# flux_tempo_autocorr

Fig. 1: flux_tempo_autocorr, M1 wires
The bar under the picture is 100 um long. Supply wires on this layer in grey.
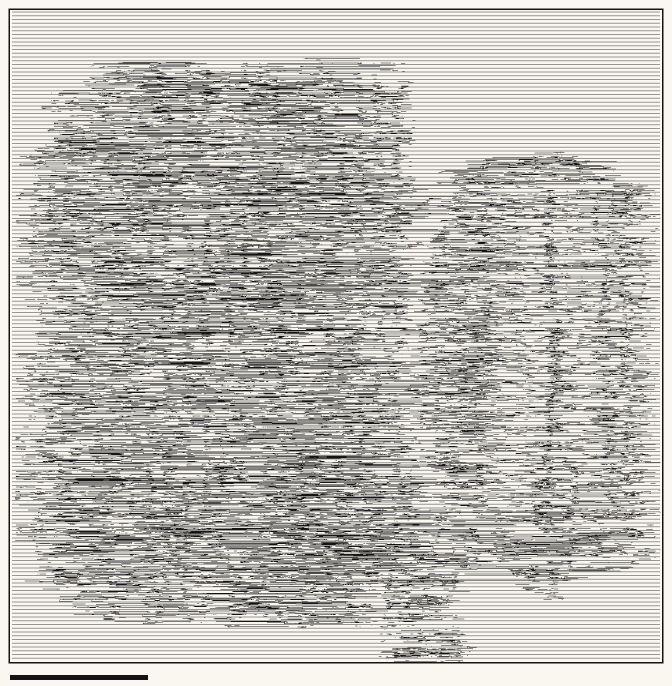

File: src/rtl/flux_tempo_autocorr.sv
// rtl/flux_tempo_autocorr.sv - autocorrelation tempo estimator over a circular flux history
// One saturated sample per frame rising edge; best lag reported after every frame once history is full.
module flux_tempo_autocorr #(
   parameter int D       = 16,
   parameter int W_IN    = 70,
   parameter int HIST    = 64,
   parameter int LAG_MIN = 8,
   parameter int LAG_MAX = 32,
   parameter int ACC_W   = 2*D + $clog2(HIST)
) (
   input  logic                    clk,
   input  logic                    reset,
   input  logic                    flux_valid,
   input  logic [W_IN-1:0]         flux_value,
   output logic [$clog2(HIST)-1:0] best_lag,
   output logic [ACC_W-1:0]        best_score,
   output logic                    tempo_valid,
   output logic                    busy,
   output logic                    dropped
);
   localparam int LW = $clog2(HIST);
   localparam logic [1:0] S_IDLE = 2'd0;
   localparam logic [1:0] S_MAC  = 2'd1;
   localparam logic [1:0] S_LEND = 2'd2;
   localparam logic [1:0] S_DONE = 2'd3;
   localparam logic [LW-1:0] LAG_MIN_C = LW'(LAG_MIN);
   localparam logic [LW-1:0] LAG_MAX_C = LW'(LAG_MAX);
   localparam logic [LW-1:0] LAST_IDX  = LW'(HIST - 1);
   localparam logic [LW:0]   FULL      = (LW+1)'(HIST);

   logic [1:0]       state;
   logic             fv_q;
   logic             rise;
   logic [D-1:0]     sample;
   logic [D-1:0]     hist [HIST];
   logic [D-1:0]     pend_data;
   logic             pend_valid;
   logic [LW-1:0]    wr_ptr;
   logic [LW:0]      fill;
   logic [LW:0]      fill_next;
   logic [LW-1:0]    lag;
   logic [LW-1:0]    idx;
   logic [LW-1:0]    rd_a;
   logic [LW-1:0]    rd_b;
   logic [2*D-1:0]   prod;
   logic [ACC_W-1:0] acc;
   logic [ACC_W-1:0] best_i;
   logic [LW-1:0]    best_lag_i;
   logic             do_commit;
   logic [D-1:0]     commit_data;
   logic             acc_wins;

   assign rise      = flux_valid & ~fv_q;
   assign sample    = (flux_value[W_IN-1:D] == '0) ? flux_value[D-1:0] : '1;
   assign busy      = (state != S_IDLE);
   assign fill_next = (fill == FULL) ? fill : fill + 1'b1;
   // wr_ptr is the oldest entry, so chronological index i lives at wr_ptr+i (wraps in LW bits)
   assign rd_a      = wr_ptr + idx;
   assign rd_b      = wr_ptr + idx + lag;
   assign prod      = hist[rd_a] * hist[rd_b];
   assign acc_wins  = (acc > best_i);

   always_comb begin
      do_commit   = 1'b0;
      commit_data = sample;
      if (state == S_IDLE) begin
         if (pend_valid) begin
            do_commit   = 1'b1;
            commit_data = pend_data;
         end else if (rise) begin
            do_commit = 1'b1;
         end
      end
   end

   always_ff @(posedge clk) begin
      if (do_commit)
         hist[wr_ptr] <= commit_data;
   end

   always_ff @(posedge clk or negedge reset) begin
      if (!reset) begin
         state       <= S_IDLE;
         fv_q        <= 1'b0;
         pend_data   <= '0;
         pend_valid  <= 1'b0;
         wr_ptr      <= '0;
         fill        <= '0;
         lag         <= '0;
         idx         <= '0;
         acc         <= '0;
         best_i      <= '0;
         best_lag_i  <= '0;
         best_lag    <= '0;
         best_score  <= '0;
         tempo_valid <= 1'b0;
         dropped     <= 1'b0;
      end else begin
         fv_q        <= flux_valid;
         tempo_valid <= 1'b0;
         dropped     <= 1'b0;

         if (do_commit) begin
            wr_ptr <= wr_ptr + 1'b1;
            fill   <= fill_next;
         end

         // A rise coinciding with a pending commit simply refills the pending slot
         if (state == S_IDLE) begin
            if (pend_valid) begin
               if (rise) pend_data  <= sample;
               else      pend_valid <= 1'b0;
            end
         end else if (rise) begin
            pend_data  <= sample;
            pend_valid <= 1'b1;
            dropped    <= pend_valid;
         end

         case (state)
            S_IDLE: begin
               if (do_commit && fill_next == FULL) begin
                  state      <= S_MAC;
                  lag        <= LAG_MIN_C;
                  idx        <= '0;
                  acc        <= '0;
                  best_lag_i <= LAG_MIN_C;
                  best_i     <= '0;
               end
            end
            S_MAC: begin
               acc <= acc + ACC_W'(prod);
               if (idx == LAST_IDX - lag) state <= S_LEND;
               else                       idx   <= idx + 1'b1;
            end
            S_LEND: begin
               if (acc_wins) begin
                  best_i     <= acc;
                  best_lag_i <= lag;
               end
               if (lag == LAG_MAX_C) begin
                  state       <= S_DONE;
                  best_lag    <= acc_wins ? lag : best_lag_i;
                  best_score  <= acc_wins ? acc : best_i;
                  tempo_valid <= 1'b1;
               end else begin
                  lag   <= lag + 1'b1;
                  idx   <= '0;
                  acc   <= '0;
                  state <= S_MAC;
               end
            end
            default: state <= S_IDLE;
         endcase
      end
   end
endmodule
File: config.mk
export PLATFORM = sky130hd
export DESIGN_NAME = flux_tempo_autocorr
export DESIGN_NICKNAME = d
export VERILOG_FILES = /design/src/rtl/flux_tempo_autocorr.sv
export SDC_FILE = /design/constraint.sdc
export NUM_CORES = 2
export LEC_CHECK = 0
export CORE_UTILIZATION = 30
export CTS_BUF_LIST = sky130_fd_sc_hd__clkbuf_8
export DETAILED_ROUTE_END_ITERATION = 10
export GPL_TIMING_DRIVEN = 0
export HOLD_SLACK_MARGIN = 0.03
export MAX_ROUTING_LAYER = met4
export PLACE_DENSITY_LB_ADDON = 0.12
export SYNTH_ARGS = -nofsm -noshare
export SYNTH_HDL_FRONTEND = slang
export SYNTH_SLANG_ARGS = --single-unit
export TNS_END_PERCENT = 5
File: constraint.sdc
create_clock -name clk -period 23.7 [get_ports clk]
set_input_delay 2.37 -clock clk [delete_from_list [all_inputs] [get_ports clk]]
set_output_delay 2.37 -clock clk [all_outputs]
set_load 0.02 [all_outputs]
# mac_job_scheduler

File: config.mk
export PLATFORM = sky130hd
export DESIGN_NAME = mac_job_scheduler
export DESIGN_NICKNAME = d
export VERILOG_FILES = /design/src/rtl/mac_job_scheduler.sv
export SDC_FILE = /design/constraint.sdc
export NUM_CORES = 1
export LEC_CHECK = 0
export CAP_MARGIN = 20
export CORE_MARGIN = 2
export CORE_UTILIZATION = 33
export CTS_BUF_LIST = sky130_fd_sc_hd__clkbuf_16
export CTS_CLUSTER_DIAMETER = 50
export DETAILED_ROUTE_END_ITERATION = 6
export GPL_TIMING_DRIVEN = 0
export PLACE_DENSITY = 0.57
export SLEW_MARGIN = 20
export SYNTH_ARGS = -nofsm -noshare
export SYNTH_HDL_FRONTEND = slang
export SYNTH_SLANG_ARGS = --single-unit
File: constraint.sdc
create_clock -name clk -period 6.1 [get_ports clk]
set_input_delay 0.915 -clock clk [delete_from_list [all_inputs] [get_ports clk]]
set_output_delay 0.915 -clock clk [all_outputs]
set_load 0.005 [all_outputs]
File: src/rtl/mac_job_scheduler.sv
// mac_job_scheduler
//   Feeds 9-element image/weight windows into a fixed-latency FP MAC pipeline, one job at a time.
//   A window is issued only when the result FIFO is guaranteed to have room for its result.
//   A shift register of tags marks which pipeline slots carry real samples.
//   Results are captured into a first-word-fall-through FIFO. The job ends when every result
//   has been popped.
//
// Ports
//   clk, rst                  clock, synchronous active-high reset
//   start, job_len,           job start pulse (sampled only in IDLE), window count and
//   exp_bias_cfg              exponent bias, both latched on start
//   busy, done                busy in RUN/DRAIN; done pulses for one cycle at job end
//   in_valid/in_ready,        window handshake and its operands
//   in_image, in_weight
//   mac_image, mac_weight,    operands to the MAC (zero bubble when nothing fires), job bias
//   mac_exp_bias
//   mac_out                   MAC result, valid LATENCY edges after capture
//   out_valid/out_ready,      FIFO head handshake, head data, and a flag marking the last
//   out_data, out_last        result of the job
//
// Build option
//   MAC_STATS_EN  adds stall_cycles[15:0]. It counts RUN cycles with in_valid=1 and
//                 in_ready=0, saturating at 16'hFFFF, and is cleared on start and rst.

module mac_job_scheduler #(
  parameter int unsigned LATENCY    = 5,
  parameter int unsigned FIFO_DEPTH = 8,
  parameter int unsigned LEN_W      = 16
) (
  input  logic             clk,
  input  logic             rst,
  input  logic             start,
  input  logic [LEN_W-1:0] job_len,
  input  logic [4:0]       exp_bias_cfg,
  output logic             busy,
  output logic             done,
  input  logic             in_valid,
  output logic             in_ready,
  input  logic [71:0]      in_image,
  input  logic [35:0]      in_weight,
  output logic [71:0]      mac_image,
  output logic [35:0]      mac_weight,
  output logic [4:0]       mac_exp_bias,
  input  logic [15:0]      mac_out,
  output logic             out_valid,
  input  logic             out_ready,
  output logic [15:0]      out_data,
  output logic             out_last
`ifdef MAC_STATS_EN
  ,
  output logic [15:0]      stall_cycles
`endif
);

  localparam int unsigned PTR_W = (FIFO_DEPTH > 1) ? $clog2(FIFO_DEPTH) : 1;
  // Wide enough for fifo_count + inflight without overflow.
  localparam int unsigned CNT_W = $clog2(FIFO_DEPTH + LATENCY + 1);

  typedef enum logic [1:0] {StIdle, StRun, StDrain, StDone} state_e;

  state_e             state_q;
  logic               busy_q, done_q;
  logic [LEN_W-1:0]   len_q, issued_q, popped_q;
  logic [4:0]         exp_bias_q;
  logic [LATENCY-1:0] tag_q;

  logic [15:0]        mem_q [FIFO_DEPTH];
  logic [PTR_W-1:0]   wr_ptr_q, rd_ptr_q;
  logic [CNT_W-1:0]   fifo_count_q;

  logic [CNT_W-1:0]   inflight;
  logic               start_acc, fire, push, pop;

  // Every in-flight tag is a result that will land in the FIFO, so it holds a credit.
  always_comb begin
    inflight = '0;
    for (int i = 0; i < LATENCY; i++) begin
      inflight = inflight + CNT_W'(tag_q[i]);
    end
  end

  assign start_acc = (state_q == StIdle) && start;
  assign in_ready  = (state_q == StRun) && (issued_q < len_q) &&
                     ((fifo_count_q + inflight) < CNT_W'(FIFO_DEPTH));
  assign fire      = in_valid && in_ready;
  assign push      = tag_q[LATENCY-1];
  assign out_valid = (fifo_count_q != '0);
  assign pop       = out_valid && out_ready;

  assign mac_image    = fire ? in_image  : '0;
  assign mac_weight   = fire ? in_weight : '0;
  assign mac_exp_bias = exp_bias_q;

  assign out_data = mem_q[rd_ptr_q];
  assign out_last = out_valid && (popped_q == len_q - LEN_W'(1));
  assign busy     = busy_q;
  assign done     = done_q;

  // Job FSM with registered busy/done.
  always_ff @(posedge clk) begin
    if (rst) begin
      state_q    <= StIdle;
      busy_q     <= 1'b0;
      done_q     <= 1'b0;
      len_q      <= '0;
      exp_bias_q <= '0;
    end else begin
      case (state_q)
        StIdle: begin
          if (start) begin
            len_q      <= job_len;
            exp_bias_q <= exp_bias_cfg;
            if (job_len != '0) begin
              state_q <= StRun;
              busy_q  <= 1'b1;
            end else begin
              state_q <= StDone;
              done_q  <= 1'b1;
            end
          end
        end
        StRun: begin
          if (fire && (issued_q == len_q - LEN_W'(1))) state_q <= StDrain;
        end
        StDrain: begin
          if (popped_q == len_q) begin
            state_q <= StDone;
            busy_q  <= 1'b0;
            done_q  <= 1'b1;
          end
        end
        StDone: begin
          state_q <= StIdle;
          done_q  <= 1'b0;
        end
        default: begin
          state_q <= StIdle;
          busy_q  <= 1'b0;
          done_q  <= 1'b0;
        end
      endcase
    end
  end

  // Job counters.
  always_ff @(posedge clk) begin
    if (rst || start_acc) begin
      issued_q <= '0;
      popped_q <= '0;
    end else begin
      if (fire) issued_q <= issued_q + LEN_W'(1);
      if (pop)  popped_q <= popped_q + LEN_W'(1);
    end
  end

  // Tag shift register. It never stalls, which matches the MAC pipeline.
  always_ff @(posedge clk) begin
    if (rst) begin
      tag_q <= '0;
    end else if (LATENCY > 1) begin
      tag_q <= {tag_q[LATENCY-2:0], fire};
    end else begin
      tag_q <= LATENCY'(fire);
    end
  end

  // FIFO storage has no reset; validity comes from fifo_count_q alone.
  always_ff @(posedge clk) begin
    if (push) mem_q[wr_ptr_q] <= mac_out;
  end

  always_ff @(posedge clk) begin
    if (rst) begin
      wr_ptr_q     <= '0;
      rd_ptr_q     <= '0;
      fifo_count_q <= '0;
    end else begin
      if (push) begin
        wr_ptr_q <= (wr_ptr_q == PTR_W'(FIFO_DEPTH - 1)) ? '0 : wr_ptr_q + PTR_W'(1);
      end
      if (pop) begin
        rd_ptr_q <= (rd_ptr_q == PTR_W'(FIFO_DEPTH - 1)) ? '0 : rd_ptr_q + PTR_W'(1);
      end
      case ({push, pop})
        2'b10:   fifo_count_q <= fifo_count_q + CNT_W'(1);
        2'b01:   fifo_count_q <= fifo_count_q - CNT_W'(1);
        default: fifo_count_q <= fifo_count_q;
      endcase
    end
  end

`ifdef MAC_STATS_EN
  logic [15:0] stall_q;

  always_ff @(posedge clk) begin
    if (rst || start_acc) begin
      stall_q <= '0;
    end else if ((state_q == StRun) && in_valid && !in_ready && (stall_q != 16'hFFFF)) begin
      stall_q <= stall_q + 16'd1;
    end
  end

  assign stall_cycles = stall_q;
`endif

endmodule
# line_mem_arbiter

<file path="src/rtl/line_mem_arbiter.sv">
`default_nettype none
// ============================================================================
// Module  : line_mem_arbiter
// Brief   : N-port arbiter sharing one line-wide memory port, fixed or RR.
// Revision: 1.0 - initial release
// ============================================================================
module line_mem_arbiter #(
    parameter int NUM_PORTS  = 2,
    parameter int ADDR_WIDTH = 12,
    parameter int LINE_WIDTH = 128,
    parameter int SEL_WIDTH  = 16,
    parameter int RR_MODE    = 0
) (
    input  logic                             clk,
    input  logic                             rst_n,
    input  logic [NUM_PORTS-1:0]             req_read,
    input  logic [NUM_PORTS-1:0]             req_write,
    input  logic [NUM_PORTS*ADDR_WIDTH-1:0]  req_address,
    input  logic [NUM_PORTS*LINE_WIDTH-1:0]  req_wdata,
    input  logic [NUM_PORTS*SEL_WIDTH-1:0]   req_sel,
    output logic [LINE_WIDTH-1:0]            req_rdata,
    output logic [NUM_PORTS-1:0]             req_resp,
    output logic                             mem_read,
    output logic                             mem_write,
    output logic [ADDR_WIDTH-1:0]            mem_address,
    output logic [LINE_WIDTH-1:0]            mem_wdata,
    output logic [SEL_WIDTH-1:0]             mem_sel,
    input  logic [LINE_WIDTH-1:0]            mem_rdata,
    input  logic                             mem_resp,
    output logic                             busy,
    output logic [$clog2(NUM_PORTS)-1:0]     grant_id
);

    localparam int                c_ID_W = $clog2(NUM_PORTS);
    localparam logic [c_ID_W-1:0] c_LAST = c_ID_W'(NUM_PORTS - 1);

    typedef enum logic [0:0] {
        IDLE = 1'b0,
        BUSY = 1'b1
    } state_t;

    state_t               r_state;
    logic [c_ID_W-1:0]    r_last;
    logic [NUM_PORTS-1:0] w_active;
    logic                 w_found;
    logic [c_ID_W-1:0]    w_winner;
    logic [c_ID_W-1:0]    w_cand;

    assign w_active = req_read | req_write;

    // Fixed priority is a scan that always starts just after the top port.
    always_comb begin
        w_found  = 1'b0;
        w_winner = '0;
        w_cand   = (RR_MODE != 0) ? r_last : c_LAST;
        for (int k = 0; k < NUM_PORTS; k++) begin
            w_cand = (w_cand == c_LAST) ? '0 : w_cand + 1'b1;
            if (!w_found && w_active[w_cand]) begin
                w_found  = 1'b1;
                w_winner = w_cand;
            end
        end
    end

    always_ff @(posedge clk or negedge rst_n) begin
        if (!rst_n) begin
            r_state     <= IDLE;
            r_last      <= c_LAST;
            mem_read    <= 1'b0;
            mem_write   <= 1'b0;
            mem_address <= '0;
            mem_wdata   <= '0;
            mem_sel     <= '0;
            busy        <= 1'b0;
            grant_id    <= '0;
        end else begin
            case (r_state)
                IDLE: begin
                    if (w_found) begin
                        mem_address <= req_address[int'(w_winner)*ADDR_WIDTH +: ADDR_WIDTH];
                        mem_wdata   <= req_wdata[int'(w_winner)*LINE_WIDTH +: LINE_WIDTH];
                        mem_sel     <= req_sel[int'(w_winner)*SEL_WIDTH +: SEL_WIDTH];
                        // A simultaneous read+write forwards only the write.
                        mem_write   <= req_write[w_winner];
                        mem_read    <= req_read[w_winner] & ~req_write[w_winner];
                        grant_id    <= w_winner;
                        if (RR_MODE != 0) begin
                            r_last <= w_winner;
                        end
                        busy        <= 1'b1;
                        r_state     <= BUSY;
                    end
                end
                BUSY: begin
                    if (mem_resp) begin
                        mem_read  <= 1'b0;
                        mem_write <= 1'b0;
                        busy      <= 1'b0;
                        r_state   <= IDLE;
                    end
                end
                default: r_state <= IDLE;
            endcase
        end
    end

    assign req_rdata = mem_rdata;

    for (genvar gi = 0; gi < NUM_PORTS; gi++) begin : g_resp
        assign req_resp[gi] = (r_state == BUSY) && mem_resp && (grant_id == c_ID_W'(gi));
    end

endmodule
`default_nettype wire
</file>
<file path="config.mk">
export PLATFORM = sky130hd
export DESIGN_NAME = line_mem_arbiter
export DESIGN_NICKNAME = d
export VERILOG_FILES = /design/src/rtl/line_mem_arbiter.sv
export SDC_FILE = /design/constraint.sdc
export NUM_CORES = 1
export LEC_CHECK = 0
export CAP_MARGIN = 20
export CORE_AREA = 2 2 284 286
export DETAILED_ROUTE_END_ITERATION = 12
export DIE_AREA = 0 0 286 288
export PLACE_DENSITY_LB_ADDON = 0.15
export REMOVE_ABC_BUFFERS = 1
export SETUP_SLACK_MARGIN = 0.4
export SYNTH_ARGS = -nofsm -noshare
export SYNTH_HDL_FRONTEND = slang
export SYNTH_SLANG_ARGS = --single-unit
</file>
<file path="constraint.sdc">
create_clock -name clk -period 1.7 [get_ports clk]
set_clock_uncertainty 0.15 [all_clocks]
set_input_delay 0.34 -clock clk [delete_from_list [all_inputs] [get_ports clk]]
set_output_delay 0.34 -clock clk [all_outputs]
set_load 0.05 [all_outputs]
</file>
# free_list

### config.mk
export PLATFORM = sky130hd
export DESIGN_NAME = free_list
export DESIGN_NICKNAME = d
export VERILOG_FILES = /design/src/rtl/free_list.sv
export SDC_FILE = /design/constraint.sdc
export NUM_CORES = 1
export LEC_CHECK = 0
export ABC_AREA = 0
export CAP_MARGIN = 25
export CELL_PAD_IN_SITES_DETAIL_PLACEMENT = 1
export CELL_PAD_IN_SITES_GLOBAL_PLACEMENT = 2
export CORE_AREA = 2 2 222 169
export DETAILED_ROUTE_END_ITERATION = 10
export DIE_AREA = 0 0 224 171
export HOLD_SLACK_MARGIN = 0.06
export PLACE_DENSITY = 0.84
export SETUP_SLACK_MARGIN = 0.15
export SYNTH_ARGS = -nofsm -noshare
export SYNTH_HDL_FRONTEND = slang
export SYNTH_SLANG_ARGS = --single-unit
### constraint.sdc
create_clock -name clock -period 6.6 [get_ports clock]
set_clock_uncertainty 0.2 [all_clocks]
set_input_delay 0.66 -clock clock [delete_from_list [all_inputs] [get_ports clock]]
set_output_delay 0.66 -clock clock [all_outputs]
set_load 0.005 [all_outputs]
### src/rtl/free_list.sv
`default_nettype none
// ============================================================================
// Module   : free_list
// Purpose  : Circular FIFO of unallocated physical register IDs for rename;
//            pops up to N per cycle, accepts N retirements, head checkpoints.
// Revision : 1.0 - initial release
// ============================================================================
module free_list #(
  parameter int N           = 3,
  parameter int PHYS_REGS   = 64,
  parameter int ARCH_REGS   = 32,
  parameter int CAP         = PHYS_REGS - ARCH_REGS,
  parameter int IDX_BITS    = $clog2(PHYS_REGS),
  parameter int SCALAR_BITS = $clog2(N + 1),
  parameter int PTR_BITS    = $clog2(CAP) + 1,
  parameter int CNT_BITS    = $clog2(CAP + 1)
) (
  input  logic                         clock,
  input  logic                         reset,
  input  logic [SCALAR_BITS-1:0]       alloc_count,
  output logic [N-1:0][IDX_BITS-1:0]   free_regs,
  output logic [SCALAR_BITS-1:0]       num_avail,
  output logic [CNT_BITS-1:0]          free_count,
  input  logic [SCALAR_BITS-1:0]       retire_count,
  input  logic [N-1:0][IDX_BITS-1:0]   retire_regs,
  output logic [PTR_BITS-1:0]          checkpoint_head,
  input  logic                         restore_valid,
  input  logic [PTR_BITS-1:0]          restore_head
);

  localparam int c_SLOT_BITS = PTR_BITS - 1;
  localparam int c_WIDE      = CNT_BITS + 1;

  logic [IDX_BITS-1:0]    r_entries [CAP];
  logic [PTR_BITS-1:0]    r_head;
  logic [PTR_BITS-1:0]    r_tail;
  logic [PTR_BITS-1:0]    w_count;
  logic [SCALAR_BITS-1:0] w_eff_alloc;
  logic [c_WIDE-1:0]      w_next_count;

  // Outputs depend only on registered state.
  always_comb begin
    w_count = r_tail - r_head;
    free_count = CNT_BITS'(w_count);
    if (w_count >= PTR_BITS'(N)) num_avail = SCALAR_BITS'(N);
    else                         num_avail = w_count[SCALAR_BITS-1:0];
    w_eff_alloc = (alloc_count > num_avail) ? num_avail : alloc_count;
    w_next_count = c_WIDE'(w_count) - c_WIDE'(w_eff_alloc) + c_WIDE'(retire_count);
    checkpoint_head = r_head;
    for (int i = 0; i < N; i++) begin
      free_regs[i] = r_entries[c_SLOT_BITS'(r_head + PTR_BITS'(i))];
    end
  end

  always_ff @(posedge clock) begin
    if (!reset) begin
      for (int i = 0; i < CAP; i++) begin
        r_entries[i] <= IDX_BITS'(ARCH_REGS + i);
      end
      r_head <= '0;
      r_tail <= PTR_BITS'(CAP);
    end else begin
      // A restore rewinds the head; retirement still lands at the tail.
      r_head <= restore_valid ? restore_head : r_head + PTR_BITS'(w_eff_alloc);
      r_tail <= r_tail + PTR_BITS'(retire_count);
      for (int j = 0; j < N; j++) begin
        if (j < int'(retire_count)) begin
          r_entries[c_SLOT_BITS'(r_tail + PTR_BITS'(j))] <= retire_regs[j];
        end
      end
    end
  end

  a_no_overflow: assert property (@(posedge clock) disable iff (!reset)
    restore_valid || (w_next_count <= c_WIDE'(CAP)));

endmodule
`default_nettype wire
# fifo_uart_tx

## src/rtl/fifo_uart_tx.sv

```systemverilog
// UART transmitter that pulls bytes from an upstream registered-read FIFO and serialises them 8N1.
// Optional even-parity bit enabled by defining UART_TX_PARITY_EN (frame becomes 11 bit-times).
module fifo_uart_tx #(
   parameter int CLKS_PER_BIT = 16
) (
   input  logic       clk,
   input  logic       rst,
   input  logic       tx_en,
   input  logic       fifo_empty,
   input  logic [7:0] fifo_data,
   output logic       fifo_read_en,
   output logic       tx,
   output logic       busy,
   output logic       tx_done
);

   localparam int BW = (CLKS_PER_BIT > 1) ? $clog2(CLKS_PER_BIT) : 1;
   localparam logic [BW-1:0] BAUD_LAST   = BW'(CLKS_PER_BIT - 1);
   localparam logic [BW-1:0] BAUD_PENULT = BW'(CLKS_PER_BIT - 2);

   typedef enum logic [2:0] {
      S_IDLE,
      S_FETCH,
      S_LOAD,
      S_START,
      S_DATA,
`ifdef UART_TX_PARITY_EN
      S_PARITY,
`endif
      S_STOP
   } state_t;

   state_t          r_state;
   logic [BW-1:0]   r_baud;
   logic [2:0]      r_bit_idx;
   logic [7:0]      r_shreg;
   logic            r_rd_en;
   logic            r_tx;
   logic            r_busy;
   logic            r_tx_done;
`ifdef UART_TX_PARITY_EN
   logic            r_parity;
`endif

   logic            w_start_ok;
   assign w_start_ok = tx_en & ~fifo_empty;

   always_ff @(posedge clk or negedge rst) begin
      if (!rst) begin
         r_state   <= S_IDLE;
         r_baud    <= '0;
         r_bit_idx <= 3'd0;
         r_shreg   <= 8'h00;
         r_rd_en   <= 1'b0;
         r_tx      <= 1'b1;
         r_busy    <= 1'b0;
         r_tx_done <= 1'b0;
`ifdef UART_TX_PARITY_EN
         r_parity  <= 1'b0;
`endif
      end else begin
         r_tx_done <= 1'b0;
         case (r_state)
            S_IDLE: begin
               if (w_start_ok) begin
                  r_state <= S_FETCH;
                  r_rd_en <= 1'b1;
                  r_busy  <= 1'b1;
               end
            end
            S_FETCH: begin
               r_rd_en <= 1'b0;
               r_state <= S_LOAD;
            end
            // FIFO read data is registered, so it is valid during LOAD, one cycle after the strobe.
            S_LOAD: begin
               r_shreg <= fifo_data;
`ifdef UART_TX_PARITY_EN
               r_parity <= ^fifo_data;
`endif
               r_baud  <= '0;
               r_tx    <= 1'b0;
               r_state <= S_START;
            end
            S_START: begin
               if (r_baud == BAUD_LAST) begin
                  r_baud    <= '0;
                  r_bit_idx <= 3'd0;
                  r_tx      <= r_shreg[0];
                  r_state   <= S_DATA;
               end else begin
                  r_baud <= r_baud + BW'(1);
               end
            end
            S_DATA: begin
               if (r_baud == BAUD_LAST) begin
                  r_baud <= '0;
                  if (r_bit_idx == 3'd7) begin
`ifdef UART_TX_PARITY_EN
                     r_tx    <= r_parity;
                     r_state <= S_PARITY;
`else
                     r_tx    <= 1'b1;
                     r_state <= S_STOP;
`endif
                  end else begin
                     r_bit_idx <= r_bit_idx + 3'd1;
                     r_shreg   <= r_shreg >> 1;
                     r_tx      <= r_shreg[1];
                  end
               end else begin
                  r_baud <= r_baud + BW'(1);
               end
            end
`ifdef UART_TX_PARITY_EN
            S_PARITY: begin
               if (r_baud == BAUD_LAST) begin
                  r_baud  <= '0;
                  r_tx    <= 1'b1;
                  r_state <= S_STOP;
               end else begin
                  r_baud <= r_baud + BW'(1);
               end
            end
`endif
            // tx_done is raised one cycle early so the registered pulse lands on the last STOP cycle.
            S_STOP: begin
               if (r_baud == BAUD_LAST) begin
                  r_baud <= '0;
                  if (w_start_ok) begin
                     r_state <= S_FETCH;
                     r_rd_en <= 1'b1;
                  end else begin
                     r_state <= S_IDLE;
                     r_busy  <= 1'b0;
                  end
               end else begin
                  r_baud <= r_baud + BW'(1);
                  if (r_baud == BAUD_PENULT) r_tx_done <= 1'b1;
               end
            end
            default: begin
               r_state <= S_IDLE;
               r_rd_en <= 1'b0;
               r_tx    <= 1'b1;
               r_busy  <= 1'b0;
            end
         endcase
      end
   end

   assign fifo_read_en = r_rd_en;
   assign tx           = r_tx;
   assign busy         = r_busy;
   assign tx_done      = r_tx_done;

endmodule

```

## config.mk

```make
export PLATFORM = sky130hd
export DESIGN_NAME = fifo_uart_tx
export DESIGN_NICKNAME = d
export VERILOG_FILES = /design/src/rtl/fifo_uart_tx.sv
export SDC_FILE = /design/constraint.sdc
export NUM_CORES = 1
export LEC_CHECK = 0
export ABC_AREA = 1
export CORE_MARGIN = 8
export CORE_UTILIZATION = 40
export DETAILED_ROUTE_END_ITERATION = 7
export GPL_TIMING_DRIVEN = 0
export PLACE_DENSITY = 0.67
export SLEW_MARGIN = 20
export SYNTH_ARGS = -nofsm -noshare
export SYNTH_HDL_FRONTEND = slang
export SYNTH_SLANG_ARGS = --single-unit
```

## constraint.sdc

```tcl
create_clock -name clk -period 1.3 [get_ports clk]
set_input_delay 0.26 -clock clk [delete_from_list [all_inputs] [get_ports clk]]
set_output_delay 0.26 -clock clk [all_outputs]
set_load 0.005 [all_outputs]
```

Fig. 2: fifo_uart_tx, gate-type map
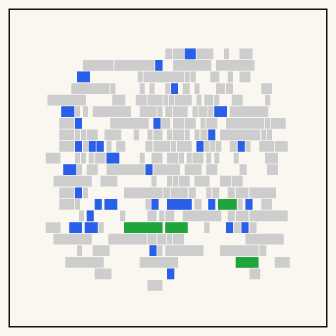
[blue] inverting AOI/OAI gates | cells: 31
[green] adder and majority cells | cells: 4
final non-filler cell total: 253
Comb/total area: 0.3963
most frequent logic cell in the layout: nand2_1

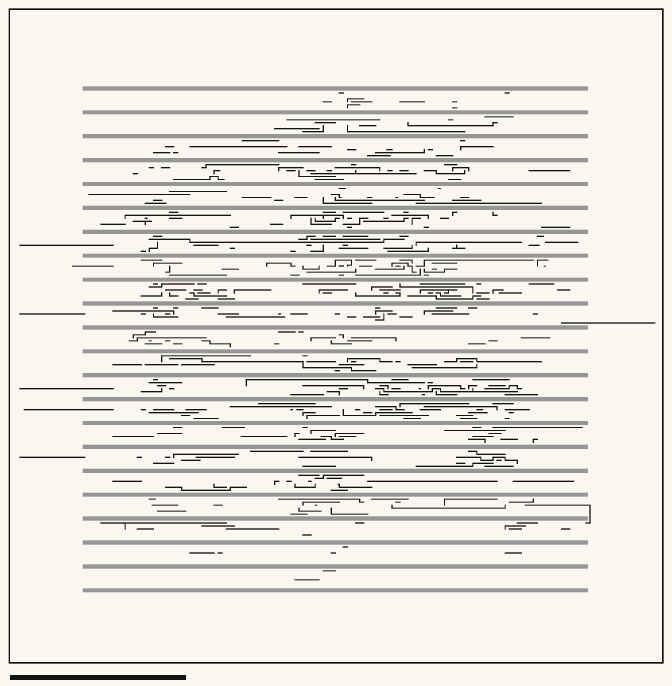
Fig. 3. M1 wires (fifo_uart_tx).
The bar under the picture is 20 um long. Supply wires on this layer in grey.
nets with wire on the layer: 201
share of all routed wire: 40%
main direction: horizontal
wire length on this layer: 1280 um
longest straight run: 22.1 um
M1 GR Usage: 0.1348
drt total wl: 3186 um

==> deck_impl_summary.md, fifo_uart_tx <==
Flow Results at a Glance

Finish
  – Layout cells sized above 1: 0.3382
  – Storage cell area: 554.3 um^2
  – Clock buf/inv share: 0.01428
  – Signal buf overhead: 0.1978
  – Logic area: 729.5 um^2
  – Flop share of the area: 0.3012
  – N_diodes: 0
  – Comb_multi_in: 114
  – Max-area cell class: combinational gates
  – Fin area: 1841 um^2

Power and ir drop
  – Clock share of power: 0.087
  – Pleak: 0.9281 nW
  – Sw Pwr: 0.001697 W
  – Peak VDD IR: 1016 uV
  – P_comb: 0.00240 W
  – Cell Int Power: 0.002178 W
  – Pwr top: combinational logic

Final timing
  – Worst-Margin Slew: 0.4998 ns
  – Min Hold Slack: 0.4250 ns
  – Max Slew Vio Count: 0
  – Finish-stage setup viols: 15
  – Final worst setup slack: -0.1400 ns

Yosys
  – Yosys cell count: 166
  – MUX share of area: 0
  – Ao+oa area frac: 0.1357
  – XOR Share, Synth: 0.01293
  – Post-Syn Instances: 166
  – Most instantiated library cell after synthesis: nand2_1
  – Synthesized cell area: 1355 um^2
  – Adder Share, Synth: 0.03693
  – Dominant Register Cell: dfrtp_1

CTS
  – Worst-path clk slew: 0.13 ns
  – Clock buffer depth: 2

Setup path
  – Reg2reg end: r_shreg[6]
  – Crit. Startpoint: r_bit_idx[1]
  – Crit path capture type: flop
  – Crit Path Max Fanout: 6
  – CP Launch Type: flop

Floorplan
  – Die Size: 5506 um^2
  – Die height: 74.21 um

Status
  – Failing checks: negative setup slack
  – Outcome: finished, violations left

Global route
  – M2 GR Usage: 0.2285

Routing
  – Post-DRT Antenna Nets: 0
  – Pre-Repair DR Iteration Count: 4
  – Top layer in use: met4

Placed design
  – DP Worst Slack: -0.2457 ns
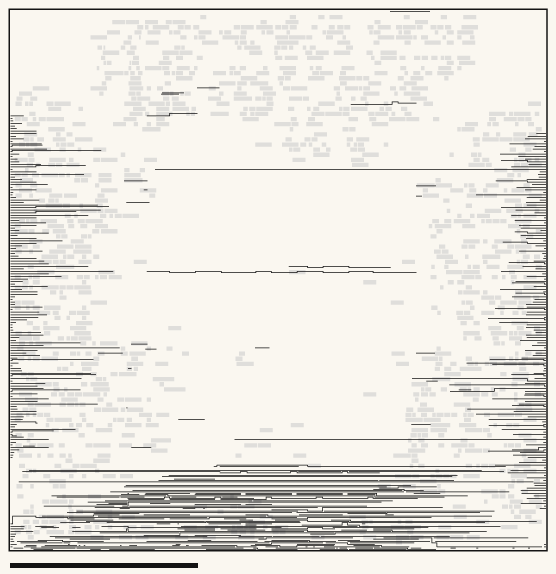
Fig. 4. The metal 3 layer (line_mem_arbiter).
The bar under the picture is 100 um long. Cells faint in the background.
wire length on this layer: 12700 um
main direction: horizontal
longest straight run: 274 um
share of all routed wire: 18%
drt total wl: 71840 um
met3 Use GR: 0.1419
Via Count: 8250

==> deck_impl_summary.md, line_mem_arbiter <==
Flow Results at a Glance

Finish
  – Clock buf/inv share: 0.03475
  – Layout cells sized above 1: 0.3307
  – N_diodes: 5
  – Storage cell area: 4065 um^2
  – Fin util: 0.2193

Routing
  – DRT iter0 DRCs: 419
  – Post-route met1 wirelength: 29130 um
  – Pre-Repair DR Iteration Count: 6
  – Drc violations: 0

Status
  – Failing checks: negative setup slack
  – Outcome: finished, violations left

CTS
  – Post-CTS Setup Bufs: 7
  – CTS Hold Bufs: 1

Global route
  – Gr busiest metal: met2
  – Number of global-route vias before repair: 8374

Final timing
  – Final worst setup slack: -0.2100 ns
  – Min Tclk post-route: 1.910 ns
  – Slew headroom: 0.7380
  – Final period util: 1.124
  – Finish-stage setup viols: 159

Power and ir drop
  – Gate power share: 0.468
  – Power Dens Cells: 1057 nW/um^2
  – Total Power: 0.01846 W

Yosys
  – Synthesized cell area: 8188 um^2
  – Yosys warns: 0
  – Post-synth top area cell: dfrtp_1
  – Simple-Gate Area Share: 0.1288
  – Synth top cells by count: dfrtp_1, o221a_1, or3_1, buf_4, clkbuf_1

Floorplan
  – I/O pins: 737
  – Tap cells: 1060

Setup path
  – Worst reg2reg startpoint: r_state
  – WP depth: 6
  – Crit path capture: mem_wdata[114]
  – Crit path capture type: flop

Placed design
  – Input/output buffers: 480
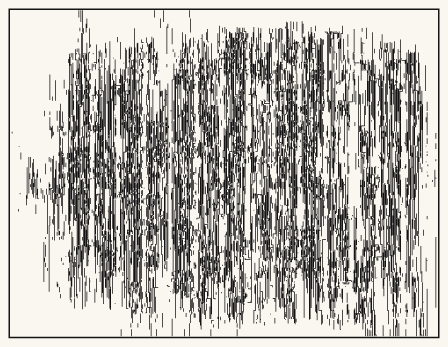
Fig. 5. Metal 2 (free_list).
wire length on this layer: 29.4 mm
longest straight run: 75.8 um
nets with wire on the layer: 1216
M2 GR Usage: 0.5375
drt total wl: 72820 um
Via Count: 14380

==> deck_impl_summary.md, free_list <==
Flow Results at a Glance

Placed design
  – Routability congestion estimate: 1.014
  – Input/output buffers: 62
  – DP Worst Slack: 1.644 ns

CTS
  – CTS Buf Count: 24
  – H-tree depth: 1
  – CTS Root Cell: clkbuf_16
  – CTS tree: built

Final timing
  – RSZ-0062 raised after global routing: false
  – Max Slew Vio Count: 0

Setup path
  – Worst EP arrival: 4.35 ns
  – Worst reg2reg startpoint: r_tail[0]
  – Crit path capture type: output pin
  – WP depth: 7
  – Critical-path cell list: buf_4, ha_1, nand2_1, xnor2_2, mux4_2, mux2_2, clkdlybuf4s50_1

Yosys
  – Synth async-reset ratio: 0
  – Chip area line of the yosys report: 15710 um^2
  – Syn_nets: 1336
  – Netlist cell types: 63
  – Synth top area cells: edfxtp_1, mux4_2, nand2_1
  – Synthesized cell area: 15710 um^2

Floorplan
  – Die height: 171 um
  – I/O pins: 63
  – Tap cells: 472
  – Die Size: 38300 um^2

Finish
  – # clk buffers: 31
  – # nets final: 1342
  – Comb/total area: 0.5181
  – Clock buf/inv share: 0.04438
  – Fin area: 17510 um^2
  – Flop share of the area: 0.3435
  – Layout cells sized above 1: 0.2523
  – Seq_cells: 204

Power and ir drop
  – Clock share of power: 0.317
  – P_comb: 0.00136 W
  – Pwr top: sequential cells

Routing
  – Post-DRT Antenna Nets: 0
  – Metal2 WL: 29360 um
  – Top layer in use: met5

Global route
  – M1 GR Usage: 0.5118
  – Gr busiest metal: met2
  – First-pass GRT wire length: 102100 um

Status
  – Outcome: completed

Worst hold path
  – Hold path cells: 2
  – Hold endpoint: checkpoint_head[5]
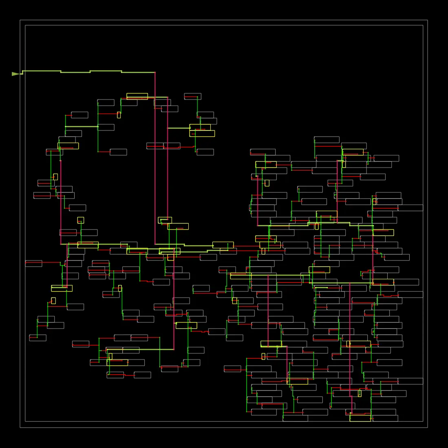
Fig. 6. Clock wiring as the flow saved it (mac_job_scheduler).
seq_cells: 203
CTS Buf Count: 24
Sink Count: 203
Late-Pin Clk Latency: 0.52 ns

==> deck_impl_summary.md, mac_job_scheduler <==
Flow Results at a Glance

Finish
  – Max reg flops: 128
  – # nets final: 1394
  – Final non-filler cell total: 1619
  – Non-clock buffers: 341
  – Fillers: 2800
  – Storage cell area: 5345 um^2
  – Most flops, register: mem_q
  – Comb_multi_in: 605

Final timing
  – Fmax: 181.3 MHz
  – Min Hold Slack: 0.4544 ns
  – Clock Skew: 0.02277 ns
  – Setup TNS: 0 ns
  – Worst-Margin Slew: 1.012 ns

Routing
  – Drt total wl: 29390 um
  – Vias/cell: 4.721
  – Pre-Repair DR Iteration Count: 5
  – Drc violations: 0

Global route
  – Gr busiest metal: met2
  – Largest net degree at the start of global routing: 14
  – Grt ovf: 0
  – M2 GR Usage: 0.2788

Setup path
  – Critical-path cell list: clkbuf_1, inv_1, ha_1, a21oi_1, o21ai_1, a2111oi_0, a211oi_1, nor4b_2, buf_2, clkbuf_1, and2_1, clkdlybuf4s50_1
  – Worst EP arrival: 4.60 ns
  – Reg2reg end: state_q[0]
  – Req. time, crit path: 5.18 ns
  – Crit. Startpoint: len_q[9]

CTS
  – Clock buffer depth: 3
  – CTS Hold Bufs: 0
  – CTS tree: built
  – Worst-path clk slew: 0.05 ns

Floorplan
  – FP Util: 0.3325

Placed design
  – Routability congestion estimate: 0.8638
  – Placement Cell Area: 13580 um^2

Power and ir drop
  – Cell Int Power: 0.002784 W

Yosys
  – Synth flops: 203
  – Most instantiated library cell after synthesis: edfxtp_1
  – Synth async-reset ratio: 0
  – Post-synth top area cell: edfxtp_1

Flow run
  – Maxcap violations: 0

Status
  – Outcome: completed
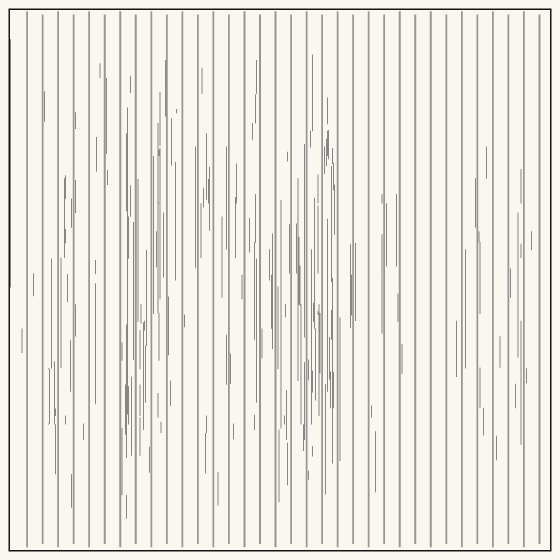
Fig. 7. The metal 4 layer (flux_tempo_autocorr).
Supply wires on this layer in grey.
share of all routed wire: 3.4%
nets with wire on the layer: 88
drt total wl: 266300 um
Via Count: 42560

About Fig. 1:
share of all routed wire: 40%
wire length on this layer: 107 mm
main direction: horizontal
M1 GR Usage: 0.3122

==> deck_impl_summary.md, flux_tempo_autocorr <==
Flow Results at a Glance

Finish
  – Inverters: 410
  – # clk buffers: 221
  – Logic area: 29210 um^2
  – Flop share of the area: 0.4510
  – Comb_multi_in: 2307
  – Comb/total area: 0.3756
  – Clock buf/inv share: 0.05125
  – Storage cell area: 35080 um^2
  – # nets final: 5058
  – Seq_cells: 1197
  – Max-area cell class: flip-flops and latches
  – Top cells excl fill/tap: edfxtp_1, mux4_2, inv_1

Yosys
  – Synth async-reset ratio: 0.1445
  – Yosys warns: 0
  – Synth top area cells: edfxtp_1, mux4_2, fa_1
  – XOR Share, Synth: 0.007742
  – Synthesized cell area: 66260 um^2
  – Simple-Gate Area Share: 0.05468
  – Synth Seq Share: 0.5294
  – Post-Syn Instances: 4166
  – Count of library flops with an enable pin: 1024

Final timing
  – Clock Skew: 0.08681 ns
  – Final worst setup slack: 8.384 ns
  – Min Hold Slack: 0.4826 ns
  – Final period util: 0.6462
  – Max Slew Vio Count: 1
  – RSZ-0062 raised after global routing: false
  – Final Hold Viols: 0
  – Slew headroom: -0.004833

CTS
  – Late-Pin Clk Latency: 0.99 ns
  – Post-CTS Setup Bufs: 0
  – Sink Count: 1197
  – Clock buffer depth: 3
  – CTS Hold Bufs: 0
  – Post-CTS Resized: 0

Power and ir drop
  – Switching Share: 0.2400
  – Total Power: 0.004283 W
  – Clock net power: 0.00189 W

Routing
  – Metal2 WL: 129400 um
  – Post-DRT Antenna Nets: 0
  – Pre-Repair DR Iteration Count: 5
  – DRT iter0 DRCs: 4667

Setup path
  – Slowest cell on the critical path: clkbuf_1
  – Setup Crit Path Kind: reg2reg
  – Crit. Startpoint: wr_ptr[1]
  – Worst EP arrival: 16.16 ns
  – Cell family with most CP delay: buffers and inverters
  – Crit path capture: acc[29]
  – Crit Path Max Fanout: 10

Flow run
  – Log Warnings: 36
  – Maxcap violations: 1

Floorplan
  – Core ar.: 219500 um^2
  – FP Rows: 172

Status
  – Failing checks: max-capacitance violations, max-slew violations
  – Outcome: finished, violations left

Global route
  – Initial antenna violation count: 6
  – Grt ovf: 0
  – Number of global-route vias before repair: 42450
  – Gr busiest metal: met2

Placed design
  – DP Worst Slack: 8.553 ns

Worst hold path
  – Hold path cells: 2
  – Hold path start: best_lag[4]
  – Hold endpoint: best_lag[4]

# simon_seq_sched

==> config.mk <==
export PLATFORM = sky130hd
export DESIGN_NAME = simon_seq_sched
export DESIGN_NICKNAME = d
export VERILOG_FILES = /design/src/rtl/simon_seq_sched.sv
export SDC_FILE = /design/constraint.sdc
export NUM_CORES = 1
export LEC_CHECK = 0
export ABC_AREA = 1
export CAP_MARGIN = 15
export CORE_UTILIZATION = 40
export DETAILED_ROUTE_END_ITERATION = 16
export PLACE_DENSITY = 0.67
export REMOVE_ABC_BUFFERS = 1
export SLEW_MARGIN = 20
export SYNTH_ARGS = -nofsm -noshare
export SYNTH_HDL_FRONTEND = slang
export SYNTH_SLANG_ARGS = --single-unit
export TNS_END_PERCENT = 100
==> constraint.sdc <==
create_clock -name clk -period 3.63 [get_ports clk]
set_input_delay 0.726 -clock clk [delete_from_list [all_inputs] [get_ports clk]]
set_output_delay 0.726 -clock clk [all_outputs]
set_load 0.01 [all_outputs]
==> src/rtl/simon_seq_sched.sv <==
// Simon pattern-memory scheduler: owns the single RAM port for store, paced playback and guess checking.
// Latency: store 1 cycle after accept; guess result 2 cycles after accept; playback 1+HOLD+BLANK cycles per entry.
// Backpressure: requests are sampled only while idle and dropped when busy; clear_req aborts any operation.
//
// Ports:
//   clk, rst              rising-edge clock, asynchronous active-high reset
//   pattern_in            switch pattern, latched when a store/guess is accepted
//   store_req/play_req/guess_req/clear_req   operation requests (priority clear > store > play > guess)
//   mem_addr/mem_we/mem_wdata/mem_rdata      synchronous single-port RAM, read data one cycle after address
//   busy                  operation in progress
//   led_pattern/led_valid playback output, valid during the hold window
//   seq_len/full          stored sequence length and capacity flag
//   play_done/guess_ok/guess_bad/round_done  one-cycle result pulses
module simon_seq_sched #(
  parameter int ADDR_W       = 5,
  parameter int PAT_W        = 4,
  parameter int HOLD_CYCLES  = 4,
  parameter int BLANK_CYCLES = 1
) (
  input  logic              clk,
  input  logic              rst,
  input  logic [PAT_W-1:0]  pattern_in,
  input  logic              store_req,
  input  logic              play_req,
  input  logic              guess_req,
  input  logic              clear_req,
  output logic [ADDR_W-1:0] mem_addr,
  output logic              mem_we,
  output logic [PAT_W-1:0]  mem_wdata,
  input  logic [PAT_W-1:0]  mem_rdata,
  output logic              busy,
  output logic [PAT_W-1:0]  led_pattern,
  output logic              led_valid,
  output logic [ADDR_W:0]   seq_len,
  output logic              full,
  output logic              play_done,
  output logic              guess_ok,
  output logic              guess_bad,
  output logic              round_done
);

  localparam int CNT_MAX = (HOLD_CYCLES > BLANK_CYCLES) ? HOLD_CYCLES : BLANK_CYCLES;
  localparam int CNT_W   = (CNT_MAX > 1) ? $clog2(CNT_MAX) : 1;
  localparam logic [CNT_W-1:0] HOLD_LAST  = CNT_W'(HOLD_CYCLES - 1);
  localparam logic [CNT_W-1:0] BLANK_LAST = CNT_W'(BLANK_CYCLES - 1);

  typedef enum logic [2:0] {
    IDLE, STORE, P_FETCH, P_HOLD, P_BLANK, G_FETCH, G_CMP
  } state_t;

  state_t             state, state_nxt;
  logic [ADDR_W-1:0]  pi, gi;
  logic [CNT_W-1:0]   cnt;
  logic [PAT_W-1:0]   lat_pat;
  logic [PAT_W-1:0]   led_reg;
  logic               play_empty_q, guess_empty_q;

  logic               pi_last;
  logic [ADDR_W:0]    gi_inc;
  logic               match;
  logic               round_hit;

  assign full      = seq_len[ADDR_W];
  assign pi_last   = ({1'b0, pi} == (seq_len - 1'b1));
  assign gi_inc    = {1'b0, gi} + 1'b1;
  assign match     = (lat_pat == mem_rdata);
  assign round_hit = (gi_inc == seq_len);

  // State register
  always_ff @(posedge clk or posedge rst) begin
    if (rst) state <= IDLE;
    else     state <= state_nxt;
  end

  // Next-state logic
  always_comb begin
    state_nxt = state;
    unique case (state)
      IDLE: begin
        if (store_req)      state_nxt = full ? IDLE : STORE;
        else if (play_req)  state_nxt = (seq_len == '0) ? IDLE : P_FETCH;
        else if (guess_req) state_nxt = (seq_len == '0) ? IDLE : G_FETCH;
      end
      STORE:   state_nxt = IDLE;
      P_FETCH: state_nxt = P_HOLD;
      P_HOLD:  if (cnt == HOLD_LAST) state_nxt = P_BLANK;
      P_BLANK: if (cnt == BLANK_LAST) state_nxt = pi_last ? IDLE : P_FETCH;
      G_FETCH: state_nxt = G_CMP;
      G_CMP:   state_nxt = IDLE;
      default: state_nxt = IDLE;
    endcase
    if (clear_req) state_nxt = IDLE;
  end

  // Datapath: sequence length, indices, latches and the hold/blank timer
  always_ff @(posedge clk or posedge rst) begin
    if (rst) begin
      seq_len       <= '0;
      pi            <= '0;
      gi            <= '0;
      cnt           <= '0;
      lat_pat       <= '0;
      led_reg       <= '0;
      play_empty_q  <= 1'b0;
      guess_empty_q <= 1'b0;
    end else begin
      play_empty_q  <= 1'b0;
      guess_empty_q <= 1'b0;
      // Timer restarts on every state change so each window counts from zero.
      cnt <= (state_nxt != state) ? '0 : cnt + 1'b1;
      if (clear_req) begin
        seq_len <= '0;
        pi      <= '0;
        gi      <= '0;
      end else begin
        unique case (state)
          IDLE: begin
            if (store_req) begin
              if (!full) begin
                lat_pat <= pattern_in;
                gi      <= '0;
              end
            end else if (play_req) begin
              if (seq_len == '0) play_empty_q <= 1'b1;
              else begin
                pi <= '0;
                gi <= '0;
              end
            end else if (guess_req) begin
              if (seq_len == '0) guess_empty_q <= 1'b1;
              else               lat_pat <= pattern_in;
            end
          end
          STORE: if (!full) seq_len <= seq_len + 1'b1;
          // Read data is only valid in the first hold cycle; keep a copy for the rest.
          P_HOLD: if (cnt == '0) led_reg <= mem_rdata;
          P_BLANK: if (cnt == BLANK_LAST) pi <= pi_last ? '0 : pi + 1'b1;
          G_CMP: begin
            if (match) gi <= round_hit ? '0 : gi_inc[ADDR_W-1:0];
            else       gi <= '0;
          end
          default: ;
        endcase
      end
    end
  end

  // Outputs
  always_comb begin
    mem_addr    = '0;
    mem_we      = 1'b0;
    mem_wdata   = '0;
    busy        = (state != IDLE);
    led_valid   = (state == P_HOLD);
    led_pattern = led_reg;
    play_done   = 1'b0;
    guess_ok    = 1'b0;
    guess_bad   = 1'b0;
    round_done  = 1'b0;
    unique case (state)
      STORE: begin
        mem_addr  = seq_len[ADDR_W-1:0];
        mem_we    = 1'b1;
        mem_wdata = lat_pat;
      end
      P_FETCH: mem_addr = pi;
      P_HOLD:  if (cnt == '0) led_pattern = mem_rdata;
      P_BLANK: play_done = (cnt == BLANK_LAST) && pi_last;
      G_FETCH: mem_addr = gi;
      G_CMP: begin
        guess_ok   = match;
        guess_bad  = !match;
        round_done = match && round_hit;
      end
      default: ;
    endcase
    if (play_empty_q)  play_done = 1'b1;
    if (guess_empty_q) guess_bad = 1'b1;
    // An aborted operation reports no result.
    if (clear_req) begin
      play_done  = 1'b0;
      guess_ok   = 1'b0;
      guess_bad  = 1'b0;
      round_done = 1'b0;
    end
  end

endmodule

# morse_letter_tx

**config.mk**
```make
export PLATFORM = sky130hd
export DESIGN_NAME = morse_letter_tx
export DESIGN_NICKNAME = d
export VERILOG_FILES = /design/src/rtl/morse_pkg.sv /design/src/rtl/morse_unit_tick.sv /design/src/rtl/morse_letter_tx.sv
export SDC_FILE = /design/constraint.sdc
export NUM_CORES = 1
export LEC_CHECK = 0
export CORE_ASPECT_RATIO = 0.7
export CORE_MARGIN = 2
export CORE_UTILIZATION = 42
export CTS_CLUSTER_SIZE = 24
export DETAILED_ROUTE_END_ITERATION = 12
export GPL_TIMING_DRIVEN = 0
export PLACE_DENSITY_LB_ADDON = 0.15
export SLEW_MARGIN = 20
export SYNTH_ARGS = -nofsm -noshare
export SYNTH_HDL_FRONTEND = slang
export SYNTH_SLANG_ARGS = --single-unit
```
**constraint.sdc**
```tcl
create_clock -name ClockIn -period 2.25 [get_ports ClockIn]
set_input_delay 0.5625 -clock ClockIn [delete_from_list [all_inputs] [get_ports ClockIn]]
set_output_delay 0.5625 -clock ClockIn [all_outputs]
set_load 0.005 [all_outputs]
```
**src/rtl/morse_pkg.sv**
```systemverilog
// Shared types, widths and the A-Z Morse lookup table for the letter transmitter.
package morse_pkg;

  localparam int PAT_W = 16;
  localparam int LEN_W = 5;
  localparam logic [4:0] LETTER_COUNT = 5'd26;

  typedef enum logic [1:0] {IDLE, SEND, GAP} state_t;

  // Packed so that the struct reads as {len, pattern}
  typedef struct packed {
    logic [LEN_W-1:0] len;
    logic [PAT_W-1:0] pattern;
  } morse_code_t;

  // Each symbol carries its own trailing off unit: dot = "10", dash = "1110".
  // The table holds the raw right-justified bits, which are left-justified on return.
  function automatic morse_code_t morse_lookup(input logic [4:0] letter);
    morse_code_t      res;
    logic [PAT_W-1:0] raw;
    logic [LEN_W-1:0] len;
    unique case (letter)
      5'd0:  begin raw = 16'b101110;         len = 5'd6;  end
      5'd1:  begin raw = 16'b1110101010;     len = 5'd10; end
      5'd2:  begin raw = 16'b111010111010;   len = 5'd12; end
      5'd3:  begin raw = 16'b11101010;       len = 5'd8;  end
      5'd4:  begin raw = 16'b10;             len = 5'd2;  end
      5'd5:  begin raw = 16'b1010111010;     len = 5'd10; end
      5'd6:  begin raw = 16'b1110111010;     len = 5'd10; end
      5'd7:  begin raw = 16'b10101010;       len = 5'd8;  end
      5'd8:  begin raw = 16'b1010;           len = 5'd4;  end
      5'd9:  begin raw = 16'b10111011101110; len = 5'd14; end
      5'd10: begin raw = 16'b1110101110;     len = 5'd10; end
      5'd11: begin raw = 16'b1011101010;     len = 5'd10; end
      5'd12: begin raw = 16'b11101110;       len = 5'd8;  end
      5'd13: begin raw = 16'b111010;         len = 5'd6;  end
      5'd14: begin raw = 16'b111011101110;   len = 5'd12; end
      5'd15: begin raw = 16'b101110111010;   len = 5'd12; end
      5'd16: begin raw = 16'b11101110101110; len = 5'd14; end
      5'd17: begin raw = 16'b10111010;       len = 5'd8;  end
      5'd18: begin raw = 16'b101010;         len = 5'd6;  end
      5'd19: begin raw = 16'b1110;           len = 5'd4;  end
      5'd20: begin raw = 16'b10101110;       len = 5'd8;  end
      5'd21: begin raw = 16'b1010101110;     len = 5'd10; end
      5'd22: begin raw = 16'b1011101110;     len = 5'd10; end
      5'd23: begin raw = 16'b111010101110;   len = 5'd12; end
      5'd24: begin raw = 16'b11101011101110; len = 5'd14; end
      5'd25: begin raw = 16'b111011101010;   len = 5'd12; end
      default: begin raw = '0;               len = '0;    end
    endcase
    res.len     = len;
    res.pattern = raw << (PAT_W - int'(len));
    return res;
  endfunction

endpackage

```
**src/rtl/morse_unit_tick.sv**
```systemverilog
// Morse unit timebase: counts DIV-1 down to 0 and flags the terminal cycle.
module morse_unit_tick #(
  parameter int DIV = 4
) (
  input  logic clk_i,
  input  logic rst_ni,
  input  logic clear_i,
  output logic tick_o
);

  localparam int CW = (DIV > 1) ? $clog2(DIV) : 1;
  localparam logic [CW-1:0] LOAD = CW'(DIV - 1);

  logic [CW-1:0] cnt_q;
  logic [CW-1:0] cnt_d;

  // Reload on clear or after the terminal count, otherwise step down by one
  always_comb begin
    cnt_d = cnt_q - CW'(1);
    if (clear_i || (cnt_q == '0)) begin
      cnt_d = LOAD;
    end
  end

  // Counter register, parked at the reload value out of reset
  always_ff @(posedge clk_i or negedge rst_ni) begin
    if (!rst_ni) begin
      cnt_q <= LOAD;
    end else begin
      cnt_q <= cnt_d;
    end
  end

  assign tick_o = (cnt_q == '0) && !clear_i;

endmodule

```
**src/rtl/morse_letter_tx.sv**
```systemverilog
// Sends one Morse letter A-Z per request, with inter-letter gap, handshake and repeat.
module morse_letter_tx #(
  parameter int DIV       = 25_000_000,
  parameter int GAP_UNITS = 2
) (
  input  logic       ClockIn,
  input  logic       Resetn,
  input  logic       Start,
  input  logic [4:0] Letter,
  input  logic       Repeat,
  output logic       DotDashOut,
  output logic       Busy,
  output logic       Done,
  output logic       Error
);

  import morse_pkg::*;

  localparam int GW = (GAP_UNITS > 1) ? $clog2(GAP_UNITS) : 1;

  state_t           state_q;
  logic [PAT_W-1:0] pat_q;
  logic [PAT_W-1:0] shift_q;
  logic [LEN_W-1:0] len_q;
  logic [LEN_W-1:0] bitsLeft_q;
  logic [GW-1:0]    gapLeft_q;
  logic             out_q;
  logic             busy_q;
  logic             done_q;
  logic             error_q;

  logic        tick;
  logic        tickClear;
  logic        finish;
  morse_code_t code;

  assign code      = morse_lookup(Letter);
  assign tickClear = (state_q == IDLE);

  morse_unit_tick #(
    .DIV(DIV)
  ) u_tick (
    .clk_i  (ClockIn),
    .rst_ni (Resetn),
    .clear_i(tickClear),
    .tick_o (tick)
  );

  // Letter completes on the unit boundary after its last bit (no gap) or its last gap unit
  always_comb begin
    finish = 1'b0;
    if (tick) begin
      if ((state_q == SEND) && (bitsLeft_q == '0) && (GAP_UNITS == 0)) begin
        finish = 1'b1;
      end
      if ((state_q == GAP) && (gapLeft_q == '0)) begin
        finish = 1'b1;
      end
    end
  end

  // Control FSM with the shift register, bit/gap counters and registered outputs
  always_ff @(posedge ClockIn or negedge Resetn) begin
    if (!Resetn) begin
      state_q    <= IDLE;
      pat_q      <= '0;
      shift_q    <= '0;
      len_q      <= '0;
      bitsLeft_q <= '0;
      gapLeft_q  <= '0;
      out_q      <= 1'b0;
      busy_q     <= 1'b0;
      done_q     <= 1'b0;
      error_q    <= 1'b0;
    end else begin
      done_q  <= 1'b0;
      error_q <= 1'b0;
      unique case (state_q)
        IDLE: begin
          if (Start) begin
            if (Letter < LETTER_COUNT) begin
              pat_q      <= code.pattern;
              len_q      <= code.len;
              out_q      <= code.pattern[PAT_W-1];
              shift_q    <= code.pattern << 1;
              bitsLeft_q <= code.len - LEN_W'(1);
              busy_q     <= 1'b1;
              state_q    <= SEND;
            end else begin
              error_q <= 1'b1;
            end
          end
        end
        SEND: begin
          if (tick) begin
            if (bitsLeft_q != '0) begin
              out_q      <= shift_q[PAT_W-1];
              shift_q    <= shift_q << 1;
              bitsLeft_q <= bitsLeft_q - LEN_W'(1);
            end else if (GAP_UNITS > 0) begin
              out_q     <= 1'b0;
              gapLeft_q <= GW'(GAP_UNITS - 1);
              state_q   <= GAP;
            end
          end
        end
        GAP: begin
          if (tick && (gapLeft_q != '0)) begin
            gapLeft_q <= gapLeft_q - GW'(1);
          end
        end
        default: state_q <= IDLE;
      endcase
      if (finish) begin
        done_q <= 1'b1;
        if (Repeat) begin
          out_q      <= pat_q[PAT_W-1];
          shift_q    <= pat_q << 1;
          bitsLeft_q <= len_q - LEN_W'(1);
          state_q    <= SEND;
        end else begin
          out_q   <= 1'b0;
          busy_q  <= 1'b0;
          state_q <= IDLE;
        end
      end
    end
  end

  assign DotDashOut = out_q;
  assign Busy       = busy_q;
  assign Done       = done_q;
  assign Error      = error_q;

endmodule
```
Fig. 8: morse_letter_tx, M1 wires
The bar under the picture is 50 um long. Supply wires on this layer in grey.
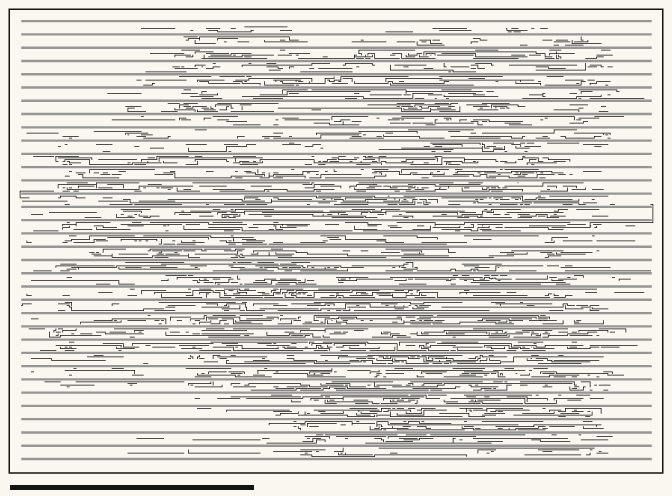
main direction: horizontal
wire length on this layer: 7960 um
share of all routed wire: 48%
Via Count: 4892
drt total wl: 16480 um
M1 GR Usage: 0.3997

==> deck_impl_summary.md, morse_letter_tx <==
Flow Results at a Glance

CTS
  – Worst-path clk slew: 0.06 ns
  – Post-CTS Resized: 124
  – CTS Hold Bufs: 0
  – Post-CTS Setup Bufs: 41

Status
  – Failing checks: negative setup slack
  – Outcome: finished, violations left

Setup path
  – R2R Setup Slk: -0.38 ns
  – Crit path capture: pat_q[12]
  – Most used cell, CP: mux2i_1
  – WP depth: 13
  – Slowest cell on the critical path: or3_4
  – Crit Path Max Fanout: 8
  – Crit. Startpoint: Letter[0]
  – CP Launch Type: primary input
  – Req. time, crit path: 2.48 ns

Power and ir drop
  – Pleak: 2.973 nW
  – Cell Int Power: 0.003294 W
  – Pwr top: sequential cells
  – Switching Share: 0.3162
  – Sequential group power: 0.00182 W

Finish
  – Final non-filler cell total: 806
  – P&R area growth vs syn: 45.86%
  – Signal buf overhead: 0.1534
  – Max reg flops: 25
  – Fin util: 0.6215
  – Top cells excl fill/tap: buf_4, dfrtp_1, nand2_1

Floorplan
  – Die height: 94.77 um
  – Core ar.: 11600 um^2

Yosys
  – XOR Share, Synth: 0.03366
  – Adder Share, Synth: 0.03290
  – Post-Syn Instances: 556
  – Average cell area after synthesis: 8.891 um^2
  – Synth top area cells: dfrtp_1, dfstp_2, nand2_1
  – MUX share of area: 0.02733
  – Synth Seq Share: 0.3637

Routing
  – Met3 WL post-DR: 1396 um
  – Post-DRT Antenna Nets: 0

Final timing
  – Final worst setup slack: -0.4439 ns
  – Fmax: 371.2 MHz
  – Finish-stage setup viols: 38

Global route
  – Number of global-route vias before repair: 4620
  – Initial antenna violation count: 0
  – First-pass GRT wire length: 25270 um
  – M2 GR Usage: 0.3677
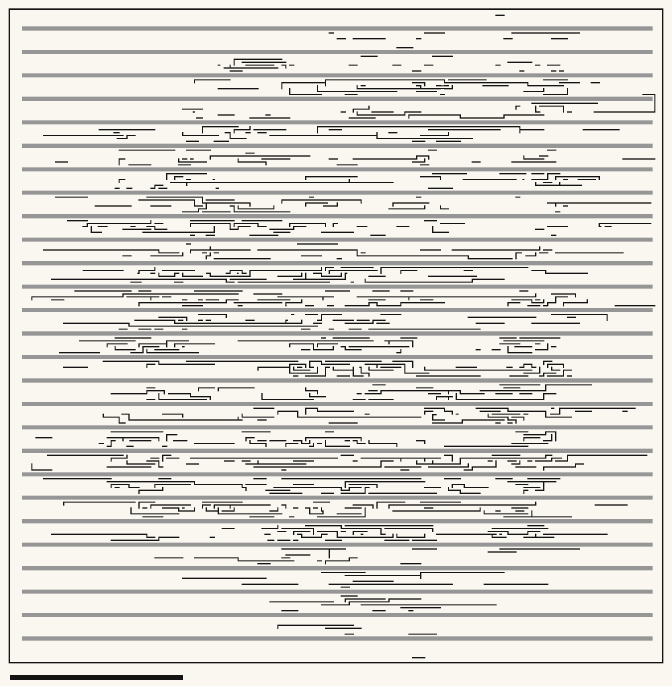
Fig. 9. M1 wires (simon_seq_sched).
The bar under the picture is 20 um long. Supply wires on this layer in grey.
main direction: horizontal
share of all routed wire: 47%
Via Count: 2060
M1 GR Usage: 0.3011
drt total wl: 5245 um

==> deck_impl_summary.md, simon_seq_sched <==
Flow Results at a Glance

CTS
  – Worst-path clk slew: 0.06 ns

Status
  – Outcome: completed

Finish
  – Clock buf/inv share: 0.03082
  – Final non-filler cell total: 415
  – Seq_cells: 31
  – # clk buffers: 5

Yosys
  – Simple-Gate Area Share: 0.3120
  – Post-Syn Instances: 300
  – Synth flops: 31

Setup path
  – R2R Setup Slk: 1.63 ns
  – Setup Crit Path Kind: reg2out

Routing
  – Drc violations: 0

Power and ir drop
  – Peak VDD IR: 264.2 uV

Final timing
  – RSZ-0062 raised after global routing: false
  – Final Hold Viols: 0

Global route
  – Total Routing Usage GR: 0.2024

==> layout pictures side by side <==
Clock wiring as the flow saved it.
picture 1
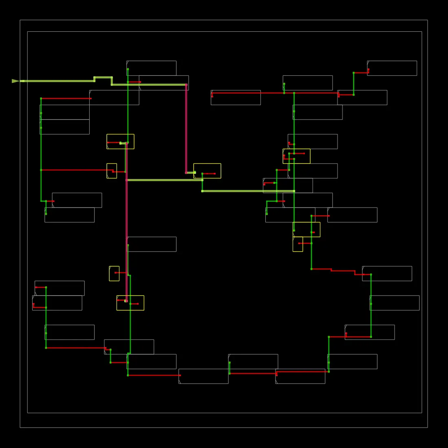
picture 2
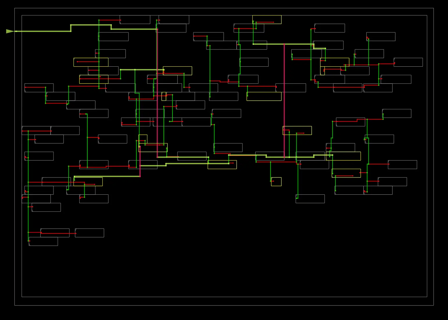
simon_seq_sched: picture 1
morse_letter_tx: picture 2


# status_sequencer

Fig. 10: status_sequencer, M1 wires
The bar under the picture is 20 um long. Supply wires on this layer in grey.
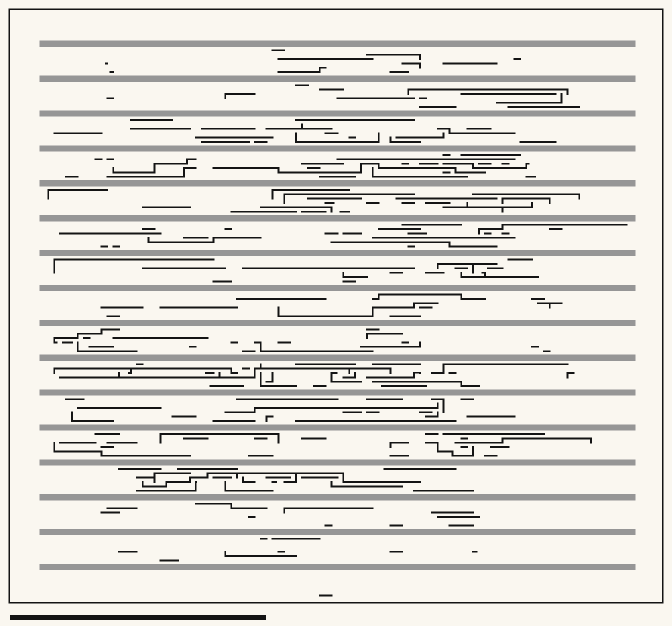

## src/rtl/status_sequencer.sv

```systemverilog
// One-hot control-phase sequencer: fetch, operand fetch, transfer, execute, interrupt and multiply phases.
// Optional one-hot integrity checker (adds oh_err) enabled by defining SC_ONEHOT_CHK_EN.
module status_sequencer #(
  parameter int unsigned IT_LEN    = 3,
  parameter int unsigned MUL_W     = 4,
  parameter int unsigned MUL_STEPS = 8,
  parameter int unsigned ACK_TMO   = 0
) (
  input  logic                  clk,
  input  logic                  reset,
  input  logic                  stall,
  input  logic                  ita,
  input  logic                  ack,
  input  logic                  from_d,
  input  logic                  to_d,
  input  logic                  op_mul,
  output logic [13+IT_LEN-1:0]  state_oh,
  output logic [MUL_W-1:0]      mul_idx,
  output logic                  mul_last,
  output logic                  bus_tmo
`ifdef SC_ONEHOT_CHK_EN
  ,
  output logic                  oh_err
`endif
);

  localparam int unsigned SW = 13 + IT_LEN;
  localparam int unsigned WW = 16;

  localparam int unsigned B_IF0 = 0;
  localparam int unsigned B_IF1 = 1;
  localparam int unsigned B_FF0 = 2;
  localparam int unsigned B_FF1 = 3;
  localparam int unsigned B_FF2 = 4;
  localparam int unsigned B_TF0 = 5;
  localparam int unsigned B_TF1 = 6;
  localparam int unsigned B_EX0 = 7;
  localparam int unsigned B_EX1 = 8;
  localparam int unsigned B_ML1 = 9;
  localparam int unsigned B_ML2 = 10;
  localparam int unsigned B_ML3 = 11;
  localparam int unsigned B_ML4 = 12;
  localparam int unsigned B_IT0 = 13;

  localparam logic [SW-1:0] ST_IF0 = SW'(1) << B_IF0;
  localparam logic [SW-1:0] ST_IF1 = SW'(1) << B_IF1;
  localparam logic [SW-1:0] ST_FF0 = SW'(1) << B_FF0;
  localparam logic [SW-1:0] ST_FF1 = SW'(1) << B_FF1;
  localparam logic [SW-1:0] ST_FF2 = SW'(1) << B_FF2;
  localparam logic [SW-1:0] ST_TF0 = SW'(1) << B_TF0;
  localparam logic [SW-1:0] ST_TF1 = SW'(1) << B_TF1;
  localparam logic [SW-1:0] ST_EX0 = SW'(1) << B_EX0;
  localparam logic [SW-1:0] ST_EX1 = SW'(1) << B_EX1;
  localparam logic [SW-1:0] ST_ML1 = SW'(1) << B_ML1;
  localparam logic [SW-1:0] ST_ML2 = SW'(1) << B_ML2;
  localparam logic [SW-1:0] ST_ML3 = SW'(1) << B_ML3;
  localparam logic [SW-1:0] ST_ML4 = SW'(1) << B_ML4;
  localparam logic [SW-1:0] ST_IT0 = SW'(1) << B_IT0;

  localparam logic [WW-1:0]    TMO_LAST  = WW'(ACK_TMO - 1);
  localparam logic [MUL_W-1:0] MUL_START = MUL_W'(MUL_STEPS - 1);

  logic [SW-1:0]    state_q, state_d;
  logic [MUL_W-1:0] mul_idx_q, mul_idx_d;
  logic [WW-1:0]    wait_q, wait_d;
  logic             tmo_q, tmo_d;
`ifdef SC_ONEHOT_CHK_EN
  logic             err_q, err_d;
`endif

  // State and counter registers
  always_ff @(posedge clk or posedge reset) begin
    if (reset) begin
      state_q   <= ST_IF0;
      mul_idx_q <= '0;
      wait_q    <= '0;
      tmo_q     <= 1'b0;
`ifdef SC_ONEHOT_CHK_EN
      err_q     <= 1'b0;
`endif
    end else begin
      state_q   <= state_d;
      mul_idx_q <= mul_idx_d;
      wait_q    <= wait_d;
      tmo_q     <= tmo_d;
`ifdef SC_ONEHOT_CHK_EN
      err_q     <= err_d;
`endif
    end
  end

  // Next state: each active one-hot bit contributes its successor
  always_comb begin
    state_d   = state_q;
    mul_idx_d = mul_idx_q;
    wait_d    = wait_q;
    tmo_d     = 1'b0;
`ifdef SC_ONEHOT_CHK_EN
    err_d     = 1'b0;
`endif
    if (!stall) begin
      state_d = '0;
      if (state_q[B_IF0]) state_d |= ita ? ST_IT0 : ST_IF1;
      if (state_q[B_IF1]) state_d |= ST_FF0;
      if (state_q[B_FF0]) begin
        if (from_d) begin
          state_d |= ST_FF2;
        end else begin
          state_d |= ST_FF1;
          wait_d   = '0;
        end
      end
      if (state_q[B_FF1]) begin
        if (ack) begin
          state_d |= ST_FF2;
        end else if ((ACK_TMO != 0) && (wait_q == TMO_LAST)) begin
          state_d |= ST_IF0;
          tmo_d    = 1'b1;
        end else begin
          state_d |= ST_FF1;
          wait_d   = wait_q + WW'(1);
        end
      end
      if (state_q[B_FF2]) state_d |= ST_TF0;
      if (state_q[B_TF0]) state_d |= to_d ? ST_EX0 : ST_TF1;
      if (state_q[B_TF1]) state_d |= ST_EX0;
      // op_mul takes priority over the direct-to-D completion
      if (state_q[B_EX0]) state_d |= op_mul ? ST_ML1 : (to_d ? ST_IF0 : ST_EX1);
      if (state_q[B_EX1]) state_d |= ST_IF0;
      if (state_q[B_ML1]) begin
        state_d  |= ST_ML2;
        mul_idx_d = MUL_START;
      end
      if (state_q[B_ML2]) begin
        if (mul_idx_q == '0) begin
          state_d |= ST_ML3;
        end else begin
          state_d  |= ST_ML2;
          mul_idx_d = mul_idx_q - MUL_W'(1);
        end
      end
      if (state_q[B_ML3]) state_d |= ST_ML4;
      if (state_q[B_ML4]) state_d |= ST_IF0;
      for (int unsigned k = 0; k < IT_LEN; k++) begin
        if (state_q[B_IT0 + k]) begin
          if (k == IT_LEN - 1) state_d |= ST_IF0;
          else                 state_d |= SW'(1) << (B_IT0 + k + 1);
        end
      end
    end
`ifdef SC_ONEHOT_CHK_EN
    // Corrupted one-hot vector recovers to IF0 regardless of stall
    if ($countones(state_q) != 1) begin
      state_d   = ST_IF0;
      mul_idx_d = '0;
      wait_d    = '0;
      tmo_d     = 1'b0;
      err_d     = 1'b1;
    end
`endif
  end

  assign state_oh = state_q;
  assign mul_idx  = mul_idx_q;
  assign mul_last = state_q[B_ML2] && (mul_idx_q == '0);
  assign bus_tmo  = tmo_q;
`ifdef SC_ONEHOT_CHK_EN
  assign oh_err   = err_q;
`endif

endmodule

```

## config.mk

```make
export PLATFORM = sky130hd
export DESIGN_NAME = status_sequencer
export DESIGN_NICKNAME = d
export VERILOG_FILES = /design/src/rtl/status_sequencer.sv
export SDC_FILE = /design/constraint.sdc
export NUM_CORES = 1
export LEC_CHECK = 0
export CORE_ASPECT_RATIO = 0.9
export CORE_MARGIN = 2
export CORE_UTILIZATION = 46
export CTS_BUF_LIST = sky130_fd_sc_hd__clkbuf_4
export CTS_CLUSTER_DIAMETER = 200
export DETAILED_ROUTE_END_ITERATION = 10
export PLACE_DENSITY_LB_ADDON = 0.3
export SKIP_CTS_REPAIR_TIMING = 1
export SYNTH_ARGS = -nofsm -noshare
export SYNTH_HDL_FRONTEND = slang
export SYNTH_SLANG_ARGS = --single-unit
```

## constraint.sdc

```tcl
create_clock -name clk -period 1.6 [get_ports clk]
set_input_delay 0.16 -clock clk [delete_from_list [all_inputs] [get_ports clk]]
set_output_delay 0.16 -clock clk [all_outputs]
set_load 0.02 [all_outputs]
```

# bcd_calc_ctrl

File: src/rtl/bcd_calc_pkg.sv
// bcd_calc_pkg: shared state encoding, key codes and digit test for the BCD calculator
package bcd_calc_pkg;
    typedef enum logic [1:0] {
        ENTRADA_A = 2'd0,
        ENTRADA_B = 2'd1,
        CALCULO   = 2'd2,
        MOSTRAR   = 2'd3
    } estado_t;
    localparam logic [3:0] TECLA_SUMA   = 4'hA;
    localparam logic [3:0] TECLA_IGUAL  = 4'hB;
    localparam logic [3:0] TECLA_BORRAR = 4'hC;
    function automatic logic es_digito(input logic [3:0] code);
        return code <= 4'd9;
    endfunction
endpackage

File: src/rtl/bcd_calc_ctrl_sumador.sv
// bcd_sumador: combinational 3-digit BCD adder producing a 4-digit BCD sum
module bcd_sumador (
    input  logic [11:0] bcd_1,
    input  logic [11:0] bcd_2,
    output logic [15:0] suma
);
    logic [3:0] c;
    assign c[0] = 1'b0;
    for (genvar g = 0; g < 3; g++) begin : gen_dig
        logic [4:0] s;
        logic [4:0] s_adj;
        assign s        = {1'b0, bcd_1[4*g +: 4]} + {1'b0, bcd_2[4*g +: 4]} + {4'b0, c[g]};
        assign s_adj    = s + 5'd6;
        assign c[g+1]   = s > 5'd9;
        assign suma[4*g +: 4] = c[g+1] ? s_adj[3:0] : s[3:0];
    end
    assign suma[15:12] = {3'b0, c[3]};
endmodule

File: src/rtl/bcd_calc_ctrl.sv
// bcd_calc_ctrl: builds two BCD operands from keypad codes, adds them on "=" and holds the sum
module bcd_calc_ctrl
    import bcd_calc_pkg::*;
(
    input  logic        clk,
    input  logic        rst,
    input  logic        tecla_valida,
    input  logic [3:0]  tecla_codigo,
    output logic [11:0] operando_a,
    output logic [11:0] operando_b,
    output logic [15:0] resultado,
    output logic [15:0] display_bcd,
    output estado_t     estado,
    output logic        listo
);
    estado_t     estado_sig;
    logic [1:0]  cnt_a;
    logic [1:0]  cnt_b;
    logic [15:0] suma;
    logic        dig;
    logic        es_suma;
    logic        es_igual;
    logic        es_borrar;
    bcd_sumador u_sumador (
        .bcd_1 (operando_a),
        .bcd_2 (operando_b),
        .suma  (suma)
    );
    assign dig       = tecla_valida && es_digito(tecla_codigo);
    assign es_suma   = tecla_valida && tecla_codigo == TECLA_SUMA;
    assign es_igual  = tecla_valida && tecla_codigo == TECLA_IGUAL;
    assign es_borrar = tecla_valida && tecla_codigo == TECLA_BORRAR;
    assign display_bcd = estado == MOSTRAR ? resultado
                       : {4'h0, estado == ENTRADA_A ? operando_a : operando_b};
    always_ff @(posedge clk) begin
        if (rst) estado <= ENTRADA_A;
        else     estado <= estado_sig;
    end
    always_comb begin
        estado_sig = estado;
        case (estado)
            ENTRADA_A: estado_sig = es_borrar ? ENTRADA_A : es_suma ? ENTRADA_B : ENTRADA_A;
            ENTRADA_B: estado_sig = es_borrar ? ENTRADA_A : es_igual ? CALCULO : ENTRADA_B;
            CALCULO:   estado_sig = MOSTRAR;
            MOSTRAR:   estado_sig = (es_borrar || dig) ? ENTRADA_A : MOSTRAR;
            default:   estado_sig = ENTRADA_A;
        endcase
    end
    always_ff @(posedge clk) begin
        if (rst) begin
            operando_a <= '0;
            operando_b <= '0;
            resultado  <= '0;
            cnt_a      <= '0;
            cnt_b      <= '0;
            listo      <= 1'b0;
        end else begin
            listo <= estado == CALCULO;
            if (estado == CALCULO) resultado <= suma;
            if (es_borrar && estado != CALCULO) begin
                operando_a <= '0;
                operando_b <= '0;
                cnt_a      <= '0;
                cnt_b      <= '0;
            end else begin
                case (estado)
                    ENTRADA_A: begin
                        if (dig && cnt_a != 2'd3) begin
                            operando_a <= {operando_a[7:0], tecla_codigo};
                            cnt_a      <= cnt_a + 2'd1;
                        end
                        if (es_suma) begin
                            operando_b <= '0;
                            cnt_b      <= '0;
                        end
                    end
                    ENTRADA_B: begin
                        if (dig && cnt_b != 2'd3) begin
                            operando_b <= {operando_b[7:0], tecla_codigo};
                            cnt_b      <= cnt_b + 2'd1;
                        end
                    end
                    MOSTRAR: begin
                        // a digit after a result starts a fresh calculation with it
                        if (dig) begin
                            operando_a <= {8'h0, tecla_codigo};
                            cnt_a      <= 2'd1;
                            operando_b <= '0;
                            cnt_b      <= '0;
                        end
                    end
                    default: ;
                endcase
            end
        end
    end
endmodule

File: config.mk
export PLATFORM = sky130hd
export DESIGN_NAME = bcd_calc_ctrl
export DESIGN_NICKNAME = d
export VERILOG_FILES = /design/src/rtl/bcd_calc_pkg.sv /design/src/rtl/bcd_calc_ctrl_sumador.sv /design/src/rtl/bcd_calc_ctrl.sv
export SDC_FILE = /design/constraint.sdc
export NUM_CORES = 1
export LEC_CHECK = 0
export CORE_ASPECT_RATIO = 1.1
export CORE_MARGIN = 2
export CORE_UTILIZATION = 51
export CTS_CLUSTER_SIZE = 30
export DETAILED_ROUTE_END_ITERATION = 7
export GPL_ROUTABILITY_DRIVEN = 0
export PLACE_DENSITY = 0.81
export SLEW_MARGIN = 5
export SYNTH_ARGS = -nofsm -noshare
export SYNTH_HDL_FRONTEND = slang
export SYNTH_SLANG_ARGS = --single-unit
File: constraint.sdc
create_clock -name clk -period 8.5 [get_ports clk]
set_input_delay 1.275 -clock clk [delete_from_list [all_inputs] [get_ports clk]]
set_output_delay 1.275 -clock clk [all_outputs]
set_load 0.02 [all_outputs]
# jtag_seq_master

[src/rtl/jtag_seq_master.sv]
// Command-driven JTAG master. It turns RESET / SHIFT_IR / SHIFT_DR / IDLE commands
// into TCK/TMS/TDI/TRSTn sequences and returns the captured TDO bits right-aligned.
module jtag_seq_master #(
  parameter int MAX_LEN  = 64,
  parameter int CLK_DIV  = 2,
  parameter int RST_TCKS = 5,
  parameter int LEN_W    = $clog2(MAX_LEN + 1)
) (
  input  logic               clk,
  input  logic               rst,
  input  logic               cmd_valid,
  output logic               cmd_ready,
  input  logic [1:0]         cmd_op,
  input  logic [LEN_W-1:0]   cmd_len,
  input  logic [MAX_LEN-1:0] cmd_data,
  output logic               rsp_valid,
  output logic [MAX_LEN-1:0] rsp_data,
  output logic               busy,
  output logic               tck,
  output logic               tms,
  output logic               tdi,
  output logic               trstn,
  input  logic               tdo
);

  localparam int RST_W = $clog2(RST_TCKS + 1);
  localparam int CNT_W = (LEN_W > RST_W) ? LEN_W : RST_W;
  localparam int DIV_W = (CLK_DIV > 1) ? $clog2(CLK_DIV) : 1;

  localparam logic [1:0]       OP_RESET = 2'd0;
  localparam logic [1:0]       OP_IR    = 2'd1;
  localparam logic [1:0]       OP_IDLE  = 2'd3;
  localparam logic [DIV_W-1:0] DIV_LAST = DIV_W'(CLK_DIV - 1);
  localparam logic [CNT_W-1:0] RST_LAST = CNT_W'(RST_TCKS);
  localparam logic [LEN_W-1:0] LEN_MAX  = LEN_W'(MAX_LEN);

  typedef enum logic [2:0] {
    ST_IDLE, ST_PRE, ST_SHIFT, ST_POST, ST_RST, ST_RTI_WAIT
  } state_t;

  state_t             state_reg, state_next;
  logic [CNT_W-1:0]   cnt_reg, cnt_next;
  logic [DIV_W-1:0]   div_reg, div_next;
  logic               phase_reg, phase_next;
  logic [1:0]         op_reg, op_next;
  logic [LEN_W-1:0]   len_reg, len_next;
  logic [MAX_LEN-1:0] data_reg, data_next;
  logic [MAX_LEN-1:0] cap_reg, cap_next;
  logic               tck_reg, tck_next;
  logic               tms_reg, tms_next;
  logic               tdi_reg, tdi_next;
  logic               trstn_reg, trstn_next;
  logic               rsp_valid_reg, rsp_valid_next;
  logic [MAX_LEN-1:0] rsp_data_reg, rsp_data_next;

  logic               accept, sample_en, load, finish;
  state_t             ld_state;
  logic [CNT_W-1:0]   ld_cnt;
  logic [1:0]         ld_op;
  logic [LEN_W-1:0]   shift_len;
  logic [CNT_W-1:0]   len_m1, pre_last;

  assign shift_len = (cmd_len == '0) ? LEN_W'(1) : ((cmd_len > LEN_MAX) ? LEN_MAX : cmd_len);
  assign len_m1    = CNT_W'(len_reg) - CNT_W'(1);
  assign pre_last  = (op_reg == OP_IR) ? CNT_W'(3) : CNT_W'(2);

  always_comb begin
    state_next     = state_reg;
    cnt_next       = cnt_reg;
    div_next       = div_reg;
    phase_next     = phase_reg;
    op_next        = op_reg;
    len_next       = len_reg;
    data_next      = data_reg;
    tck_next       = tck_reg;
    tms_next       = tms_reg;
    tdi_next       = tdi_reg;
    trstn_next     = trstn_reg;
    rsp_valid_next = 1'b0;
    rsp_data_next  = rsp_data_reg;
    accept         = 1'b0;
    sample_en      = 1'b0;
    load           = 1'b0;
    finish         = 1'b0;
    ld_state       = state_reg;
    ld_cnt         = cnt_reg;
    ld_op          = op_reg;

    if (state_reg == ST_IDLE) begin
      trstn_next = 1'b1;
      if (cmd_valid) begin
        accept     = 1'b1;
        load       = 1'b1;
        ld_op      = cmd_op;
        ld_cnt     = '0;
        op_next    = cmd_op;
        data_next  = cmd_data;
        div_next   = '0;
        phase_next = 1'b0;
        case (cmd_op)
          OP_RESET: begin ld_state = ST_RST;      len_next = cmd_len;   end
          OP_IDLE:  begin ld_state = ST_RTI_WAIT; len_next = cmd_len;   end
          default:  begin ld_state = ST_PRE;      len_next = shift_len; end
        endcase
      end
    end else if (state_reg == ST_RTI_WAIT && len_reg == '0) begin
      state_next = ST_IDLE;
    end else if (div_reg != DIV_LAST) begin
      div_next = div_reg + DIV_W'(1);
    end else begin
      div_next   = '0;
      phase_next = !phase_reg;
      if (!phase_reg) begin
        tck_next  = 1'b1;
        sample_en = (state_reg == ST_SHIFT);
      end else begin
        // End of a TCK: step the sequence and set up TMS/TDI for the next one.
        tck_next = 1'b0;
        ld_cnt   = cnt_reg + CNT_W'(1);
        case (state_reg)
          ST_RST:   if (cnt_reg == RST_LAST) finish = 1'b1;
          ST_PRE:   if (cnt_reg == pre_last) begin ld_state = ST_SHIFT; ld_cnt = '0; end
          ST_SHIFT: if (cnt_reg == len_m1) begin ld_state = ST_POST; ld_cnt = '0; end
          ST_POST:  if (cnt_reg == CNT_W'(1)) finish = 1'b1;
          default:  if (cnt_reg == len_m1) finish = 1'b1;
        endcase
        load = !finish;
      end
    end

    if (finish) begin
      state_next = ST_IDLE;
      tdi_next   = 1'b0;
      if (state_reg == ST_POST) begin
        rsp_valid_next = 1'b1;
        rsp_data_next  = cap_reg;
      end
    end

    if (load) begin
      state_next = ld_state;
      cnt_next   = ld_cnt;
      tdi_next   = 1'b0;
      trstn_next = 1'b1;
      case (ld_state)
        ST_RST: begin
          tms_next   = (ld_cnt != RST_LAST);
          trstn_next = (ld_cnt == RST_LAST);
        end
        ST_PRE:   tms_next = (ld_cnt == '0) || (ld_op == OP_IR && ld_cnt == CNT_W'(1));
        ST_SHIFT: begin
          tms_next  = (ld_cnt == len_m1);
          tdi_next  = data_reg[0];
          data_next = data_reg >> 1;
        end
        ST_POST:  tms_next = (ld_cnt == '0);
        default:  tms_next = 1'b0;
      endcase
    end
  end

  // Each capture bit is written only on the TCK rise of its own shift position.
  genvar gi;
  generate
    for (gi = 0; gi < MAX_LEN; gi++) begin : g_cap
      assign cap_next[gi] = accept ? 1'b0 :
                            ((sample_en && cnt_reg == CNT_W'(gi)) ? tdo : cap_reg[gi]);
    end
  endgenerate

  always_ff @(posedge clk or posedge rst) begin
    if (rst) begin
      state_reg     <= ST_IDLE;
      cnt_reg       <= '0;
      div_reg       <= '0;
      phase_reg     <= 1'b0;
      op_reg        <= '0;
      len_reg       <= '0;
      data_reg      <= '0;
      cap_reg       <= '0;
      tck_reg       <= 1'b0;
      tms_reg       <= 1'b1;
      tdi_reg       <= 1'b0;
      trstn_reg     <= 1'b0;
      rsp_valid_reg <= 1'b0;
      rsp_data_reg  <= '0;
    end else begin
      state_reg     <= state_next;
      cnt_reg       <= cnt_next;
      div_reg       <= div_next;
      phase_reg     <= phase_next;
      op_reg        <= op_next;
      len_reg       <= len_next;
      data_reg      <= data_next;
      cap_reg       <= cap_next;
      tck_reg       <= tck_next;
      tms_reg       <= tms_next;
      tdi_reg       <= tdi_next;
      trstn_reg     <= trstn_next;
      rsp_valid_reg <= rsp_valid_next;
      rsp_data_reg  <= rsp_data_next;
    end
  end

  assign cmd_ready = (state_reg == ST_IDLE);
  assign busy      = !cmd_ready;
  assign rsp_valid = rsp_valid_reg;
  assign rsp_data  = rsp_data_reg;
  assign tck       = tck_reg;
  assign tms       = tms_reg;
  assign tdi       = tdi_reg;
  assign trstn     = trstn_reg;

endmodule

[config.mk]
export PLATFORM = sky130hd
export DESIGN_NAME = jtag_seq_master
export DESIGN_NICKNAME = d
export VERILOG_FILES = /design/src/rtl/jtag_seq_master.sv
export SDC_FILE = /design/constraint.sdc
export NUM_CORES = 1
export LEC_CHECK = 0
export CAP_MARGIN = 5
export CORE_MARGIN = 4
export CORE_UTILIZATION = 42
export DETAILED_ROUTE_END_ITERATION = 6
export HOLD_SLACK_MARGIN = 0.15
export PLACE_DENSITY = 0.66
export REMOVE_ABC_BUFFERS = 1
export SYNTH_ARGS = -nofsm -noshare
export SYNTH_HDL_FRONTEND = slang
export SYNTH_SLANG_ARGS = --single-unit
[constraint.sdc]
create_clock -name clk -period 16.8 [get_ports clk]
set_input_delay 1.68 -clock clk [delete_from_list [all_inputs] [get_ports clk]]
set_output_delay 1.68 -clock clk [all_outputs]
set_load 0.05 [all_outputs]
# uart_baud_tick_gen

--- src/rtl/uart_pkg.sv ---
// Shared definitions for the UART baud/oversample tick generator:
// FSM state encoding and the legal OVERSAMPLE values.
package uart_pkg;

  typedef enum logic {
    ST_IDLE = 1'b0,
    ST_RUN  = 1'b1
  } baud_state_e;

  localparam int unsigned OS_LEGAL_8  = 8;
  localparam int unsigned OS_LEGAL_16 = 16;

  function automatic bit os_legal(input int unsigned os);
    return (os == OS_LEGAL_8) || (os == OS_LEGAL_16);
  endfunction

endpackage

--- src/rtl/uart_baud_tick_gen.sv ---
// Oversample/baud tick generator with down-counter period and shadowed divisor.
// Define UART_BAUD_FRAC_EN to enable the fractional divisor accumulator.
module uart_baud_tick_gen
  import uart_pkg::*;
#(
  parameter int unsigned DIV_W      = 16,
  parameter int unsigned FRAC_W     = 4,
  parameter int unsigned OVERSAMPLE = 16
) (
  input  logic                          clk,
  input  logic                          rst,
  input  logic                          en,
  input  logic [DIV_W-1:0]              div_int,
  input  logic [FRAC_W-1:0]             div_frac,
  input  logic                          div_load,
  output logic                          os_tick,
  output logic [$clog2(OVERSAMPLE)-1:0] os_index,
  output logic                          baud_tick,
  output logic                          active
);

  localparam int unsigned IDX_W = $clog2(OVERSAMPLE);
  localparam logic [IDX_W-1:0] IDX_LAST = IDX_W'(OVERSAMPLE - 1);

  baud_state_e      state_q;
  logic [DIV_W-1:0] cnt_q;
  logic [DIV_W-1:0] sh_int_q;
  logic [DIV_W-1:0] sh_int_d;
  logic [DIV_W-1:0] eff_int;
  logic [DIV_W-1:0] reload_val;
  logic [IDX_W-1:0] idx_q;
  logic [IDX_W-1:0] idx_inc;
  logic             os_tick_q;
  logic             baud_tick_q;
  logic             active_q;

`ifdef UART_BAUD_FRAC_EN
  logic [FRAC_W-1:0] sh_frac_q;
  logic [FRAC_W-1:0] sh_frac_d;
  logic [FRAC_W-1:0] acc_q;
  logic [FRAC_W:0]   acc_sum;
`else
  logic unused_frac;
  assign unused_frac = ^div_frac;
`endif

  // A load in the same cycle as a reload must be seen by that reload, so
  // the reload path works from the next-state shadow value.
  always_comb begin
    sh_int_d = div_load ? div_int : sh_int_q;
    eff_int  = (sh_int_d < DIV_W'(2)) ? DIV_W'(2) : sh_int_d;
    idx_inc  = (idx_q == IDX_LAST) ? '0 : idx_q + IDX_W'(1);
`ifdef UART_BAUD_FRAC_EN
    sh_frac_d  = div_load ? div_frac : sh_frac_q;
    acc_sum    = {1'b0, acc_q} + {1'b0, sh_frac_d};
    reload_val = acc_sum[FRAC_W] ? eff_int : eff_int - DIV_W'(1);
`else
    reload_val = eff_int - DIV_W'(1);
`endif
  end

  always_ff @(posedge clk) begin
    if (rst) begin
      state_q     <= ST_IDLE;
      cnt_q       <= '0;
      sh_int_q    <= '1;
      idx_q       <= '0;
      os_tick_q   <= 1'b0;
      baud_tick_q <= 1'b0;
      active_q    <= 1'b0;
`ifdef UART_BAUD_FRAC_EN
      sh_frac_q   <= '0;
      acc_q       <= '0;
`endif
    end else begin
      sh_int_q    <= sh_int_d;
`ifdef UART_BAUD_FRAC_EN
      sh_frac_q   <= sh_frac_d;
`endif
      os_tick_q   <= 1'b0;
      baud_tick_q <= 1'b0;
      case (state_q)
        ST_IDLE: begin
          idx_q <= '0;
          if (en) begin
            state_q  <= ST_RUN;
            active_q <= 1'b1;
            cnt_q    <= eff_int - DIV_W'(1);
`ifdef UART_BAUD_FRAC_EN
            acc_q    <= '0;
`endif
          end else begin
            active_q <= 1'b0;
          end
        end
        ST_RUN: begin
          if (!en) begin
            // Abandon the current period outright: no tick even if due now.
            state_q  <= ST_IDLE;
            active_q <= 1'b0;
            cnt_q    <= '0;
            idx_q    <= '0;
          end else if (cnt_q == '0) begin
            os_tick_q   <= 1'b1;
            baud_tick_q <= (idx_q == IDX_LAST);
            idx_q       <= idx_inc;
            cnt_q       <= reload_val;
`ifdef UART_BAUD_FRAC_EN
            acc_q       <= acc_sum[FRAC_W-1:0];
`endif
          end else begin
            cnt_q <= cnt_q - DIV_W'(1);
          end
        end
        default: begin
          state_q  <= ST_IDLE;
          active_q <= 1'b0;
          cnt_q    <= '0;
          idx_q    <= '0;
        end
      endcase
    end
  end

  assign os_tick   = os_tick_q;
  assign os_index  = idx_q;
  assign baud_tick = baud_tick_q;
  assign active    = active_q;

endmodule

--- config.mk ---
export PLATFORM = sky130hd
export DESIGN_NAME = uart_baud_tick_gen
export DESIGN_NICKNAME = d
export VERILOG_FILES = /design/src/rtl/uart_pkg.sv /design/src/rtl/uart_baud_tick_gen.sv
export SDC_FILE = /design/constraint.sdc
export NUM_CORES = 1
export LEC_CHECK = 0
export CORE_MARGIN = 5
export CORE_UTILIZATION = 56
export DETAILED_ROUTE_END_ITERATION = 10
export PLACE_DENSITY = 0.77
export SYNTH_ARGS = -nofsm -noshare
export SYNTH_HDL_FRONTEND = slang
export SYNTH_SLANG_ARGS = --single-unit
--- constraint.sdc ---
create_clock -name clk -period 3.71 [get_ports clk]
set_clock_uncertainty 0.2 [all_clocks]
set_input_delay 0.742 -clock clk [delete_from_list [all_inputs] [get_ports clk]]
set_output_delay 0.742 -clock clk [all_outputs]
set_load 0.005 [all_outputs]
Fig. 11: status_sequencer, gate-type map
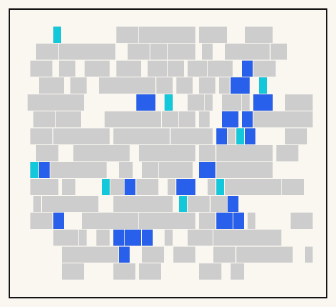
[blue] inverting AOI/OAI gates | cells: 20
[cyan] inverters | cells: 8
Comb/total area: 0.2728
most frequent logic cell in the layout: clkdlybuf4s50_1
final non-filler cell total: 147

Notes on Fig. 10 above:
longest straight run: 15.2 um
share of all routed wire: 46%
drt total wl: 1889 um
Via Count: 745
M1 GR Usage: 0.2348

==> deck_impl_summary.md, status_sequencer <==
Flow Results at a Glance

Finish
  – Logic area: 370.4 um^2
  – Top cells excl fill/tap: clkdlybuf4s50_1, dfrtp_1, o21ai_0, buf_4
  – # nets final: 132
  – Clock buf/inv share: 0.03871
  – Max reg flops: 16
  – Fillers: 141
  – Max-area cell class: flip-flops and latches
  – Flop share of the area: 0.3705

Final timing
  – Final worst setup slack: -0.009725 ns
  – Final period util: 1.006
  – Final Hold Viols: 0
  – Finish-stage setup viols: 1

Power and ir drop
  – Total Power: 0.002178 W
  – Power Dens Cells: 1605 nW/um^2
  – Sw Pwr: 0.0007512 W
  – Cell Int Power: 0.001427 W
  – Gate power share: 0.453

CTS
  – Sink Count: 20
  – Clock buffer depth: 2

Placed design
  – Routability congestion estimate: 0.8376
  – Input/output buffers: 28
  – Dpl hpwl: 1381 um

Yosys
  – Post-Syn Instances: 85
  – Yosys warns: 0
  – Main kind of combinational logic by area: AND-OR/OR-AND gates
  – Dominant Register Cell: dfrtp_1
  – Max-area cell share: 0.5234
  – Syn_nets: 94
  – MUX share of area: 0.08678
  – Count of library flops with an enable pin: 0
  – Ao+oa area frac: 0.1474

Floorplan
  – Tap cells: 25
  – FP Rows: 15

Global route
  – First-pass GRT wire length: 3042 um
  – Gr busiest metal: met2
  – Total Routing Usage GR: 0.1868

Status
  – Failing checks: negative setup slack
  – Outcome: finished, violations left

Setup path
  – CP Launch Type: flop
  – R2R Setup Slk: 0.11 ns
  – Setup Crit Path Kind: reg2out
  – Crit path capture type: output pin
  – Crit path capture: mul_last
  – Critical path's largest stage delay: 0.41 ns

Routing
  – DRT iter0 DRCs: 10
  – Vias/cell: 5.068
  – Pre-Repair DR Iteration Count: 4
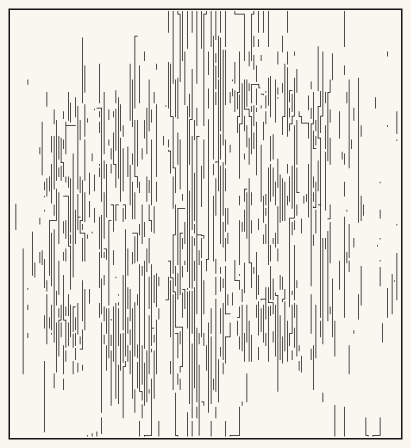
Fig. 12. Metal 2 (bcd_calc_ctrl).
share of all routed wire: 49%
longest straight run: 34.7 um
Via Count: 2756
drt total wl: 7496 um
M2 GR Usage: 0.4296

==> deck_impl_summary.md, bcd_calc_ctrl <==
Flow Results at a Glance

Final timing
  – Final worst setup slack: 2.029 ns
  – Slew headroom: 0.2732
  – Final period util: 0.7613

Setup path
  – Crit path capture type: flop
  – Crit. Startpoint: operando_b[0]
  – Critical-path cell list: ha_1, inv_1, fa_1, xor2_1, ha_1, o31ai_1, fa_1, fa_1, xnor2_1, ha_1, nor2b_1, a31oi_1, a311o_1, fa_1, fa_1, xnor2_1, ha_1, nor2b_1, a31oi_1, a311oi_2, mux2_1, a31o_1
  – Most used cell, CP: fa_1

Yosys
  – Post-synth top area cell: dfxtp_1
  – Main kind of combinational logic by area: AND-OR/OR-AND gates
  – Post-Syn Instances: 345
  – Simple-Gate Area Share: 0.2008
  – Most instantiated library cell after synthesis: dfxtp_1
  – Adder Share, Synth: 0.1176

CTS
  – Post-CTS Resized: 0
  – Worst-path clk slew: 0.09 ns
  – CTS Root Cell: clkbuf_8
  – Clock buffer depth: 2

Placed design
  – Dpl hpwl: 5497 um
  – Placed instance count: 459
  – Placement Cell Area: 3458 um^2

Status
  – Outcome: completed

Routing
  – Pre-Repair DR Iteration Count: 5

Floorplan
  – FP Rows: 28
  – I/O pins: 66

Power and ir drop
  – Total Power: 0.0004004 W

Finish
  – # clk buffers: 7
  – Fillers: 477
  – Most frequent logic cell in the layout: clkdlybuf4s50_1
  – Largest regs: resultado (13), operando_a (12), operando_b (12)
  – Max-area cell class: combinational gates

Global route
  – Gr busiest metal: met2
  – M1 GR Usage: 0.3221
  – Met3 Use GR: 0.05218
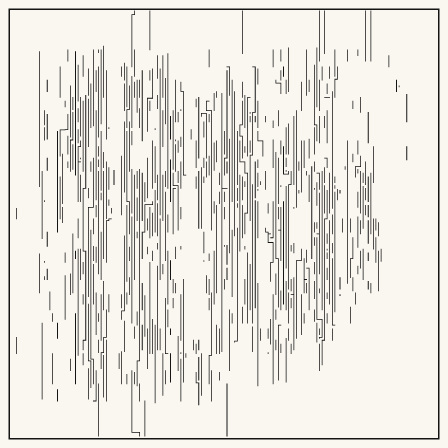
Fig. 13. Metal 2 (uart_baud_tick_gen).
nets with wire on the layer: 307
longest straight run: 46.2 um
wire length on this layer: 3090 um
M2 GR Usage: 0.3413
drt total wl: 6488 um

==> deck_impl_summary.md, uart_baud_tick_gen <==
Flow Results at a Glance

Finish
  – Inverters: 6
  – Flop share of the area: 0.2588
  – Non-clock buffers: 53

Setup path
  – WP depth: 11
  – CP Launch Type: primary input

Power and ir drop
  – Total Power: 0.001039 W
  – Clock net power: 0.000291 W

Worst hold path
  – Hold path start: active

Final timing
  – Min Tclk post-route: 3.628 ns

Status
  – Outcome: completed

Yosys
  – Main kind of combinational logic by area: simple AND/OR/NAND/NOR gates
  – MUX share of area: 0.05631
  – Dominant Register Cell: dfxtp_1

Global route
  – Initial antenna violation count: 0
  – M1 GR Usage: 0.2807

Floorplan
  – Die height: 76.67 um

Routing
  – Top layer in use: met4
  – Post-route met1 wirelength: 2876 um
  – Pre-Repair DR Iteration Count: 5

CTS
  – Post-CTS Setup Bufs: 0
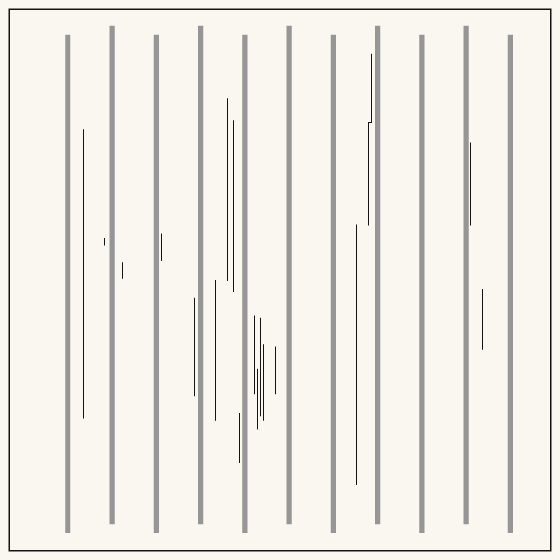
Fig. 14. The metal 4 layer (jtag_seq_master).
Supply wires on this layer in grey.
main direction: vertical
nets with wire on the layer: 12
Via Count: 8855
drt total wl: 26180 um

==> deck_impl_summary.md, jtag_seq_master <==
Flow Results at a Glance

Setup path
  – Reg2reg end: tms
  – Worst reg2reg startpoint: cnt_reg[2]
  – Req. time, crit path: 17.24 ns
  – Slowest cell on the critical path: clkdlybuf4s50_1

Status
  – Outcome: completed

Yosys
  – Synth async-reset ratio: 1.000
  – Synth top cells by count: nand2_1, dfrtp_1, nor2_1, clkbuf_1, a31oi_1
  – Chip area line of the yosys report: 10430 um^2
  – Yosys cell count: 1241
  – Yosys warns: 0
  – Synth flops: 218

Routing
  – Met3 WL post-DR: 1664 um

Global route
  – Largest net degree at the start of global routing: 144
  – Initial antenna violation count: 2

Power and ir drop
  – Switching Share: 0.3857
  – Clock share of power: 0.259

Flow run
  – Log Warnings: 32

Floorplan
  – FP Util: 0.4275
  – I/O pins: 148

Finish
  – P&R area growth vs syn: 22.94%
  – Fin util: 0.5256

Final timing
  – Final worst setup slack: 12.22 ns

==> notes/layouts.md <==
Pictures saved along the way, in no particular order.

M1 wires.
shot_01.png
The bar under the picture is 50 um long. Supply wires on this layer in grey.
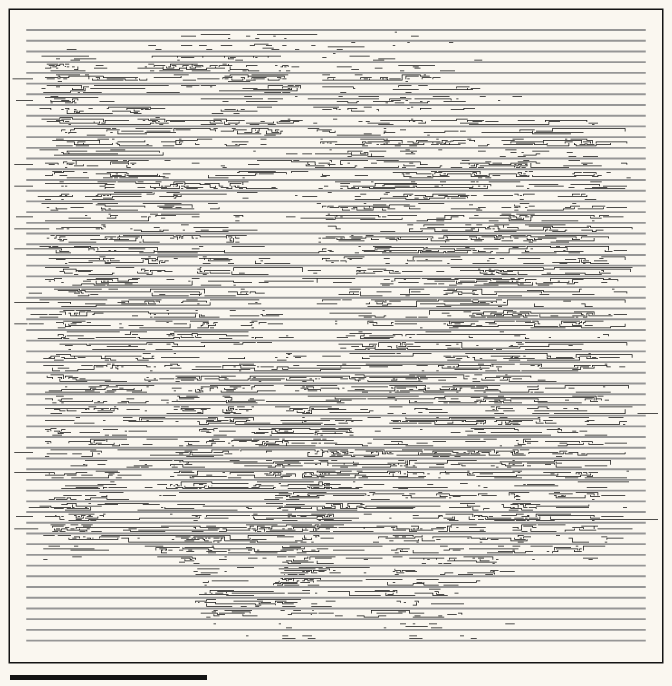
shot_02.png
The bar under the picture is 20 um long. Supply wires on this layer in grey.
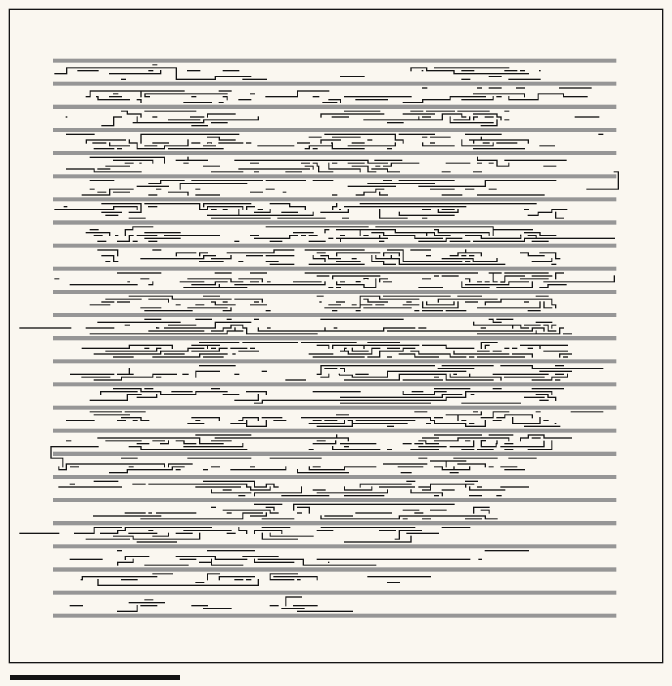
shot_03.png
The bar under the picture is 20 um long. Supply wires on this layer in grey.
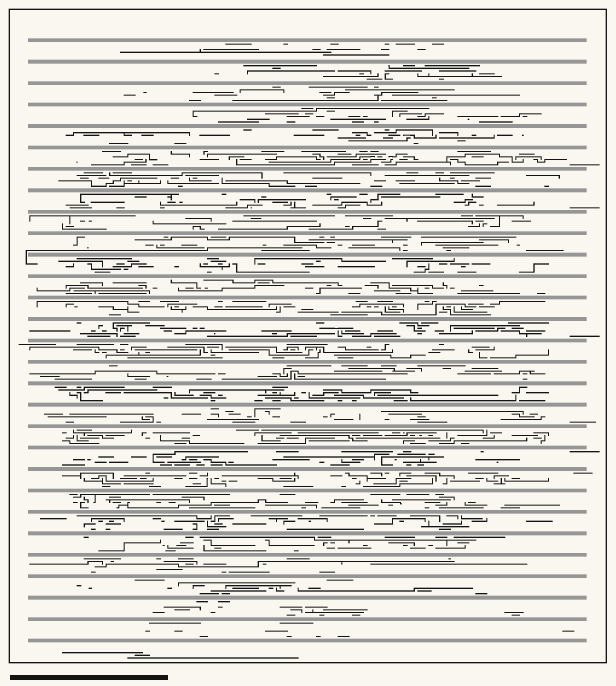
| from | picture |
|---|---|
| jtag_seq_master | shot_01.png |
| uart_baud_tick_gen | shot_02.png |
| bcd_calc_ctrl | shot_03.png |

Key to shot_03.png:
share of all routed wire: 44%
longest straight run: 28.1 um
nets with wire on the layer: 379
wire length on this layer: 3300 um


# serial_addsub

[config.mk]
export PLATFORM = sky130hd
export DESIGN_NAME = serial_addsub
export DESIGN_NICKNAME = d
export VERILOG_FILES = /design/src/rtl/addsub_pkg.sv /design/src/rtl/full_adder.sv /design/src/rtl/serial_addsub.sv
export SDC_FILE = /design/constraint.sdc
export NUM_CORES = 1
export LEC_CHECK = 0
export CAP_MARGIN = 15
export CORE_MARGIN = 2
export CORE_UTILIZATION = 45
export CTS_CLUSTER_SIZE = 16
export DETAILED_ROUTE_END_ITERATION = 10
export HOLD_SLACK_MARGIN = 0.12
export PLACE_DENSITY = 0.83
export SLEW_MARGIN = 20
export SYNTH_ARGS = -nofsm -noshare
export SYNTH_HDL_FRONTEND = slang
export SYNTH_SLANG_ARGS = --single-unit
[constraint.sdc]
create_clock -name clk -period 3.75 [get_ports clk]
set_clock_uncertainty 0.15 [all_clocks]
set_input_delay 0.75 -clock clk [delete_from_list [all_inputs] [get_ports clk]]
set_output_delay 0.75 -clock clk [all_outputs]
set_load 0.02 [all_outputs]
[src/rtl/addsub_pkg.sv]
// Shared encodings for the bit-serial add/subtract unit.
package addsub_pkg;

    typedef enum logic [1:0] {
        ST_IDLE = 2'd0,
        ST_RUN  = 2'd1,
        ST_DONE = 2'd2
    } state_t;

    localparam logic OP_ADD = 1'b0;
    localparam logic OP_SUB = 1'b1;

    // Subtraction runs as a + ~b + 1, so a borrow-in removes that +1.
    function automatic logic carry_init(input logic sub, input logic cin);
        return (sub == OP_SUB) ? ~cin : cin;
    endfunction

endpackage

[src/rtl/full_adder.sv]
// Single-bit full adder cell, reused once per clock by serial_addsub.
module full_adder (
    input  logic a,
    input  logic b,
    input  logic cin,
    output logic s,
    output logic cout
);

    assign s    = a ^ b ^ cin;
    assign cout = (a & b) | (a & cin) | (b & cin);

endmodule

[src/rtl/serial_addsub.sv]
// Bit-serial add/subtract: one full adder stepped over WIDTH clocks, LSB first,
// behind a start/done handshake.
module serial_addsub
    import addsub_pkg::*;
#(
    parameter int WIDTH = 8
) (
    input  logic             clk,
    input  logic             rst,
    input  logic             start,
    input  logic             sub,
    input  logic [WIDTH-1:0] a,
    input  logic [WIDTH-1:0] b,
    input  logic             cin,
    output logic             busy,
    output logic             done,
    output logic [WIDTH-1:0] result,
    output logic             carry,
    output logic             overflow
);

    localparam int CW = $clog2(WIDTH + 1);

    state_t           state, state_nxt;
    logic [WIDTH-1:0] a_sh, b_sh;
    logic             sub_q;
    logic             c_q;
    logic [CW-1:0]    cnt;
    logic             accept, last_step;
    logic             bb, s_bit, c_out;

    assign accept    = (state == ST_IDLE) && start;
    assign last_step = (cnt == CW'(WIDTH - 1));
    assign bb        = b_sh[0] ^ sub_q;

    full_adder u_fa (
        .a    (a_sh[0]),
        .b    (bb),
        .cin  (c_q),
        .s    (s_bit),
        .cout (c_out)
    );

    always_comb begin
        state_nxt = state;
        case (state)
            ST_IDLE: if (start) state_nxt = ST_RUN;
            ST_RUN:  if (last_step) state_nxt = ST_DONE;
            ST_DONE: state_nxt = ST_IDLE;
            default: state_nxt = ST_IDLE;
        endcase
    end

    always_ff @(posedge clk) begin
        if (rst) begin
            state    <= ST_IDLE;
            a_sh     <= '0;
            b_sh     <= '0;
            sub_q    <= 1'b0;
            c_q      <= 1'b0;
            cnt      <= '0;
            result   <= '0;
            carry    <= 1'b0;
            overflow <= 1'b0;
        end else begin
            state <= state_nxt;
            if (accept) begin
                a_sh  <= a;
                b_sh  <= b;
                sub_q <= sub;
                c_q   <= carry_init(sub, cin);
                cnt   <= '0;
            end else if (state == ST_RUN) begin
                a_sh   <= a_sh >> 1;
                b_sh   <= b_sh >> 1;
                c_q    <= c_out;
                cnt    <= cnt + CW'(1);
                // Sum bits enter at the MSB; after WIDTH shifts bit 0 lands at the LSB.
                result <= {s_bit, result[WIDTH-1:1]};
                if (last_step) begin
                    carry    <= c_out ^ sub_q;
                    overflow <= c_q ^ c_out;
                end
            end
        end
    end

    assign busy = (state == ST_RUN);
    assign done = (state == ST_DONE);

endmodule

# bist_seq_ctrl

[config.mk]
export PLATFORM = sky130hd
export DESIGN_NAME = bist_seq_ctrl
export DESIGN_NICKNAME = d
export VERILOG_FILES = /design/src/rtl/bist_seq_ctrl.sv
export SDC_FILE = /design/constraint.sdc
export NUM_CORES = 1
export LEC_CHECK = 0
export CORE_MARGIN = 2
export CORE_UTILIZATION = 49
export CTS_BUF_LIST = sky130_fd_sc_hd__clkbuf_8
export DETAILED_ROUTE_END_ITERATION = 8
export GPL_TIMING_DRIVEN = 0
export PLACE_DENSITY = 0.78
export SETUP_SLACK_MARGIN = 0.05
export SLEW_MARGIN = 20
export SYNTH_ARGS = -nofsm -noshare
export SYNTH_HDL_FRONTEND = slang
export SYNTH_SLANG_ARGS = --single-unit
[constraint.sdc]
create_clock -name clk_i -period 1.9 [get_ports clk_i]
set_input_delay 0.285 -clock clk_i [delete_from_list [all_inputs] [get_ports clk_i]]
set_output_delay 0.285 -clock clk_i [all_outputs]
set_load 0.01 [all_outputs]
[src/rtl/bist_seq_ctrl.sv]
// Safety BIST sequencer: walks a shared BIST engine through NumPhases phases over a
// req/ack handshake and reports hardened MuBi4 busy/done/pass status.
module bist_seq_ctrl #(
  parameter int unsigned NumPhases     = 4,
  parameter int unsigned TimeoutCycles = 1024,
  localparam int unsigned PhaseW       = $clog2(NumPhases)
) (
  input  logic              clk_i,
  input  logic              rst_ni,
  input  logic [3:0]        bist_en_i,
  input  logic [3:0]        abort_i,
  output logic              phase_req_o,
  output logic [PhaseW-1:0] phase_id_o,
  input  logic              phase_ack_i,
  input  logic              phase_pass_i,
  output logic [3:0]        busy_o,
  output logic [3:0]        done_o,
  output logic [3:0]        pass_o,
  output logic [PhaseW-1:0] fail_phase_o,
  output logic              timeout_o,
  output logic              err_o
);

  localparam int unsigned CntW = $clog2(TimeoutCycles);
  localparam logic [3:0] MuBi4True  = 4'h6;
  localparam logic [3:0] MuBi4False = 4'h9;
  localparam logic [PhaseW-1:0] LastPhase = PhaseW'(NumPhases - 1);
  localparam logic [CntW-1:0]   CntMax    = CntW'(TimeoutCycles - 1);

  typedef enum logic [2:0] {
    StIdle,
    StReq,
    StGap,
    StDone,
    StErr
  } state_e;

  state_e          state_q;
  logic [CntW-1:0] cnt_q;
  logic            en_true, en_false, abort_true, invalid;

  always_comb begin
    en_true    = (bist_en_i == MuBi4True);
    en_false   = (bist_en_i == MuBi4False);
    abort_true = (abort_i == MuBi4True);
    invalid    = !(en_true || en_false) ||
                 !((abort_i == MuBi4True) || (abort_i == MuBi4False));
  end

  // phase_id_o doubles as the phase counter; it is already advanced while in GAP,
  // so an abort there reports the phase that was about to run.
  always_ff @(posedge clk_i or negedge rst_ni) begin
    if (!rst_ni) begin
      state_q      <= StIdle;
      cnt_q        <= '0;
      phase_req_o  <= 1'b0;
      phase_id_o   <= '0;
      busy_o       <= MuBi4False;
      done_o       <= MuBi4False;
      pass_o       <= MuBi4False;
      fail_phase_o <= '0;
      timeout_o    <= 1'b0;
      err_o        <= 1'b0;
    end else if (invalid) begin
      state_q     <= StErr;
      err_o       <= 1'b1;
      phase_req_o <= 1'b0;
      busy_o      <= MuBi4False;
      done_o      <= MuBi4True;
      pass_o      <= MuBi4False;
    end else begin
      case (state_q)
        StIdle: begin
          if (en_true) begin
            state_q      <= StReq;
            cnt_q        <= '0;
            phase_req_o  <= 1'b1;
            phase_id_o   <= '0;
            busy_o       <= MuBi4True;
            done_o       <= MuBi4False;
            pass_o       <= MuBi4False;
            fail_phase_o <= '0;
            timeout_o    <= 1'b0;
          end
        end
        StReq: begin
          if (abort_true || (phase_ack_i && !phase_pass_i) ||
              (!phase_ack_i && cnt_q == CntMax)) begin
            state_q      <= StDone;
            phase_req_o  <= 1'b0;
            busy_o       <= MuBi4False;
            done_o       <= MuBi4True;
            pass_o       <= MuBi4False;
            fail_phase_o <= phase_id_o;
            timeout_o    <= !abort_true && !phase_ack_i;
          end else if (phase_ack_i) begin
            phase_req_o <= 1'b0;
            if (phase_id_o == LastPhase) begin
              state_q <= StDone;
              busy_o  <= MuBi4False;
              done_o  <= MuBi4True;
              pass_o  <= MuBi4True;
            end else begin
              state_q    <= StGap;
              phase_id_o <= phase_id_o + PhaseW'(1);
            end
          end else begin
            cnt_q <= cnt_q + CntW'(1);
          end
        end
        StGap: begin
          if (abort_true) begin
            state_q      <= StDone;
            busy_o       <= MuBi4False;
            done_o       <= MuBi4True;
            pass_o       <= MuBi4False;
            fail_phase_o <= phase_id_o;
          end else begin
            state_q     <= StReq;
            cnt_q       <= '0;
            phase_req_o <= 1'b1;
          end
        end
        StDone: begin
          if (en_false) begin
            state_q <= StIdle;
            done_o  <= MuBi4False;
            pass_o  <= MuBi4False;
          end
        end
        StErr: ;
        default: begin
          state_q     <= StErr;
          err_o       <= 1'b1;
          phase_req_o <= 1'b0;
          busy_o      <= MuBi4False;
          done_o      <= MuBi4True;
          pass_o      <= MuBi4False;
        end
      endcase
    end
  end

endmodule

# comp_serial_msb

--- config.mk ---
export PLATFORM = sky130hd
export DESIGN_NAME = comp_serial_msb
export DESIGN_NICKNAME = d
export VERILOG_FILES = /design/src/rtl/comp_serial_msb.sv
export SDC_FILE = /design/constraint.sdc
export NUM_CORES = 1
export LEC_CHECK = 0
export CORE_UTILIZATION = 51
export CTS_CLUSTER_DIAMETER = 80
export CTS_CLUSTER_SIZE = 28
export DETAILED_ROUTE_END_ITERATION = 6
export PLACE_DENSITY = 0.88
export SYNTH_ARGS = -nofsm -noshare
export SYNTH_HDL_FRONTEND = slang
export SYNTH_SLANG_ARGS = --single-unit
--- constraint.sdc ---
create_clock -name i_clk -period 2.02 [get_ports i_clk]
set_input_delay 0.505 -clock i_clk [delete_from_list [all_inputs] [get_ports i_clk]]
set_output_delay 0.505 -clock i_clk [all_outputs]
set_load 0.03 [all_outputs]
--- src/rtl/comp_serial_msb.sv ---
// comp_serial_msb: nibble-serial unsigned magnitude comparator.
// Walks two WIDTH-bit operands MSB-first, one nibble per clock, behind a
// start/busy/done handshake. The first differing nibble decides the result.
// Optional feature macro: CMP_EARLY_EXIT_EN. When defined, the scan stops on
// the first differing nibble. When undefined, all NIB nibbles are always scanned.
// WIDTH must be a multiple of 4 and at least 8.
module comp_serial_msb #(
    parameter int unsigned WIDTH = 16,
    localparam int unsigned NIB = WIDTH / 4,
    localparam int unsigned CW = $clog2(NIB) + 1
) (
    input  logic             i_clk,
    input  logic             i_rst_n,
    input  logic             i_start,
    input  logic [WIDTH-1:0] i_a,
    input  logic [WIDTH-1:0] i_b,
    output logic             o_busy,
    output logic             o_done,
    output logic             o_a_lt_b,
    output logic             o_a_eq_b,
    output logic             o_a_gt_b,
    output logic [CW-1:0]    o_nib_count
);

    localparam logic [1:0] S_IDLE    = 2'd0;
    localparam logic [1:0] S_COMPARE = 2'd1;
    localparam logic [1:0] S_DONE    = 2'd2;

    localparam logic [CW-1:0] NIB_C = CW'(NIB);

    logic [1:0]       r_state;
    logic [WIDTH-1:0] r_sa;
    logic [WIDTH-1:0] r_sb;
    logic             r_lt;
    logic             r_eq;
    logic             r_gt;
    logic [CW-1:0]    r_cnt;

    logic [3:0]       w_nib_a;
    logic [3:0]       w_nib_b;
    logic             w_lt_nxt;
    logic             w_eq_nxt;
    logic             w_gt_nxt;
    logic [CW-1:0]    w_cnt_nxt;
    logic             w_last;
    logic             w_accept;

    // Evaluate the current top nibble and decide whether this edge ends the scan.
    always_comb begin
        w_nib_a   = r_sa[WIDTH-1 -: 4];
        w_nib_b   = r_sb[WIDTH-1 -: 4];
        // Once a difference has been seen the flags are frozen.
        w_lt_nxt  = r_eq ? (w_nib_a < w_nib_b) : r_lt;
        w_gt_nxt  = r_eq ? (w_nib_a > w_nib_b) : r_gt;
        w_eq_nxt  = r_eq && (w_nib_a == w_nib_b);
        w_cnt_nxt = r_cnt + 1'b1;
`ifdef CMP_EARLY_EXIT_EN
        w_last    = (w_cnt_nxt == NIB_C) || (r_eq && (w_nib_a != w_nib_b));
`else
        w_last    = (w_cnt_nxt == NIB_C);
`endif
        // start is only honoured outside COMPARE (IDLE or DONE).
        w_accept  = i_start && (r_state != S_COMPARE);
    end

    // Handshake decode from the state register.
    always_comb begin
        o_busy = (r_state == S_COMPARE);
        o_done = (r_state == S_DONE);
    end

    // State, shift registers, working flags and registered results.
    always_ff @(posedge i_clk or negedge i_rst_n) begin
        if (!i_rst_n) begin
            r_state     <= S_IDLE;
            r_sa        <= '0;
            r_sb        <= '0;
            r_lt        <= 1'b0;
            r_eq        <= 1'b1;
            r_gt        <= 1'b0;
            r_cnt       <= '0;
            o_a_lt_b    <= 1'b0;
            o_a_eq_b    <= 1'b1;
            o_a_gt_b    <= 1'b0;
            o_nib_count <= '0;
        end else begin
            case (r_state)
                S_COMPARE: begin
                    r_sa  <= r_sa << 4;
                    r_sb  <= r_sb << 4;
                    r_lt  <= w_lt_nxt;
                    r_eq  <= w_eq_nxt;
                    r_gt  <= w_gt_nxt;
                    r_cnt <= w_cnt_nxt;
                    if (w_last) begin
                        r_state     <= S_DONE;
                        // Results move only here, so they never glitch mid-scan.
                        o_a_lt_b    <= w_lt_nxt;
                        o_a_eq_b    <= w_eq_nxt;
                        o_a_gt_b    <= w_gt_nxt;
                        o_nib_count <= w_cnt_nxt;
                    end
                end
                default: begin
                    // IDLE, DONE (and any unused encoding) share accept logic.
                    if (w_accept) begin
                        r_state <= S_COMPARE;
                        r_sa    <= i_a;
                        r_sb    <= i_b;
                        r_lt    <= 1'b0;
                        r_eq    <= 1'b1;
                        r_gt    <= 1'b0;
                        r_cnt   <= '0;
                    end else begin
                        r_state <= S_IDLE;
                    end
                end
            endcase
        end
    end

endmodule

# wb_result_arbiter_flat

--- src/rtl/wb_result_arbiter_pkg.sv ---
// Shared types, source encodings and grant helper for the write-back result arbiter.
package wb_result_arbiter_pkg;

  localparam int unsigned DATA_W = 64;
  localparam int unsigned RD_W   = 5;

  // Source tags carried with the held entry; also the data mux select value
  localparam logic SRC_ALU  = 1'b0;
  localparam logic SRC_LOAD = 1'b1;

  // Output register occupancy
  typedef enum logic {
    ST_EMPTY = 1'b0,
    ST_FULL  = 1'b1
  } state_e;

  // One-hot (or empty) grant vector for the two requesters
  typedef struct packed {
    logic g1;
    logic g0;
  } grant_t;

  // Round-robin pick: a lone request wins outright, a tie goes to the prio index
  function automatic grant_t rr_grant(input logic v0, input logic v1, input logic prio);
    grant_t g;
    g = '0;
    if (v0 && v1) begin
      g.g1 = prio;
      g.g0 = ~prio;
    end else begin
      g.g0 = v0;
      g.g1 = v1;
    end
    return g;
  endfunction

endpackage

--- src/rtl/wb_result_arbiter_if.sv ---
// Requester and consumer handshake bundle around the write-back arbiter.
interface wb_result_arbiter_if #(
  parameter int unsigned W  = wb_result_arbiter_pkg::DATA_W,
  parameter int unsigned RW = wb_result_arbiter_pkg::RD_W
) ();

  logic          in0_valid;
  logic [W-1:0]  in0_data;
  logic [RW-1:0] in0_rd;
  logic          in0_ready;

  logic          in1_valid;
  logic [W-1:0]  in1_data;
  logic [RW-1:0] in1_rd;
  logic          in1_ready;

  logic          out_valid;
  logic [W-1:0]  out_data;
  logic [RW-1:0] out_rd;
  logic          out_src;
  logic          out_ready;

  // Environment side: requesters plus register-file consumer
  modport master (
    output in0_valid, in0_data, in0_rd,
    input  in0_ready,
    output in1_valid, in1_data, in1_rd,
    input  in1_ready,
    input  out_valid, out_data, out_rd, out_src,
    output out_ready
  );

  // Arbiter side
  modport slave (
    input  in0_valid, in0_data, in0_rd,
    output in0_ready,
    input  in1_valid, in1_data, in1_rd,
    output in1_ready,
    output out_valid, out_data, out_rd, out_src,
    input  out_ready
  );

endinterface

--- src/rtl/wb_result_arbiter_ymuxx.sv ---
// W-bit 2:1 data mux; sel 0 passes a_i, sel 1 passes b_i.
module wb_result_arbiter_ymuxx #(
  parameter int unsigned W = 64
) (
  input  logic [W-1:0] a_i,
  input  logic [W-1:0] b_i,
  input  logic         sel_i,
  output logic [W-1:0] y_c
);

  // Pure combinational select
  always_comb begin
    y_c = sel_i ? b_i : a_i;
  end

endmodule

--- src/rtl/wb_result_arbiter.sv ---
// Two-requester round-robin arbiter feeding a one-entry write-back output register.
module wb_result_arbiter
  import wb_result_arbiter_pkg::*;
#(
  parameter int unsigned W         = DATA_W,
  parameter int unsigned RW        = RD_W,
  parameter int unsigned PRIO_INIT = 0
) (
  input  logic            clk,
  input  logic            reset,
  wb_result_arbiter_if.slave bus
);

  state_e        state_q, state_d;
  logic          prio_q, prio_d;
  logic [W-1:0]  data_q, data_d;
  logic [RW-1:0] rd_q, rd_d;
  logic          src_q, src_d;

  grant_t        grant;
  logic          grant_any;
  logic          can_load;
  logic          load;
  logic          in0_ready_c;
  logic          in1_ready_c;
  logic [W-1:0]  mux_y;

  // Grant from live requests; a slot opens when empty or draining this cycle
  always_comb begin
    grant     = rr_grant(bus.in0_valid, bus.in1_valid, prio_q);
    grant_any = grant.g0 | grant.g1;
    can_load  = (state_q == ST_EMPTY) | bus.out_ready;
    load      = grant_any & can_load;
  end

  wb_result_arbiter_ymuxx #(
    .W (W)
  ) u_data_mux (
    .a_i   (bus.in0_data),
    .b_i   (bus.in1_data),
    .sel_i (grant.g1),
    .y_c   (mux_y)
  );

  // Occupancy state register
  always_ff @(posedge clk or posedge reset) begin
    if (reset) begin
      state_q <= ST_EMPTY;
    end else begin
      state_q <= state_d;
    end
  end

  // Occupancy next state: fill on any grant when empty, empty on drain without refill
  always_comb begin
    state_d = state_q;
    case (state_q)
      ST_EMPTY: if (grant_any) state_d = ST_FULL;
      ST_FULL:  if (bus.out_ready && !grant_any) state_d = ST_EMPTY;
      default:  state_d = ST_EMPTY;
    endcase
  end

  // Handshake outputs and payload/priority updates for the transfer edge
  always_comb begin
    in0_ready_c = grant.g0 & can_load;
    in1_ready_c = grant.g1 & can_load;
    data_d      = data_q;
    rd_d        = rd_q;
    src_d       = src_q;
    prio_d      = prio_q;
    if (load) begin
      data_d = mux_y;
      rd_d   = grant.g1 ? bus.in1_rd : bus.in0_rd;
      src_d  = grant.g1 ? SRC_LOAD : SRC_ALU;
      prio_d = ~grant.g1;
    end
  end

  // Held entry and round-robin pointer
  always_ff @(posedge clk or posedge reset) begin
    if (reset) begin
      data_q <= '0;
      rd_q   <= '0;
      src_q  <= SRC_ALU;
      prio_q <= 1'(PRIO_INIT);
    end else begin
      data_q <= data_d;
      rd_q   <= rd_d;
      src_q  <= src_d;
      prio_q <= prio_d;
    end
  end

  assign bus.in0_ready = in0_ready_c;
  assign bus.in1_ready = in1_ready_c;
  assign bus.out_valid = (state_q == ST_FULL);
  assign bus.out_data  = data_q;
  assign bus.out_rd    = rd_q;
  assign bus.out_src   = src_q;

endmodule

--- src/flat_wrapper.sv ---
// flat-port wrapper written by rule: the top's interface ports become plain ports
module wb_result_arbiter_flat import wb_result_arbiter_pkg::*;
#(
  parameter int unsigned W         = DATA_W,
  parameter int unsigned RW        = RD_W,
  parameter int unsigned PRIO_INIT = 0
)
  (clk, reset, bus_in0_valid, bus_in0_data, bus_in0_rd, bus_in0_ready, bus_in1_valid, bus_in1_data, bus_in1_rd, bus_in1_ready, bus_out_valid, bus_out_data, bus_out_rd, bus_out_src, bus_out_ready);
  wb_result_arbiter_if #(.W(W), .RW(RW)) bus_i ();
  input  logic clk;
  input  logic reset;
  input wire logic [$bits(bus_i.in0_valid)-1:0] bus_in0_valid;
  input wire logic [$bits(bus_i.in0_data)-1:0] bus_in0_data;
  input wire logic [$bits(bus_i.in0_rd)-1:0] bus_in0_rd;
  output wire logic [$bits(bus_i.in0_ready)-1:0] bus_in0_ready;
  input wire logic [$bits(bus_i.in1_valid)-1:0] bus_in1_valid;
  input wire logic [$bits(bus_i.in1_data)-1:0] bus_in1_data;
  input wire logic [$bits(bus_i.in1_rd)-1:0] bus_in1_rd;
  output wire logic [$bits(bus_i.in1_ready)-1:0] bus_in1_ready;
  output wire logic [$bits(bus_i.out_valid)-1:0] bus_out_valid;
  output wire logic [$bits(bus_i.out_data)-1:0] bus_out_data;
  output wire logic [$bits(bus_i.out_rd)-1:0] bus_out_rd;
  output wire logic [$bits(bus_i.out_src)-1:0] bus_out_src;
  input wire logic [$bits(bus_i.out_ready)-1:0] bus_out_ready;
  assign bus_i.in0_valid = bus_in0_valid;
  assign bus_i.in0_data = bus_in0_data;
  assign bus_i.in0_rd = bus_in0_rd;
  assign bus_in0_ready = bus_i.in0_ready;
  assign bus_i.in1_valid = bus_in1_valid;
  assign bus_i.in1_data = bus_in1_data;
  assign bus_i.in1_rd = bus_in1_rd;
  assign bus_in1_ready = bus_i.in1_ready;
  assign bus_out_valid = bus_i.out_valid;
  assign bus_out_data = bus_i.out_data;
  assign bus_out_rd = bus_i.out_rd;
  assign bus_out_src = bus_i.out_src;
  assign bus_i.out_ready = bus_out_ready;
  wb_result_arbiter #(.W(W), .RW(RW), .PRIO_INIT(PRIO_INIT)) u_core (.clk(clk), .reset(reset), .bus(bus_i));
endmodule
--- config.mk ---
export PLATFORM = sky130hd
export DESIGN_NAME = wb_result_arbiter_flat
export DESIGN_NICKNAME = d
export VERILOG_FILES = /design/src/rtl/wb_result_arbiter_pkg.sv /design/src/rtl/wb_result_arbiter_if.sv /design/src/rtl/wb_result_arbiter_ymuxx.sv /design/src/rtl/wb_result_arbiter.sv /design/src/flat_wrapper.sv
export SDC_FILE = /design/constraint.sdc
export NUM_CORES = 1
export LEC_CHECK = 0
export ABC_AREA = 0
export CAP_MARGIN = 0
export CORE_UTILIZATION = 40
export CTS_BUF_LIST = sky130_fd_sc_hd__clkbuf_8
export DETAILED_ROUTE_END_ITERATION = 7
export GPL_TIMING_DRIVEN = 0
export PLACE_DENSITY = 0.82
export SLEW_MARGIN = 20
export SYNTH_ARGS = -nofsm -noshare
export SYNTH_HDL_FRONTEND = slang
export SYNTH_SLANG_ARGS = --single-unit
--- constraint.sdc ---
create_clock -name clk -period 3.1 [get_ports clk]
set_input_delay 0.62 -clock clk [delete_from_list [all_inputs] [get_ports clk]]
set_output_delay 0.62 -clock clk [all_outputs]
set_load 0.02 [all_outputs]
Fig. 15: bist_seq_ctrl, the metal 4 layer
Supply wires on this layer in grey.
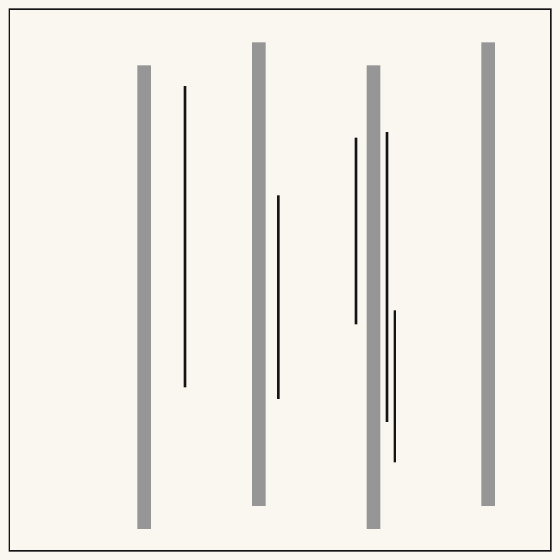
main direction: vertical
share of all routed wire: 2.6%
longest straight run: 35.4 um
wire length on this layer: 133 um
Via Count: 1787
drt total wl: 5201 um

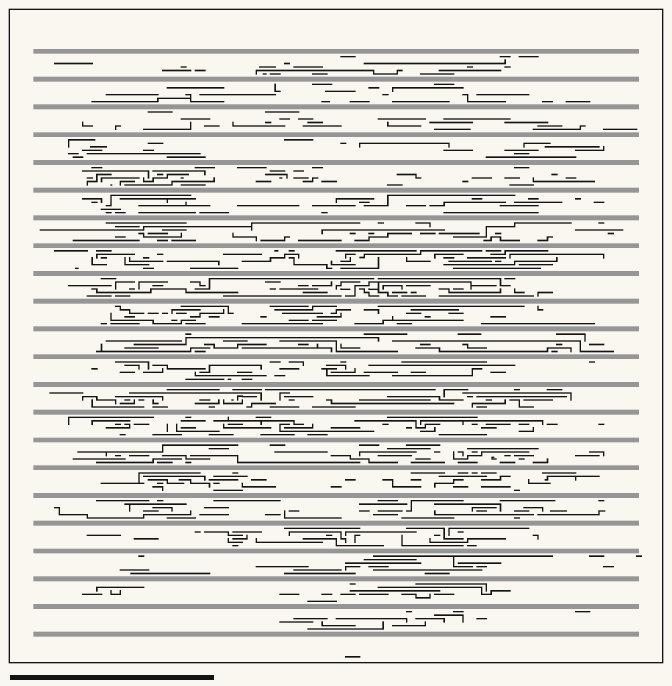
Fig. 16. M1 wires (bist_seq_ctrl).
The bar under the picture is 20 um long. Supply wires on this layer in grey.
share of all routed wire: 39%
main direction: horizontal
wire length on this layer: 2040 um
nets with wire on the layer: 238
M1 GR Usage: 0.3171

==> deck_impl_summary.md, bist_seq_ctrl <==
Flow Results at a Glance

CTS
  – Worst-path clk slew: 0.10 ns
  – Post-CTS Setup Bufs: 22
  – CTS Root Cell: clkbuf_8

Setup path
  – Crit path capture type: flop
  – Worst reg2reg startpoint: cnt_q[5]
  – Crit path capture: done_o[2]
  – Worst Path Buf+Inv: 0
  – Slowest cell on the critical path: dfrtp_1
  – WP depth: 5
  – R2R Setup Slk: -0.09 ns
  – CP Launch Type: flop
  – R2R cell count: 5

Placed design
  – Routability congestion estimate: 0.8827
  – Input/output buffers: 30

Yosys
  – Count of library flops with an enable pin: 0
  – Yosys warns: 0
  – Synth top cells by count: dfrtp_1, inv_1, o21ai_1, a21oi_1, nand3_1
  – Main kind of combinational logic by area: AND-OR/OR-AND gates
  – Post-Syn Instances: 179
  – Synth Seq Share: 0.3722
  – Post-synth top area cell: dfrtp_1
  – Netlist cell types: 54

Finish
  – Fin area: 2626 um^2
  – Fin util: 0.7748
  – Max reg flops: 10
  – Final non-filler cell total: 290
  – Max-area cell class: combinational gates
  – P&R area growth vs syn: 49.40%
  – Top cells excl fill/tap: buf_4, dfrtp_1, clkdlybuf4s50_1
  – Inverters: 14
  – # nets final: 259
  – Most flops, register: cnt_q
  – Layout cells sized above 1: 0.3852
  – Comb_multi_in: 126
  – Clock buf/inv share: 0.02716
  – # clk buffers: 3

Power and ir drop
  – Gate power share: 0.076
  – Sequential group power: 0.000554 W
  – Pleak: 1.071 nW

Flow run
  – Maxcap violations: 0

Final timing
  – Finish-stage setup viols: 11
  – Final worst setup slack: -0.09446 ns
  – Max Slew Vio Count: 0
  – Final Hold Viols: 3
  – Clock Skew: 0.004512 ns
  – RSZ-0062 raised after global routing: true
  – Min Hold Slack: -0.002797 ns
  – Final period util: 1.050
  – Worst-Margin Slew: 0.5925 ns
  – Min Tclk post-route: 1.994 ns
  – Setup TNS: -0.4682 ns
  – Fmax: 501.4 MHz

Global route
  – M2 GR Usage: 0.4648
  – Initial antenna violation count: 0
  – Largest net degree at the start of global routing: 27

Floorplan
  – Die Size: 4083 um^2
  – Die height: 63.90 um
  – I/O pins: 31
  – FP Rows: 21
  – Core ar.: 3390 um^2

Status
  – Outcome: finished, violations left
  – Failing checks: negative hold slack, negative setup slack

Routing
  – Pre-Repair DR Iteration Count: 5

Worst hold path
  – Hold WC Path Type: in2async
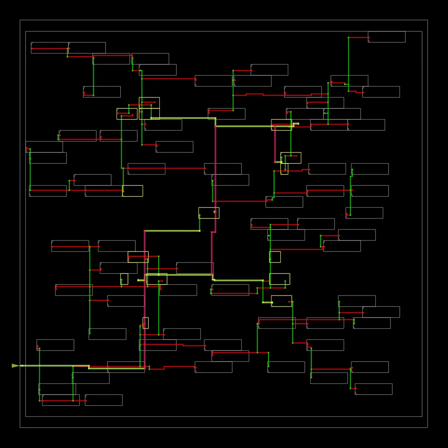
Fig. 17. Clock wiring as the flow saved it (wb_result_arbiter_flat).
Clock net power: 0.000681 W
CTS Buf Count: 9
Clock Skew: 0.008990 ns

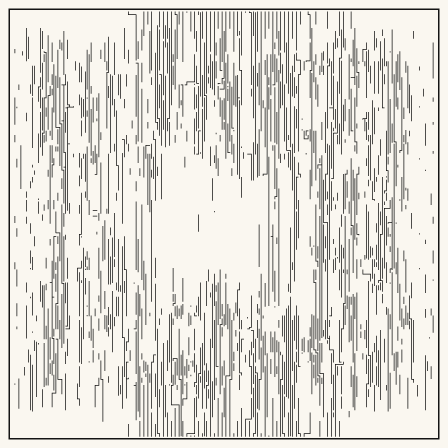
Fig. 18. Metal 2 (wb_result_arbiter_flat).
wire length on this layer: 6600 um
nets with wire on the layer: 660
drt total wl: 13650 um
M2 GR Usage: 0.4510
Via Count: 4118

==> deck_impl_summary.md, wb_result_arbiter_flat <==
Flow Results at a Glance

Yosys
  – XOR Share, Synth: 0
  – MUX share of area: 0.002888
  – Count of library flops with an enable pin: 0
  – Yosys cell count: 346
  – Yosys warns: 0
  – Synth async-reset ratio: 1.000
  – Main kind of combinational logic by area: AND-OR/OR-AND gates

Floorplan
  – Core ar.: 9328 um^2
  – FP Rows: 35
  – Tap cells: 129

Worst hold path
  – Hold path cells: 1

Finish
  – Comb/total area: 0.2951
  – Top cells excl fill/tap: clkdlybuf4s50_1, dfrtp_1, a311o_1, a21boi_0, o22a_1
  – # nets final: 712
  – Signal buf overhead: 0.3699
  – Clock buf/inv share: 0.02701
  – Comb_multi_in: 219
  – Fillers: 752

CTS
  – CTS Root Cell: clkbuf_8
  – H-tree depth: 3
  – Clock buffer depth: 2

Setup path
  – Worst EP arrival: 2.30 ns
  – Crit path capture type: output pin
  – Crit. Startpoint: bus_in0_valid
  – CP Launch Type: primary input

Global route
  – Grt ovf: 0
  – First-pass GRT wire length: 21600 um

Placed design
  – Routability congestion estimate: 0.7837
  – Placement Cell Area: 6225 um^2

Status
  – Outcome: completed

Final timing
  – Final period util: 0.9432
  – Final Hold Viols: 0
  – RSZ-0062 raised after global routing: false
  – Final worst setup slack: 0.1761 ns

Routing
  – DR WL/cell: 19.44 um
  – Post-route met1 wirelength: 5559 um

Power and ir drop
  – Sw Pwr: 0.0009991 W
  – Pleak: 2.379 nW
  – P_comb: 0.00118 W
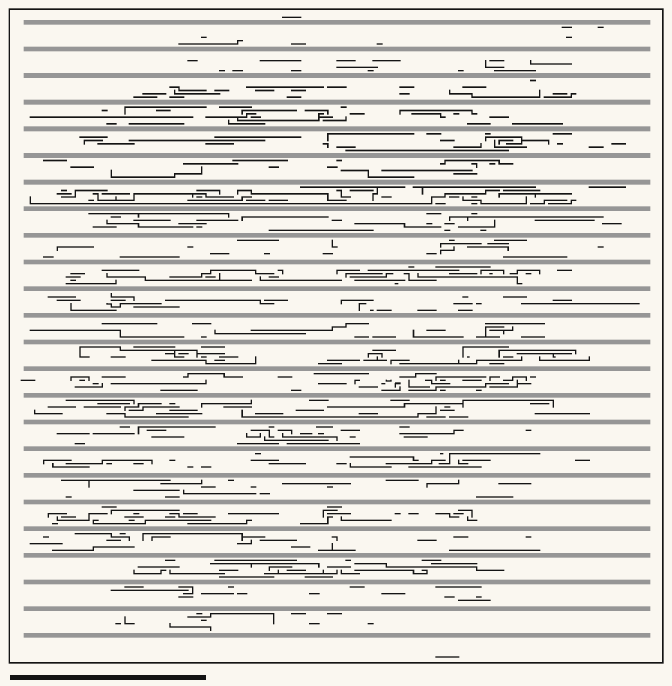
Fig. 19. M1 wires (comp_serial_msb).
The bar under the picture is 20 um long. Supply wires on this layer in grey.
longest straight run: 40.9 um
share of all routed wire: 45%
M1 GR Usage: 0.2248
Via Count: 1511
drt total wl: 3729 um

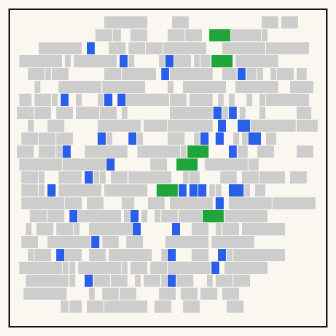
Fig. 20. Gate-type map (comp_serial_msb).
[green] adder and majority cells | cells: 6
[blue] inverting AOI/OAI gates | cells: 38
most frequent logic cell in the layout: dfrtp_1
final non-filler cell total: 292
Comb/total area: 0.3305

==> deck_impl_summary.md, comp_serial_msb <==
Flow Results at a Glance

CTS
  – Post-CTS Setup Bufs: 0
  – CTS Buf Count: 5
  – Clock buffer depth: 2

Setup path
  – Req. time, crit path: 2.20 ns
  – Slowest cell on the critical path: dfrtp_1
  – Cell family with most CP delay: flip-flops
  – R2R Setup Slk: 0.19 ns
  – Crit Path Max Fanout: 8
  – Critical-path cell list: ha_1, xor2_1, nand3_4, inv_4, mux2_4, a41o_1
  – Critical path's largest stage delay: 0.43 ns
  – Reg2reg end: o_a_gt_b
  – Crit path capture: o_a_gt_b

Final timing
  – Slew headroom: 0.6218
  – Setup TNS: 0 ns
  – Final period util: 0.9083
  – Clock Skew: 0.007524 ns
  – Final worst setup slack: 0.1852 ns

Floorplan
  – I/O pins: 43
  – FP Rows: 23
  – Die Size: 4426 um^2

Power and ir drop
  – Clock net power: 0.000658 W
  – P_comb: 0.00129 W
  – Peak VDD IR: 706.9 uV
  – Gate power share: 0.383
  – Pleak: 1.274 nW
  – Clock share of power: 0.194

Finish
  – Flop share of the area: 0.4286
  – # clk buffers: 7
  – Clock buf/inv share: 0.03952
  – Storage cell area: 1154 um^2
  – Fillers: 314
  – Inverters: 8
  – Largest regs: r_sa (16), r_sb (16)
  – Signal buf overhead: 0.1650
  – Layout cells sized above 1: 0.07851

Global route
  – Initial antenna violation count: 0
  – Total Routing Usage GR: 0.1923
  – M2 GR Usage: 0.3393

Routing
  – Drc violations: 0
  – Met3 WL post-DR: 110 um
  – Vias/cell: 5.175
  – DRT iter0 DRCs: 61

Yosys
  – Synth Seq Share: 0.5433
  – Synthesized cell area: 2123 um^2
  – Yosys warns: 0
  – Main kind of combinational logic by area: multiplexers
  – Average cell area after synthesis: 10.67 um^2
  – Synth top cells by count: dfrtp_1, nand2_1, mux2i_1, o21ai_0, nor2_1

Placed design
  – Input/output buffers: 42
  – Placed instance count: 284

Status
  – Outcome: completed
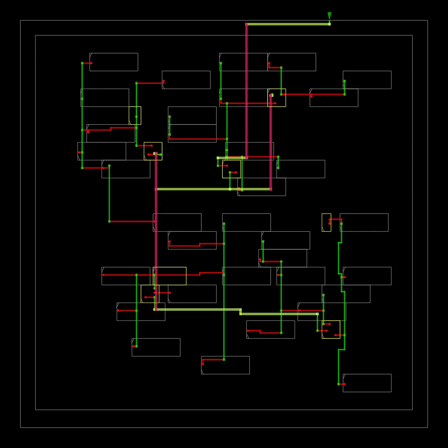
Fig. 21. Clock wiring as the flow saved it (serial_addsub).
# clk buffers: 7
seq_cells: 34
Sink Count: 34
Late-Pin Clk Latency: 0.34 ns
Clock net power: 0.000213 W

==> deck_impl_summary.md, serial_addsub <==
Flow Results at a Glance

Status
  – Outcome: completed

Yosys
  – Simple-Gate Area Share: 0.1860
  – XOR Share, Synth: 0.03457
  – Synth async-reset ratio: 0

Finish
  – Comb/total area: 0.3941
  – Fin area: 1896 um^2
  – Inverters: 4

Setup path
  – Crit. Startpoint: state[0]
  – CP Launch Type: flop
  – Req. time, crit path: 2.85 ns
  – Worst Path Buf+Inv: 2
  – R2R Setup Slk: 1.96 ns

Routing
  – Drt total wl: 2973 um

Global route
  – Total Routing Usage GR: 0.1716
  – Largest net degree at the start of global routing: 35

Placed design
  – Placement Cell Area: 1836 um^2

Power and ir drop
  – Pleak: 0.6686 nW

# dht_poll_ctrl

Fig. 22: dht_poll_ctrl, the metal 4 layer
Supply wires on this layer in grey.
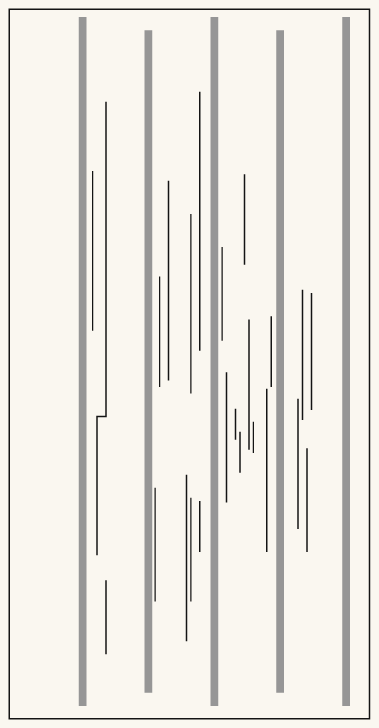

$ cat config.mk
export PLATFORM = sky130hd
export DESIGN_NAME = dht_poll_ctrl
export DESIGN_NICKNAME = d
export VERILOG_FILES = /design/src/rtl/dht_pkg.sv /design/src/rtl/dht_sat_cntr.sv /design/src/rtl/dht_poll_ctrl.sv
export SDC_FILE = /design/constraint.sdc
export NUM_CORES = 1
export LEC_CHECK = 0
export CAP_MARGIN = 20
export CORE_ASPECT_RATIO = 2
export CORE_UTILIZATION = 58
export CTS_CLUSTER_DIAMETER = 60
export DETAILED_ROUTE_END_ITERATION = 8
export GPL_ROUTABILITY_DRIVEN = 0
export PLACE_DENSITY_LB_ADDON = 0.3
export SETUP_SLACK_MARGIN = 0.3
export SLEW_MARGIN = 0
export SYNTH_ARGS = -nofsm -noshare
export SYNTH_HDL_FRONTEND = slang
export SYNTH_HIERARCHICAL = 1
export SYNTH_SLANG_ARGS = --single-unit
$ cat constraint.sdc
create_clock -name clk -period 11.6 [get_ports clk]
set_input_delay 1.74 -clock clk [delete_from_list [all_inputs] [get_ports clk]]
set_output_delay 1.74 -clock clk [all_outputs]
set_load 0.02 [all_outputs]
$ cat src/rtl/dht_pkg.sv
// Shared FSM encoding, frame layout and checksum helper for the DHT polling sequencer.
package dht_pkg;

    typedef enum logic [4:0] {
        IDLE       = 5'b00001,
        TRIG       = 5'b00010,
        WAIT_FRAME = 5'b00100,
        CHECK      = 5'b01000,
        WAIT_POLL  = 5'b10000
    } dht_state_t;

    localparam int unsigned FRAME_W      = 40;
    localparam int unsigned HUM_INT_LSB  = 32;
    localparam int unsigned HUM_DEC_LSB  = 24;
    localparam int unsigned TEMP_INT_LSB = 16;
    localparam int unsigned TEMP_DEC_LSB = 8;
    localparam int unsigned CSUM_LSB     = 0;

    localparam logic [7:0] SAT_MAX = 8'hFF;

    // Checksum is the mod-256 sum of the four data bytes.
    function automatic logic frame_ok(input logic [FRAME_W-1:0] f);
        logic [7:0] sum;
        sum = f[HUM_INT_LSB +: 8] + f[HUM_DEC_LSB +: 8]
            + f[TEMP_INT_LSB +: 8] + f[TEMP_DEC_LSB +: 8];
        return sum == f[CSUM_LSB +: 8];
    endfunction

endpackage

$ cat src/rtl/dht_sat_cntr.sv
// 8-bit event counter that sticks at its maximum value.
module dht_sat_cntr
    import dht_pkg::*;
(
    input  logic       clk,
    input  logic       rst,
    input  logic       inc,
    output logic [7:0] cnt
);

    always_ff @(posedge clk or posedge rst) begin
        if (rst) begin
            cnt <= 8'h00;
        end else if (inc && (cnt != SAT_MAX)) begin
            cnt <= cnt + 8'd1;
        end
    end

endmodule

$ cat src/rtl/dht_poll_ctrl.sv
// Periodic DHT poll sequencer: start, await frame with timeout, checksum, retry, publish.
// Error counters exist only when DHT_POLL_STATS_EN is defined; otherwise they read zero.
module dht_poll_ctrl
    import dht_pkg::*;
#(
    parameter int unsigned POLL_CYCLES    = 200000000,
    parameter int unsigned TIMEOUT_CYCLES = 5000000,
    parameter int unsigned RETRY_CYCLES   = 10000000,
    parameter int unsigned MAX_RETRY      = 3,
    parameter int unsigned CNT_W          = 28
) (
    input  logic               clk,
    input  logic               rst,
    input  logic               enable,
    input  logic               frame_ready,
    input  logic [FRAME_W-1:0] frame,
    output logic               sensor_start,
    output logic [7:0]         hum_int,
    output logic [7:0]         hum_dec,
    output logic [7:0]         temp_int,
    output logic [7:0]         temp_dec,
    output logic               data_valid,
    output logic               update,
    output logic               busy,
    output logic               fail,
    output logic [7:0]         crc_err_cnt,
    output logic [7:0]         timeout_cnt
);

    localparam int unsigned RC_W = (MAX_RETRY < 1) ? 1 : $clog2(MAX_RETRY + 1);
    localparam logic [CNT_W-1:0] TIMEOUT_LAST = CNT_W'(TIMEOUT_CYCLES - 1);
    localparam logic [CNT_W-1:0] POLL_LAST    = CNT_W'(POLL_CYCLES - 1);
    localparam logic [CNT_W-1:0] RETRY_LAST   = CNT_W'(RETRY_CYCLES - 1);
    localparam logic [RC_W-1:0]  RETRY_MAX    = RC_W'(MAX_RETRY);

    dht_state_t         state;
    logic [CNT_W-1:0]   timer;
    logic [RC_W-1:0]    retry_cnt;
    logic [FRAME_W-1:0] shadow;
    logic               gap_long;
    logic               timeout_c;
    logic               crc_bad_c;

    // A frame arriving on the last wait cycle takes priority over the timeout.
    assign timeout_c = enable && (state == WAIT_FRAME) && !frame_ready && (timer == TIMEOUT_LAST);
    assign crc_bad_c = enable && (state == CHECK) && !frame_ok(shadow);

    always_ff @(posedge clk or posedge rst) begin
        if (rst) begin
            state        <= IDLE;
            timer        <= '0;
            retry_cnt    <= '0;
            shadow       <= '0;
            gap_long     <= 1'b0;
            sensor_start <= 1'b0;
            hum_int      <= 8'h00;
            hum_dec      <= 8'h00;
            temp_int     <= 8'h00;
            temp_dec     <= 8'h00;
            data_valid   <= 1'b0;
            update       <= 1'b0;
            busy         <= 1'b0;
            fail         <= 1'b0;
        end else begin
            sensor_start <= 1'b0;
            update       <= 1'b0;
            if (!enable) begin
                state     <= IDLE;
                busy      <= 1'b0;
                timer     <= '0;
                retry_cnt <= '0;
            end else if (timeout_c || crc_bad_c) begin
                // Failed attempt: short retry gap until retries run out, then flag and back off.
                state <= WAIT_POLL;
                busy  <= 1'b0;
                timer <= '0;
                if (retry_cnt < RETRY_MAX) begin
                    retry_cnt <= retry_cnt + RC_W'(1);
                    gap_long  <= 1'b0;
                end else begin
                    fail      <= 1'b1;
                    retry_cnt <= '0;
                    gap_long  <= 1'b1;
                end
            end else begin
                case (state)
                    IDLE: begin
                        timer        <= '0;
                        retry_cnt    <= '0;
                        state        <= TRIG;
                        busy         <= 1'b1;
                        sensor_start <= 1'b1;
                    end
                    TRIG: begin
                        timer <= '0;
                        state <= WAIT_FRAME;
                    end
                    WAIT_FRAME: begin
                        if (frame_ready) begin
                            shadow <= frame;
                            state  <= CHECK;
                        end else begin
                            timer <= timer + CNT_W'(1);
                        end
                    end
                    CHECK: begin
                        hum_int    <= shadow[HUM_INT_LSB +: 8];
                        hum_dec    <= shadow[HUM_DEC_LSB +: 8];
                        temp_int   <= shadow[TEMP_INT_LSB +: 8];
                        temp_dec   <= shadow[TEMP_DEC_LSB +: 8];
                        update     <= 1'b1;
                        data_valid <= 1'b1;
                        fail       <= 1'b0;
                        retry_cnt  <= '0;
                        gap_long   <= 1'b1;
                        timer      <= '0;
                        busy       <= 1'b0;
                        state      <= WAIT_POLL;
                    end
                    WAIT_POLL: begin
                        if (timer == (gap_long ? POLL_LAST : RETRY_LAST)) begin
                            timer        <= '0;
                            state        <= TRIG;
                            busy         <= 1'b1;
                            sensor_start <= 1'b1;
                        end else begin
                            timer <= timer + CNT_W'(1);
                        end
                    end
                    default: begin
                        state <= IDLE;
                        busy  <= 1'b0;
                    end
                endcase
            end
        end
    end

`ifdef DHT_POLL_STATS_EN
    dht_sat_cntr u_crc_cnt (
        .clk (clk),
        .rst (rst),
        .inc (crc_bad_c),
        .cnt (crc_err_cnt)
    );

    dht_sat_cntr u_timeout_cnt (
        .clk (clk),
        .rst (rst),
        .inc (timeout_c),
        .cnt (timeout_cnt)
    );
`else
    assign crc_err_cnt = 8'h00;
    assign timeout_cnt = 8'h00;
`endif

endmodule
# regfile_wb_arbiter

`config.mk`:
```
export PLATFORM = sky130hd
export DESIGN_NAME = regfile_wb_arbiter
export DESIGN_NICKNAME = d
export VERILOG_FILES = /design/src/rtl/regfile_wb_arbiter.sv
export SDC_FILE = /design/constraint.sdc
export NUM_CORES = 1
export LEC_CHECK = 0
export ABC_CLOCK_PERIOD_IN_PS = 4800
export CAP_MARGIN = 20
export CORE_MARGIN = 5
export CORE_UTILIZATION = 41
export CTS_BUF_LIST = sky130_fd_sc_hd__clkbuf_4
export CTS_CLUSTER_SIZE = 16
export DETAILED_ROUTE_END_ITERATION = 8
export PLACE_DENSITY = 0.84
export REMOVE_ABC_BUFFERS = 1
export SYNTH_ARGS = -nofsm -noshare
export SYNTH_HDL_FRONTEND = slang
export SYNTH_SLANG_ARGS = --single-unit
export TNS_END_PERCENT = 20
```
`constraint.sdc`:
```
create_clock -name elk -period 4.8 [get_ports elk]
set_input_delay 0.48 -clock elk [delete_from_list [all_inputs] [get_ports elk]]
set_output_delay 0.48 -clock elk [all_outputs]
set_load 0.05 [all_outputs]
```
`src/rtl/regfile_wb_arbiter.sv`:
```
// regfile_wb_arbiter: round-robin writeback arbiter for the register file's single write port, with hazard query.
module regfile_wb_arbiter #(
  parameter int N_REQ = 3,
  parameter int CNT_W = 16
) (
  input  logic               elk,
  input  logic               nrst,
  input  logic               hold,
  input  logic [N_REQ-1:0]   req_valid,
  input  logic [5*N_REQ-1:0] req_addr,
  input  logic [32*N_REQ-1:0] req_data,
  output logic [N_REQ-1:0]   req_ready,
  output logic               wr_en,
  output logic [4:0]         wr_addr,
  output logic [31:0]        wr_data,
  input  logic [4:0]         qry_addrA,
  input  logic [4:0]         qry_addrB,
  output logic               qry_pendA,
  output logic               qry_pendB,
  output logic [CNT_W-1:0]   wr_count
);
  localparam int PW = $clog2(N_REQ);
  localparam logic [PW:0] NQ = (PW+1)'(N_REQ);
  logic [PW-1:0] ptr, off, idx;
  logic [PW:0] sum;
  logic [2*N_REQ-1:0] dbl;
  logic found, xfer, hit_a, hit_b;
  logic [4:0] sel_addr;
  logic [31:0] sel_data;
  // rotate requests so bit 0 is the current priority holder, then take the lowest set bit
  always_comb begin
    dbl = {req_valid, req_valid} >> ptr;
    found = 1'b0;
    off = '0;
    for (int k = N_REQ-1; k >= 0; k--)
      if (dbl[k]) begin
        found = 1'b1;
        off = PW'(k);
      end
    sum = {1'b0, ptr} + {1'b0, off};
    idx = (sum >= NQ) ? PW'(sum - NQ) : PW'(sum);
    sel_addr = '0;
    sel_data = '0;
    hit_a = 1'b0;
    hit_b = 1'b0;
    for (int k = 0; k < N_REQ; k++) begin
      if (idx == PW'(k)) begin
        sel_addr = req_addr[5*k +: 5];
        sel_data = req_data[32*k +: 32];
      end
      if (req_valid[k] && req_addr[5*k +: 5] == qry_addrA) hit_a = 1'b1;
      if (req_valid[k] && req_addr[5*k +: 5] == qry_addrB) hit_b = 1'b1;
    end
    xfer = found & ~hold & ~nrst;
    req_ready = xfer ? ({{(N_REQ-1){1'b0}}, 1'b1} << idx) : '0;
    qry_pendA = (qry_addrA != 5'd0) && (hit_a || (wr_en && wr_addr == qry_addrA));
    qry_pendB = (qry_addrB != 5'd0) && (hit_b || (wr_en && wr_addr == qry_addrB));
  end
  always_ff @(posedge elk) begin
    if (nrst) begin
      ptr <= '0;
      wr_en <= 1'b0;
      wr_addr <= '0;
      wr_data <= '0;
      wr_count <= '0;
    end else begin
      wr_en <= xfer && sel_addr != 5'd0;
      if (xfer) begin
        ptr <= (idx == PW'(N_REQ-1)) ? '0 : idx + 1'b1;
        wr_addr <= sel_addr;
        wr_data <= sel_data;
      end
      if (xfer && sel_addr != 5'd0) wr_count <= wr_count + 1'b1;
    end
  end
endmodule

```
# pipe_stage_reg

--- src/rtl/pipe_stage_reg.sv ---
// Handshaked pipeline stage register with an optional skid entry, a same-cycle flush
// and a saturating counter of back-pressured cycles.
module pipe_stage_reg #(
  parameter int DATA_WIDTH  = 69,
  parameter int SKID        = 1,
  parameter int COUNT_WIDTH = 16
) (
  input  logic                   CLOCK,
  input  logic                   RESETn,
  input  logic                   In_Valid,
  output logic                   In_Ready,
  input  logic [DATA_WIDTH-1:0]  In_Data,
  output logic                   Out_Valid,
  input  logic                   Out_Ready,
  output logic [DATA_WIDTH-1:0]  Out_Data,
  input  logic                   Flush,
  input  logic                   CountClear,
  output logic [COUNT_WIDTH-1:0] StallCycles
);

  typedef enum logic [1:0] {
    EMPTY = 2'd0,
    BUSY  = 2'd1,
    FULL  = 2'd2
  } state_t;

  localparam logic [COUNT_WIDTH-1:0] COUNT_MAX = '1;

  logic in_fire;
  logic out_fire;

  assign in_fire  = In_Valid & In_Ready;
  assign out_fire = Out_Valid & Out_Ready;

  generate
    if (SKID != 0) begin : g_skid
      state_t                state_reg, state_next;
      logic [DATA_WIDTH-1:0] main_reg, main_next;
      logic [DATA_WIDTH-1:0] skid_reg, skid_next;
      logic                  ready_reg;

      // ready_reg tracks "skid entry free" one edge ahead, so In_Ready has no
      // combinational dependence on Out_Ready.
      always_ff @(posedge CLOCK or negedge RESETn) begin
        if (!RESETn) begin
          state_reg <= EMPTY;
          main_reg  <= '0;
          skid_reg  <= '0;
          ready_reg <= 1'b0;
        end else begin
          state_reg <= state_next;
          main_reg  <= main_next;
          skid_reg  <= skid_next;
          ready_reg <= (state_next != FULL);
        end
      end

      always_comb begin
        state_next = state_reg;
        main_next  = main_reg;
        skid_next  = skid_reg;
        if (Flush) begin
          state_next = EMPTY;
        end else begin
          case (state_reg)
            EMPTY: begin
              if (in_fire) begin
                state_next = BUSY;
                main_next  = In_Data;
              end
            end
            BUSY: begin
              if (in_fire && out_fire) begin
                main_next = In_Data;
              end else if (in_fire) begin
                state_next = FULL;
                skid_next  = In_Data;
              end else if (out_fire) begin
                state_next = EMPTY;
              end
            end
            FULL: begin
              if (out_fire) begin
                state_next = BUSY;
                main_next  = skid_reg;
              end
            end
            default: state_next = EMPTY;
          endcase
        end
      end

      assign In_Ready  = ready_reg & ~Flush & RESETn;
      assign Out_Valid = (state_reg != EMPTY);
      assign Out_Data  = main_reg;
    end else begin : g_single
      state_t                state_reg, state_next;
      logic [DATA_WIDTH-1:0] main_reg, main_next;

      always_ff @(posedge CLOCK or negedge RESETn) begin
        if (!RESETn) begin
          state_reg <= EMPTY;
          main_reg  <= '0;
        end else begin
          state_reg <= state_next;
          main_reg  <= main_next;
        end
      end

      always_comb begin
        state_next = state_reg;
        main_next  = main_reg;
        if (Flush) begin
          state_next = EMPTY;
        end else if (in_fire) begin
          state_next = BUSY;
          main_next  = In_Data;
        end else if (out_fire) begin
          state_next = EMPTY;
        end
      end

      // Single entry: accept whenever the held payload leaves this same cycle.
      assign In_Ready  = (~Out_Valid | Out_Ready) & ~Flush & RESETn;
      assign Out_Valid = (state_reg != EMPTY);
      assign Out_Data  = main_reg;
    end
  endgenerate

  logic [COUNT_WIDTH-1:0] stall_reg, stall_next;

  always_ff @(posedge CLOCK or negedge RESETn) begin
    if (!RESETn) begin
      stall_reg <= '0;
    end else begin
      stall_reg <= stall_next;
    end
  end

  always_comb begin
    stall_next = stall_reg;
    if (CountClear) begin
      stall_next = '0;
    end else if (Out_Valid && !Out_Ready && !Flush && (stall_reg != COUNT_MAX)) begin
      stall_next = stall_reg + 1'b1;
    end
  end

  assign StallCycles = stall_reg;

endmodule

--- config.mk ---
export PLATFORM = sky130hd
export DESIGN_NAME = pipe_stage_reg
export DESIGN_NICKNAME = d
export VERILOG_FILES = /design/src/rtl/pipe_stage_reg.sv
export SDC_FILE = /design/constraint.sdc
export NUM_CORES = 1
export LEC_CHECK = 0
export CELL_PAD_IN_SITES_DETAIL_PLACEMENT = 1
export CELL_PAD_IN_SITES_GLOBAL_PLACEMENT = 1
export CORE_MARGIN = 4
export CORE_UTILIZATION = 44
export DETAILED_ROUTE_END_ITERATION = 8
export PLACE_DENSITY = 0.94
export SETUP_SLACK_MARGIN = 0.2
export SLEW_MARGIN = 40
export SYNTH_ARGS = -nofsm -noshare
export SYNTH_HDL_FRONTEND = slang
export SYNTH_SLANG_ARGS = --single-unit
--- constraint.sdc ---
create_clock -name CLOCK -period 3.85 [get_ports CLOCK]
set_input_delay 0.77 -clock CLOCK [delete_from_list [all_inputs] [get_ports CLOCK]]
set_output_delay 0.77 -clock CLOCK [all_outputs]
set_load 0.02 [all_outputs]
# keypad_scan

File: config.mk
export PLATFORM = sky130hd
export DESIGN_NAME = keypad_scan
export DESIGN_NICKNAME = d
export VERILOG_FILES = /design/src/rtl/keypad_scan.sv
export SDC_FILE = /design/constraint.sdc
export NUM_CORES = 1
export LEC_CHECK = 0
export CAP_MARGIN = 20
export CELL_PAD_IN_SITES_DETAIL_PLACEMENT = 0
export CELL_PAD_IN_SITES_GLOBAL_PLACEMENT = 1
export CORE_ASPECT_RATIO = 0.7
export CORE_MARGIN = 4
export CORE_UTILIZATION = 42
export DETAILED_ROUTE_END_ITERATION = 10
export PLACE_DENSITY = 0.83
export SLEW_MARGIN = 20
export SYNTH_ARGS = -nofsm -noshare
export SYNTH_HDL_FRONTEND = slang
export SYNTH_SLANG_ARGS = --single-unit
export TNS_END_PERCENT = 20
File: constraint.sdc
create_clock -name clk -period 2.4 [get_ports clk]
set_input_delay 0.48 -clock clk [delete_from_list [all_inputs] [get_ports clk]]
set_output_delay 0.48 -clock clk [all_outputs]
set_load 0.02 [all_outputs]
File: src/rtl/keypad_scan.sv
// keypad_scan: 4x4 active-low row-scanning keypad reader with frame debounce and valid/ready key events.
// Define KEYPAD_REPEAT_EN to auto-repeat a single held key after REPEAT_DELAY frames, then every REPEAT_RATE.
module keypad_scan #(
    parameter int CLK_DIV_W      = 13,
    parameter int DEBOUNCE_SCANS = 4,
    parameter int REPEAT_DELAY   = 64,
    parameter int REPEAT_RATE    = 16
) (
    input  logic        clk,
    input  logic        rst_n,
    input  logic [3:0]  col_in,
    output logic [3:0]  row_out,
    input  logic        key_ready,
    output logic        key_valid,
    output logic [3:0]  key_code,
    output logic        key_down,
    output logic        key_overrun,
    output logic [15:0] pressed_map
);
    localparam int SW = DEBOUNCE_SCANS > 1 ? $clog2(DEBOUNCE_SCANS) : 1;
    localparam logic [SW-1:0] STABLE_MAX = SW'(DEBOUNCE_SCANS - 1);

    typedef enum logic [1:0] {IDLE, HELD, MULTI} state_t;

    logic [3:0]           col_meta, col_sync;
    logic [CLK_DIV_W-1:0] div;
    logic [1:0]           r;
    logic [11:0]          snap;
    logic [15:0]          prev, frame;
    logic [SW-1:0]        stable, stable_nxt;
    logic                 tick, frame_end, single, emit, rpt_fire;
    logic [3:0]           code, held, emit_code;
    state_t               state, state_nxt;

    always_ff @(posedge clk or negedge rst_n)
        if (!rst_n) begin
            col_meta <= '1;
            col_sync <= '1;
        end else begin
            col_meta <= col_in;
            col_sync <= col_meta;
        end

    assign tick       = &div;
    assign frame_end  = tick && r == 2'd3;
    // snap shifts in rows 0..2; row 3 is taken straight from the synchronizer at frame end
    assign frame      = {~col_sync, snap};
    assign stable_nxt = frame != prev ? '0 : (stable == STABLE_MAX ? stable : stable + 1'b1);

    always_ff @(posedge clk or negedge rst_n)
        if (!rst_n) begin
            div         <= '0;
            r           <= '0;
            row_out     <= 4'b1110;
            snap        <= '0;
            prev        <= '0;
            stable      <= '0;
            pressed_map <= '0;
            key_down    <= 1'b0;
        end else begin
            div <= div + 1'b1;
            if (tick) begin
                snap    <= {~col_sync, snap[11:4]};
                r       <= r + 2'd1;
                row_out <= ~(4'b0001 << (r + 2'd1));
            end
            if (frame_end) begin
                prev   <= frame;
                stable <= stable_nxt;
                if (stable_nxt == STABLE_MAX && frame != pressed_map) begin
                    pressed_map <= frame;
                    key_down    <= |frame;
                end
            end
        end

    always_comb begin
        code = '0;
        for (int i = 0; i < 16; i++)
            if (pressed_map[i]) code = 4'(i);
    end

    assign single = |pressed_map && ~|(pressed_map & (pressed_map - 16'd1));

    always_ff @(posedge clk or negedge rst_n)
        if (!rst_n) state <= IDLE;
        else state <= state_nxt;

    always_comb begin
        state_nxt = state;
        case (state)
            IDLE:    state_nxt = single ? HELD : (|pressed_map ? MULTI : IDLE);
            HELD:    state_nxt = ~|pressed_map ? IDLE : (!single || code != held ? MULTI : HELD);
            MULTI:   state_nxt = ~|pressed_map ? IDLE : MULTI;
            default: state_nxt = IDLE;
        endcase
    end

    always_comb begin
        emit      = (state == IDLE && single) || rpt_fire;
        emit_code = state == IDLE ? code : held;
    end

`ifdef KEYPAD_REPEAT_EN
    localparam int RMAX = REPEAT_DELAY > REPEAT_RATE ? REPEAT_DELAY : REPEAT_RATE;
    localparam int RW   = $clog2(RMAX + 1);
    logic [RW-1:0] rpt;
    assign rpt_fire = state == HELD && state_nxt == HELD && frame_end && rpt == RW'(1);
    always_ff @(posedge clk or negedge rst_n)
        if (!rst_n) rpt <= '0;
        else if (state != HELD) rpt <= RW'(REPEAT_DELAY);
        else if (frame_end) rpt <= rpt == RW'(1) ? RW'(REPEAT_RATE) : rpt - 1'b1;
`else
    // repeat timing parameters have no effect without auto-repeat
    assign rpt_fire = (REPEAT_DELAY < 0) && (REPEAT_RATE < 0);
`endif

    always_ff @(posedge clk or negedge rst_n)
        if (!rst_n) begin
            key_valid   <= 1'b0;
            key_code    <= '0;
            key_overrun <= 1'b0;
            held        <= '0;
        end else begin
            if (state == IDLE && single) held <= code;
            if (emit && (!key_valid || key_ready)) begin
                key_valid   <= 1'b1;
                key_code    <= emit_code;
                key_overrun <= 1'b0;
            end else if (emit) begin
                key_overrun <= 1'b1;
            end else if (key_valid && key_ready) begin
                key_valid   <= 1'b0;
                key_overrun <= 1'b0;
            end
        end
endmodule
# xor_slice_engine_74x86

`config.mk`:
```
export PLATFORM = sky130hd
export DESIGN_NAME = xor_slice_engine_74x86
export DESIGN_NICKNAME = d
export VERILOG_FILES = /design/src/rtl/xor_slice_engine_74x86.sv
export SDC_FILE = /design/constraint.sdc
export NUM_CORES = 1
export LEC_CHECK = 0
export CAP_MARGIN = 10
export CORE_MARGIN = 4
export CORE_UTILIZATION = 44
export CTS_CLUSTER_SIZE = 24
export DETAILED_ROUTE_END_ITERATION = 12
export MAX_ROUTING_LAYER = met4
export PLACE_DENSITY = 0.71
export SLEW_MARGIN = 20
export SYNTH_ARGS = -nofsm -noshare
export SYNTH_HDL_FRONTEND = slang
export SYNTH_SLANG_ARGS = --single-unit
```
`constraint.sdc`:
```
create_clock -name CLK -period 1.8 [get_ports CLK]
set_input_delay 0.18 -clock CLK [delete_from_list [all_inputs] [get_ports CLK]]
set_output_delay 0.18 -clock CLK [all_outputs]
set_load 0.05 [all_outputs]
```
`src/rtl/xor_slice_engine_74x86.sv`:
```
// Time-multiplexed XOR/XNOR engine: one SLICE-wide gate package processes a WIDTH-bit pair per NSLICE cycles.
// Optional even-parity output PAR is built when XSE_PARITY_EN is defined.
module xor_slice_engine_74x86 #(
  parameter int WIDTH = 8,
  parameter int SLICE = 4
) (
  input  logic             CLK,
  input  logic             MR_N,
  input  logic             IN_VALID,
  output logic             IN_READY,
  input  logic [WIDTH-1:0] A,
  input  logic [WIDTH-1:0] B,
  input  logic             INV,
  output logic             OUT_VALID,
  input  logic             OUT_READY,
  output logic [WIDTH-1:0] Y,
  output logic             BUSY
`ifdef XSE_PARITY_EN
  ,
  output logic             PAR
`endif
);

  localparam int NSLICE = (WIDTH + SLICE - 1) / SLICE;
  localparam int IDX_W  = (NSLICE > 1) ? $clog2(NSLICE) : 1;
  localparam logic [IDX_W-1:0] LAST_IDX = IDX_W'(NSLICE - 1);

  typedef enum logic [1:0] {
    ST_IDLE = 2'd0,
    ST_RUN  = 2'd1,
    ST_DONE = 2'd2
  } state_e;

  function automatic logic even_parity(input logic [WIDTH-1:0] v);
    return ^v;
  endfunction

  // Bits of the current slice; positions at or above WIDTH simply do not exist.
  function automatic logic [WIDTH-1:0] slice_mask(input logic [IDX_W-1:0] idx);
    logic [WIDTH-1:0] m;
    m = {WIDTH{1'b0}};
    for (int j = 0; j < WIDTH; j++) begin
      m[j] = ((j / SLICE) == int'(idx));
    end
    return m;
  endfunction

  state_e           state_q, state_d;
  logic [WIDTH-1:0] a_q, a_d, b_q, b_d, y_q, y_d;
  logic             inv_q, inv_d, out_valid_q, out_valid_d;
  logic [IDX_W-1:0] idx_q, idx_d;
  logic [WIDTH-1:0] mask_s, gate_s;
  logic             in_ready_s, load_s;
`ifdef XSE_PARITY_EN
  logic             par_q, par_d;
`endif

  assign in_ready_s = MR_N && ((state_q == ST_IDLE) || ((state_q == ST_DONE) && OUT_READY));
  assign mask_s     = slice_mask(idx_q);
  assign gate_s     = (a_q ^ b_q) ^ {WIDTH{inv_q}};

  always_comb begin
    state_d     = state_q;
    a_d         = a_q;
    b_d         = b_q;
    inv_d       = inv_q;
    y_d         = y_q;
    idx_d       = idx_q;
    out_valid_d = out_valid_q;
    load_s      = 1'b0;
`ifdef XSE_PARITY_EN
    par_d       = par_q;
`endif
    case (state_q)
      ST_IDLE: begin
        if (IN_VALID && in_ready_s) begin
          load_s = 1'b1;
        end else begin
          state_d = ST_IDLE;
        end
      end
      ST_RUN: begin
        y_d = (y_q & ~mask_s) | (gate_s & mask_s);
`ifdef XSE_PARITY_EN
        par_d = par_q ^ even_parity(gate_s & mask_s);
`endif
        if (idx_q == LAST_IDX) begin
          state_d     = ST_DONE;
          out_valid_d = 1'b1;
        end else begin
          idx_d = idx_q + IDX_W'(1);
        end
      end
      ST_DONE: begin
        // A drain may coincide with a new accept; that edge goes straight to RUN.
        if (OUT_READY) begin
          out_valid_d = 1'b0;
          if (IN_VALID) begin
            load_s = 1'b1;
          end else begin
            state_d = ST_IDLE;
          end
        end else begin
          state_d = ST_DONE;
        end
      end
      default: begin
        state_d     = ST_IDLE;
        out_valid_d = 1'b0;
      end
    endcase
    if (load_s) begin
      state_d     = ST_RUN;
      a_d         = A;
      b_d         = B;
      inv_d       = INV;
      y_d         = {WIDTH{1'b0}};
      idx_d       = {IDX_W{1'b0}};
      out_valid_d = 1'b0;
`ifdef XSE_PARITY_EN
      par_d       = 1'b0;
`endif
    end else begin
      load_s = 1'b0;
    end
  end

  always_ff @(posedge CLK or negedge MR_N) begin
    if (!MR_N) begin
      state_q     <= ST_IDLE;
      a_q         <= {WIDTH{1'b0}};
      b_q         <= {WIDTH{1'b0}};
      inv_q       <= 1'b0;
      y_q         <= {WIDTH{1'b0}};
      idx_q       <= {IDX_W{1'b0}};
      out_valid_q <= 1'b0;
`ifdef XSE_PARITY_EN
      par_q       <= 1'b0;
`endif
    end else begin
      state_q     <= state_d;
      a_q         <= a_d;
      b_q         <= b_d;
      inv_q       <= inv_d;
      y_q         <= y_d;
      idx_q       <= idx_d;
      out_valid_q <= out_valid_d;
`ifdef XSE_PARITY_EN
      par_q       <= par_d;
`endif
    end
  end

  assign IN_READY  = in_ready_s;
  assign BUSY      = (state_q == ST_RUN);
  assign OUT_VALID = out_valid_q;
  assign Y         = y_q;
`ifdef XSE_PARITY_EN
  assign PAR       = par_q;
`endif

endmodule

```
Fig. 23: xor_slice_engine_74x86, gate-type map
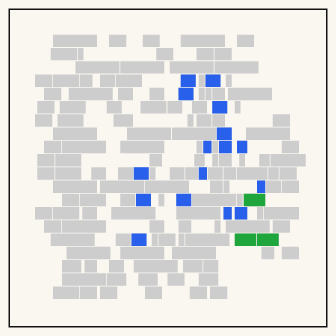
[green] adder and majority cells | cells: 3
[blue] inverting AOI/OAI gates | cells: 16
final non-filler cell total: 192
Comb/total area: 0.3464

==> deck_impl_summary.md, xor_slice_engine_74x86 <==
Flow Results at a Glance

Final timing
  – Max Slew Vio Count: 0
  – Clock Skew: 0.009346 ns

Power and ir drop
  – Cell Int Power: 0.001452 W
  – Sw Pwr: 0.0008413 W
  – Switching Share: 0.3668
  – Power Dens Cells: 1240 nW/um^2
  – Total Power: 0.002294 W
  – P_comb: 0.000981 W

Finish
  – # clk buffers: 8
  – P&R area growth vs syn: 30.22%
  – # nets final: 171
  – Top cells excl fill/tap: dfrtp_1, clkdlybuf4s50_1, xnor2_1
  – Seq_cells: 29
  – Clock buf/inv share: 0.02639

Yosys
  – Post-Syn Instances: 108
  – Dominant Register Cell: dfrtp_1
  – XOR Share, Synth: 0.09868
  – Simple-Gate Area Share: 0.05991
  – Count of library flops with an enable pin: 0
  – Average cell area after synthesis: 13.15 um^2
  – Synth Seq Share: 0.5110

Routing
  – Post-route met1 wirelength: 1074 um
  – Post-DRT Antenna Nets: 0
  – Met3 WL post-DR: 138 um
  – Vias/cell: 4.714
  – Metal2 WL: 1157 um

Flow run
  – Log Warnings: 28

CTS
  – CTS Buf Count: 5
  – CTS Root Cell: clkbuf_4
  – H-tree depth: 2
  – Post-CTS Setup Bufs: 0

Global route
  – M2 GR Usage: 0.2261
  – Initial antenna violation count: 0
  – Grt ovf: 0

Placed design
  – Routability congestion estimate: 0.8159
  – Placed instance count: 184

Status
  – Outcome: completed

Setup path
  – Crit. Startpoint: state_q[0]
  – Crit path capture type: flop
  – CP Launch Type: flop
  – Cell family with most CP delay: flip-flops
  – Reg2reg end: a_q[7]
  – Slowest cell on the critical path: dfrtp_1
  – Crit path capture: a_q[7]
  – R2R cell count: 5

Floorplan
  – FP Util: 0.4614
  – Die Size: 4200 um^2
  – Die height: 64.81 um
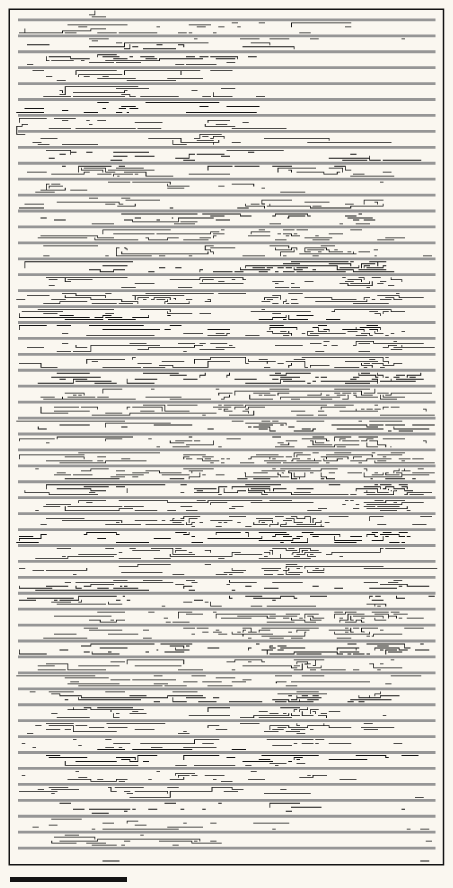
Fig. 24. M1 wires (dht_poll_ctrl).
The bar under the picture is 20 um long. Supply wires on this layer in grey.
wire length on this layer: 4920 um
main direction: horizontal
longest straight run: 21.6 um
M1 GR Usage: 0.3122
Via Count: 4402
drt total wl: 14380 um

Notes on Fig. 22 above:
main direction: vertical
nets with wire on the layer: 21
longest straight run: 64.7 um

==> deck_impl_summary.md, dht_poll_ctrl <==
Flow Results at a Glance

Status
  – Outcome: completed

Finish
  – Largest regs: shadow (40), timer (28)
  – # nets final: 660

Placed design
  – Input/output buffers: 80

Global route
  – Total Routing Usage GR: 0.2886
  – Grt ovf: 0
  – Largest net degree at the start of global routing: 85

Final timing
  – Final period util: 0.3878
  – RSZ-0062 raised after global routing: false

CTS
  – Worst-path clk slew: 0.06 ns
  – Post-CTS Setup Bufs: 0
  – CTS Buf Count: 17

Routing
  – Drc violations: 0

Yosys
  – Synth Seq Share: 0.4714
  – Main kind of combinational logic by area: multiplexers

Power and ir drop
  – Pwr top: the clock network

Setup path
  – Setup Crit Path Kind: reg2reg
  – R2R Setup Slk: 7.10 ns
  – WP depth: 13
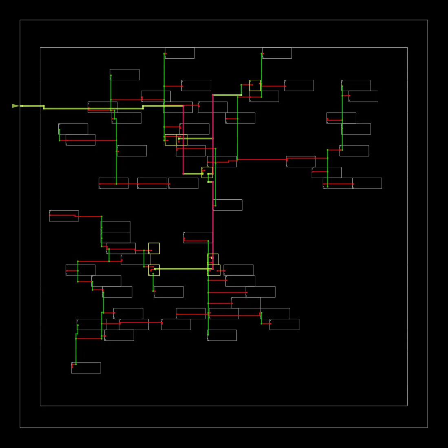
Fig. 25. Clock wiring as the flow saved it (regfile_wb_arbiter).
CTS Buf Count: 5
Clock Skew: 0.02472 ns

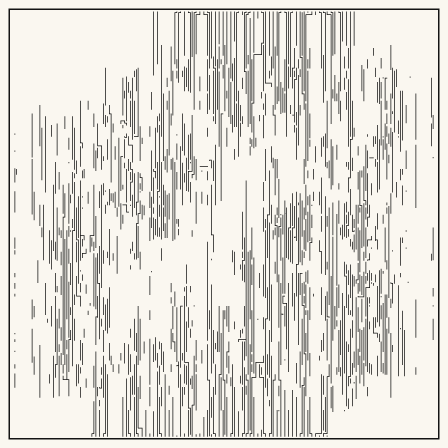
Fig. 26. Metal 2 (regfile_wb_arbiter).
longest straight run: 41.8 um
main direction: vertical
share of all routed wire: 52%
nets with wire on the layer: 639
drt total wl: 12110 um
M2 GR Usage: 0.4083

==> deck_impl_summary.md, regfile_wb_arbiter <==
Flow Results at a Glance

Final timing
  – Final worst setup slack: 0.2306 ns

Finish
  – Seq_cells: 56
  – Comb/total area: 0.4000
  – Non-clock buffers: 192
  – Clock buf/inv share: 0.01120
  – Final non-filler cell total: 693
  – Logic area: 2190 um^2
  – Comb_multi_in: 321
  – # nets final: 718

Yosys
  – Main kind of combinational logic by area: AND-OR/OR-AND gates
  – XOR Share, Synth: 0.1209
  – Post-synth top area cell: dfxtp_1
  – Max-area cell share: 0.3223
  – Ao+oa area frac: 0.2219
  – Yosys cell count: 424
  – Average cell area after synthesis: 8.204 um^2
  – Synthesized cell area: 3478 um^2
  – MUX share of area: 0.06475
  – Chip area line of the yosys report: 3478 um^2
  – Post-Syn Instances: 424

CTS
  – Late-Pin Clk Latency: 0.38 ns
  – Worst-path clk slew: 0.15 ns
  – Post-CTS Setup Bufs: 0

Floorplan
  – Die height: 102.1 um
  – Tap cells: 105
  – I/O pins: 186

Routing
  – DRT iter0 DRCs: 194
  – Post-route met1 wirelength: 4507 um
  – Pre-Repair DR Iteration Count: 6

Placed design
  – Input/output buffers: 185

Worst hold path
  – Hold path start: wr_count[15]
  – Hold endpoint: wr_count[15]

Status
  – Outcome: completed

Global route
  – M1 GR Usage: 0.2542

Power and ir drop
  – Register share of total power: 0.248
  – P_comb: 0.00170 W

Flow run
  – Log Warnings: 25

Setup path
  – Reg2reg end: wr_count[6]
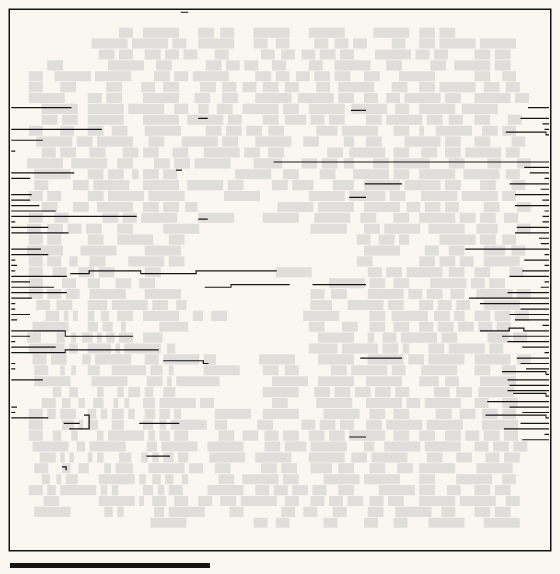
Fig. 27. The metal 3 layer (pipe_stage_reg).
The bar under the picture is 50 um long. Cells faint in the background.
nets with wire on the layer: 103
longest straight run: 68.5 um
share of all routed wire: 5.3%
wire length on this layer: 956 um
main direction: horizontal
drt total wl: 18130 um
Via Count: 4609

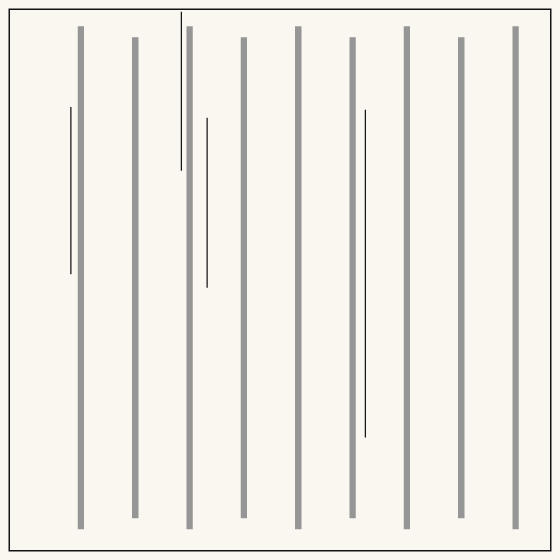
Fig. 28. The metal 4 layer (pipe_stage_reg).
Supply wires on this layer in grey.
longest straight run: 81.6 um
wire length on this layer: 205 um

==> deck_impl_summary.md, pipe_stage_reg <==
Flow Results at a Glance

Status
  – Outcome: completed

Global route
  – Number of global-route vias before repair: 5402
  – First-pass GRT wire length: 29640 um
  – Met3 Use GR: 0.05104

CTS
  – CTS Buf Count: 17
  – CTS Hold Bufs: 0

Yosys
  – Count of library flops with an enable pin: 0
  – Average cell area after synthesis: 14.57 um^2
  – Syn_nets: 562
  – Synth top area cells: dfrtp_1, mux2_2, mux2_4

Finish
  – Flop share of the area: 0.4141
  – Max-area cell class: flip-flops and latches
  – Seq_cells: 157

Floorplan
  – I/O pins: 162
  – Die height: 134.9 um

Setup path
  – Cell family with most CP delay: buffers and inverters
  – Req. time, crit path: 3.08 ns
  – R2R cell count: 5

Power and ir drop
  – P_comb: 0.00134 W
  – Sw Pwr: 0.001472 W
  – Pleak: 4.126 nW
  – Switching Share: 0.2876

Routing
  – Pre-Repair DR Iteration Count: 4
  – Metal2 WL: 9593 um
  – Post-DRT Antenna Nets: 0

Final timing
  – Min Hold Slack: 0.1918 ns
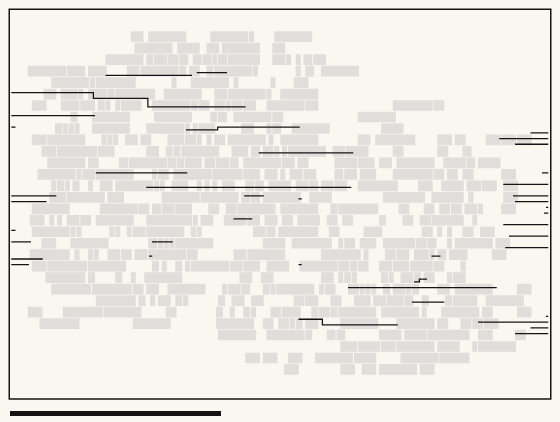
Fig. 29. The metal 3 layer (keypad_scan).
The bar under the picture is 50 um long. Cells faint in the background.
share of all routed wire: 4.8%
longest straight run: 48.3 um
wire length on this layer: 454 um
nets with wire on the layer: 35
main direction: horizontal
Via Count: 3054
met3 Use GR: 0.04773

==> deck_impl_summary.md, keypad_scan <==
Flow Results at a Glance

Yosys
  – Synth Seq Share: 0.5115
  – Yosys cell count: 386
  – Dominant Register Cell: dfrtp_1

Power and ir drop
  – Sequential group power: 0.00147 W
  – Switching Share: 0.2137
  – Clock share of power: 0.484
  – P_comb: 0.0000581 W
  – Pleak: 2.598 nW

Final timing
  – Final worst setup slack: 0.04204 ns
  – Min Tclk post-route: 2.358 ns
  – RSZ-0062 raised after global routing: true

CTS
  – Post-CTS Setup Bufs: 5
  – CTS Buf Count: 9

Placed design
  – Input/output buffers: 33
  – Dpl hpwl: 6553 um

Global route
  – M1 GR Usage: 0.2516

Routing
  – Post-DRT Antenna Nets: 0
  – Pre-Repair DR Iteration Count: 4
  – Drt total wl: 9429 um

Finish
  – P&R area growth vs syn: 27.84%

Floorplan
  – FP Util: 0.4338

Setup path
  – Most used cell, CP: buf_4

Status
  – Outcome: completed

# pipe_stage_buf

Fig. 30: pipe_stage_buf, the metal 4 layer
Supply wires on this layer in grey.
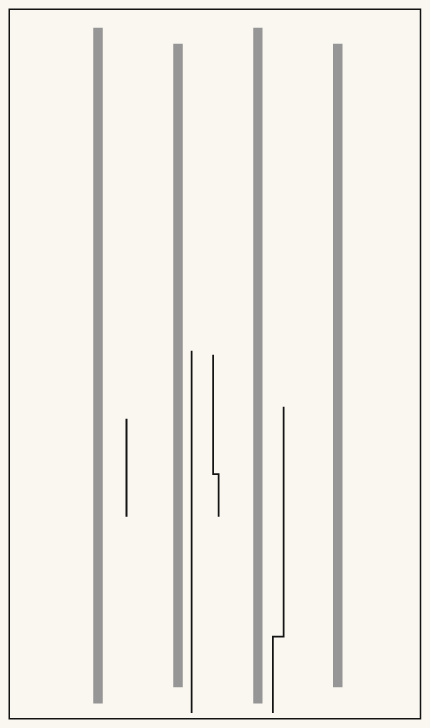

[src/rtl/pipe_stage_buf.sv]
// pipe_stage_buf: elastic inter-stage buffer with a valid/ready handshake.
// A WIDTH-bit, DEPTH-entry circular buffer that replaces enable-gated
// pipeline latches. Back-pressure travels upstream through in_ready.
// Optional feature macro: PIPE_STAGE_STATS_EN adds a saturating stall_cycles counter.
//
// Handshake: a transfer happens on a rising CLK edge when valid and ready are
// both high in the preceding cycle. push = in_valid & in_ready and
// pop = out_valid & out_ready. A producer holding valid high must keep its data
// stable until that handshake. in_ready depends only on occupancy and RST, so
// there is no combinational path from out_ready. out_valid is registered state,
// so there is no path from in_valid.
module pipe_stage_buf #(
    parameter int WIDTH = 32,
    parameter int DEPTH = 2,
    localparam int CW   = $clog2(DEPTH + 1),
    localparam int PW   = (DEPTH > 1) ? $clog2(DEPTH) : 1
) (
    input  logic             CLK,
    input  logic             RST,
    input  logic             flush,
    input  logic             in_valid,
    output logic             in_ready,
    input  logic [WIDTH-1:0] in_data,
    output logic             out_valid,
    input  logic             out_ready,
    output logic [WIDTH-1:0] out_data,
    output logic [CW-1:0]    count
`ifdef PIPE_STAGE_STATS_EN
    ,
    output logic [31:0]      stall_cycles
`endif
);

    localparam logic [CW-1:0] DEPTH_C = CW'(DEPTH);
    localparam logic [PW-1:0] LAST_C  = PW'(DEPTH - 1);

    logic [WIDTH-1:0] mem_q [DEPTH];
    logic [PW-1:0]    wp_q, wp_d;
    logic [PW-1:0]    rp_q, rp_d;
    logic [CW-1:0]    count_q, count_d;
    logic             push, pop;

    // Handshake events and the flow-control / masked output drive.
    always_comb begin
        in_ready  = (count_q < DEPTH_C) & ~RST;
        out_valid = (count_q != '0);
        push      = in_valid & in_ready;
        pop       = out_valid & out_ready;
        out_data  = out_valid ? mem_q[rp_q] : '0;
        count     = count_q;
    end

    // Next pointers and occupancy; flush discards any push/pop of this cycle.
    // Pointers wrap by explicit compare so DEPTH need not be a power of two.
    always_comb begin
        wp_d    = wp_q;
        rp_d    = rp_q;
        count_d = count_q;
        if (flush) begin
            wp_d    = '0;
            rp_d    = '0;
            count_d = '0;
        end else begin
            if (push) begin
                wp_d = (wp_q == LAST_C) ? '0 : wp_q + PW'(1);
            end
            if (pop) begin
                rp_d = (rp_q == LAST_C) ? '0 : rp_q + PW'(1);
            end
            case ({push, pop})
                2'b10:   count_d = count_q + CW'(1);
                2'b01:   count_d = count_q - CW'(1);
                default: count_d = count_q;
            endcase
        end
    end

    // Pointer and occupancy registers; reset takes priority over flush.
    always_ff @(posedge CLK) begin
        if (RST) begin
            wp_q    <= '0;
            rp_q    <= '0;
            count_q <= '0;
        end else begin
            wp_q    <= wp_d;
            rp_q    <= rp_d;
            count_q <= count_d;
        end
    end

    // Entry storage; flushed entries keep stale data since out_data is masked.
    always_ff @(posedge CLK) begin
        if (RST) begin
            for (int i = 0; i < DEPTH; i++) begin
                mem_q[i] <= '0;
            end
        end else if (!flush && push) begin
            mem_q[wp_q] <= in_data;
        end
    end

`ifdef PIPE_STAGE_STATS_EN
    logic [31:0] stall_q;

    // Saturating count of cycles where the head is held by the consumer.
    // Cleared only by RST so that squashes do not hide stall history.
    always_ff @(posedge CLK) begin
        if (RST) begin
            stall_q <= '0;
        end else if (out_valid && !out_ready && (stall_q != 32'hFFFF_FFFF)) begin
            stall_q <= stall_q + 32'd1;
        end
    end

    assign stall_cycles = stall_q;
`endif

endmodule

[config.mk]
export PLATFORM = sky130hd
export DESIGN_NAME = pipe_stage_buf
export DESIGN_NICKNAME = d
export VERILOG_FILES = /design/src/rtl/pipe_stage_buf.sv
export SDC_FILE = /design/constraint.sdc
export NUM_CORES = 1
export LEC_CHECK = 0
export CAP_MARGIN = 10
export CELL_PAD_IN_SITES_DETAIL_PLACEMENT = 0
export CELL_PAD_IN_SITES_GLOBAL_PLACEMENT = 1
export CORE_ASPECT_RATIO = 1.75
export CORE_UTILIZATION = 39
export CTS_CLUSTER_SIZE = 28
export DETAILED_ROUTE_END_ITERATION = 7
export PLACE_DENSITY = 0.84
export SLEW_MARGIN = 20
export SYNTH_ARGS = -nofsm -noshare
export SYNTH_HDL_FRONTEND = slang
export SYNTH_SLANG_ARGS = --single-unit
[constraint.sdc]
create_clock -name CLK -period 2.6 [get_ports CLK]
set_input_delay 0.52 -clock CLK [delete_from_list [all_inputs] [get_ports CLK]]
set_output_delay 0.52 -clock CLK [all_outputs]
set_load 0.01 [all_outputs]
# gb_bus_sync

$ cat src/rtl/gb_bus_sync.sv
// gb_bus_sync: synchronizes the cartridge bus and qualifies write strobes.
// Accepted register-space writes are queued as {addr,data} events in a FIFO.
//
// Ports:
//   clk, rst           clock, async active-high reset
//   GB_A, GB_D, GB_WR  async cartridge bus (A[15:12], D, active-low WR)
//   ev_addr, ev_data   head event; zero while the FIFO is empty
//   ev_valid, ev_ready head handshake, pop on valid & ready
//   ovf, ovf_clr       sticky drop flag and its synchronous clear
//   busy               write FSM is not idle
module gb_bus_sync #(
  parameter int SYNC_STAGES = 2,
  parameter int MIN_LOW     = 3,
  parameter int FIFO_DEPTH  = 4
) (
  input  logic       clk,
  input  logic       rst,
  input  logic [3:0] GB_A,
  input  logic [7:0] GB_D,
  input  logic       GB_WR,
  output logic [3:0] ev_addr,
  output logic [7:0] ev_data,
  output logic       ev_valid,
  input  logic       ev_ready,
  output logic       ovf,
  input  logic       ovf_clr,
  output logic       busy
);

  localparam int AW = $clog2(FIFO_DEPTH);
  localparam int CW = AW + 1;
  localparam logic [3:0] MIN_LOW_C = 4'(MIN_LOW);
  localparam logic [CW-1:0] FULL_C = CW'(FIFO_DEPTH);

  typedef enum logic [1:0] {
    WAIT_HIGH,
    IDLE,
    LOW_CNT,
    ARMED
  } state_t;

  logic [SYNC_STAGES-1:0]      wr_sync;
  logic [SYNC_STAGES-1:0]      primed_sr;
  logic [SYNC_STAGES-1:0][3:0] a_sync;
  logic [SYNC_STAGES-1:0][7:0] d_sync;

  logic       wr_s;
  logic [3:0] a_s;
  logic [7:0] d_s;
  logic       primed;

  always_ff @(posedge clk or posedge rst) begin
    if (rst) begin
      wr_sync   <= '1;
      a_sync    <= '0;
      d_sync    <= '0;
      primed_sr <= '0;
    end else begin
      wr_sync   <= {wr_sync[SYNC_STAGES-2:0], GB_WR};
      a_sync    <= {a_sync[SYNC_STAGES-2:0], GB_A};
      d_sync    <= {d_sync[SYNC_STAGES-2:0], GB_D};
      primed_sr <= {primed_sr[SYNC_STAGES-2:0], 1'b1};
    end
  end

  assign wr_s = wr_sync[SYNC_STAGES-1];
  assign a_s  = a_sync[SYNC_STAGES-1];
  assign d_s  = d_sync[SYNC_STAGES-1];
  // The reset value of the chain is not a pin sample; only trust wr_s
  // as "seen high" once a real sample has reached the last stage.
  assign primed = primed_sr[SYNC_STAGES-1];

  state_t     state, state_nxt;
  logic [3:0] cnt, cnt_nxt;
  logic [3:0] hold_a;
  logic [7:0] hold_d;
  logic       push_try;

  always_ff @(posedge clk or posedge rst) begin
    if (rst) begin
      state <= WAIT_HIGH;
      cnt   <= '0;
    end else begin
      state <= state_nxt;
      cnt   <= cnt_nxt;
    end
  end

  always_comb begin
    state_nxt = state;
    cnt_nxt   = cnt;
    push_try  = 1'b0;
    unique case (state)
      WAIT_HIGH: begin
        if (wr_s && primed) state_nxt = IDLE;
      end
      IDLE: begin
        if (!wr_s) begin
          cnt_nxt   = 4'd1;
          state_nxt = (MIN_LOW == 1) ? ARMED : LOW_CNT;
        end
      end
      LOW_CNT: begin
        if (wr_s) begin
          state_nxt = IDLE;
        end else begin
          cnt_nxt = cnt + 4'd1;
          if (cnt_nxt == MIN_LOW_C) state_nxt = ARMED;
        end
      end
      ARMED: begin
        if (wr_s) begin
          push_try  = !hold_a[3];
          state_nxt = IDLE;
        end
      end
      default: state_nxt = WAIT_HIGH;
    endcase
  end

  // Capturing on every low cycle means the hold register always carries
  // the last low-cycle sample, even when the strobe is exactly MIN_LOW long.
  always_ff @(posedge clk or posedge rst) begin
    if (rst) begin
      hold_a <= '0;
      hold_d <= '0;
    end else if (!wr_s) begin
      hold_a <= a_s;
      hold_d <= d_s;
    end
  end

  logic [11:0]   mem [FIFO_DEPTH];
  logic [AW-1:0] rd_ptr, wr_ptr;
  logic [CW-1:0] count;
  logic          full, pop, push, drop;

  assign full = (count == FULL_C);
  assign pop  = ev_valid && ev_ready;
  assign push = push_try && (!full || pop);
  assign drop = push_try && full && !pop;

  always_ff @(posedge clk) begin
    if (push) mem[wr_ptr] <= {hold_a, hold_d};
  end

  always_ff @(posedge clk or posedge rst) begin
    if (rst) begin
      rd_ptr <= '0;
      wr_ptr <= '0;
      count  <= '0;
      ovf    <= 1'b0;
    end else begin
      if (push) wr_ptr <= wr_ptr + 1'b1;
      if (pop)  rd_ptr <= rd_ptr + 1'b1;
      unique case ({push, pop})
        2'b10:   count <= count + 1'b1;
        2'b01:   count <= count - 1'b1;
        default: count <= count;
      endcase
      if (drop)         ovf <= 1'b1;
      else if (ovf_clr) ovf <= 1'b0;
    end
  end

  assign ev_valid = (count != '0);
  assign ev_addr  = ev_valid ? mem[rd_ptr][11:8] : 4'h0;
  assign ev_data  = ev_valid ? mem[rd_ptr][7:0]  : 8'h00;
  assign busy     = (state != IDLE);

endmodule

$ cat config.mk
export PLATFORM = sky130hd
export DESIGN_NAME = gb_bus_sync
export DESIGN_NICKNAME = d
export VERILOG_FILES = /design/src/rtl/gb_bus_sync.sv
export SDC_FILE = /design/constraint.sdc
export NUM_CORES = 1
export LEC_CHECK = 0
export CORE_MARGIN = 2
export CORE_UTILIZATION = 30
export DETAILED_ROUTE_END_ITERATION = 7
export SLEW_MARGIN = 20
export SYNTH_ARGS = -nofsm -noshare
export SYNTH_HDL_FRONTEND = slang
export SYNTH_SLANG_ARGS = --single-unit
$ cat constraint.sdc
create_clock -name clk -period 2.1 [get_ports clk]
set_input_delay 0.21 -clock clk [delete_from_list [all_inputs] [get_ports clk]]
set_output_delay 0.21 -clock clk [all_outputs]
set_load 0.03 [all_outputs]
# fir_tap_chain

## src/rtl/fir_tap_chain.sv

```systemverilog
// Transposed-form FIR tap chain: run-time coefficient reload, valid/ready
// sample input, output right shift with saturation to OUT_W bits.
// Define FIR_ROUND_EN for round-half-up on the output shift (default: truncate).
module fir_tap_chain #(
   parameter int unsigned DATA_W = 4,
   parameter int unsigned COEF_W = 8,
   parameter int unsigned TAPS   = 8,
   parameter int unsigned ACC_W  = 16,
   parameter int unsigned OUT_W  = 12,
   parameter int unsigned SHIFT  = 0
) (
   input  logic              clk,
   input  logic              rst_n,
   input  logic              in_valid,
   output logic              in_ready,
   input  logic [DATA_W-1:0] x_in,
   input  logic              coef_start,
   input  logic              coef_wr,
   input  logic [COEF_W-1:0] coef_data,
   output logic              coef_done,
   output logic              y_valid,
   output logic [OUT_W-1:0]  y_out,
   output logic              sat_flag
);

   localparam int unsigned PROD_W = DATA_W + COEF_W;
   localparam int unsigned IDX_W  = $clog2(TAPS);
   localparam int unsigned SH_W   = ACC_W + 1;
   localparam int unsigned RND_I  = (2 ** SHIFT) / 2;
   localparam logic [SH_W-1:0] Y_MAX = SH_W'((2 ** OUT_W) - 1);

   // Parameter sanity: the chain must never overflow its partial sums.
   if (ACC_W < DATA_W + COEF_W + $clog2(TAPS)) begin : g_bad_acc_w
      $error("fir_tap_chain: ACC_W too small for DATA_W+COEF_W+clog2(TAPS)");
   end
   if (TAPS < 2) begin : g_bad_taps
      $error("fir_tap_chain: TAPS must be at least 2");
   end
   if (SHIFT >= ACC_W) begin : g_bad_shift
      $error("fir_tap_chain: SHIFT must be below ACC_W");
   end

   typedef enum logic [0:0] {S_IDLE = 1'b0, S_LOAD = 1'b1} state_t;

   state_t            r_state;
   state_t            w_state_nxt;
   logic [IDX_W-1:0]  r_idx;
   logic [COEF_W-1:0] r_coef [TAPS];
   logic [ACC_W-1:0]  r_s    [1:TAPS-1];
   logic [PROD_W-1:0] w_prod [TAPS];
   logic [ACC_W-1:0]  w_full;
   logic [SH_W-1:0]   w_shifted;
   logic              w_sat;
   logic              w_in_ready;
   logic              w_accept;
   logic              w_load_wr;
   logic              w_load_last;
   logic              r_y_valid;
   logic [OUT_W-1:0]  r_y_out;
   logic              r_sat;
   logic              r_coef_done;

   // Coefficient FSM state register.
   always_ff @(posedge clk) begin
      if (!rst_n) r_state <= S_IDLE;
      else        r_state <= w_state_nxt;
   end

   // Next state: start a reload from IDLE, return after the last write.
   always_comb begin
      w_state_nxt = r_state;
      case (r_state)
         S_IDLE:  if (coef_start) w_state_nxt = S_LOAD;
         S_LOAD:  if (coef_wr && (r_idx == IDX_W'(TAPS - 1))) w_state_nxt = S_IDLE;
         default: w_state_nxt = S_IDLE;
      endcase
   end

   // FSM decodes: sample acceptance and coefficient write strobes.
   always_comb begin
      w_in_ready  = (r_state == S_IDLE);
      w_load_wr   = (r_state == S_LOAD) && coef_wr;
      w_load_last = w_load_wr && (r_idx == IDX_W'(TAPS - 1));
      w_accept    = in_valid && w_in_ready;
   end

   // Write index into the coefficient bank.
   always_ff @(posedge clk) begin
      if (!rst_n) begin
         r_idx <= '0;
      end else if ((r_state == S_IDLE) && coef_start) begin
         r_idx <= '0;
      end else if (w_load_wr) begin
         r_idx <= w_load_last ? '0 : r_idx + IDX_W'(1);
      end
   end

   // Per-tap products and the full sum leaving the head of the chain.
   always_comb begin
      for (int k = 0; k < TAPS; k++) begin
         w_prod[k] = PROD_W'(r_coef[k]) * PROD_W'(x_in);
      end
      w_full = ACC_W'(w_prod[0]) + r_s[1];
   end

   // Output scaling and saturation.
   always_comb begin
`ifdef FIR_ROUND_EN
      w_shifted = ({1'b0, w_full} + SH_W'(RND_I)) >> SHIFT;
`else
      w_shifted = {1'b0, w_full} >> SHIFT;
`endif
      w_sat = (OUT_W < SH_W) ? (w_shifted > Y_MAX) : 1'b0;
   end

   // Coefficient bank and partial-sum chain; a completed reload clears history.
   always_ff @(posedge clk) begin
      if (!rst_n) begin
         for (int k = 0; k < TAPS; k++) r_coef[k] <= '0;
         for (int k = 1; k < TAPS; k++) r_s[k] <= '0;
      end else begin
         if (w_load_wr) begin
            for (int k = 0; k < TAPS; k++) begin
               if (r_idx == IDX_W'(k)) r_coef[k] <= coef_data;
            end
         end
         if (w_load_last) begin
            for (int k = 1; k < TAPS; k++) r_s[k] <= '0;
         end else if (w_accept) begin
            for (int k = 1; k < TAPS - 1; k++) begin
               r_s[k] <= ACC_W'(w_prod[k]) + r_s[k+1];
            end
            r_s[TAPS-1] <= ACC_W'(w_prod[TAPS-1]);
         end
      end
   end

   // Output register: one-cycle valid, held result and saturation flag.
   always_ff @(posedge clk) begin
      if (!rst_n) begin
         r_y_valid   <= 1'b0;
         r_y_out     <= '0;
         r_sat       <= 1'b0;
         r_coef_done <= 1'b0;
      end else begin
         r_y_valid   <= w_accept;
         r_coef_done <= w_load_last;
         if (w_accept) begin
            r_y_out <= w_sat ? {OUT_W{1'b1}} : OUT_W'(w_shifted);
            r_sat   <= w_sat;
         end
      end
   end

   assign in_ready  = w_in_ready;
   assign y_valid   = r_y_valid;
   assign y_out     = r_y_out;
   assign sat_flag  = r_sat;
   assign coef_done = r_coef_done;

endmodule

```

## config.mk

```make
export PLATFORM = sky130hd
export DESIGN_NAME = fir_tap_chain
export DESIGN_NICKNAME = d
export VERILOG_FILES = /design/src/rtl/fir_tap_chain.sv
export SDC_FILE = /design/constraint.sdc
export NUM_CORES = 1
export LEC_CHECK = 0
export CORE_UTILIZATION = 55
export CTS_CLUSTER_DIAMETER = 100
export DETAILED_ROUTE_END_ITERATION = 7
export PLACE_DENSITY = 0.72
export SYNTH_ARGS = -nofsm -noshare
export SYNTH_HDL_FRONTEND = slang
export SYNTH_SLANG_ARGS = --single-unit
export TNS_END_PERCENT = 20
```

## constraint.sdc

```tcl
create_clock -name clk -period 6.4 [get_ports clk]
set_input_delay 1.28 -clock clk [delete_from_list [all_inputs] [get_ports clk]]
set_output_delay 1.28 -clock clk [all_outputs]
set_load 0.05 [all_outputs]
```

Fig. 31: gb_bus_sync, the metal 3 layer
The bar under the picture is 20 um long. Cells faint in the background.
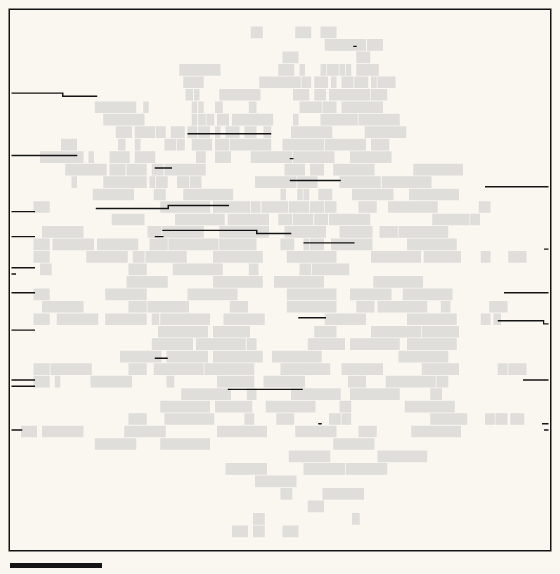
wire length on this layer: 240 um
nets with wire on the layer: 22
main direction: horizontal
share of all routed wire: 4.0%
drt total wl: 6063 um
met3 Use GR: 0.02180

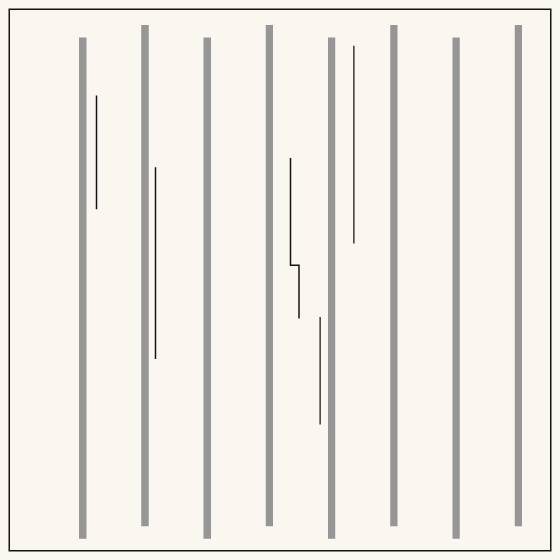
Fig. 32. The metal 4 layer (gb_bus_sync).
Supply wires on this layer in grey.
nets with wire on the layer: 3
longest straight run: 42.8 um
share of all routed wire: 2.8%
main direction: vertical
Via Count: 1830

==> deck_impl_summary.md, gb_bus_sync <==
Flow Results at a Glance

Status
  – Outcome: finished, violations left
  – Failing checks: negative setup slack

CTS
  – Post-CTS Setup Bufs: 0
  – Worst-path clk slew: 0.06 ns
  – CTS Root Cell: clkbuf_16
  – H-tree depth: 3
  – CTS Hold Bufs: 0
  – Sink Count: 102
  – CTS tree: built

Final timing
  – Final worst setup slack: -0.01055 ns
  – Finish-stage setup viols: 1
  – Max Slew Vio Count: 0
  – Final period util: 1.005
  – Setup TNS: -0.01055 ns
  – Min Tclk post-route: 2.111 ns

Yosys
  – Average cell area after synthesis: 17.81 um^2
  – Synthesized cell area: 3882 um^2
  – Ao+oa area frac: 0.02675
  – Post-Syn Instances: 218
  – Dominant Register Cell: dfrtp_1
  – Syn_nets: 247
  – Main kind of combinational logic by area: multiplexers
  – XOR Share, Synth: 0.01547
  – Synth Seq Share: 0.7199
  – Synth top cells by count: dfrtp_1, edfxtp_1, inv_1
  – Netlist cell types: 38

Setup path
  – Req. time, crit path: 2.36 ns
  – Worst Path Buf+Inv: 2
  – Critical-path cell list: or4b_4, nor2b_4, inv_2, ha_4, inv_2, fa_2, xor2_1, nor2_1, xor2_1
  – R2R Setup Slk: -0.01 ns
  – Cell family with most CP delay: simple AND/OR/NAND/NOR gates

Finish
  – # nets final: 296
  – Max reg flops: 48
  – Fin area: 4766 um^2
  – Inverters: 13
  – Most frequent logic cell in the layout: dfrtp_1
  – Layout cells sized above 1: 0.3015
  – Signal buf overhead: 0.08795
  – P&R area growth vs syn: 22.75%
  – Logic area: 1011 um^2
  – Non-clock buffers: 45
  – Most flops, register: mem
  – Comb_multi_in: 96
  – Clock buf/inv share: 0.05802
  – Seq_cells: 102

Placed design
  – Dpl hpwl: 4118 um
  – Placed instance count: 428
  – Routability congestion estimate: 0.7608

Flow run
  – Maxcap violations: 0

Power and ir drop
  – P_comb: 0.00186 W
  – Power Dens Cells: 1225 nW/um^2
  – Pwr top: sequential cells

Global route
  – Number of global-route vias before repair: 1931
  – Gr busiest metal: met2
  – M2 GR Usage: 0.1584
  – Total Routing Usage GR: 0.09353
  – First-pass GRT wire length: 9880 um

Floorplan
  – Tap cells: 172
  – Die W: 117.8 um

Routing
  – Met3 WL post-DR: 239 um
  – Drc violations: 0
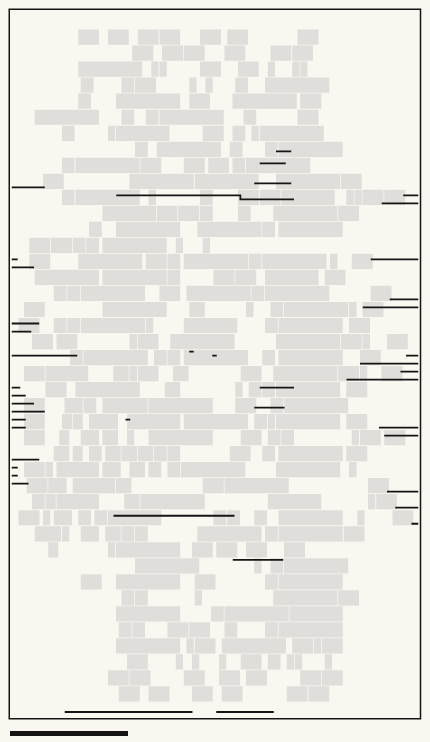
Fig. 33. The metal 3 layer (pipe_stage_buf).
The bar under the picture is 20 um long. Cells faint in the background.
main direction: horizontal
share of all routed wire: 3.7%
Via Count: 2075
drt total wl: 6475 um
met3 Use GR: 0.03500

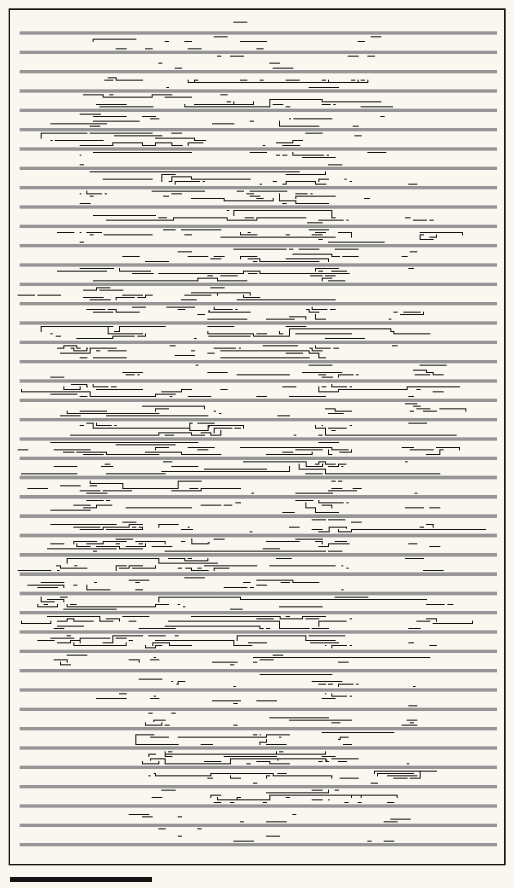
Fig. 34. M1 wires (pipe_stage_buf).
The bar under the picture is 20 um long. Supply wires on this layer in grey.
main direction: horizontal
longest straight run: 29.4 um
share of all routed wire: 39%
nets with wire on the layer: 308
wire length on this layer: 2510 um
M1 GR Usage: 0.1694

## Picture notes: Fig. 30
wire length on this layer: 159 um
main direction: vertical
share of all routed wire: 2.5%
longest straight run: 61.2 um

==> deck_impl_summary.md, pipe_stage_buf <==
Flow Results at a Glance

Status
  – Outcome: completed

Routing
  – Met3 WL post-DR: 241 um
  – Post-DRT Antenna Nets: 0
  – DRT iter0 DRCs: 112

Yosys
  – Yosys cell count: 243
  – Synth Seq Share: 0.6493
  – Synth top cells by count: and3_1, edfxtp_1, nor2_1, mux2i_1, clkbuf_1

Global route
  – Initial antenna violation count: 0
  – Number of global-route vias before repair: 2089

Final timing
  – Setup TNS: 0 ns
  – Final period util: 0.9301
  – Finish-stage setup viols: 0
  – Final worst setup slack: 0.1818 ns

Floorplan
  – Die Size: 8361 um^2
  – Tap cells: 88
  – Core ar.: 7672 um^2

Finish
  – Max-area cell class: flip-flops and latches
  – Most frequent logic cell in the layout: clkdlybuf4s50_1
  – Inverters: 2
  – Layout cells sized above 1: 0.07813
  – # clk buffers: 12

CTS
  – Late-Pin Clk Latency: 0.32 ns
  – Post-CTS Setup Bufs: 0
  – H-tree depth: 3

Setup path
  – R2R cell count: 5

Placed design
  – DP Worst Slack: 0.1152 ns
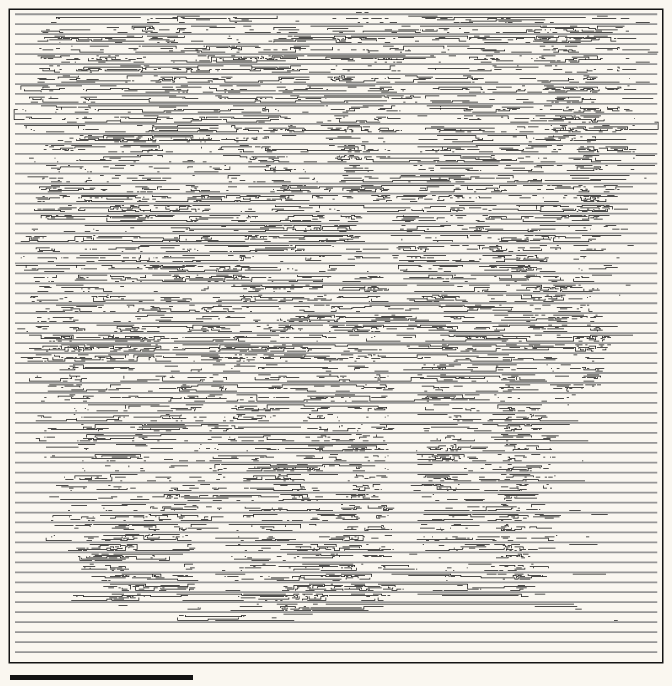
Fig. 35. M1 wires (fir_tap_chain).
The bar under the picture is 50 um long. Supply wires on this layer in grey.
main direction: horizontal
nets with wire on the layer: 1945
wire length on this layer: 15200 um
share of all routed wire: 44%
longest straight run: 67.6 um
drt total wl: 34420 um
M1 GR Usage: 0.3073
Via Count: 11680

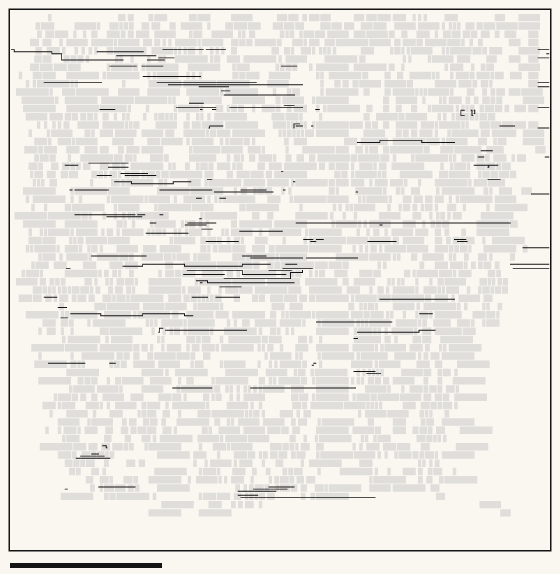
Fig. 36. The metal 3 layer (fir_tap_chain).
The bar under the picture is 50 um long. Cells faint in the background.
main direction: horizontal
share of all routed wire: 4.1%
nets with wire on the layer: 87
longest straight run: 70.6 um
wire length on this layer: 1400 um
met3 Use GR: 0.03021

==> deck_impl_summary.md, fir_tap_chain <==
Flow Results at a Glance

Power and ir drop
  – Cell Int Power: 0.002742 W
  – Total Power: 0.004343 W
  – Clock share of power: 0.242
  – Clock net power: 0.00105 W
  – Sequential group power: 0.00155 W

Worst hold path
  – Hold path cells: 1

Setup path
  – R2R Setup Slk: 2.06 ns
  – R2R cell count: 14
  – Critical path's largest stage delay: 0.60 ns
  – Cell family with most CP delay: adder cells
  – WP depth: 15
  – Most used cell, CP: fa_1

Finish
  – Logic area: 10340 um^2
  – Max reg flops: 105
  – Fin util: 0.5986
  – Comb_multi_in: 1204
  – Inverters: 275
  – Comb/total area: 0.5660
  – P&R area growth vs syn: 7.245%
  – Layout cells sized above 1: 0.03333
  – Clock buf/inv share: 0.03158
  – Non-clock buffers: 41
  – Fin area: 18260 um^2
  – Flop share of the area: 0.2987

Placed design
  – Placed instance count: 2104
  – DP Worst Slack: 0.5335 ns
  – Placement Cell Area: 17680 um^2
  – Routability congestion estimate: 0.8339

Yosys
  – Post-Syn Instances: 1720
  – XOR Share, Synth: 0.03747
  – Synth top area cells: edfxtp_1, fa_1, ha_1
  – Most instantiated library cell after synthesis: inv_1
  – Synthesized cell area: 17030 um^2
  – MUX share of area: 0.003086
  – Simple-Gate Area Share: 0.1630

Global route
  – Total Routing Usage GR: 0.2301
  – First-pass GRT wire length: 56550 um
  – Number of global-route vias before repair: 11500

Routing
  – Met3 WL post-DR: 1395 um
  – Pre-Repair DR Iteration Count: 5
  – DR WL/cell: 16.11 um
  – DRT iter0 DRCs: 654

Final timing
  – Final worst setup slack: 0.9735 ns
  – Worst-Margin Slew: 1.054 ns

CTS
  – Late-Pin Clk Latency: 0.44 ns
  – Post-CTS Setup Bufs: 0

Floorplan
  – I/O pins: 33
  – FP Rows: 64
  – Die W: 178.0 um
  – Die Size: 31670 um^2
  – FP Util: 0.5582

Status
  – Outcome: completed

# sensor_accumulator_n

File: src/rtl/sensor_acc_pkg.sv
// -----------------------------------------------------------------------------
// sensor_acc_pkg
// Shared types and helpers for the sensor accumulator:
//   deb_state_e   - debounce FSM state encoding
//   hex_to_seg7() - 4-bit value to active-low 7-segment pattern (bit6=g .. bit0=a)
// -----------------------------------------------------------------------------
package sensor_acc_pkg;

    typedef enum logic [1:0] {
        ST_IDLE      = 2'd0,
        ST_WAIT_HIGH = 2'd1,
        ST_HELD      = 2'd2,
        ST_WAIT_LOW  = 2'd3
    } deb_state_e;

    // Active-low segments: a '0' lights the segment.
    function automatic logic [6:0] hex_to_seg7(input logic [3:0] v);
        logic [6:0] seg;
        case (v)
            4'h0: seg = 7'h40;
            4'h1: seg = 7'h79;
            4'h2: seg = 7'h24;
            4'h3: seg = 7'h30;
            4'h4: seg = 7'h19;
            4'h5: seg = 7'h12;
            4'h6: seg = 7'h02;
            4'h7: seg = 7'h78;
            4'h8: seg = 7'h00;
            4'h9: seg = 7'h10;
            4'hA: seg = 7'h08;
            4'hB: seg = 7'h03;
            4'hC: seg = 7'h46;
            4'hD: seg = 7'h21;
            4'hE: seg = 7'h06;
            default: seg = 7'h0E;
        endcase
        return seg;
    endfunction

endpackage

File: src/rtl/debounce_pulse.sv
// -----------------------------------------------------------------------------
// debounce_pulse
// Synchronises a raw pushbutton, debounces it with a four-state FSM and emits
// exactly one single-cycle pulse per accepted press.
// Ports:
//   clk      - clock, all state on rising edge
//   reset    - asynchronous active-high reset
//   btn_i    - raw button, asynchronous to clk
//   pulse_o  - registered one-cycle pulse when a press is accepted
// -----------------------------------------------------------------------------
module debounce_pulse
    import sensor_acc_pkg::*;
#(
    parameter int DEB_CYCLES = 4
) (
    input  logic clk,
    input  logic reset,
    input  logic btn_i,
    output logic pulse_o
);

    localparam int CNT_W = (DEB_CYCLES > 1) ? $clog2(DEB_CYCLES) : 1;
    localparam logic [CNT_W-1:0] CNT_LAST = CNT_W'(DEB_CYCLES - 1);

    logic             sync1_q;
    logic             sync2_q;
    logic [1:0]       fill_q;
    logic             armed_q;
    deb_state_e       state_q;
    logic [CNT_W-1:0] cnt_q;
    logic             pulse_q;

    // fill_q marks when the synchroniser holds real samples again after reset.
    // armed_q only sets once a genuine low level is seen, so a button still held
    // through a reset cannot be mistaken for a new press.
    always_ff @(posedge clk or posedge reset) begin
        if (reset) begin
            sync1_q <= 1'b0;
            sync2_q <= 1'b0;
            fill_q  <= 2'b00;
            armed_q <= 1'b0;
            state_q <= ST_IDLE;
            cnt_q   <= '0;
            pulse_q <= 1'b0;
        end else begin
            sync1_q <= btn_i;
            sync2_q <= sync1_q;
            fill_q  <= {fill_q[0], 1'b1};
            if (fill_q[1] && !sync2_q)
                armed_q <= 1'b1;
            pulse_q <= 1'b0;

            // The sample that causes a state entry counts as the first of the run.
            case (state_q)
                ST_IDLE: begin
                    if (sync2_q && armed_q) begin
                        state_q <= ST_WAIT_HIGH;
                        cnt_q   <= CNT_W'(1);
                    end else begin
                        cnt_q   <= '0;
                    end
                end
                ST_WAIT_HIGH: begin
                    if (!sync2_q) begin
                        state_q <= ST_IDLE;
                        cnt_q   <= '0;
                    end else if (cnt_q == CNT_LAST) begin
                        state_q <= ST_HELD;
                        cnt_q   <= '0;
                        pulse_q <= 1'b1;
                    end else begin
                        cnt_q   <= cnt_q + CNT_W'(1);
                    end
                end
                ST_HELD: begin
                    if (!sync2_q) begin
                        state_q <= ST_WAIT_LOW;
                        cnt_q   <= CNT_W'(1);
                    end
                end
                ST_WAIT_LOW: begin
                    if (sync2_q) begin
                        state_q <= ST_HELD;
                        cnt_q   <= '0;
                    end else if (cnt_q == CNT_LAST) begin
                        state_q <= ST_IDLE;
                        cnt_q   <= '0;
                    end else begin
                        cnt_q   <= cnt_q + CNT_W'(1);
                    end
                end
                default: begin
                    state_q <= ST_IDLE;
                    cnt_q   <= '0;
                end
            endcase
        end
    end

    assign pulse_o = pulse_q;

endmodule

File: src/rtl/sensor_accumulator_n.sv
// -----------------------------------------------------------------------------
// sensor_accumulator_n
// Priority-encodes N_SENS sensor lines; each debounced press of 'enable' adds
// the encoded index to an ACC_W-bit accumulator (saturating or wrapping).
// Ports:
//   clk, reset        - clock / asynchronous active-high reset
//   enable            - raw pushbutton (asynchronous)
//   clear             - synchronous accumulator + overflow clear
//   sensores          - sensor lines
//   cod_out/cod_valid - highest active sensor index / any sensor active
//   sum_out           - value acc_out would take if a press landed now
//   acc_out, overflow - accumulator and sticky overflow flag
//   motor_on          - acc_out is odd
//   segmentos         - active-low 7-segment of acc_out[3:0]
// -----------------------------------------------------------------------------
module sensor_accumulator_n
    import sensor_acc_pkg::*;
#(
    parameter int N_SENS     = 8,
    parameter int ACC_W      = 4,
    parameter int DEB_CYCLES = 4,
    parameter int SATURATE   = 1
) (
    input  logic                      clk,
    input  logic                      reset,
    input  logic                      enable,
    input  logic                      clear,
    input  logic [N_SENS-1:0]         sensores,
    output logic [$clog2(N_SENS)-1:0] cod_out,
    output logic                      cod_valid,
    output logic [ACC_W-1:0]          sum_out,
    output logic [ACC_W-1:0]          acc_out,
    output logic                      overflow,
    output logic                      motor_on,
    output logic [6:0]                segmentos
);

    localparam int COD_W = $clog2(N_SENS);
    // Wide enough for both operands plus carry even when the index is wider
    // than the accumulator.
    localparam int SUM_W = ((ACC_W > COD_W) ? ACC_W : COD_W) + 1;
    localparam logic [SUM_W-1:0] ACC_MAX = SUM_W'((1 << ACC_W) - 1);

    logic [COD_W-1:0] cod;
    logic             valid;
    logic [SUM_W-1:0] sum_wide;
    logic             ovf_evt;
    logic [ACC_W-1:0] sum_sel;
    logic             add_pulse;
    logic [ACC_W-1:0] acc_q, acc_d;
    logic             ovf_q, ovf_d;

    debounce_pulse #(
        .DEB_CYCLES (DEB_CYCLES)
    ) u_deb (
        .clk     (clk),
        .reset   (reset),
        .btn_i   (enable),
        .pulse_o (add_pulse)
    );

    // Ascending scan: the last (highest) active index wins.
    always_comb begin
        cod   = '0;
        valid = 1'b0;
        for (int i = 0; i < N_SENS; i++) begin
            if (sensores[i]) begin
                cod   = COD_W'(i);
                valid = 1'b1;
            end
        end
    end

    always_comb begin
        sum_wide = SUM_W'(acc_q) + SUM_W'(cod);
        ovf_evt  = (sum_wide > ACC_MAX);
        if (ovf_evt && (SATURATE != 0))
            sum_sel = ACC_MAX[ACC_W-1:0];
        else
            sum_sel = sum_wide[ACC_W-1:0];
    end

    always_comb begin
        acc_d = acc_q;
        ovf_d = ovf_q;
        if (clear) begin
            acc_d = '0;
            ovf_d = 1'b0;
        end else if (add_pulse && valid) begin
            acc_d = sum_sel;
            if (ovf_evt)
                ovf_d = 1'b1;
        end
    end

    always_ff @(posedge clk or posedge reset) begin
        if (reset) begin
            acc_q <= '0;
            ovf_q <= 1'b0;
        end else begin
            acc_q <= acc_d;
            ovf_q <= ovf_d;
        end
    end

    assign cod_out   = cod;
    assign cod_valid = valid;
    assign sum_out   = sum_sel;
    assign acc_out   = acc_q;
    assign overflow  = ovf_q;
    assign motor_on  = acc_q[0];
    // Narrow accumulators are zero-extended to a nibble before decoding.
    assign segmentos = hex_to_seg7(4'(acc_q));

endmodule

File: config.mk
export PLATFORM = sky130hd
export DESIGN_NAME = sensor_accumulator_n
export DESIGN_NICKNAME = d
export VERILOG_FILES = /design/src/rtl/sensor_acc_pkg.sv /design/src/rtl/debounce_pulse.sv /design/src/rtl/sensor_accumulator_n.sv
export SDC_FILE = /design/constraint.sdc
export NUM_CORES = 1
export LEC_CHECK = 0
export ABC_CLOCK_PERIOD_IN_PS = 2100
export CAP_MARGIN = 0
export CORE_UTILIZATION = 43
export CTS_BUF_LIST = sky130_fd_sc_hd__clkbuf_8
export DETAILED_ROUTE_END_ITERATION = 16
export MAX_ROUTING_LAYER = met4
export PLACE_DENSITY = 0.77
export SETUP_SLACK_MARGIN = 0.4
export SLEW_MARGIN = 20
export SYNTH_ARGS = -nofsm -noshare
export SYNTH_HDL_FRONTEND = slang
export SYNTH_SLANG_ARGS = --single-unit
File: constraint.sdc
create_clock -name clk -period 2.1 [get_ports clk]
set_input_delay 0.315 -clock clk [delete_from_list [all_inputs] [get_ports clk]]
set_output_delay 0.315 -clock clk [all_outputs]
set_load 0.02 [all_outputs]
# freq_meas

==> src/rtl/freq_meas.sv <==
// freq_meas: measures period and high time of a divided-clock signal in
// reference-clock cycles, flags lock once consecutive measurements agree,
// and flags timeout when rising edges stop arriving.
module freq_meas #(
  parameter int n        = 8,  // counter width; longest period is 2^n-1
  parameter int LOCK_CNT = 3   // matching measurements needed for lock (1..15)
) (
  input  logic         clk,
  input  logic         rst,
  input  logic         sig_in,
  output logic [n-1:0] period,
  output logic [n-1:0] high,
  output logic         valid,
  output logic         lock,
  output logic         timeout
);

  typedef enum logic {
    IDLE = 1'b0,
    MEAS = 1'b1
  } state_t;

  // Saturation value of the period counter; reaching it without an edge
  // means the input has stopped.
  localparam logic [n-1:0] CNT_MAX  = {n{1'b1}};
  localparam logic [n-1:0] CNT_ONE  = {{(n-1){1'b0}}, 1'b1};
  localparam logic [3:0]   LOCK_RUN = 4'(LOCK_CNT);

  state_t       state_reg, state_next;
  logic         s0, s1;
  logic         rise;
  logic [n-1:0] per_cnt, per_cnt_next;
  logic [n-1:0] hi_cnt, hi_cnt_next;
  logic [3:0]   run, run_next;
  logic [n-1:0] period_next, high_next;
  logic         valid_next, lock_next, timeout_next;
  logic         same_pair;

  // Two-flop input stage: synchronizes sig_in and provides the previous
  // sample for edge detection.
  always_ff @(posedge clk or posedge rst) begin
    if (rst) begin
      s0 <= 1'b0;
      s1 <= 1'b0;
    end else begin
      s0 <= sig_in;
      s1 <= s0;
    end
  end

  assign rise = s0 & ~s1;

  // A new measurement repeats the previous one only if both numbers match
  // and a run is already in progress (run is 0 after reset or timeout).
  assign same_pair = (per_cnt == period) && (hi_cnt == high) && (run != 4'd0);

  // State and measurement registers.
  always_ff @(posedge clk or posedge rst) begin
    if (rst) begin
      state_reg <= IDLE;
      per_cnt   <= '0;
      hi_cnt    <= '0;
      run       <= 4'd0;
      period    <= '0;
      high      <= '0;
      valid     <= 1'b0;
      lock      <= 1'b0;
      timeout   <= 1'b0;
    end else begin
      state_reg <= state_next;
      per_cnt   <= per_cnt_next;
      hi_cnt    <= hi_cnt_next;
      run       <= run_next;
      period    <= period_next;
      high      <= high_next;
      valid     <= valid_next;
      lock      <= lock_next;
      timeout   <= timeout_next;
    end
  end

  // Next-state and measurement logic; everything holds unless updated,
  // except valid which is a single-cycle pulse.
  always_comb begin
    state_next   = state_reg;
    per_cnt_next = per_cnt;
    hi_cnt_next  = hi_cnt;
    run_next     = run;
    period_next  = period;
    high_next    = high;
    valid_next   = 1'b0;
    lock_next    = lock;
    timeout_next = timeout;

    case (state_reg)
      IDLE: begin
        // The first edge only opens a measurement window; it cannot report
        // anything and it leaves a pending timeout flag untouched.
        per_cnt_next = '0;
        if (rise) begin
          state_next   = MEAS;
          per_cnt_next = CNT_ONE;
          hi_cnt_next  = CNT_ONE;
        end
      end

      MEAS: begin
        if (rise) begin
          // Close the current window and open the next one on the same edge.
          // An edge arriving exactly at saturation still counts as a valid
          // measurement of the longest period.
          period_next  = per_cnt;
          high_next    = hi_cnt;
          valid_next   = 1'b1;
          per_cnt_next = CNT_ONE;
          hi_cnt_next  = CNT_ONE;
          timeout_next = 1'b0;
          if (same_pair) begin
            run_next = (run >= LOCK_RUN) ? LOCK_RUN : run + 4'd1;
          end else begin
            run_next = 4'd1;
          end
          lock_next = (run_next >= LOCK_RUN);
        end else if (per_cnt == CNT_MAX) begin
          // No edge within the longest measurable period: give up, drop lock
          // and keep the last good measurement on the outputs.
          state_next   = IDLE;
          per_cnt_next = '0;
          timeout_next = 1'b1;
          run_next     = 4'd0;
          lock_next    = 1'b0;
        end else begin
          // hi_cnt only grows when per_cnt does, so high never exceeds period.
          per_cnt_next = per_cnt + CNT_ONE;
          hi_cnt_next  = hi_cnt + {{(n-1){1'b0}}, s0};
        end
      end

      default: begin
        state_next = IDLE;
      end
    endcase
  end

endmodule

==> config.mk <==
export PLATFORM = sky130hd
export DESIGN_NAME = freq_meas
export DESIGN_NICKNAME = d
export VERILOG_FILES = /design/src/rtl/freq_meas.sv
export SDC_FILE = /design/constraint.sdc
export NUM_CORES = 1
export LEC_CHECK = 0
export CAP_MARGIN = 5
export CORE_MARGIN = 2
export CORE_UTILIZATION = 35
export DETAILED_ROUTE_END_ITERATION = 16
export SLEW_MARGIN = 0
export SYNTH_ARGS = -nofsm -noshare
export SYNTH_HDL_FRONTEND = slang
export SYNTH_SLANG_ARGS = --single-unit
==> constraint.sdc <==
create_clock -name clk -period 4.9 [get_ports clk]
set_input_delay 0.735 -clock clk [delete_from_list [all_inputs] [get_ports clk]]
set_output_delay 0.735 -clock clk [all_outputs]
set_load 0.005 [all_outputs]
Fig. 37: sensor_accumulator_n, the metal 4 layer
Supply wires on this layer in grey.
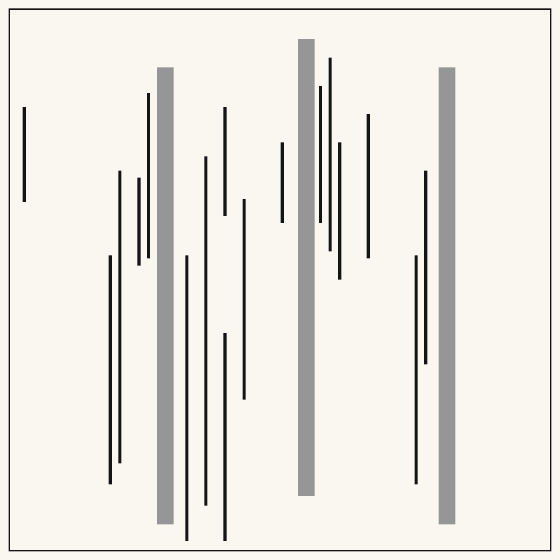
wire length on this layer: 297 um
nets with wire on the layer: 16
longest straight run: 33.3 um
drt total wl: 5292 um
Via Count: 1294

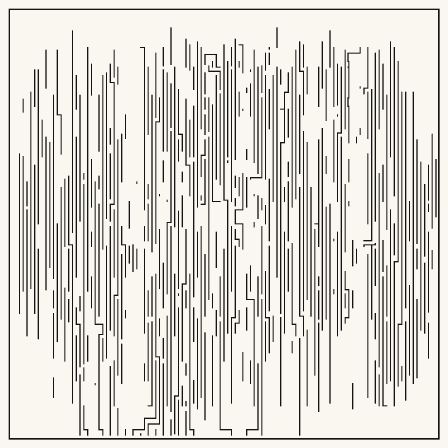
Fig. 38. Metal 2 (sensor_accumulator_n).
wire length on this layer: 2760 um
nets with wire on the layer: 200
M2 GR Usage: 0.6154

==> deck_impl_summary.md, sensor_accumulator_n <==
Flow Results at a Glance

Final timing
  – Final period util: 1.132
  – RSZ-0062 raised after global routing: true
  – Final worst setup slack: -0.2766 ns
  – Finish-stage setup viols: 7
  – Setup TNS: -1.241 ns

Setup path
  – Critical path's largest stage delay: 0.41 ns
  – Reg2reg end: acc_out[0]
  – Most used cell, CP: buf_6
  – Crit path capture: sum_out[2]
  – Slowest cell on the critical path: fa_2
  – Worst Path Buf+Inv: 3
  – Crit path capture type: output pin
  – Worst EP arrival: 2.06 ns

Global route
  – Met3 Use GR: 0.07602
  – First-pass GRT wire length: 5775 um
  – Largest net degree at the start of global routing: 16
  – Total Routing Usage GR: 0.3153

Finish
  – Fin util: 0.9252
  – Final non-filler cell total: 217
  – Logic area: 869.6 um^2
  – Flop share of the area: 0.1794
  – # clk buffers: 3
  – Layout cells sized above 1: 0.6561
  – P&R area growth vs syn: 95.93%
  – Fin area: 2106 um^2
  – Fillers: 75
  – Most frequent logic cell in the layout: buf_4
  – Max reg flops: 4
  – N_diodes: 0

Power and ir drop
  – Pleak: 0.9462 nW
  – Switching Share: 0.4025
  – Total Power: 0.001314 W
  – Sequential group power: 0.000406 W

Routing
  – Metal2 WL: 2763 um
  – Top layer in use: met4
  – Met3 WL post-DR: 308 um
  – Pre-Repair DR Iteration Count: 4
  – Post-DRT Antenna Nets: 0

Floorplan
  – Die height: 52.00 um
  – Die Size: 2703 um^2
  – FP Util: 0.4722

Yosys
  – Max-area cell share: 0.3492
  – Synthesized cell area: 1075 um^2
  – Post-Syn Instances: 112
  – Synth top cells by count: dfrtp_1, nor2_1, inv_1, ha_1, nand2_1
  – Adder Share, Synth: 0.1350
  – Main kind of combinational logic by area: AND-OR/OR-AND gates
  – Synth Seq Share: 0.3492
  – Synth async-reset ratio: 1.000
  – Most instantiated library cell after synthesis: dfrtp_1
  – Yosys cell count: 112

Worst hold path
  – Hold endpoint: u_deb.sync2_q
  – Hold path start: u_deb.sync1_q
  – Hold path cells: 0

CTS
  – CTS Buf Count: 3

Status
  – Failing checks: negative setup slack
  – Outcome: finished, violations left
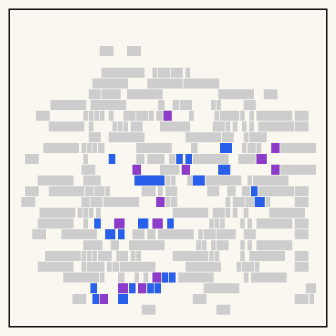
Fig. 39. Gate-type map (freq_meas).
[purple] AND and OR gates | cells: 13
[blue] inverting AOI/OAI gates | cells: 22
final non-filler cell total: 301
Comb/total area: 0.3746
most frequent logic cell in the layout: nand2_1

==> deck_impl_summary.md, freq_meas <==
Flow Results at a Glance

Routing
  – Drc violations: 0
  – Met3 WL post-DR: 178 um

Placed design
  – Routability congestion estimate: 0.7655
  – DP Worst Slack: 2.563 ns
  – Placed instance count: 293
  – Input/output buffers: 21
  – Placement Cell Area: 2278 um^2

Yosys
  – Synth top cells by count: nand2_1, dfrtp_1, xor2_1, nor2_1, a21oi_1
  – Most instantiated library cell after synthesis: nand2_1
  – Synthesized cell area: 2007 um^2
  – MUX share of area: 0.009975
  – Max-area cell share: 0.5237

Setup path
  – CP Launch Type: flop
  – Crit. Startpoint: state_reg
  – Cell family with most CP delay: simple AND/OR/NAND/NOR gates
  – Worst reg2reg startpoint: state_reg
  – Slowest cell on the critical path: clkinv_1
  – Setup Crit Path Kind: reg2reg

CTS
  – Worst-path clk slew: 0.08 ns
  – Clock buffer depth: 2
  – H-tree depth: 2

Finish
  – Seq_cells: 42
  – # nets final: 236
  – Signal buf overhead: 0.09129
  – N_diodes: 0
  – Fin util: 0.4331
  – P&R area growth vs syn: 18.83%
  – Clock buf/inv share: 0.04460

Global route
  – Met3 Use GR: 0.04864
  – Largest net degree at the start of global routing: 43
  – First-pass GRT wire length: 6879 um
  – Grt ovf: 0
  – M1 GR Usage: 0.2014
  – Number of global-route vias before repair: 1426

Power and ir drop
  – Clock share of power: 0.279
  – Power Dens Cells: 404.3 nW/um^2
  – Cell Int Power: 0.0006648 W
  – Register share of total power: 0.492

Floorplan
  – Tap cells: 72
  – FP Rows: 27

Final timing
  – Worst-Margin Slew: 0.7999 ns
  – Final Hold Viols: 0
  – Clock Skew: 0.006284 ns

Flow run
  – Log Warnings: 27

Status
  – Outcome: completed

# serial_adder

Fig. 40: serial_adder, M1 wires
The bar under the picture is 20 um long. Supply wires on this layer in grey.
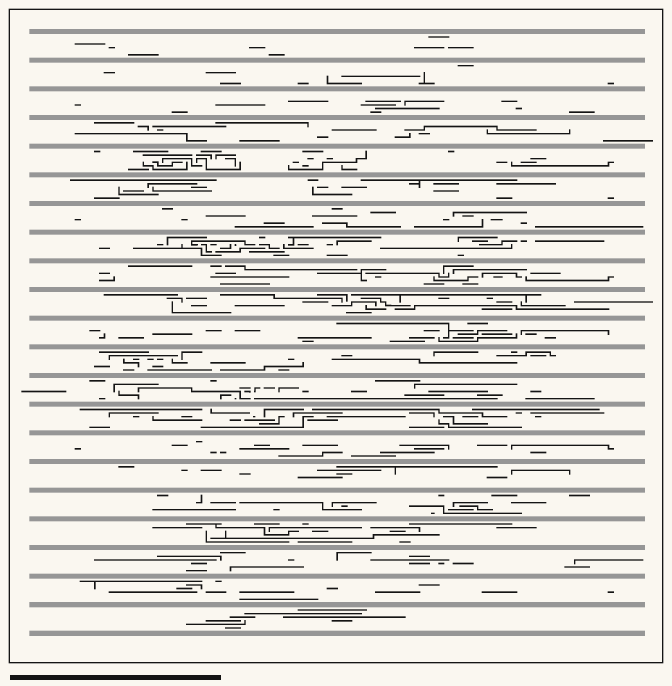

`config.mk`:
```
export PLATFORM = sky130hd
export DESIGN_NAME = serial_adder
export DESIGN_NICKNAME = d
export VERILOG_FILES = /design/src/rtl/serial_adder.sv
export SDC_FILE = /design/constraint.sdc
export NUM_CORES = 1
export LEC_CHECK = 0
export CAP_MARGIN = 20
export CORE_MARGIN = 1.5
export CORE_UTILIZATION = 45
export CTS_BUF_LIST = sky130_fd_sc_hd__clkbuf_8 sky130_fd_sc_hd__clkbuf_16
export CTS_CLUSTER_DIAMETER = 30
export DETAILED_ROUTE_END_ITERATION = 8
export PLACE_DENSITY = 0.72
export SLEW_MARGIN = 10
export SYNTH_ARGS = -nofsm -noshare
export SYNTH_HDL_FRONTEND = slang
export SYNTH_SLANG_ARGS = --single-unit
```
`constraint.sdc`:
```
create_clock -name clk -period 1.43 [get_ports clk]
set_input_delay 0.143 -clock clk [delete_from_list [all_inputs] [get_ports clk]]
set_output_delay 0.143 -clock clk [all_outputs]
set_load 0.005 [all_outputs]
```
`src/rtl/serial_adder.sv`:
```
// Bit-serial adder/subtractor: one full-adder cell and a carry flop process one
// bit per clock, LSB first, and the registered result is published with a done pulse.
module serial_adder #(
    parameter int WIDTH = 8
) (
    input  logic             clk,
    input  logic             rst_n,
    input  logic             i_start,
    input  logic             i_op_sub,
    input  logic [WIDTH-1:0] i_a,
    input  logic [WIDTH-1:0] i_b,
    input  logic             i_cin,
    output logic             o_busy,
    output logic             o_done,
    output logic [WIDTH-1:0] o_sum,
    output logic             o_cout,
    output logic             o_ovf
);

    localparam int CW = (WIDTH > 1) ? $clog2(WIDTH) : 1;
    localparam logic [CW-1:0] LAST_BIT = CW'(WIDTH - 1);

    typedef enum logic [1:0] {
        S_IDLE,
        S_RUN,
        S_DONE
    } state_t;

    state_t r_state;
    state_t w_nextState;

    logic [WIDTH-1:0] r_opA;
    logic [WIDTH-1:0] r_opB;
    logic             r_carry;
    logic [CW-1:0]    r_cnt;
    logic [WIDTH-1:0] r_sum;
    logic             r_cout;
    logic             r_ovf;

    logic             w_sBit;
    logic             w_cNext;
    logic             w_lastBit;
    logic             w_capture;
    logic             w_step;
    logic             w_busy;
    logic             w_done;
    logic [WIDTH-1:0] w_opANext;

    assign w_sBit    = r_opA[0] ^ r_opB[0] ^ r_carry;
    assign w_cNext   = (r_opA[0] & r_opB[0]) | (r_opA[0] & r_carry) | (r_opB[0] & r_carry);
    assign w_lastBit = (r_cnt == LAST_BIT);

    // Sum bits refill the vacated MSB of the A register, so after WIDTH shifts it holds the result.
    generate
        if (WIDTH == 1) begin : g_single
            assign w_opANext = w_sBit;
        end else begin : g_multi
            assign w_opANext = {w_sBit, r_opA[WIDTH-1:1]};
        end
    endgenerate

    always_ff @(posedge clk or negedge rst_n) begin
        if (!rst_n) begin
            r_state <= S_IDLE;
        end else begin
            r_state <= w_nextState;
        end
    end

    always_comb begin
        w_nextState = r_state;
        w_busy      = 1'b0;
        w_done      = 1'b0;
        w_capture   = 1'b0;
        w_step      = 1'b0;
        case (r_state)
            S_IDLE: begin
                if (i_start) begin
                    w_capture   = 1'b1;
                    w_nextState = S_RUN;
                end
            end
            S_RUN: begin
                w_busy = 1'b1;
                w_step = 1'b1;
                if (w_lastBit) begin
                    w_nextState = S_DONE;
                end
            end
            S_DONE: begin
                w_done      = 1'b1;
                w_nextState = S_IDLE;
            end
            default: begin
                w_nextState = S_IDLE;
            end
        endcase
    end

    always_ff @(posedge clk or negedge rst_n) begin
        if (!rst_n) begin
            r_opA   <= '0;
            r_opB   <= '0;
            r_carry <= 1'b0;
            r_cnt   <= '0;
        end else if (w_capture) begin
            r_opA   <= i_a;
            r_opB   <= i_b ^ {WIDTH{i_op_sub}};
            r_carry <= i_op_sub | i_cin;
            r_cnt   <= '0;
        end else if (w_step) begin
            r_opA   <= w_opANext;
            r_opB   <= r_opB >> 1;
            r_carry <= w_cNext;
            r_cnt   <= r_cnt + CW'(1);
        end
    end

    // On the last bit r_carry is the carry into the MSB, giving signed overflow directly.
    always_ff @(posedge clk or negedge rst_n) begin
        if (!rst_n) begin
            r_sum  <= '0;
            r_cout <= 1'b0;
            r_ovf  <= 1'b0;
        end else if (w_step && w_lastBit) begin
            r_sum  <= w_opANext;
            r_cout <= w_cNext;
            r_ovf  <= r_carry ^ w_cNext;
        end
    end

    assign o_busy = w_busy;
    assign o_done = w_done;
    assign o_sum  = r_sum;
    assign o_cout = r_cout;
    assign o_ovf  = r_ovf;

endmodule

```
# cell_plotter

### src/rtl/cell_plotter.sv
// cell_plotter: takes cell updates (column, row, colour) from the Life engine
// through a valid/ready handshake, buffers them in a small FIFO and expands each
// one into a CELL_SIZE x CELL_SIZE pixel square on the VGA adapter's
// x/y/colour/plot interface, one pixel per clock. It also runs a full-screen
// black clear sweep on request.
//
// Ports:
//   clock, reset            system clock, asynchronous active-high reset
//   upd_valid/upd_ready     update handshake; upd_x/upd_y cell index, upd_colour
//   clear_req               one-cycle pulse requesting a full-screen clear
//   x, y, colour, plot      registered pixel write to the adapter
//   busy                    registered: drawing, clearing, queued work or pending clear
//
// Build option: define CELL_PLOTTER_GRID_LINES_EN to draw the right and bottom
// edge of every cell in blue (3'b001), in squares and in the clear sweep.
//
// state | meaning
// IDLE  | waiting; starts a pending clear first, otherwise pops the next update
// DRAW  | emitting the current square, dx fastest
// CLEAR | sweeping the whole screen, px fastest
module cell_plotter #(
  parameter int CELL_SIZE  = 4,
  parameter int FIFO_DEPTH = 8,
  parameter int SCREEN_W   = 160,
  parameter int SCREEN_H   = 120
) (
  input  logic       clock,
  input  logic       reset,
  input  logic       upd_valid,
  output logic       upd_ready,
  input  logic [7:0] upd_x,
  input  logic [7:0] upd_y,
  input  logic [2:0] upd_colour,
  input  logic       clear_req,
  output logic [7:0] x,
  output logic [6:0] y,
  output logic [2:0] colour,
  output logic       plot,
  output logic       busy
);

  localparam int CS_LOG2 = $clog2(CELL_SIZE);
  localparam int DW      = (CS_LOG2 > 0) ? CS_LOG2 : 1;
  localparam int AW      = $clog2(FIFO_DEPTH);

  localparam logic [DW-1:0] D_LAST     = DW'(CELL_SIZE - 1);
  localparam logic [DW-1:0] D_ONE      = DW'(1);
  localparam logic [AW-1:0] PTR_ONE    = AW'(1);
  localparam logic [AW:0]   CNT_ONE    = (AW+1)'(1);
  localparam logic [AW:0]   CNT_FULL   = (AW+1)'(FIFO_DEPTH);
  localparam logic [7:0]    CLR_X_LAST = 8'(SCREEN_W - 1);
  localparam logic [6:0]    CLR_Y_LAST = 7'(SCREEN_H - 1);
  localparam logic [10:0]   SCR_W11    = 11'(SCREEN_W);
  localparam logic [10:0]   SCR_H11    = 11'(SCREEN_H);

  typedef enum logic [1:0] {
    S_IDLE  = 2'd0,
    S_DRAW  = 2'd1,
    S_CLEAR = 2'd2
  } state_t;

  typedef struct packed {
    logic [7:0] cx;
    logic [7:0] cy;
    logic [2:0] col;
  } entry_t;

  entry_t          fifo_mem_q [FIFO_DEPTH];
  logic [AW-1:0]   wr_ptr_q, rd_ptr_q;
  logic [AW:0]     count_q, count_d;

  state_t          state_q;
  logic [7:0]      cell_x_q, cell_y_q;
  logic [2:0]      cell_col_q;
  logic [DW-1:0]   dx_q, dy_q;
  logic [7:0]      clr_x_q;
  logic [6:0]      clr_y_q;
  logic            clear_pending_q;

  logic [7:0]      x_q;
  logic [6:0]      y_q;
  logic [2:0]      colour_q;
  logic            plot_q;
  logic            busy_q;

  logic            push, pop, flush;
  entry_t          head;
  logic [10:0]     px_draw, py_draw;
  logic            draw_vis;
  logic [2:0]      draw_colour, clear_colour;

  // Readiness looks only at the registered count, so a pop in the same cycle
  // does not open a slot early.
  assign upd_ready = (count_q != CNT_FULL) && (state_q != S_CLEAR);
  assign push      = upd_valid && upd_ready;
  assign pop       = (state_q == S_IDLE) && !clear_pending_q && (count_q != '0);
  assign flush     = (state_q == S_IDLE) && clear_pending_q;
  assign head      = fifo_mem_q[rd_ptr_q];

  always_comb begin
    count_d = count_q;
    if (flush) begin
      count_d = '0;
    end else if (push && !pop) begin
      count_d = count_q + CNT_ONE;
    end else if (pop && !push) begin
      count_d = count_q - CNT_ONE;
    end
  end

  // 11-bit address so off-screen cells compare correctly before truncation.
  assign px_draw  = ({3'b000, cell_x_q} << CS_LOG2) + {{(11-DW){1'b0}}, dx_q};
  assign py_draw  = ({3'b000, cell_y_q} << CS_LOG2) + {{(11-DW){1'b0}}, dy_q};
  assign draw_vis = (px_draw < SCR_W11) && (py_draw < SCR_H11);

`ifdef CELL_PLOTTER_GRID_LINES_EN
  localparam logic [7:0] CX_MASK = 8'(CELL_SIZE - 1);
  localparam logic [6:0] CY_MASK = 7'(CELL_SIZE - 1);
  assign draw_colour  = ((dx_q == D_LAST) || (dy_q == D_LAST)) ? 3'b001 : cell_col_q;
  assign clear_colour = (((clr_x_q & CX_MASK) == CX_MASK) ||
                         ((clr_y_q & CY_MASK) == CY_MASK)) ? 3'b001 : 3'b000;
`else
  assign draw_colour  = cell_col_q;
  assign clear_colour = 3'b000;
`endif

  // Storage is not reset; validity is tracked by the pointers and count.
  always_ff @(posedge clock) begin
    if (push) begin
      fifo_mem_q[wr_ptr_q] <= {upd_x, upd_y, upd_colour};
    end
  end

  always_ff @(posedge clock or posedge reset) begin
    if (reset) begin
      wr_ptr_q        <= '0;
      rd_ptr_q        <= '0;
      count_q         <= '0;
      state_q         <= S_IDLE;
      cell_x_q        <= '0;
      cell_y_q        <= '0;
      cell_col_q      <= '0;
      dx_q            <= '0;
      dy_q            <= '0;
      clr_x_q         <= '0;
      clr_y_q         <= '0;
      clear_pending_q <= 1'b0;
      x_q             <= '0;
      y_q             <= '0;
      colour_q        <= '0;
      plot_q          <= 1'b0;
      busy_q          <= 1'b0;
    end else begin
      busy_q  <= (state_q != S_IDLE) || (count_q != '0) || clear_pending_q;
      count_q <= count_d;
      plot_q  <= 1'b0;

      if (flush) begin
        wr_ptr_q <= '0;
        rd_ptr_q <= '0;
      end else begin
        if (push) wr_ptr_q <= wr_ptr_q + PTR_ONE;
        if (pop)  rd_ptr_q <= rd_ptr_q + PTR_ONE;
      end

      case (state_q)
        S_IDLE: begin
          if (clear_pending_q) begin
            // A clear_req on this same edge is absorbed: the sweep starts at (0,0) anyway.
            clear_pending_q <= 1'b0;
            clr_x_q         <= '0;
            clr_y_q         <= '0;
            state_q         <= S_CLEAR;
          end else begin
            clear_pending_q <= clear_req;
            if (count_q != '0) begin
              cell_x_q   <= head.cx;
              cell_y_q   <= head.cy;
              cell_col_q <= head.col;
              dx_q       <= '0;
              dy_q       <= '0;
              state_q    <= S_DRAW;
            end
          end
        end

        S_DRAW: begin
          if (clear_req) begin
            // Abort the square; IDLE then starts the clear.
            clear_pending_q <= 1'b1;
            state_q         <= S_IDLE;
          end else begin
            x_q      <= px_draw[7:0];
            y_q      <= py_draw[6:0];
            colour_q <= draw_colour;
            plot_q   <= draw_vis;
            if (dx_q == D_LAST) begin
              dx_q <= '0;
              if (dy_q == D_LAST) begin
                state_q <= S_IDLE;
              end else begin
                dy_q <= dy_q + D_ONE;
              end
            end else begin
              dx_q <= dx_q + D_ONE;
            end
          end
        end

        S_CLEAR: begin
          x_q      <= clr_x_q;
          y_q      <= clr_y_q;
          colour_q <= clear_colour;
          plot_q   <= 1'b1;
          if (clear_req) begin
            clr_x_q <= '0;
            clr_y_q <= '0;
          end else if (clr_x_q == CLR_X_LAST) begin
            clr_x_q <= '0;
            if (clr_y_q == CLR_Y_LAST) begin
              state_q <= S_IDLE;
            end else begin
              clr_y_q <= clr_y_q + 7'd1;
            end
          end else begin
            clr_x_q <= clr_x_q + 8'd1;
          end
        end

        default: state_q <= S_IDLE;
      endcase
    end
  end

  assign x      = x_q;
  assign y      = y_q;
  assign colour = colour_q;
  assign plot   = plot_q;
  assign busy   = busy_q;

endmodule

### config.mk
export PLATFORM = sky130hd
export DESIGN_NAME = cell_plotter
export DESIGN_NICKNAME = d
export VERILOG_FILES = /design/src/rtl/cell_plotter.sv
export SDC_FILE = /design/constraint.sdc
export NUM_CORES = 1
export LEC_CHECK = 0
export CAP_MARGIN = 30
export CORE_ASPECT_RATIO = 1.5
export CORE_MARGIN = 2
export CORE_UTILIZATION = 24
export DETAILED_ROUTE_END_ITERATION = 8
export SLEW_MARGIN = 15
export SYNTH_ARGS = -nofsm -noshare
export SYNTH_HDL_FRONTEND = slang
export SYNTH_SLANG_ARGS = --single-unit
export TNS_END_PERCENT = 10
### constraint.sdc
create_clock -name clock -period 9.5 [get_ports clock]
set_clock_uncertainty 0.2 [all_clocks]
set_input_delay 1.425 -clock clock [delete_from_list [all_inputs] [get_ports clock]]
set_output_delay 1.425 -clock clock [all_outputs]
set_load 0.03 [all_outputs]

==> layout pictures side by side <==
Clock wiring as the flow saved it.
panel A
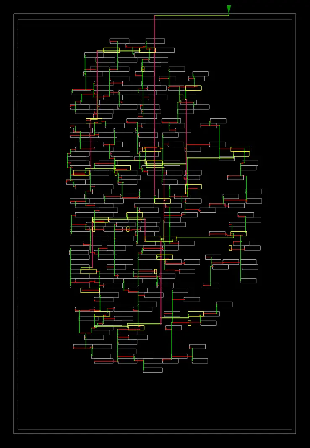
panel B
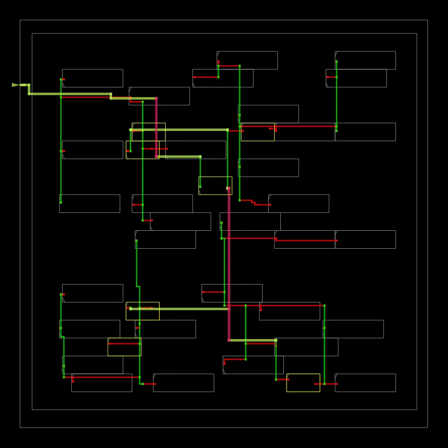
The one with the most clock buffers is panel A.
| from | picture |
|---|---|
| cell_plotter | panel A |
| serial_adder | panel B |

Fig. 41: cell_plotter, M1 wires
The bar under the picture is 50 um long. Supply wires on this layer in grey.
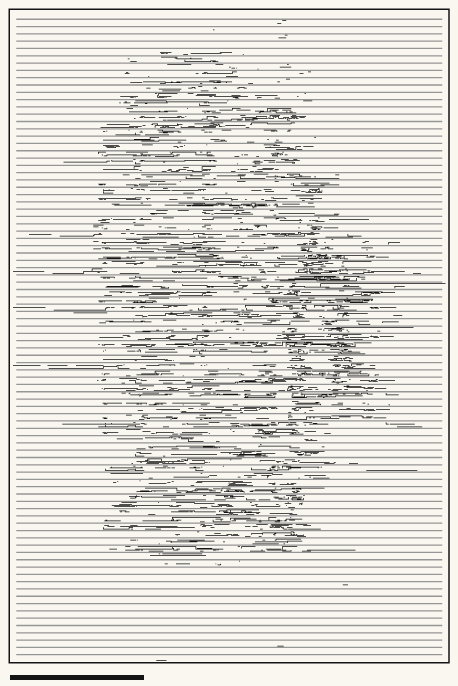
wire length on this layer: 7260 um
share of all routed wire: 39%
nets with wire on the layer: 624
drt total wl: 18400 um
M1 GR Usage: 0.1048

==> deck_impl_summary.md, cell_plotter <==
Flow Results at a Glance

Power and ir drop
  – Sw Pwr: 0.0009965 W
  – Pleak: 3.741 nW
  – Peak VDD IR: 151.9 uV
  – Total Power: 0.003083 W
  – Clock share of power: 0.256
  – Pwr top: sequential cells
  – Sequential group power: 0.00133 W
  – Power Dens Cells: 283.1 nW/um^2
  – Register share of total power: 0.432

Yosys
  – Syn_nets: 620
  – Yosys cell count: 585
  – Simple-Gate Area Share: 0.07254
  – Synth async-reset ratio: 0.3184
  – XOR Share, Synth: 0.007679
  – Netlist cell types: 51
  – Synth top cells by count: edfxtp_1, dfrtp_1, nand2_1, o21ai_0
  – Dominant Register Cell: edfxtp_1

Finish
  – Comb/total area: 0.2438
  – Logic area: 2655 um^2
  – P&R area growth vs syn: 19.33%
  – Signal buf overhead: 0.05607
  – Most frequent logic cell in the layout: edfxtp_1
  – Inverters: 11
  – Max reg flops: 152
  – # nets final: 673
  – Most flops, register: fifo_mem_q
  – Fin util: 0.2900
  – Fillers: 3738
  – Fin area: 10890 um^2
  – Comb_multi_in: 323
  – Final non-filler cell total: 1139
  – Flop share of the area: 0.5824

Placed design
  – Routability congestion estimate: 0.7492
  – DP Worst Slack: 5.459 ns

Setup path
  – Slowest cell on the critical path: clkdlybuf4s50_1
  – Worst reg2reg startpoint: state_q[0]
  – Cell family with most CP delay: buffers and inverters
  – WP depth: 4
  – Critical-path cell list: inv_1, ha_1, a21oi_1, clkdlybuf4s50_1
  – R2R cell count: 12
  – Setup Crit Path Kind: reg2out

Final timing
  – Final worst setup slack: 5.752 ns
  – Max Slew Vio Count: 0
  – Final period util: 0.3945
  – Slew headroom: 0.4678
  – Setup TNS: 0 ns
  – Final Hold Viols: 0

Global route
  – First-pass GRT wire length: 29240 um
  – Largest net degree at the start of global routing: 72
  – Grt ovf: 0
  – Initial antenna violation count: 1

Floorplan
  – I/O pins: 44
  – FP Rows: 87
  – Die W: 163.2 um

Flow run
  – Log Warnings: 28
  – Maxcap violations: 0

CTS
  – CTS Root Cell: clkbuf_16
  – CTS tree: built
  – CTS Buf Count: 20
  – Clock buffer depth: 3

Routing
  – DR WL/cell: 16.16 um
  – Pre-Repair DR Iteration Count: 6
  – Post-DRT Antenna Nets: 0

Status
  – Outcome: completed
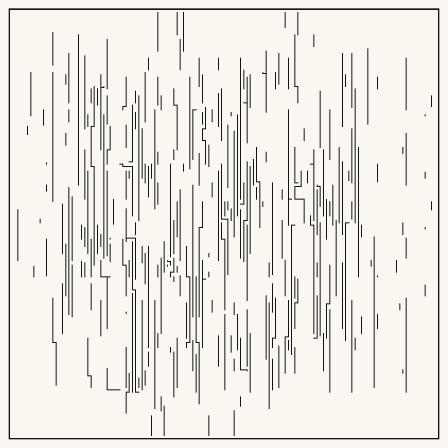
Fig. 42. Metal 2 (serial_adder).
wire length on this layer: 1650 um
share of all routed wire: 50%
longest straight run: 21.8 um
nets with wire on the layer: 172
Via Count: 1200
M2 GR Usage: 0.3233
drt total wl: 3289 um

About Fig. 40:
nets with wire on the layer: 181
main direction: horizontal
share of all routed wire: 42%
wire length on this layer: 1370 um
longest straight run: 23.0 um
M1 GR Usage: 0.2228

==> deck_impl_summary.md, serial_adder <==
Flow Results at a Glance

Finish
  – Comb_multi_in: 94
  – Non-clock buffers: 51
  – Logic area: 726.9 um^2
  – # nets final: 209
  – Fin util: 0.6475
  – Inverters: 1

Yosys
  – Synth async-reset ratio: 1.000
  – Ao+oa area frac: 0.1604
  – Dominant Register Cell: dfrtp_1
  – Synth top area cells: dfrtp_1, mux2_4, xnor2_1
  – MUX share of area: 0.08901
  – Count of library flops with an enable pin: 0
  – Average cell area after synthesis: 11.31 um^2
  – Synth flops: 32

Power and ir drop
  – Total Power: 0.004001 W
  – Cell Int Power: 0.002763 W
  – Register share of total power: 0.391
  – Gate power share: 0.425
  – Switching Share: 0.3096
  – Sw Pwr: 0.001239 W
  – Pleak: 0.9788 nW

Final timing
  – Slew headroom: 0.7335
  – Finish-stage setup viols: 7
  – RSZ-0062 raised after global routing: true
  – Min Hold Slack: 0.2579 ns
  – Clock Skew: 0.005477 ns
  – Final worst setup slack: -0.01288 ns
  – Setup TNS: -0.05481 ns
  – Min Tclk post-route: 1.443 ns

Global route
  – First-pass GRT wire length: 5112 um
  – Initial antenna violation count: 0

Status
  – Outcome: finished, violations left
  – Failing checks: negative setup slack

Setup path
  – Crit. Startpoint: r_cnt[1]
  – Slowest cell on the critical path: dfrtp_1
  – Worst EP arrival: 1.61 ns
  – Worst reg2reg startpoint: r_cnt[1]

Flow run
  – Log Warnings: 28

Routing
  – Metal2 WL: 1654 um
  – Met3 WL post-DR: 219 um

CTS
  – CTS tree: built
  – CTS Root Cell: clkbuf_8
  – Sink Count: 32
  – Clock buffer depth: 2
  – Worst-path clk slew: 0.06 ns

Floorplan
  – Die Size: 3830 um^2


==> screenshots <==
The metal 4 layer.
Supply wires on this layer in grey.
image #1
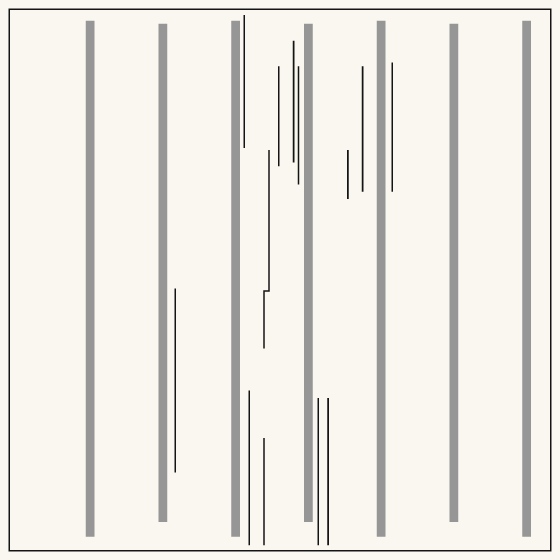
image #2
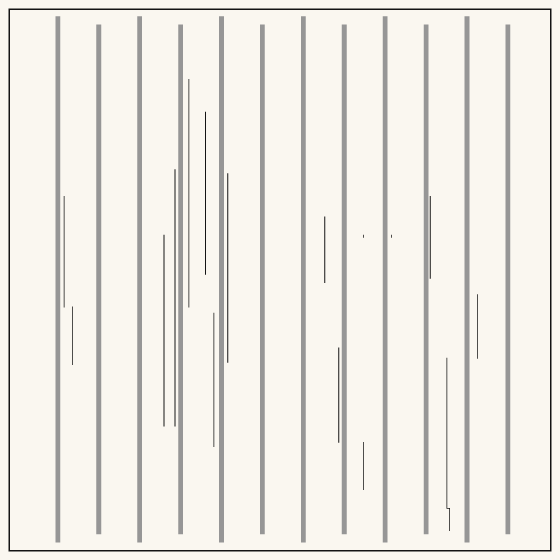
image #3
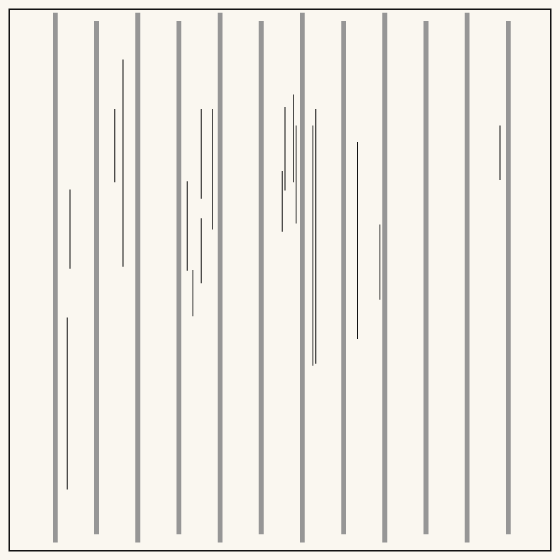
image #4
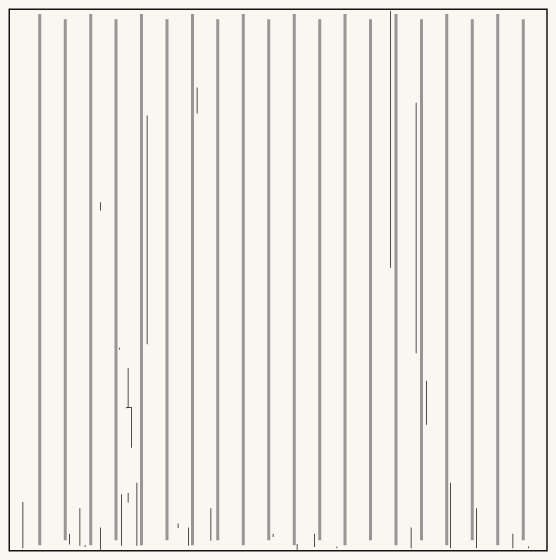
image #5
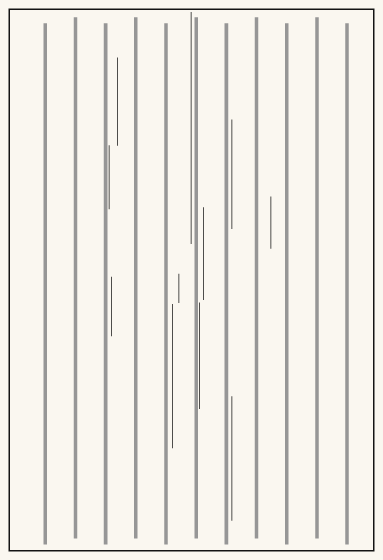
image #6
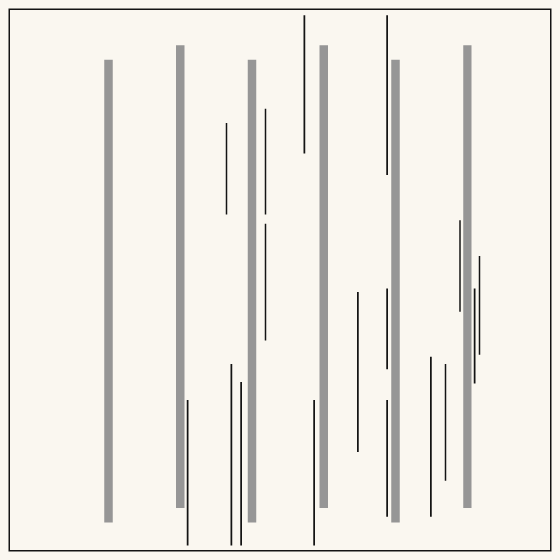
image #1 -> wb_result_arbiter_flat
image #5 -> cell_plotter
image #6 -> regfile_wb_arbiter
image #4 -> line_mem_arbiter
image #3 -> fir_tap_chain
image #2 -> mac_job_scheduler

Key to image #6:
share of all routed wire: 3.3%
nets with wire on the layer: 16
main direction: vertical


## Gallery

Metal 2.
Plate I
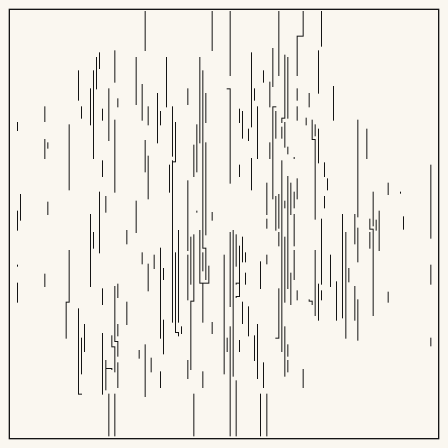
Plate II
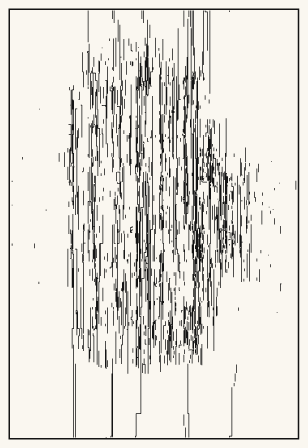
Plate III
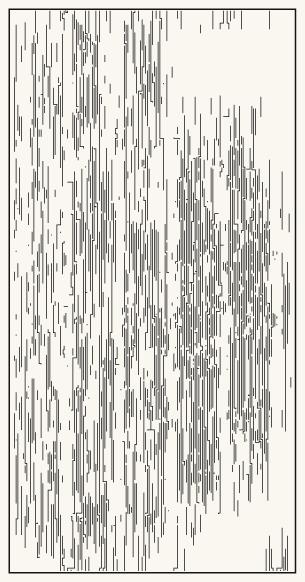
Plate IV
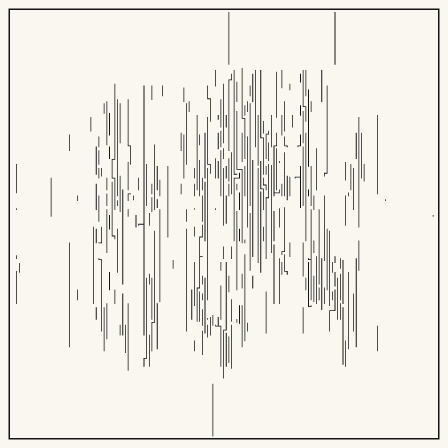
Plate V
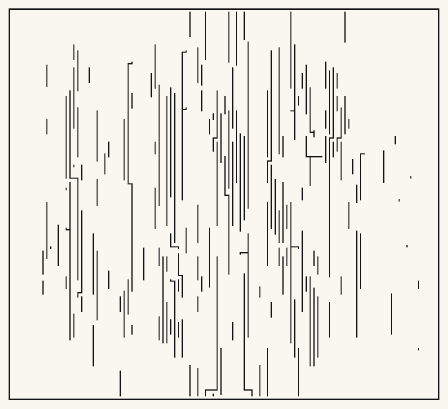
Plate VI
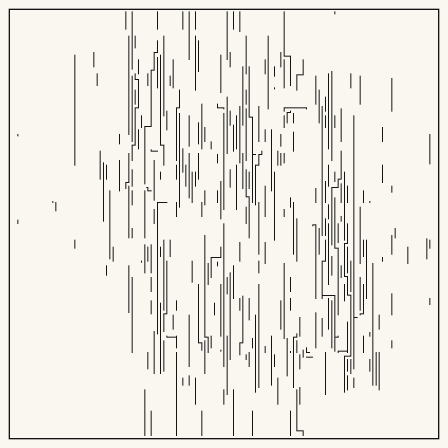
Plate V: status_sequencer
Plate II: cell_plotter
Plate III: dht_poll_ctrl
Plate I: xor_slice_engine_74x86
Plate VI: serial_addsub
Plate IV: fifo_uart_tx

Power figures rest on the tool's default switching activity, not on a simulated workload.
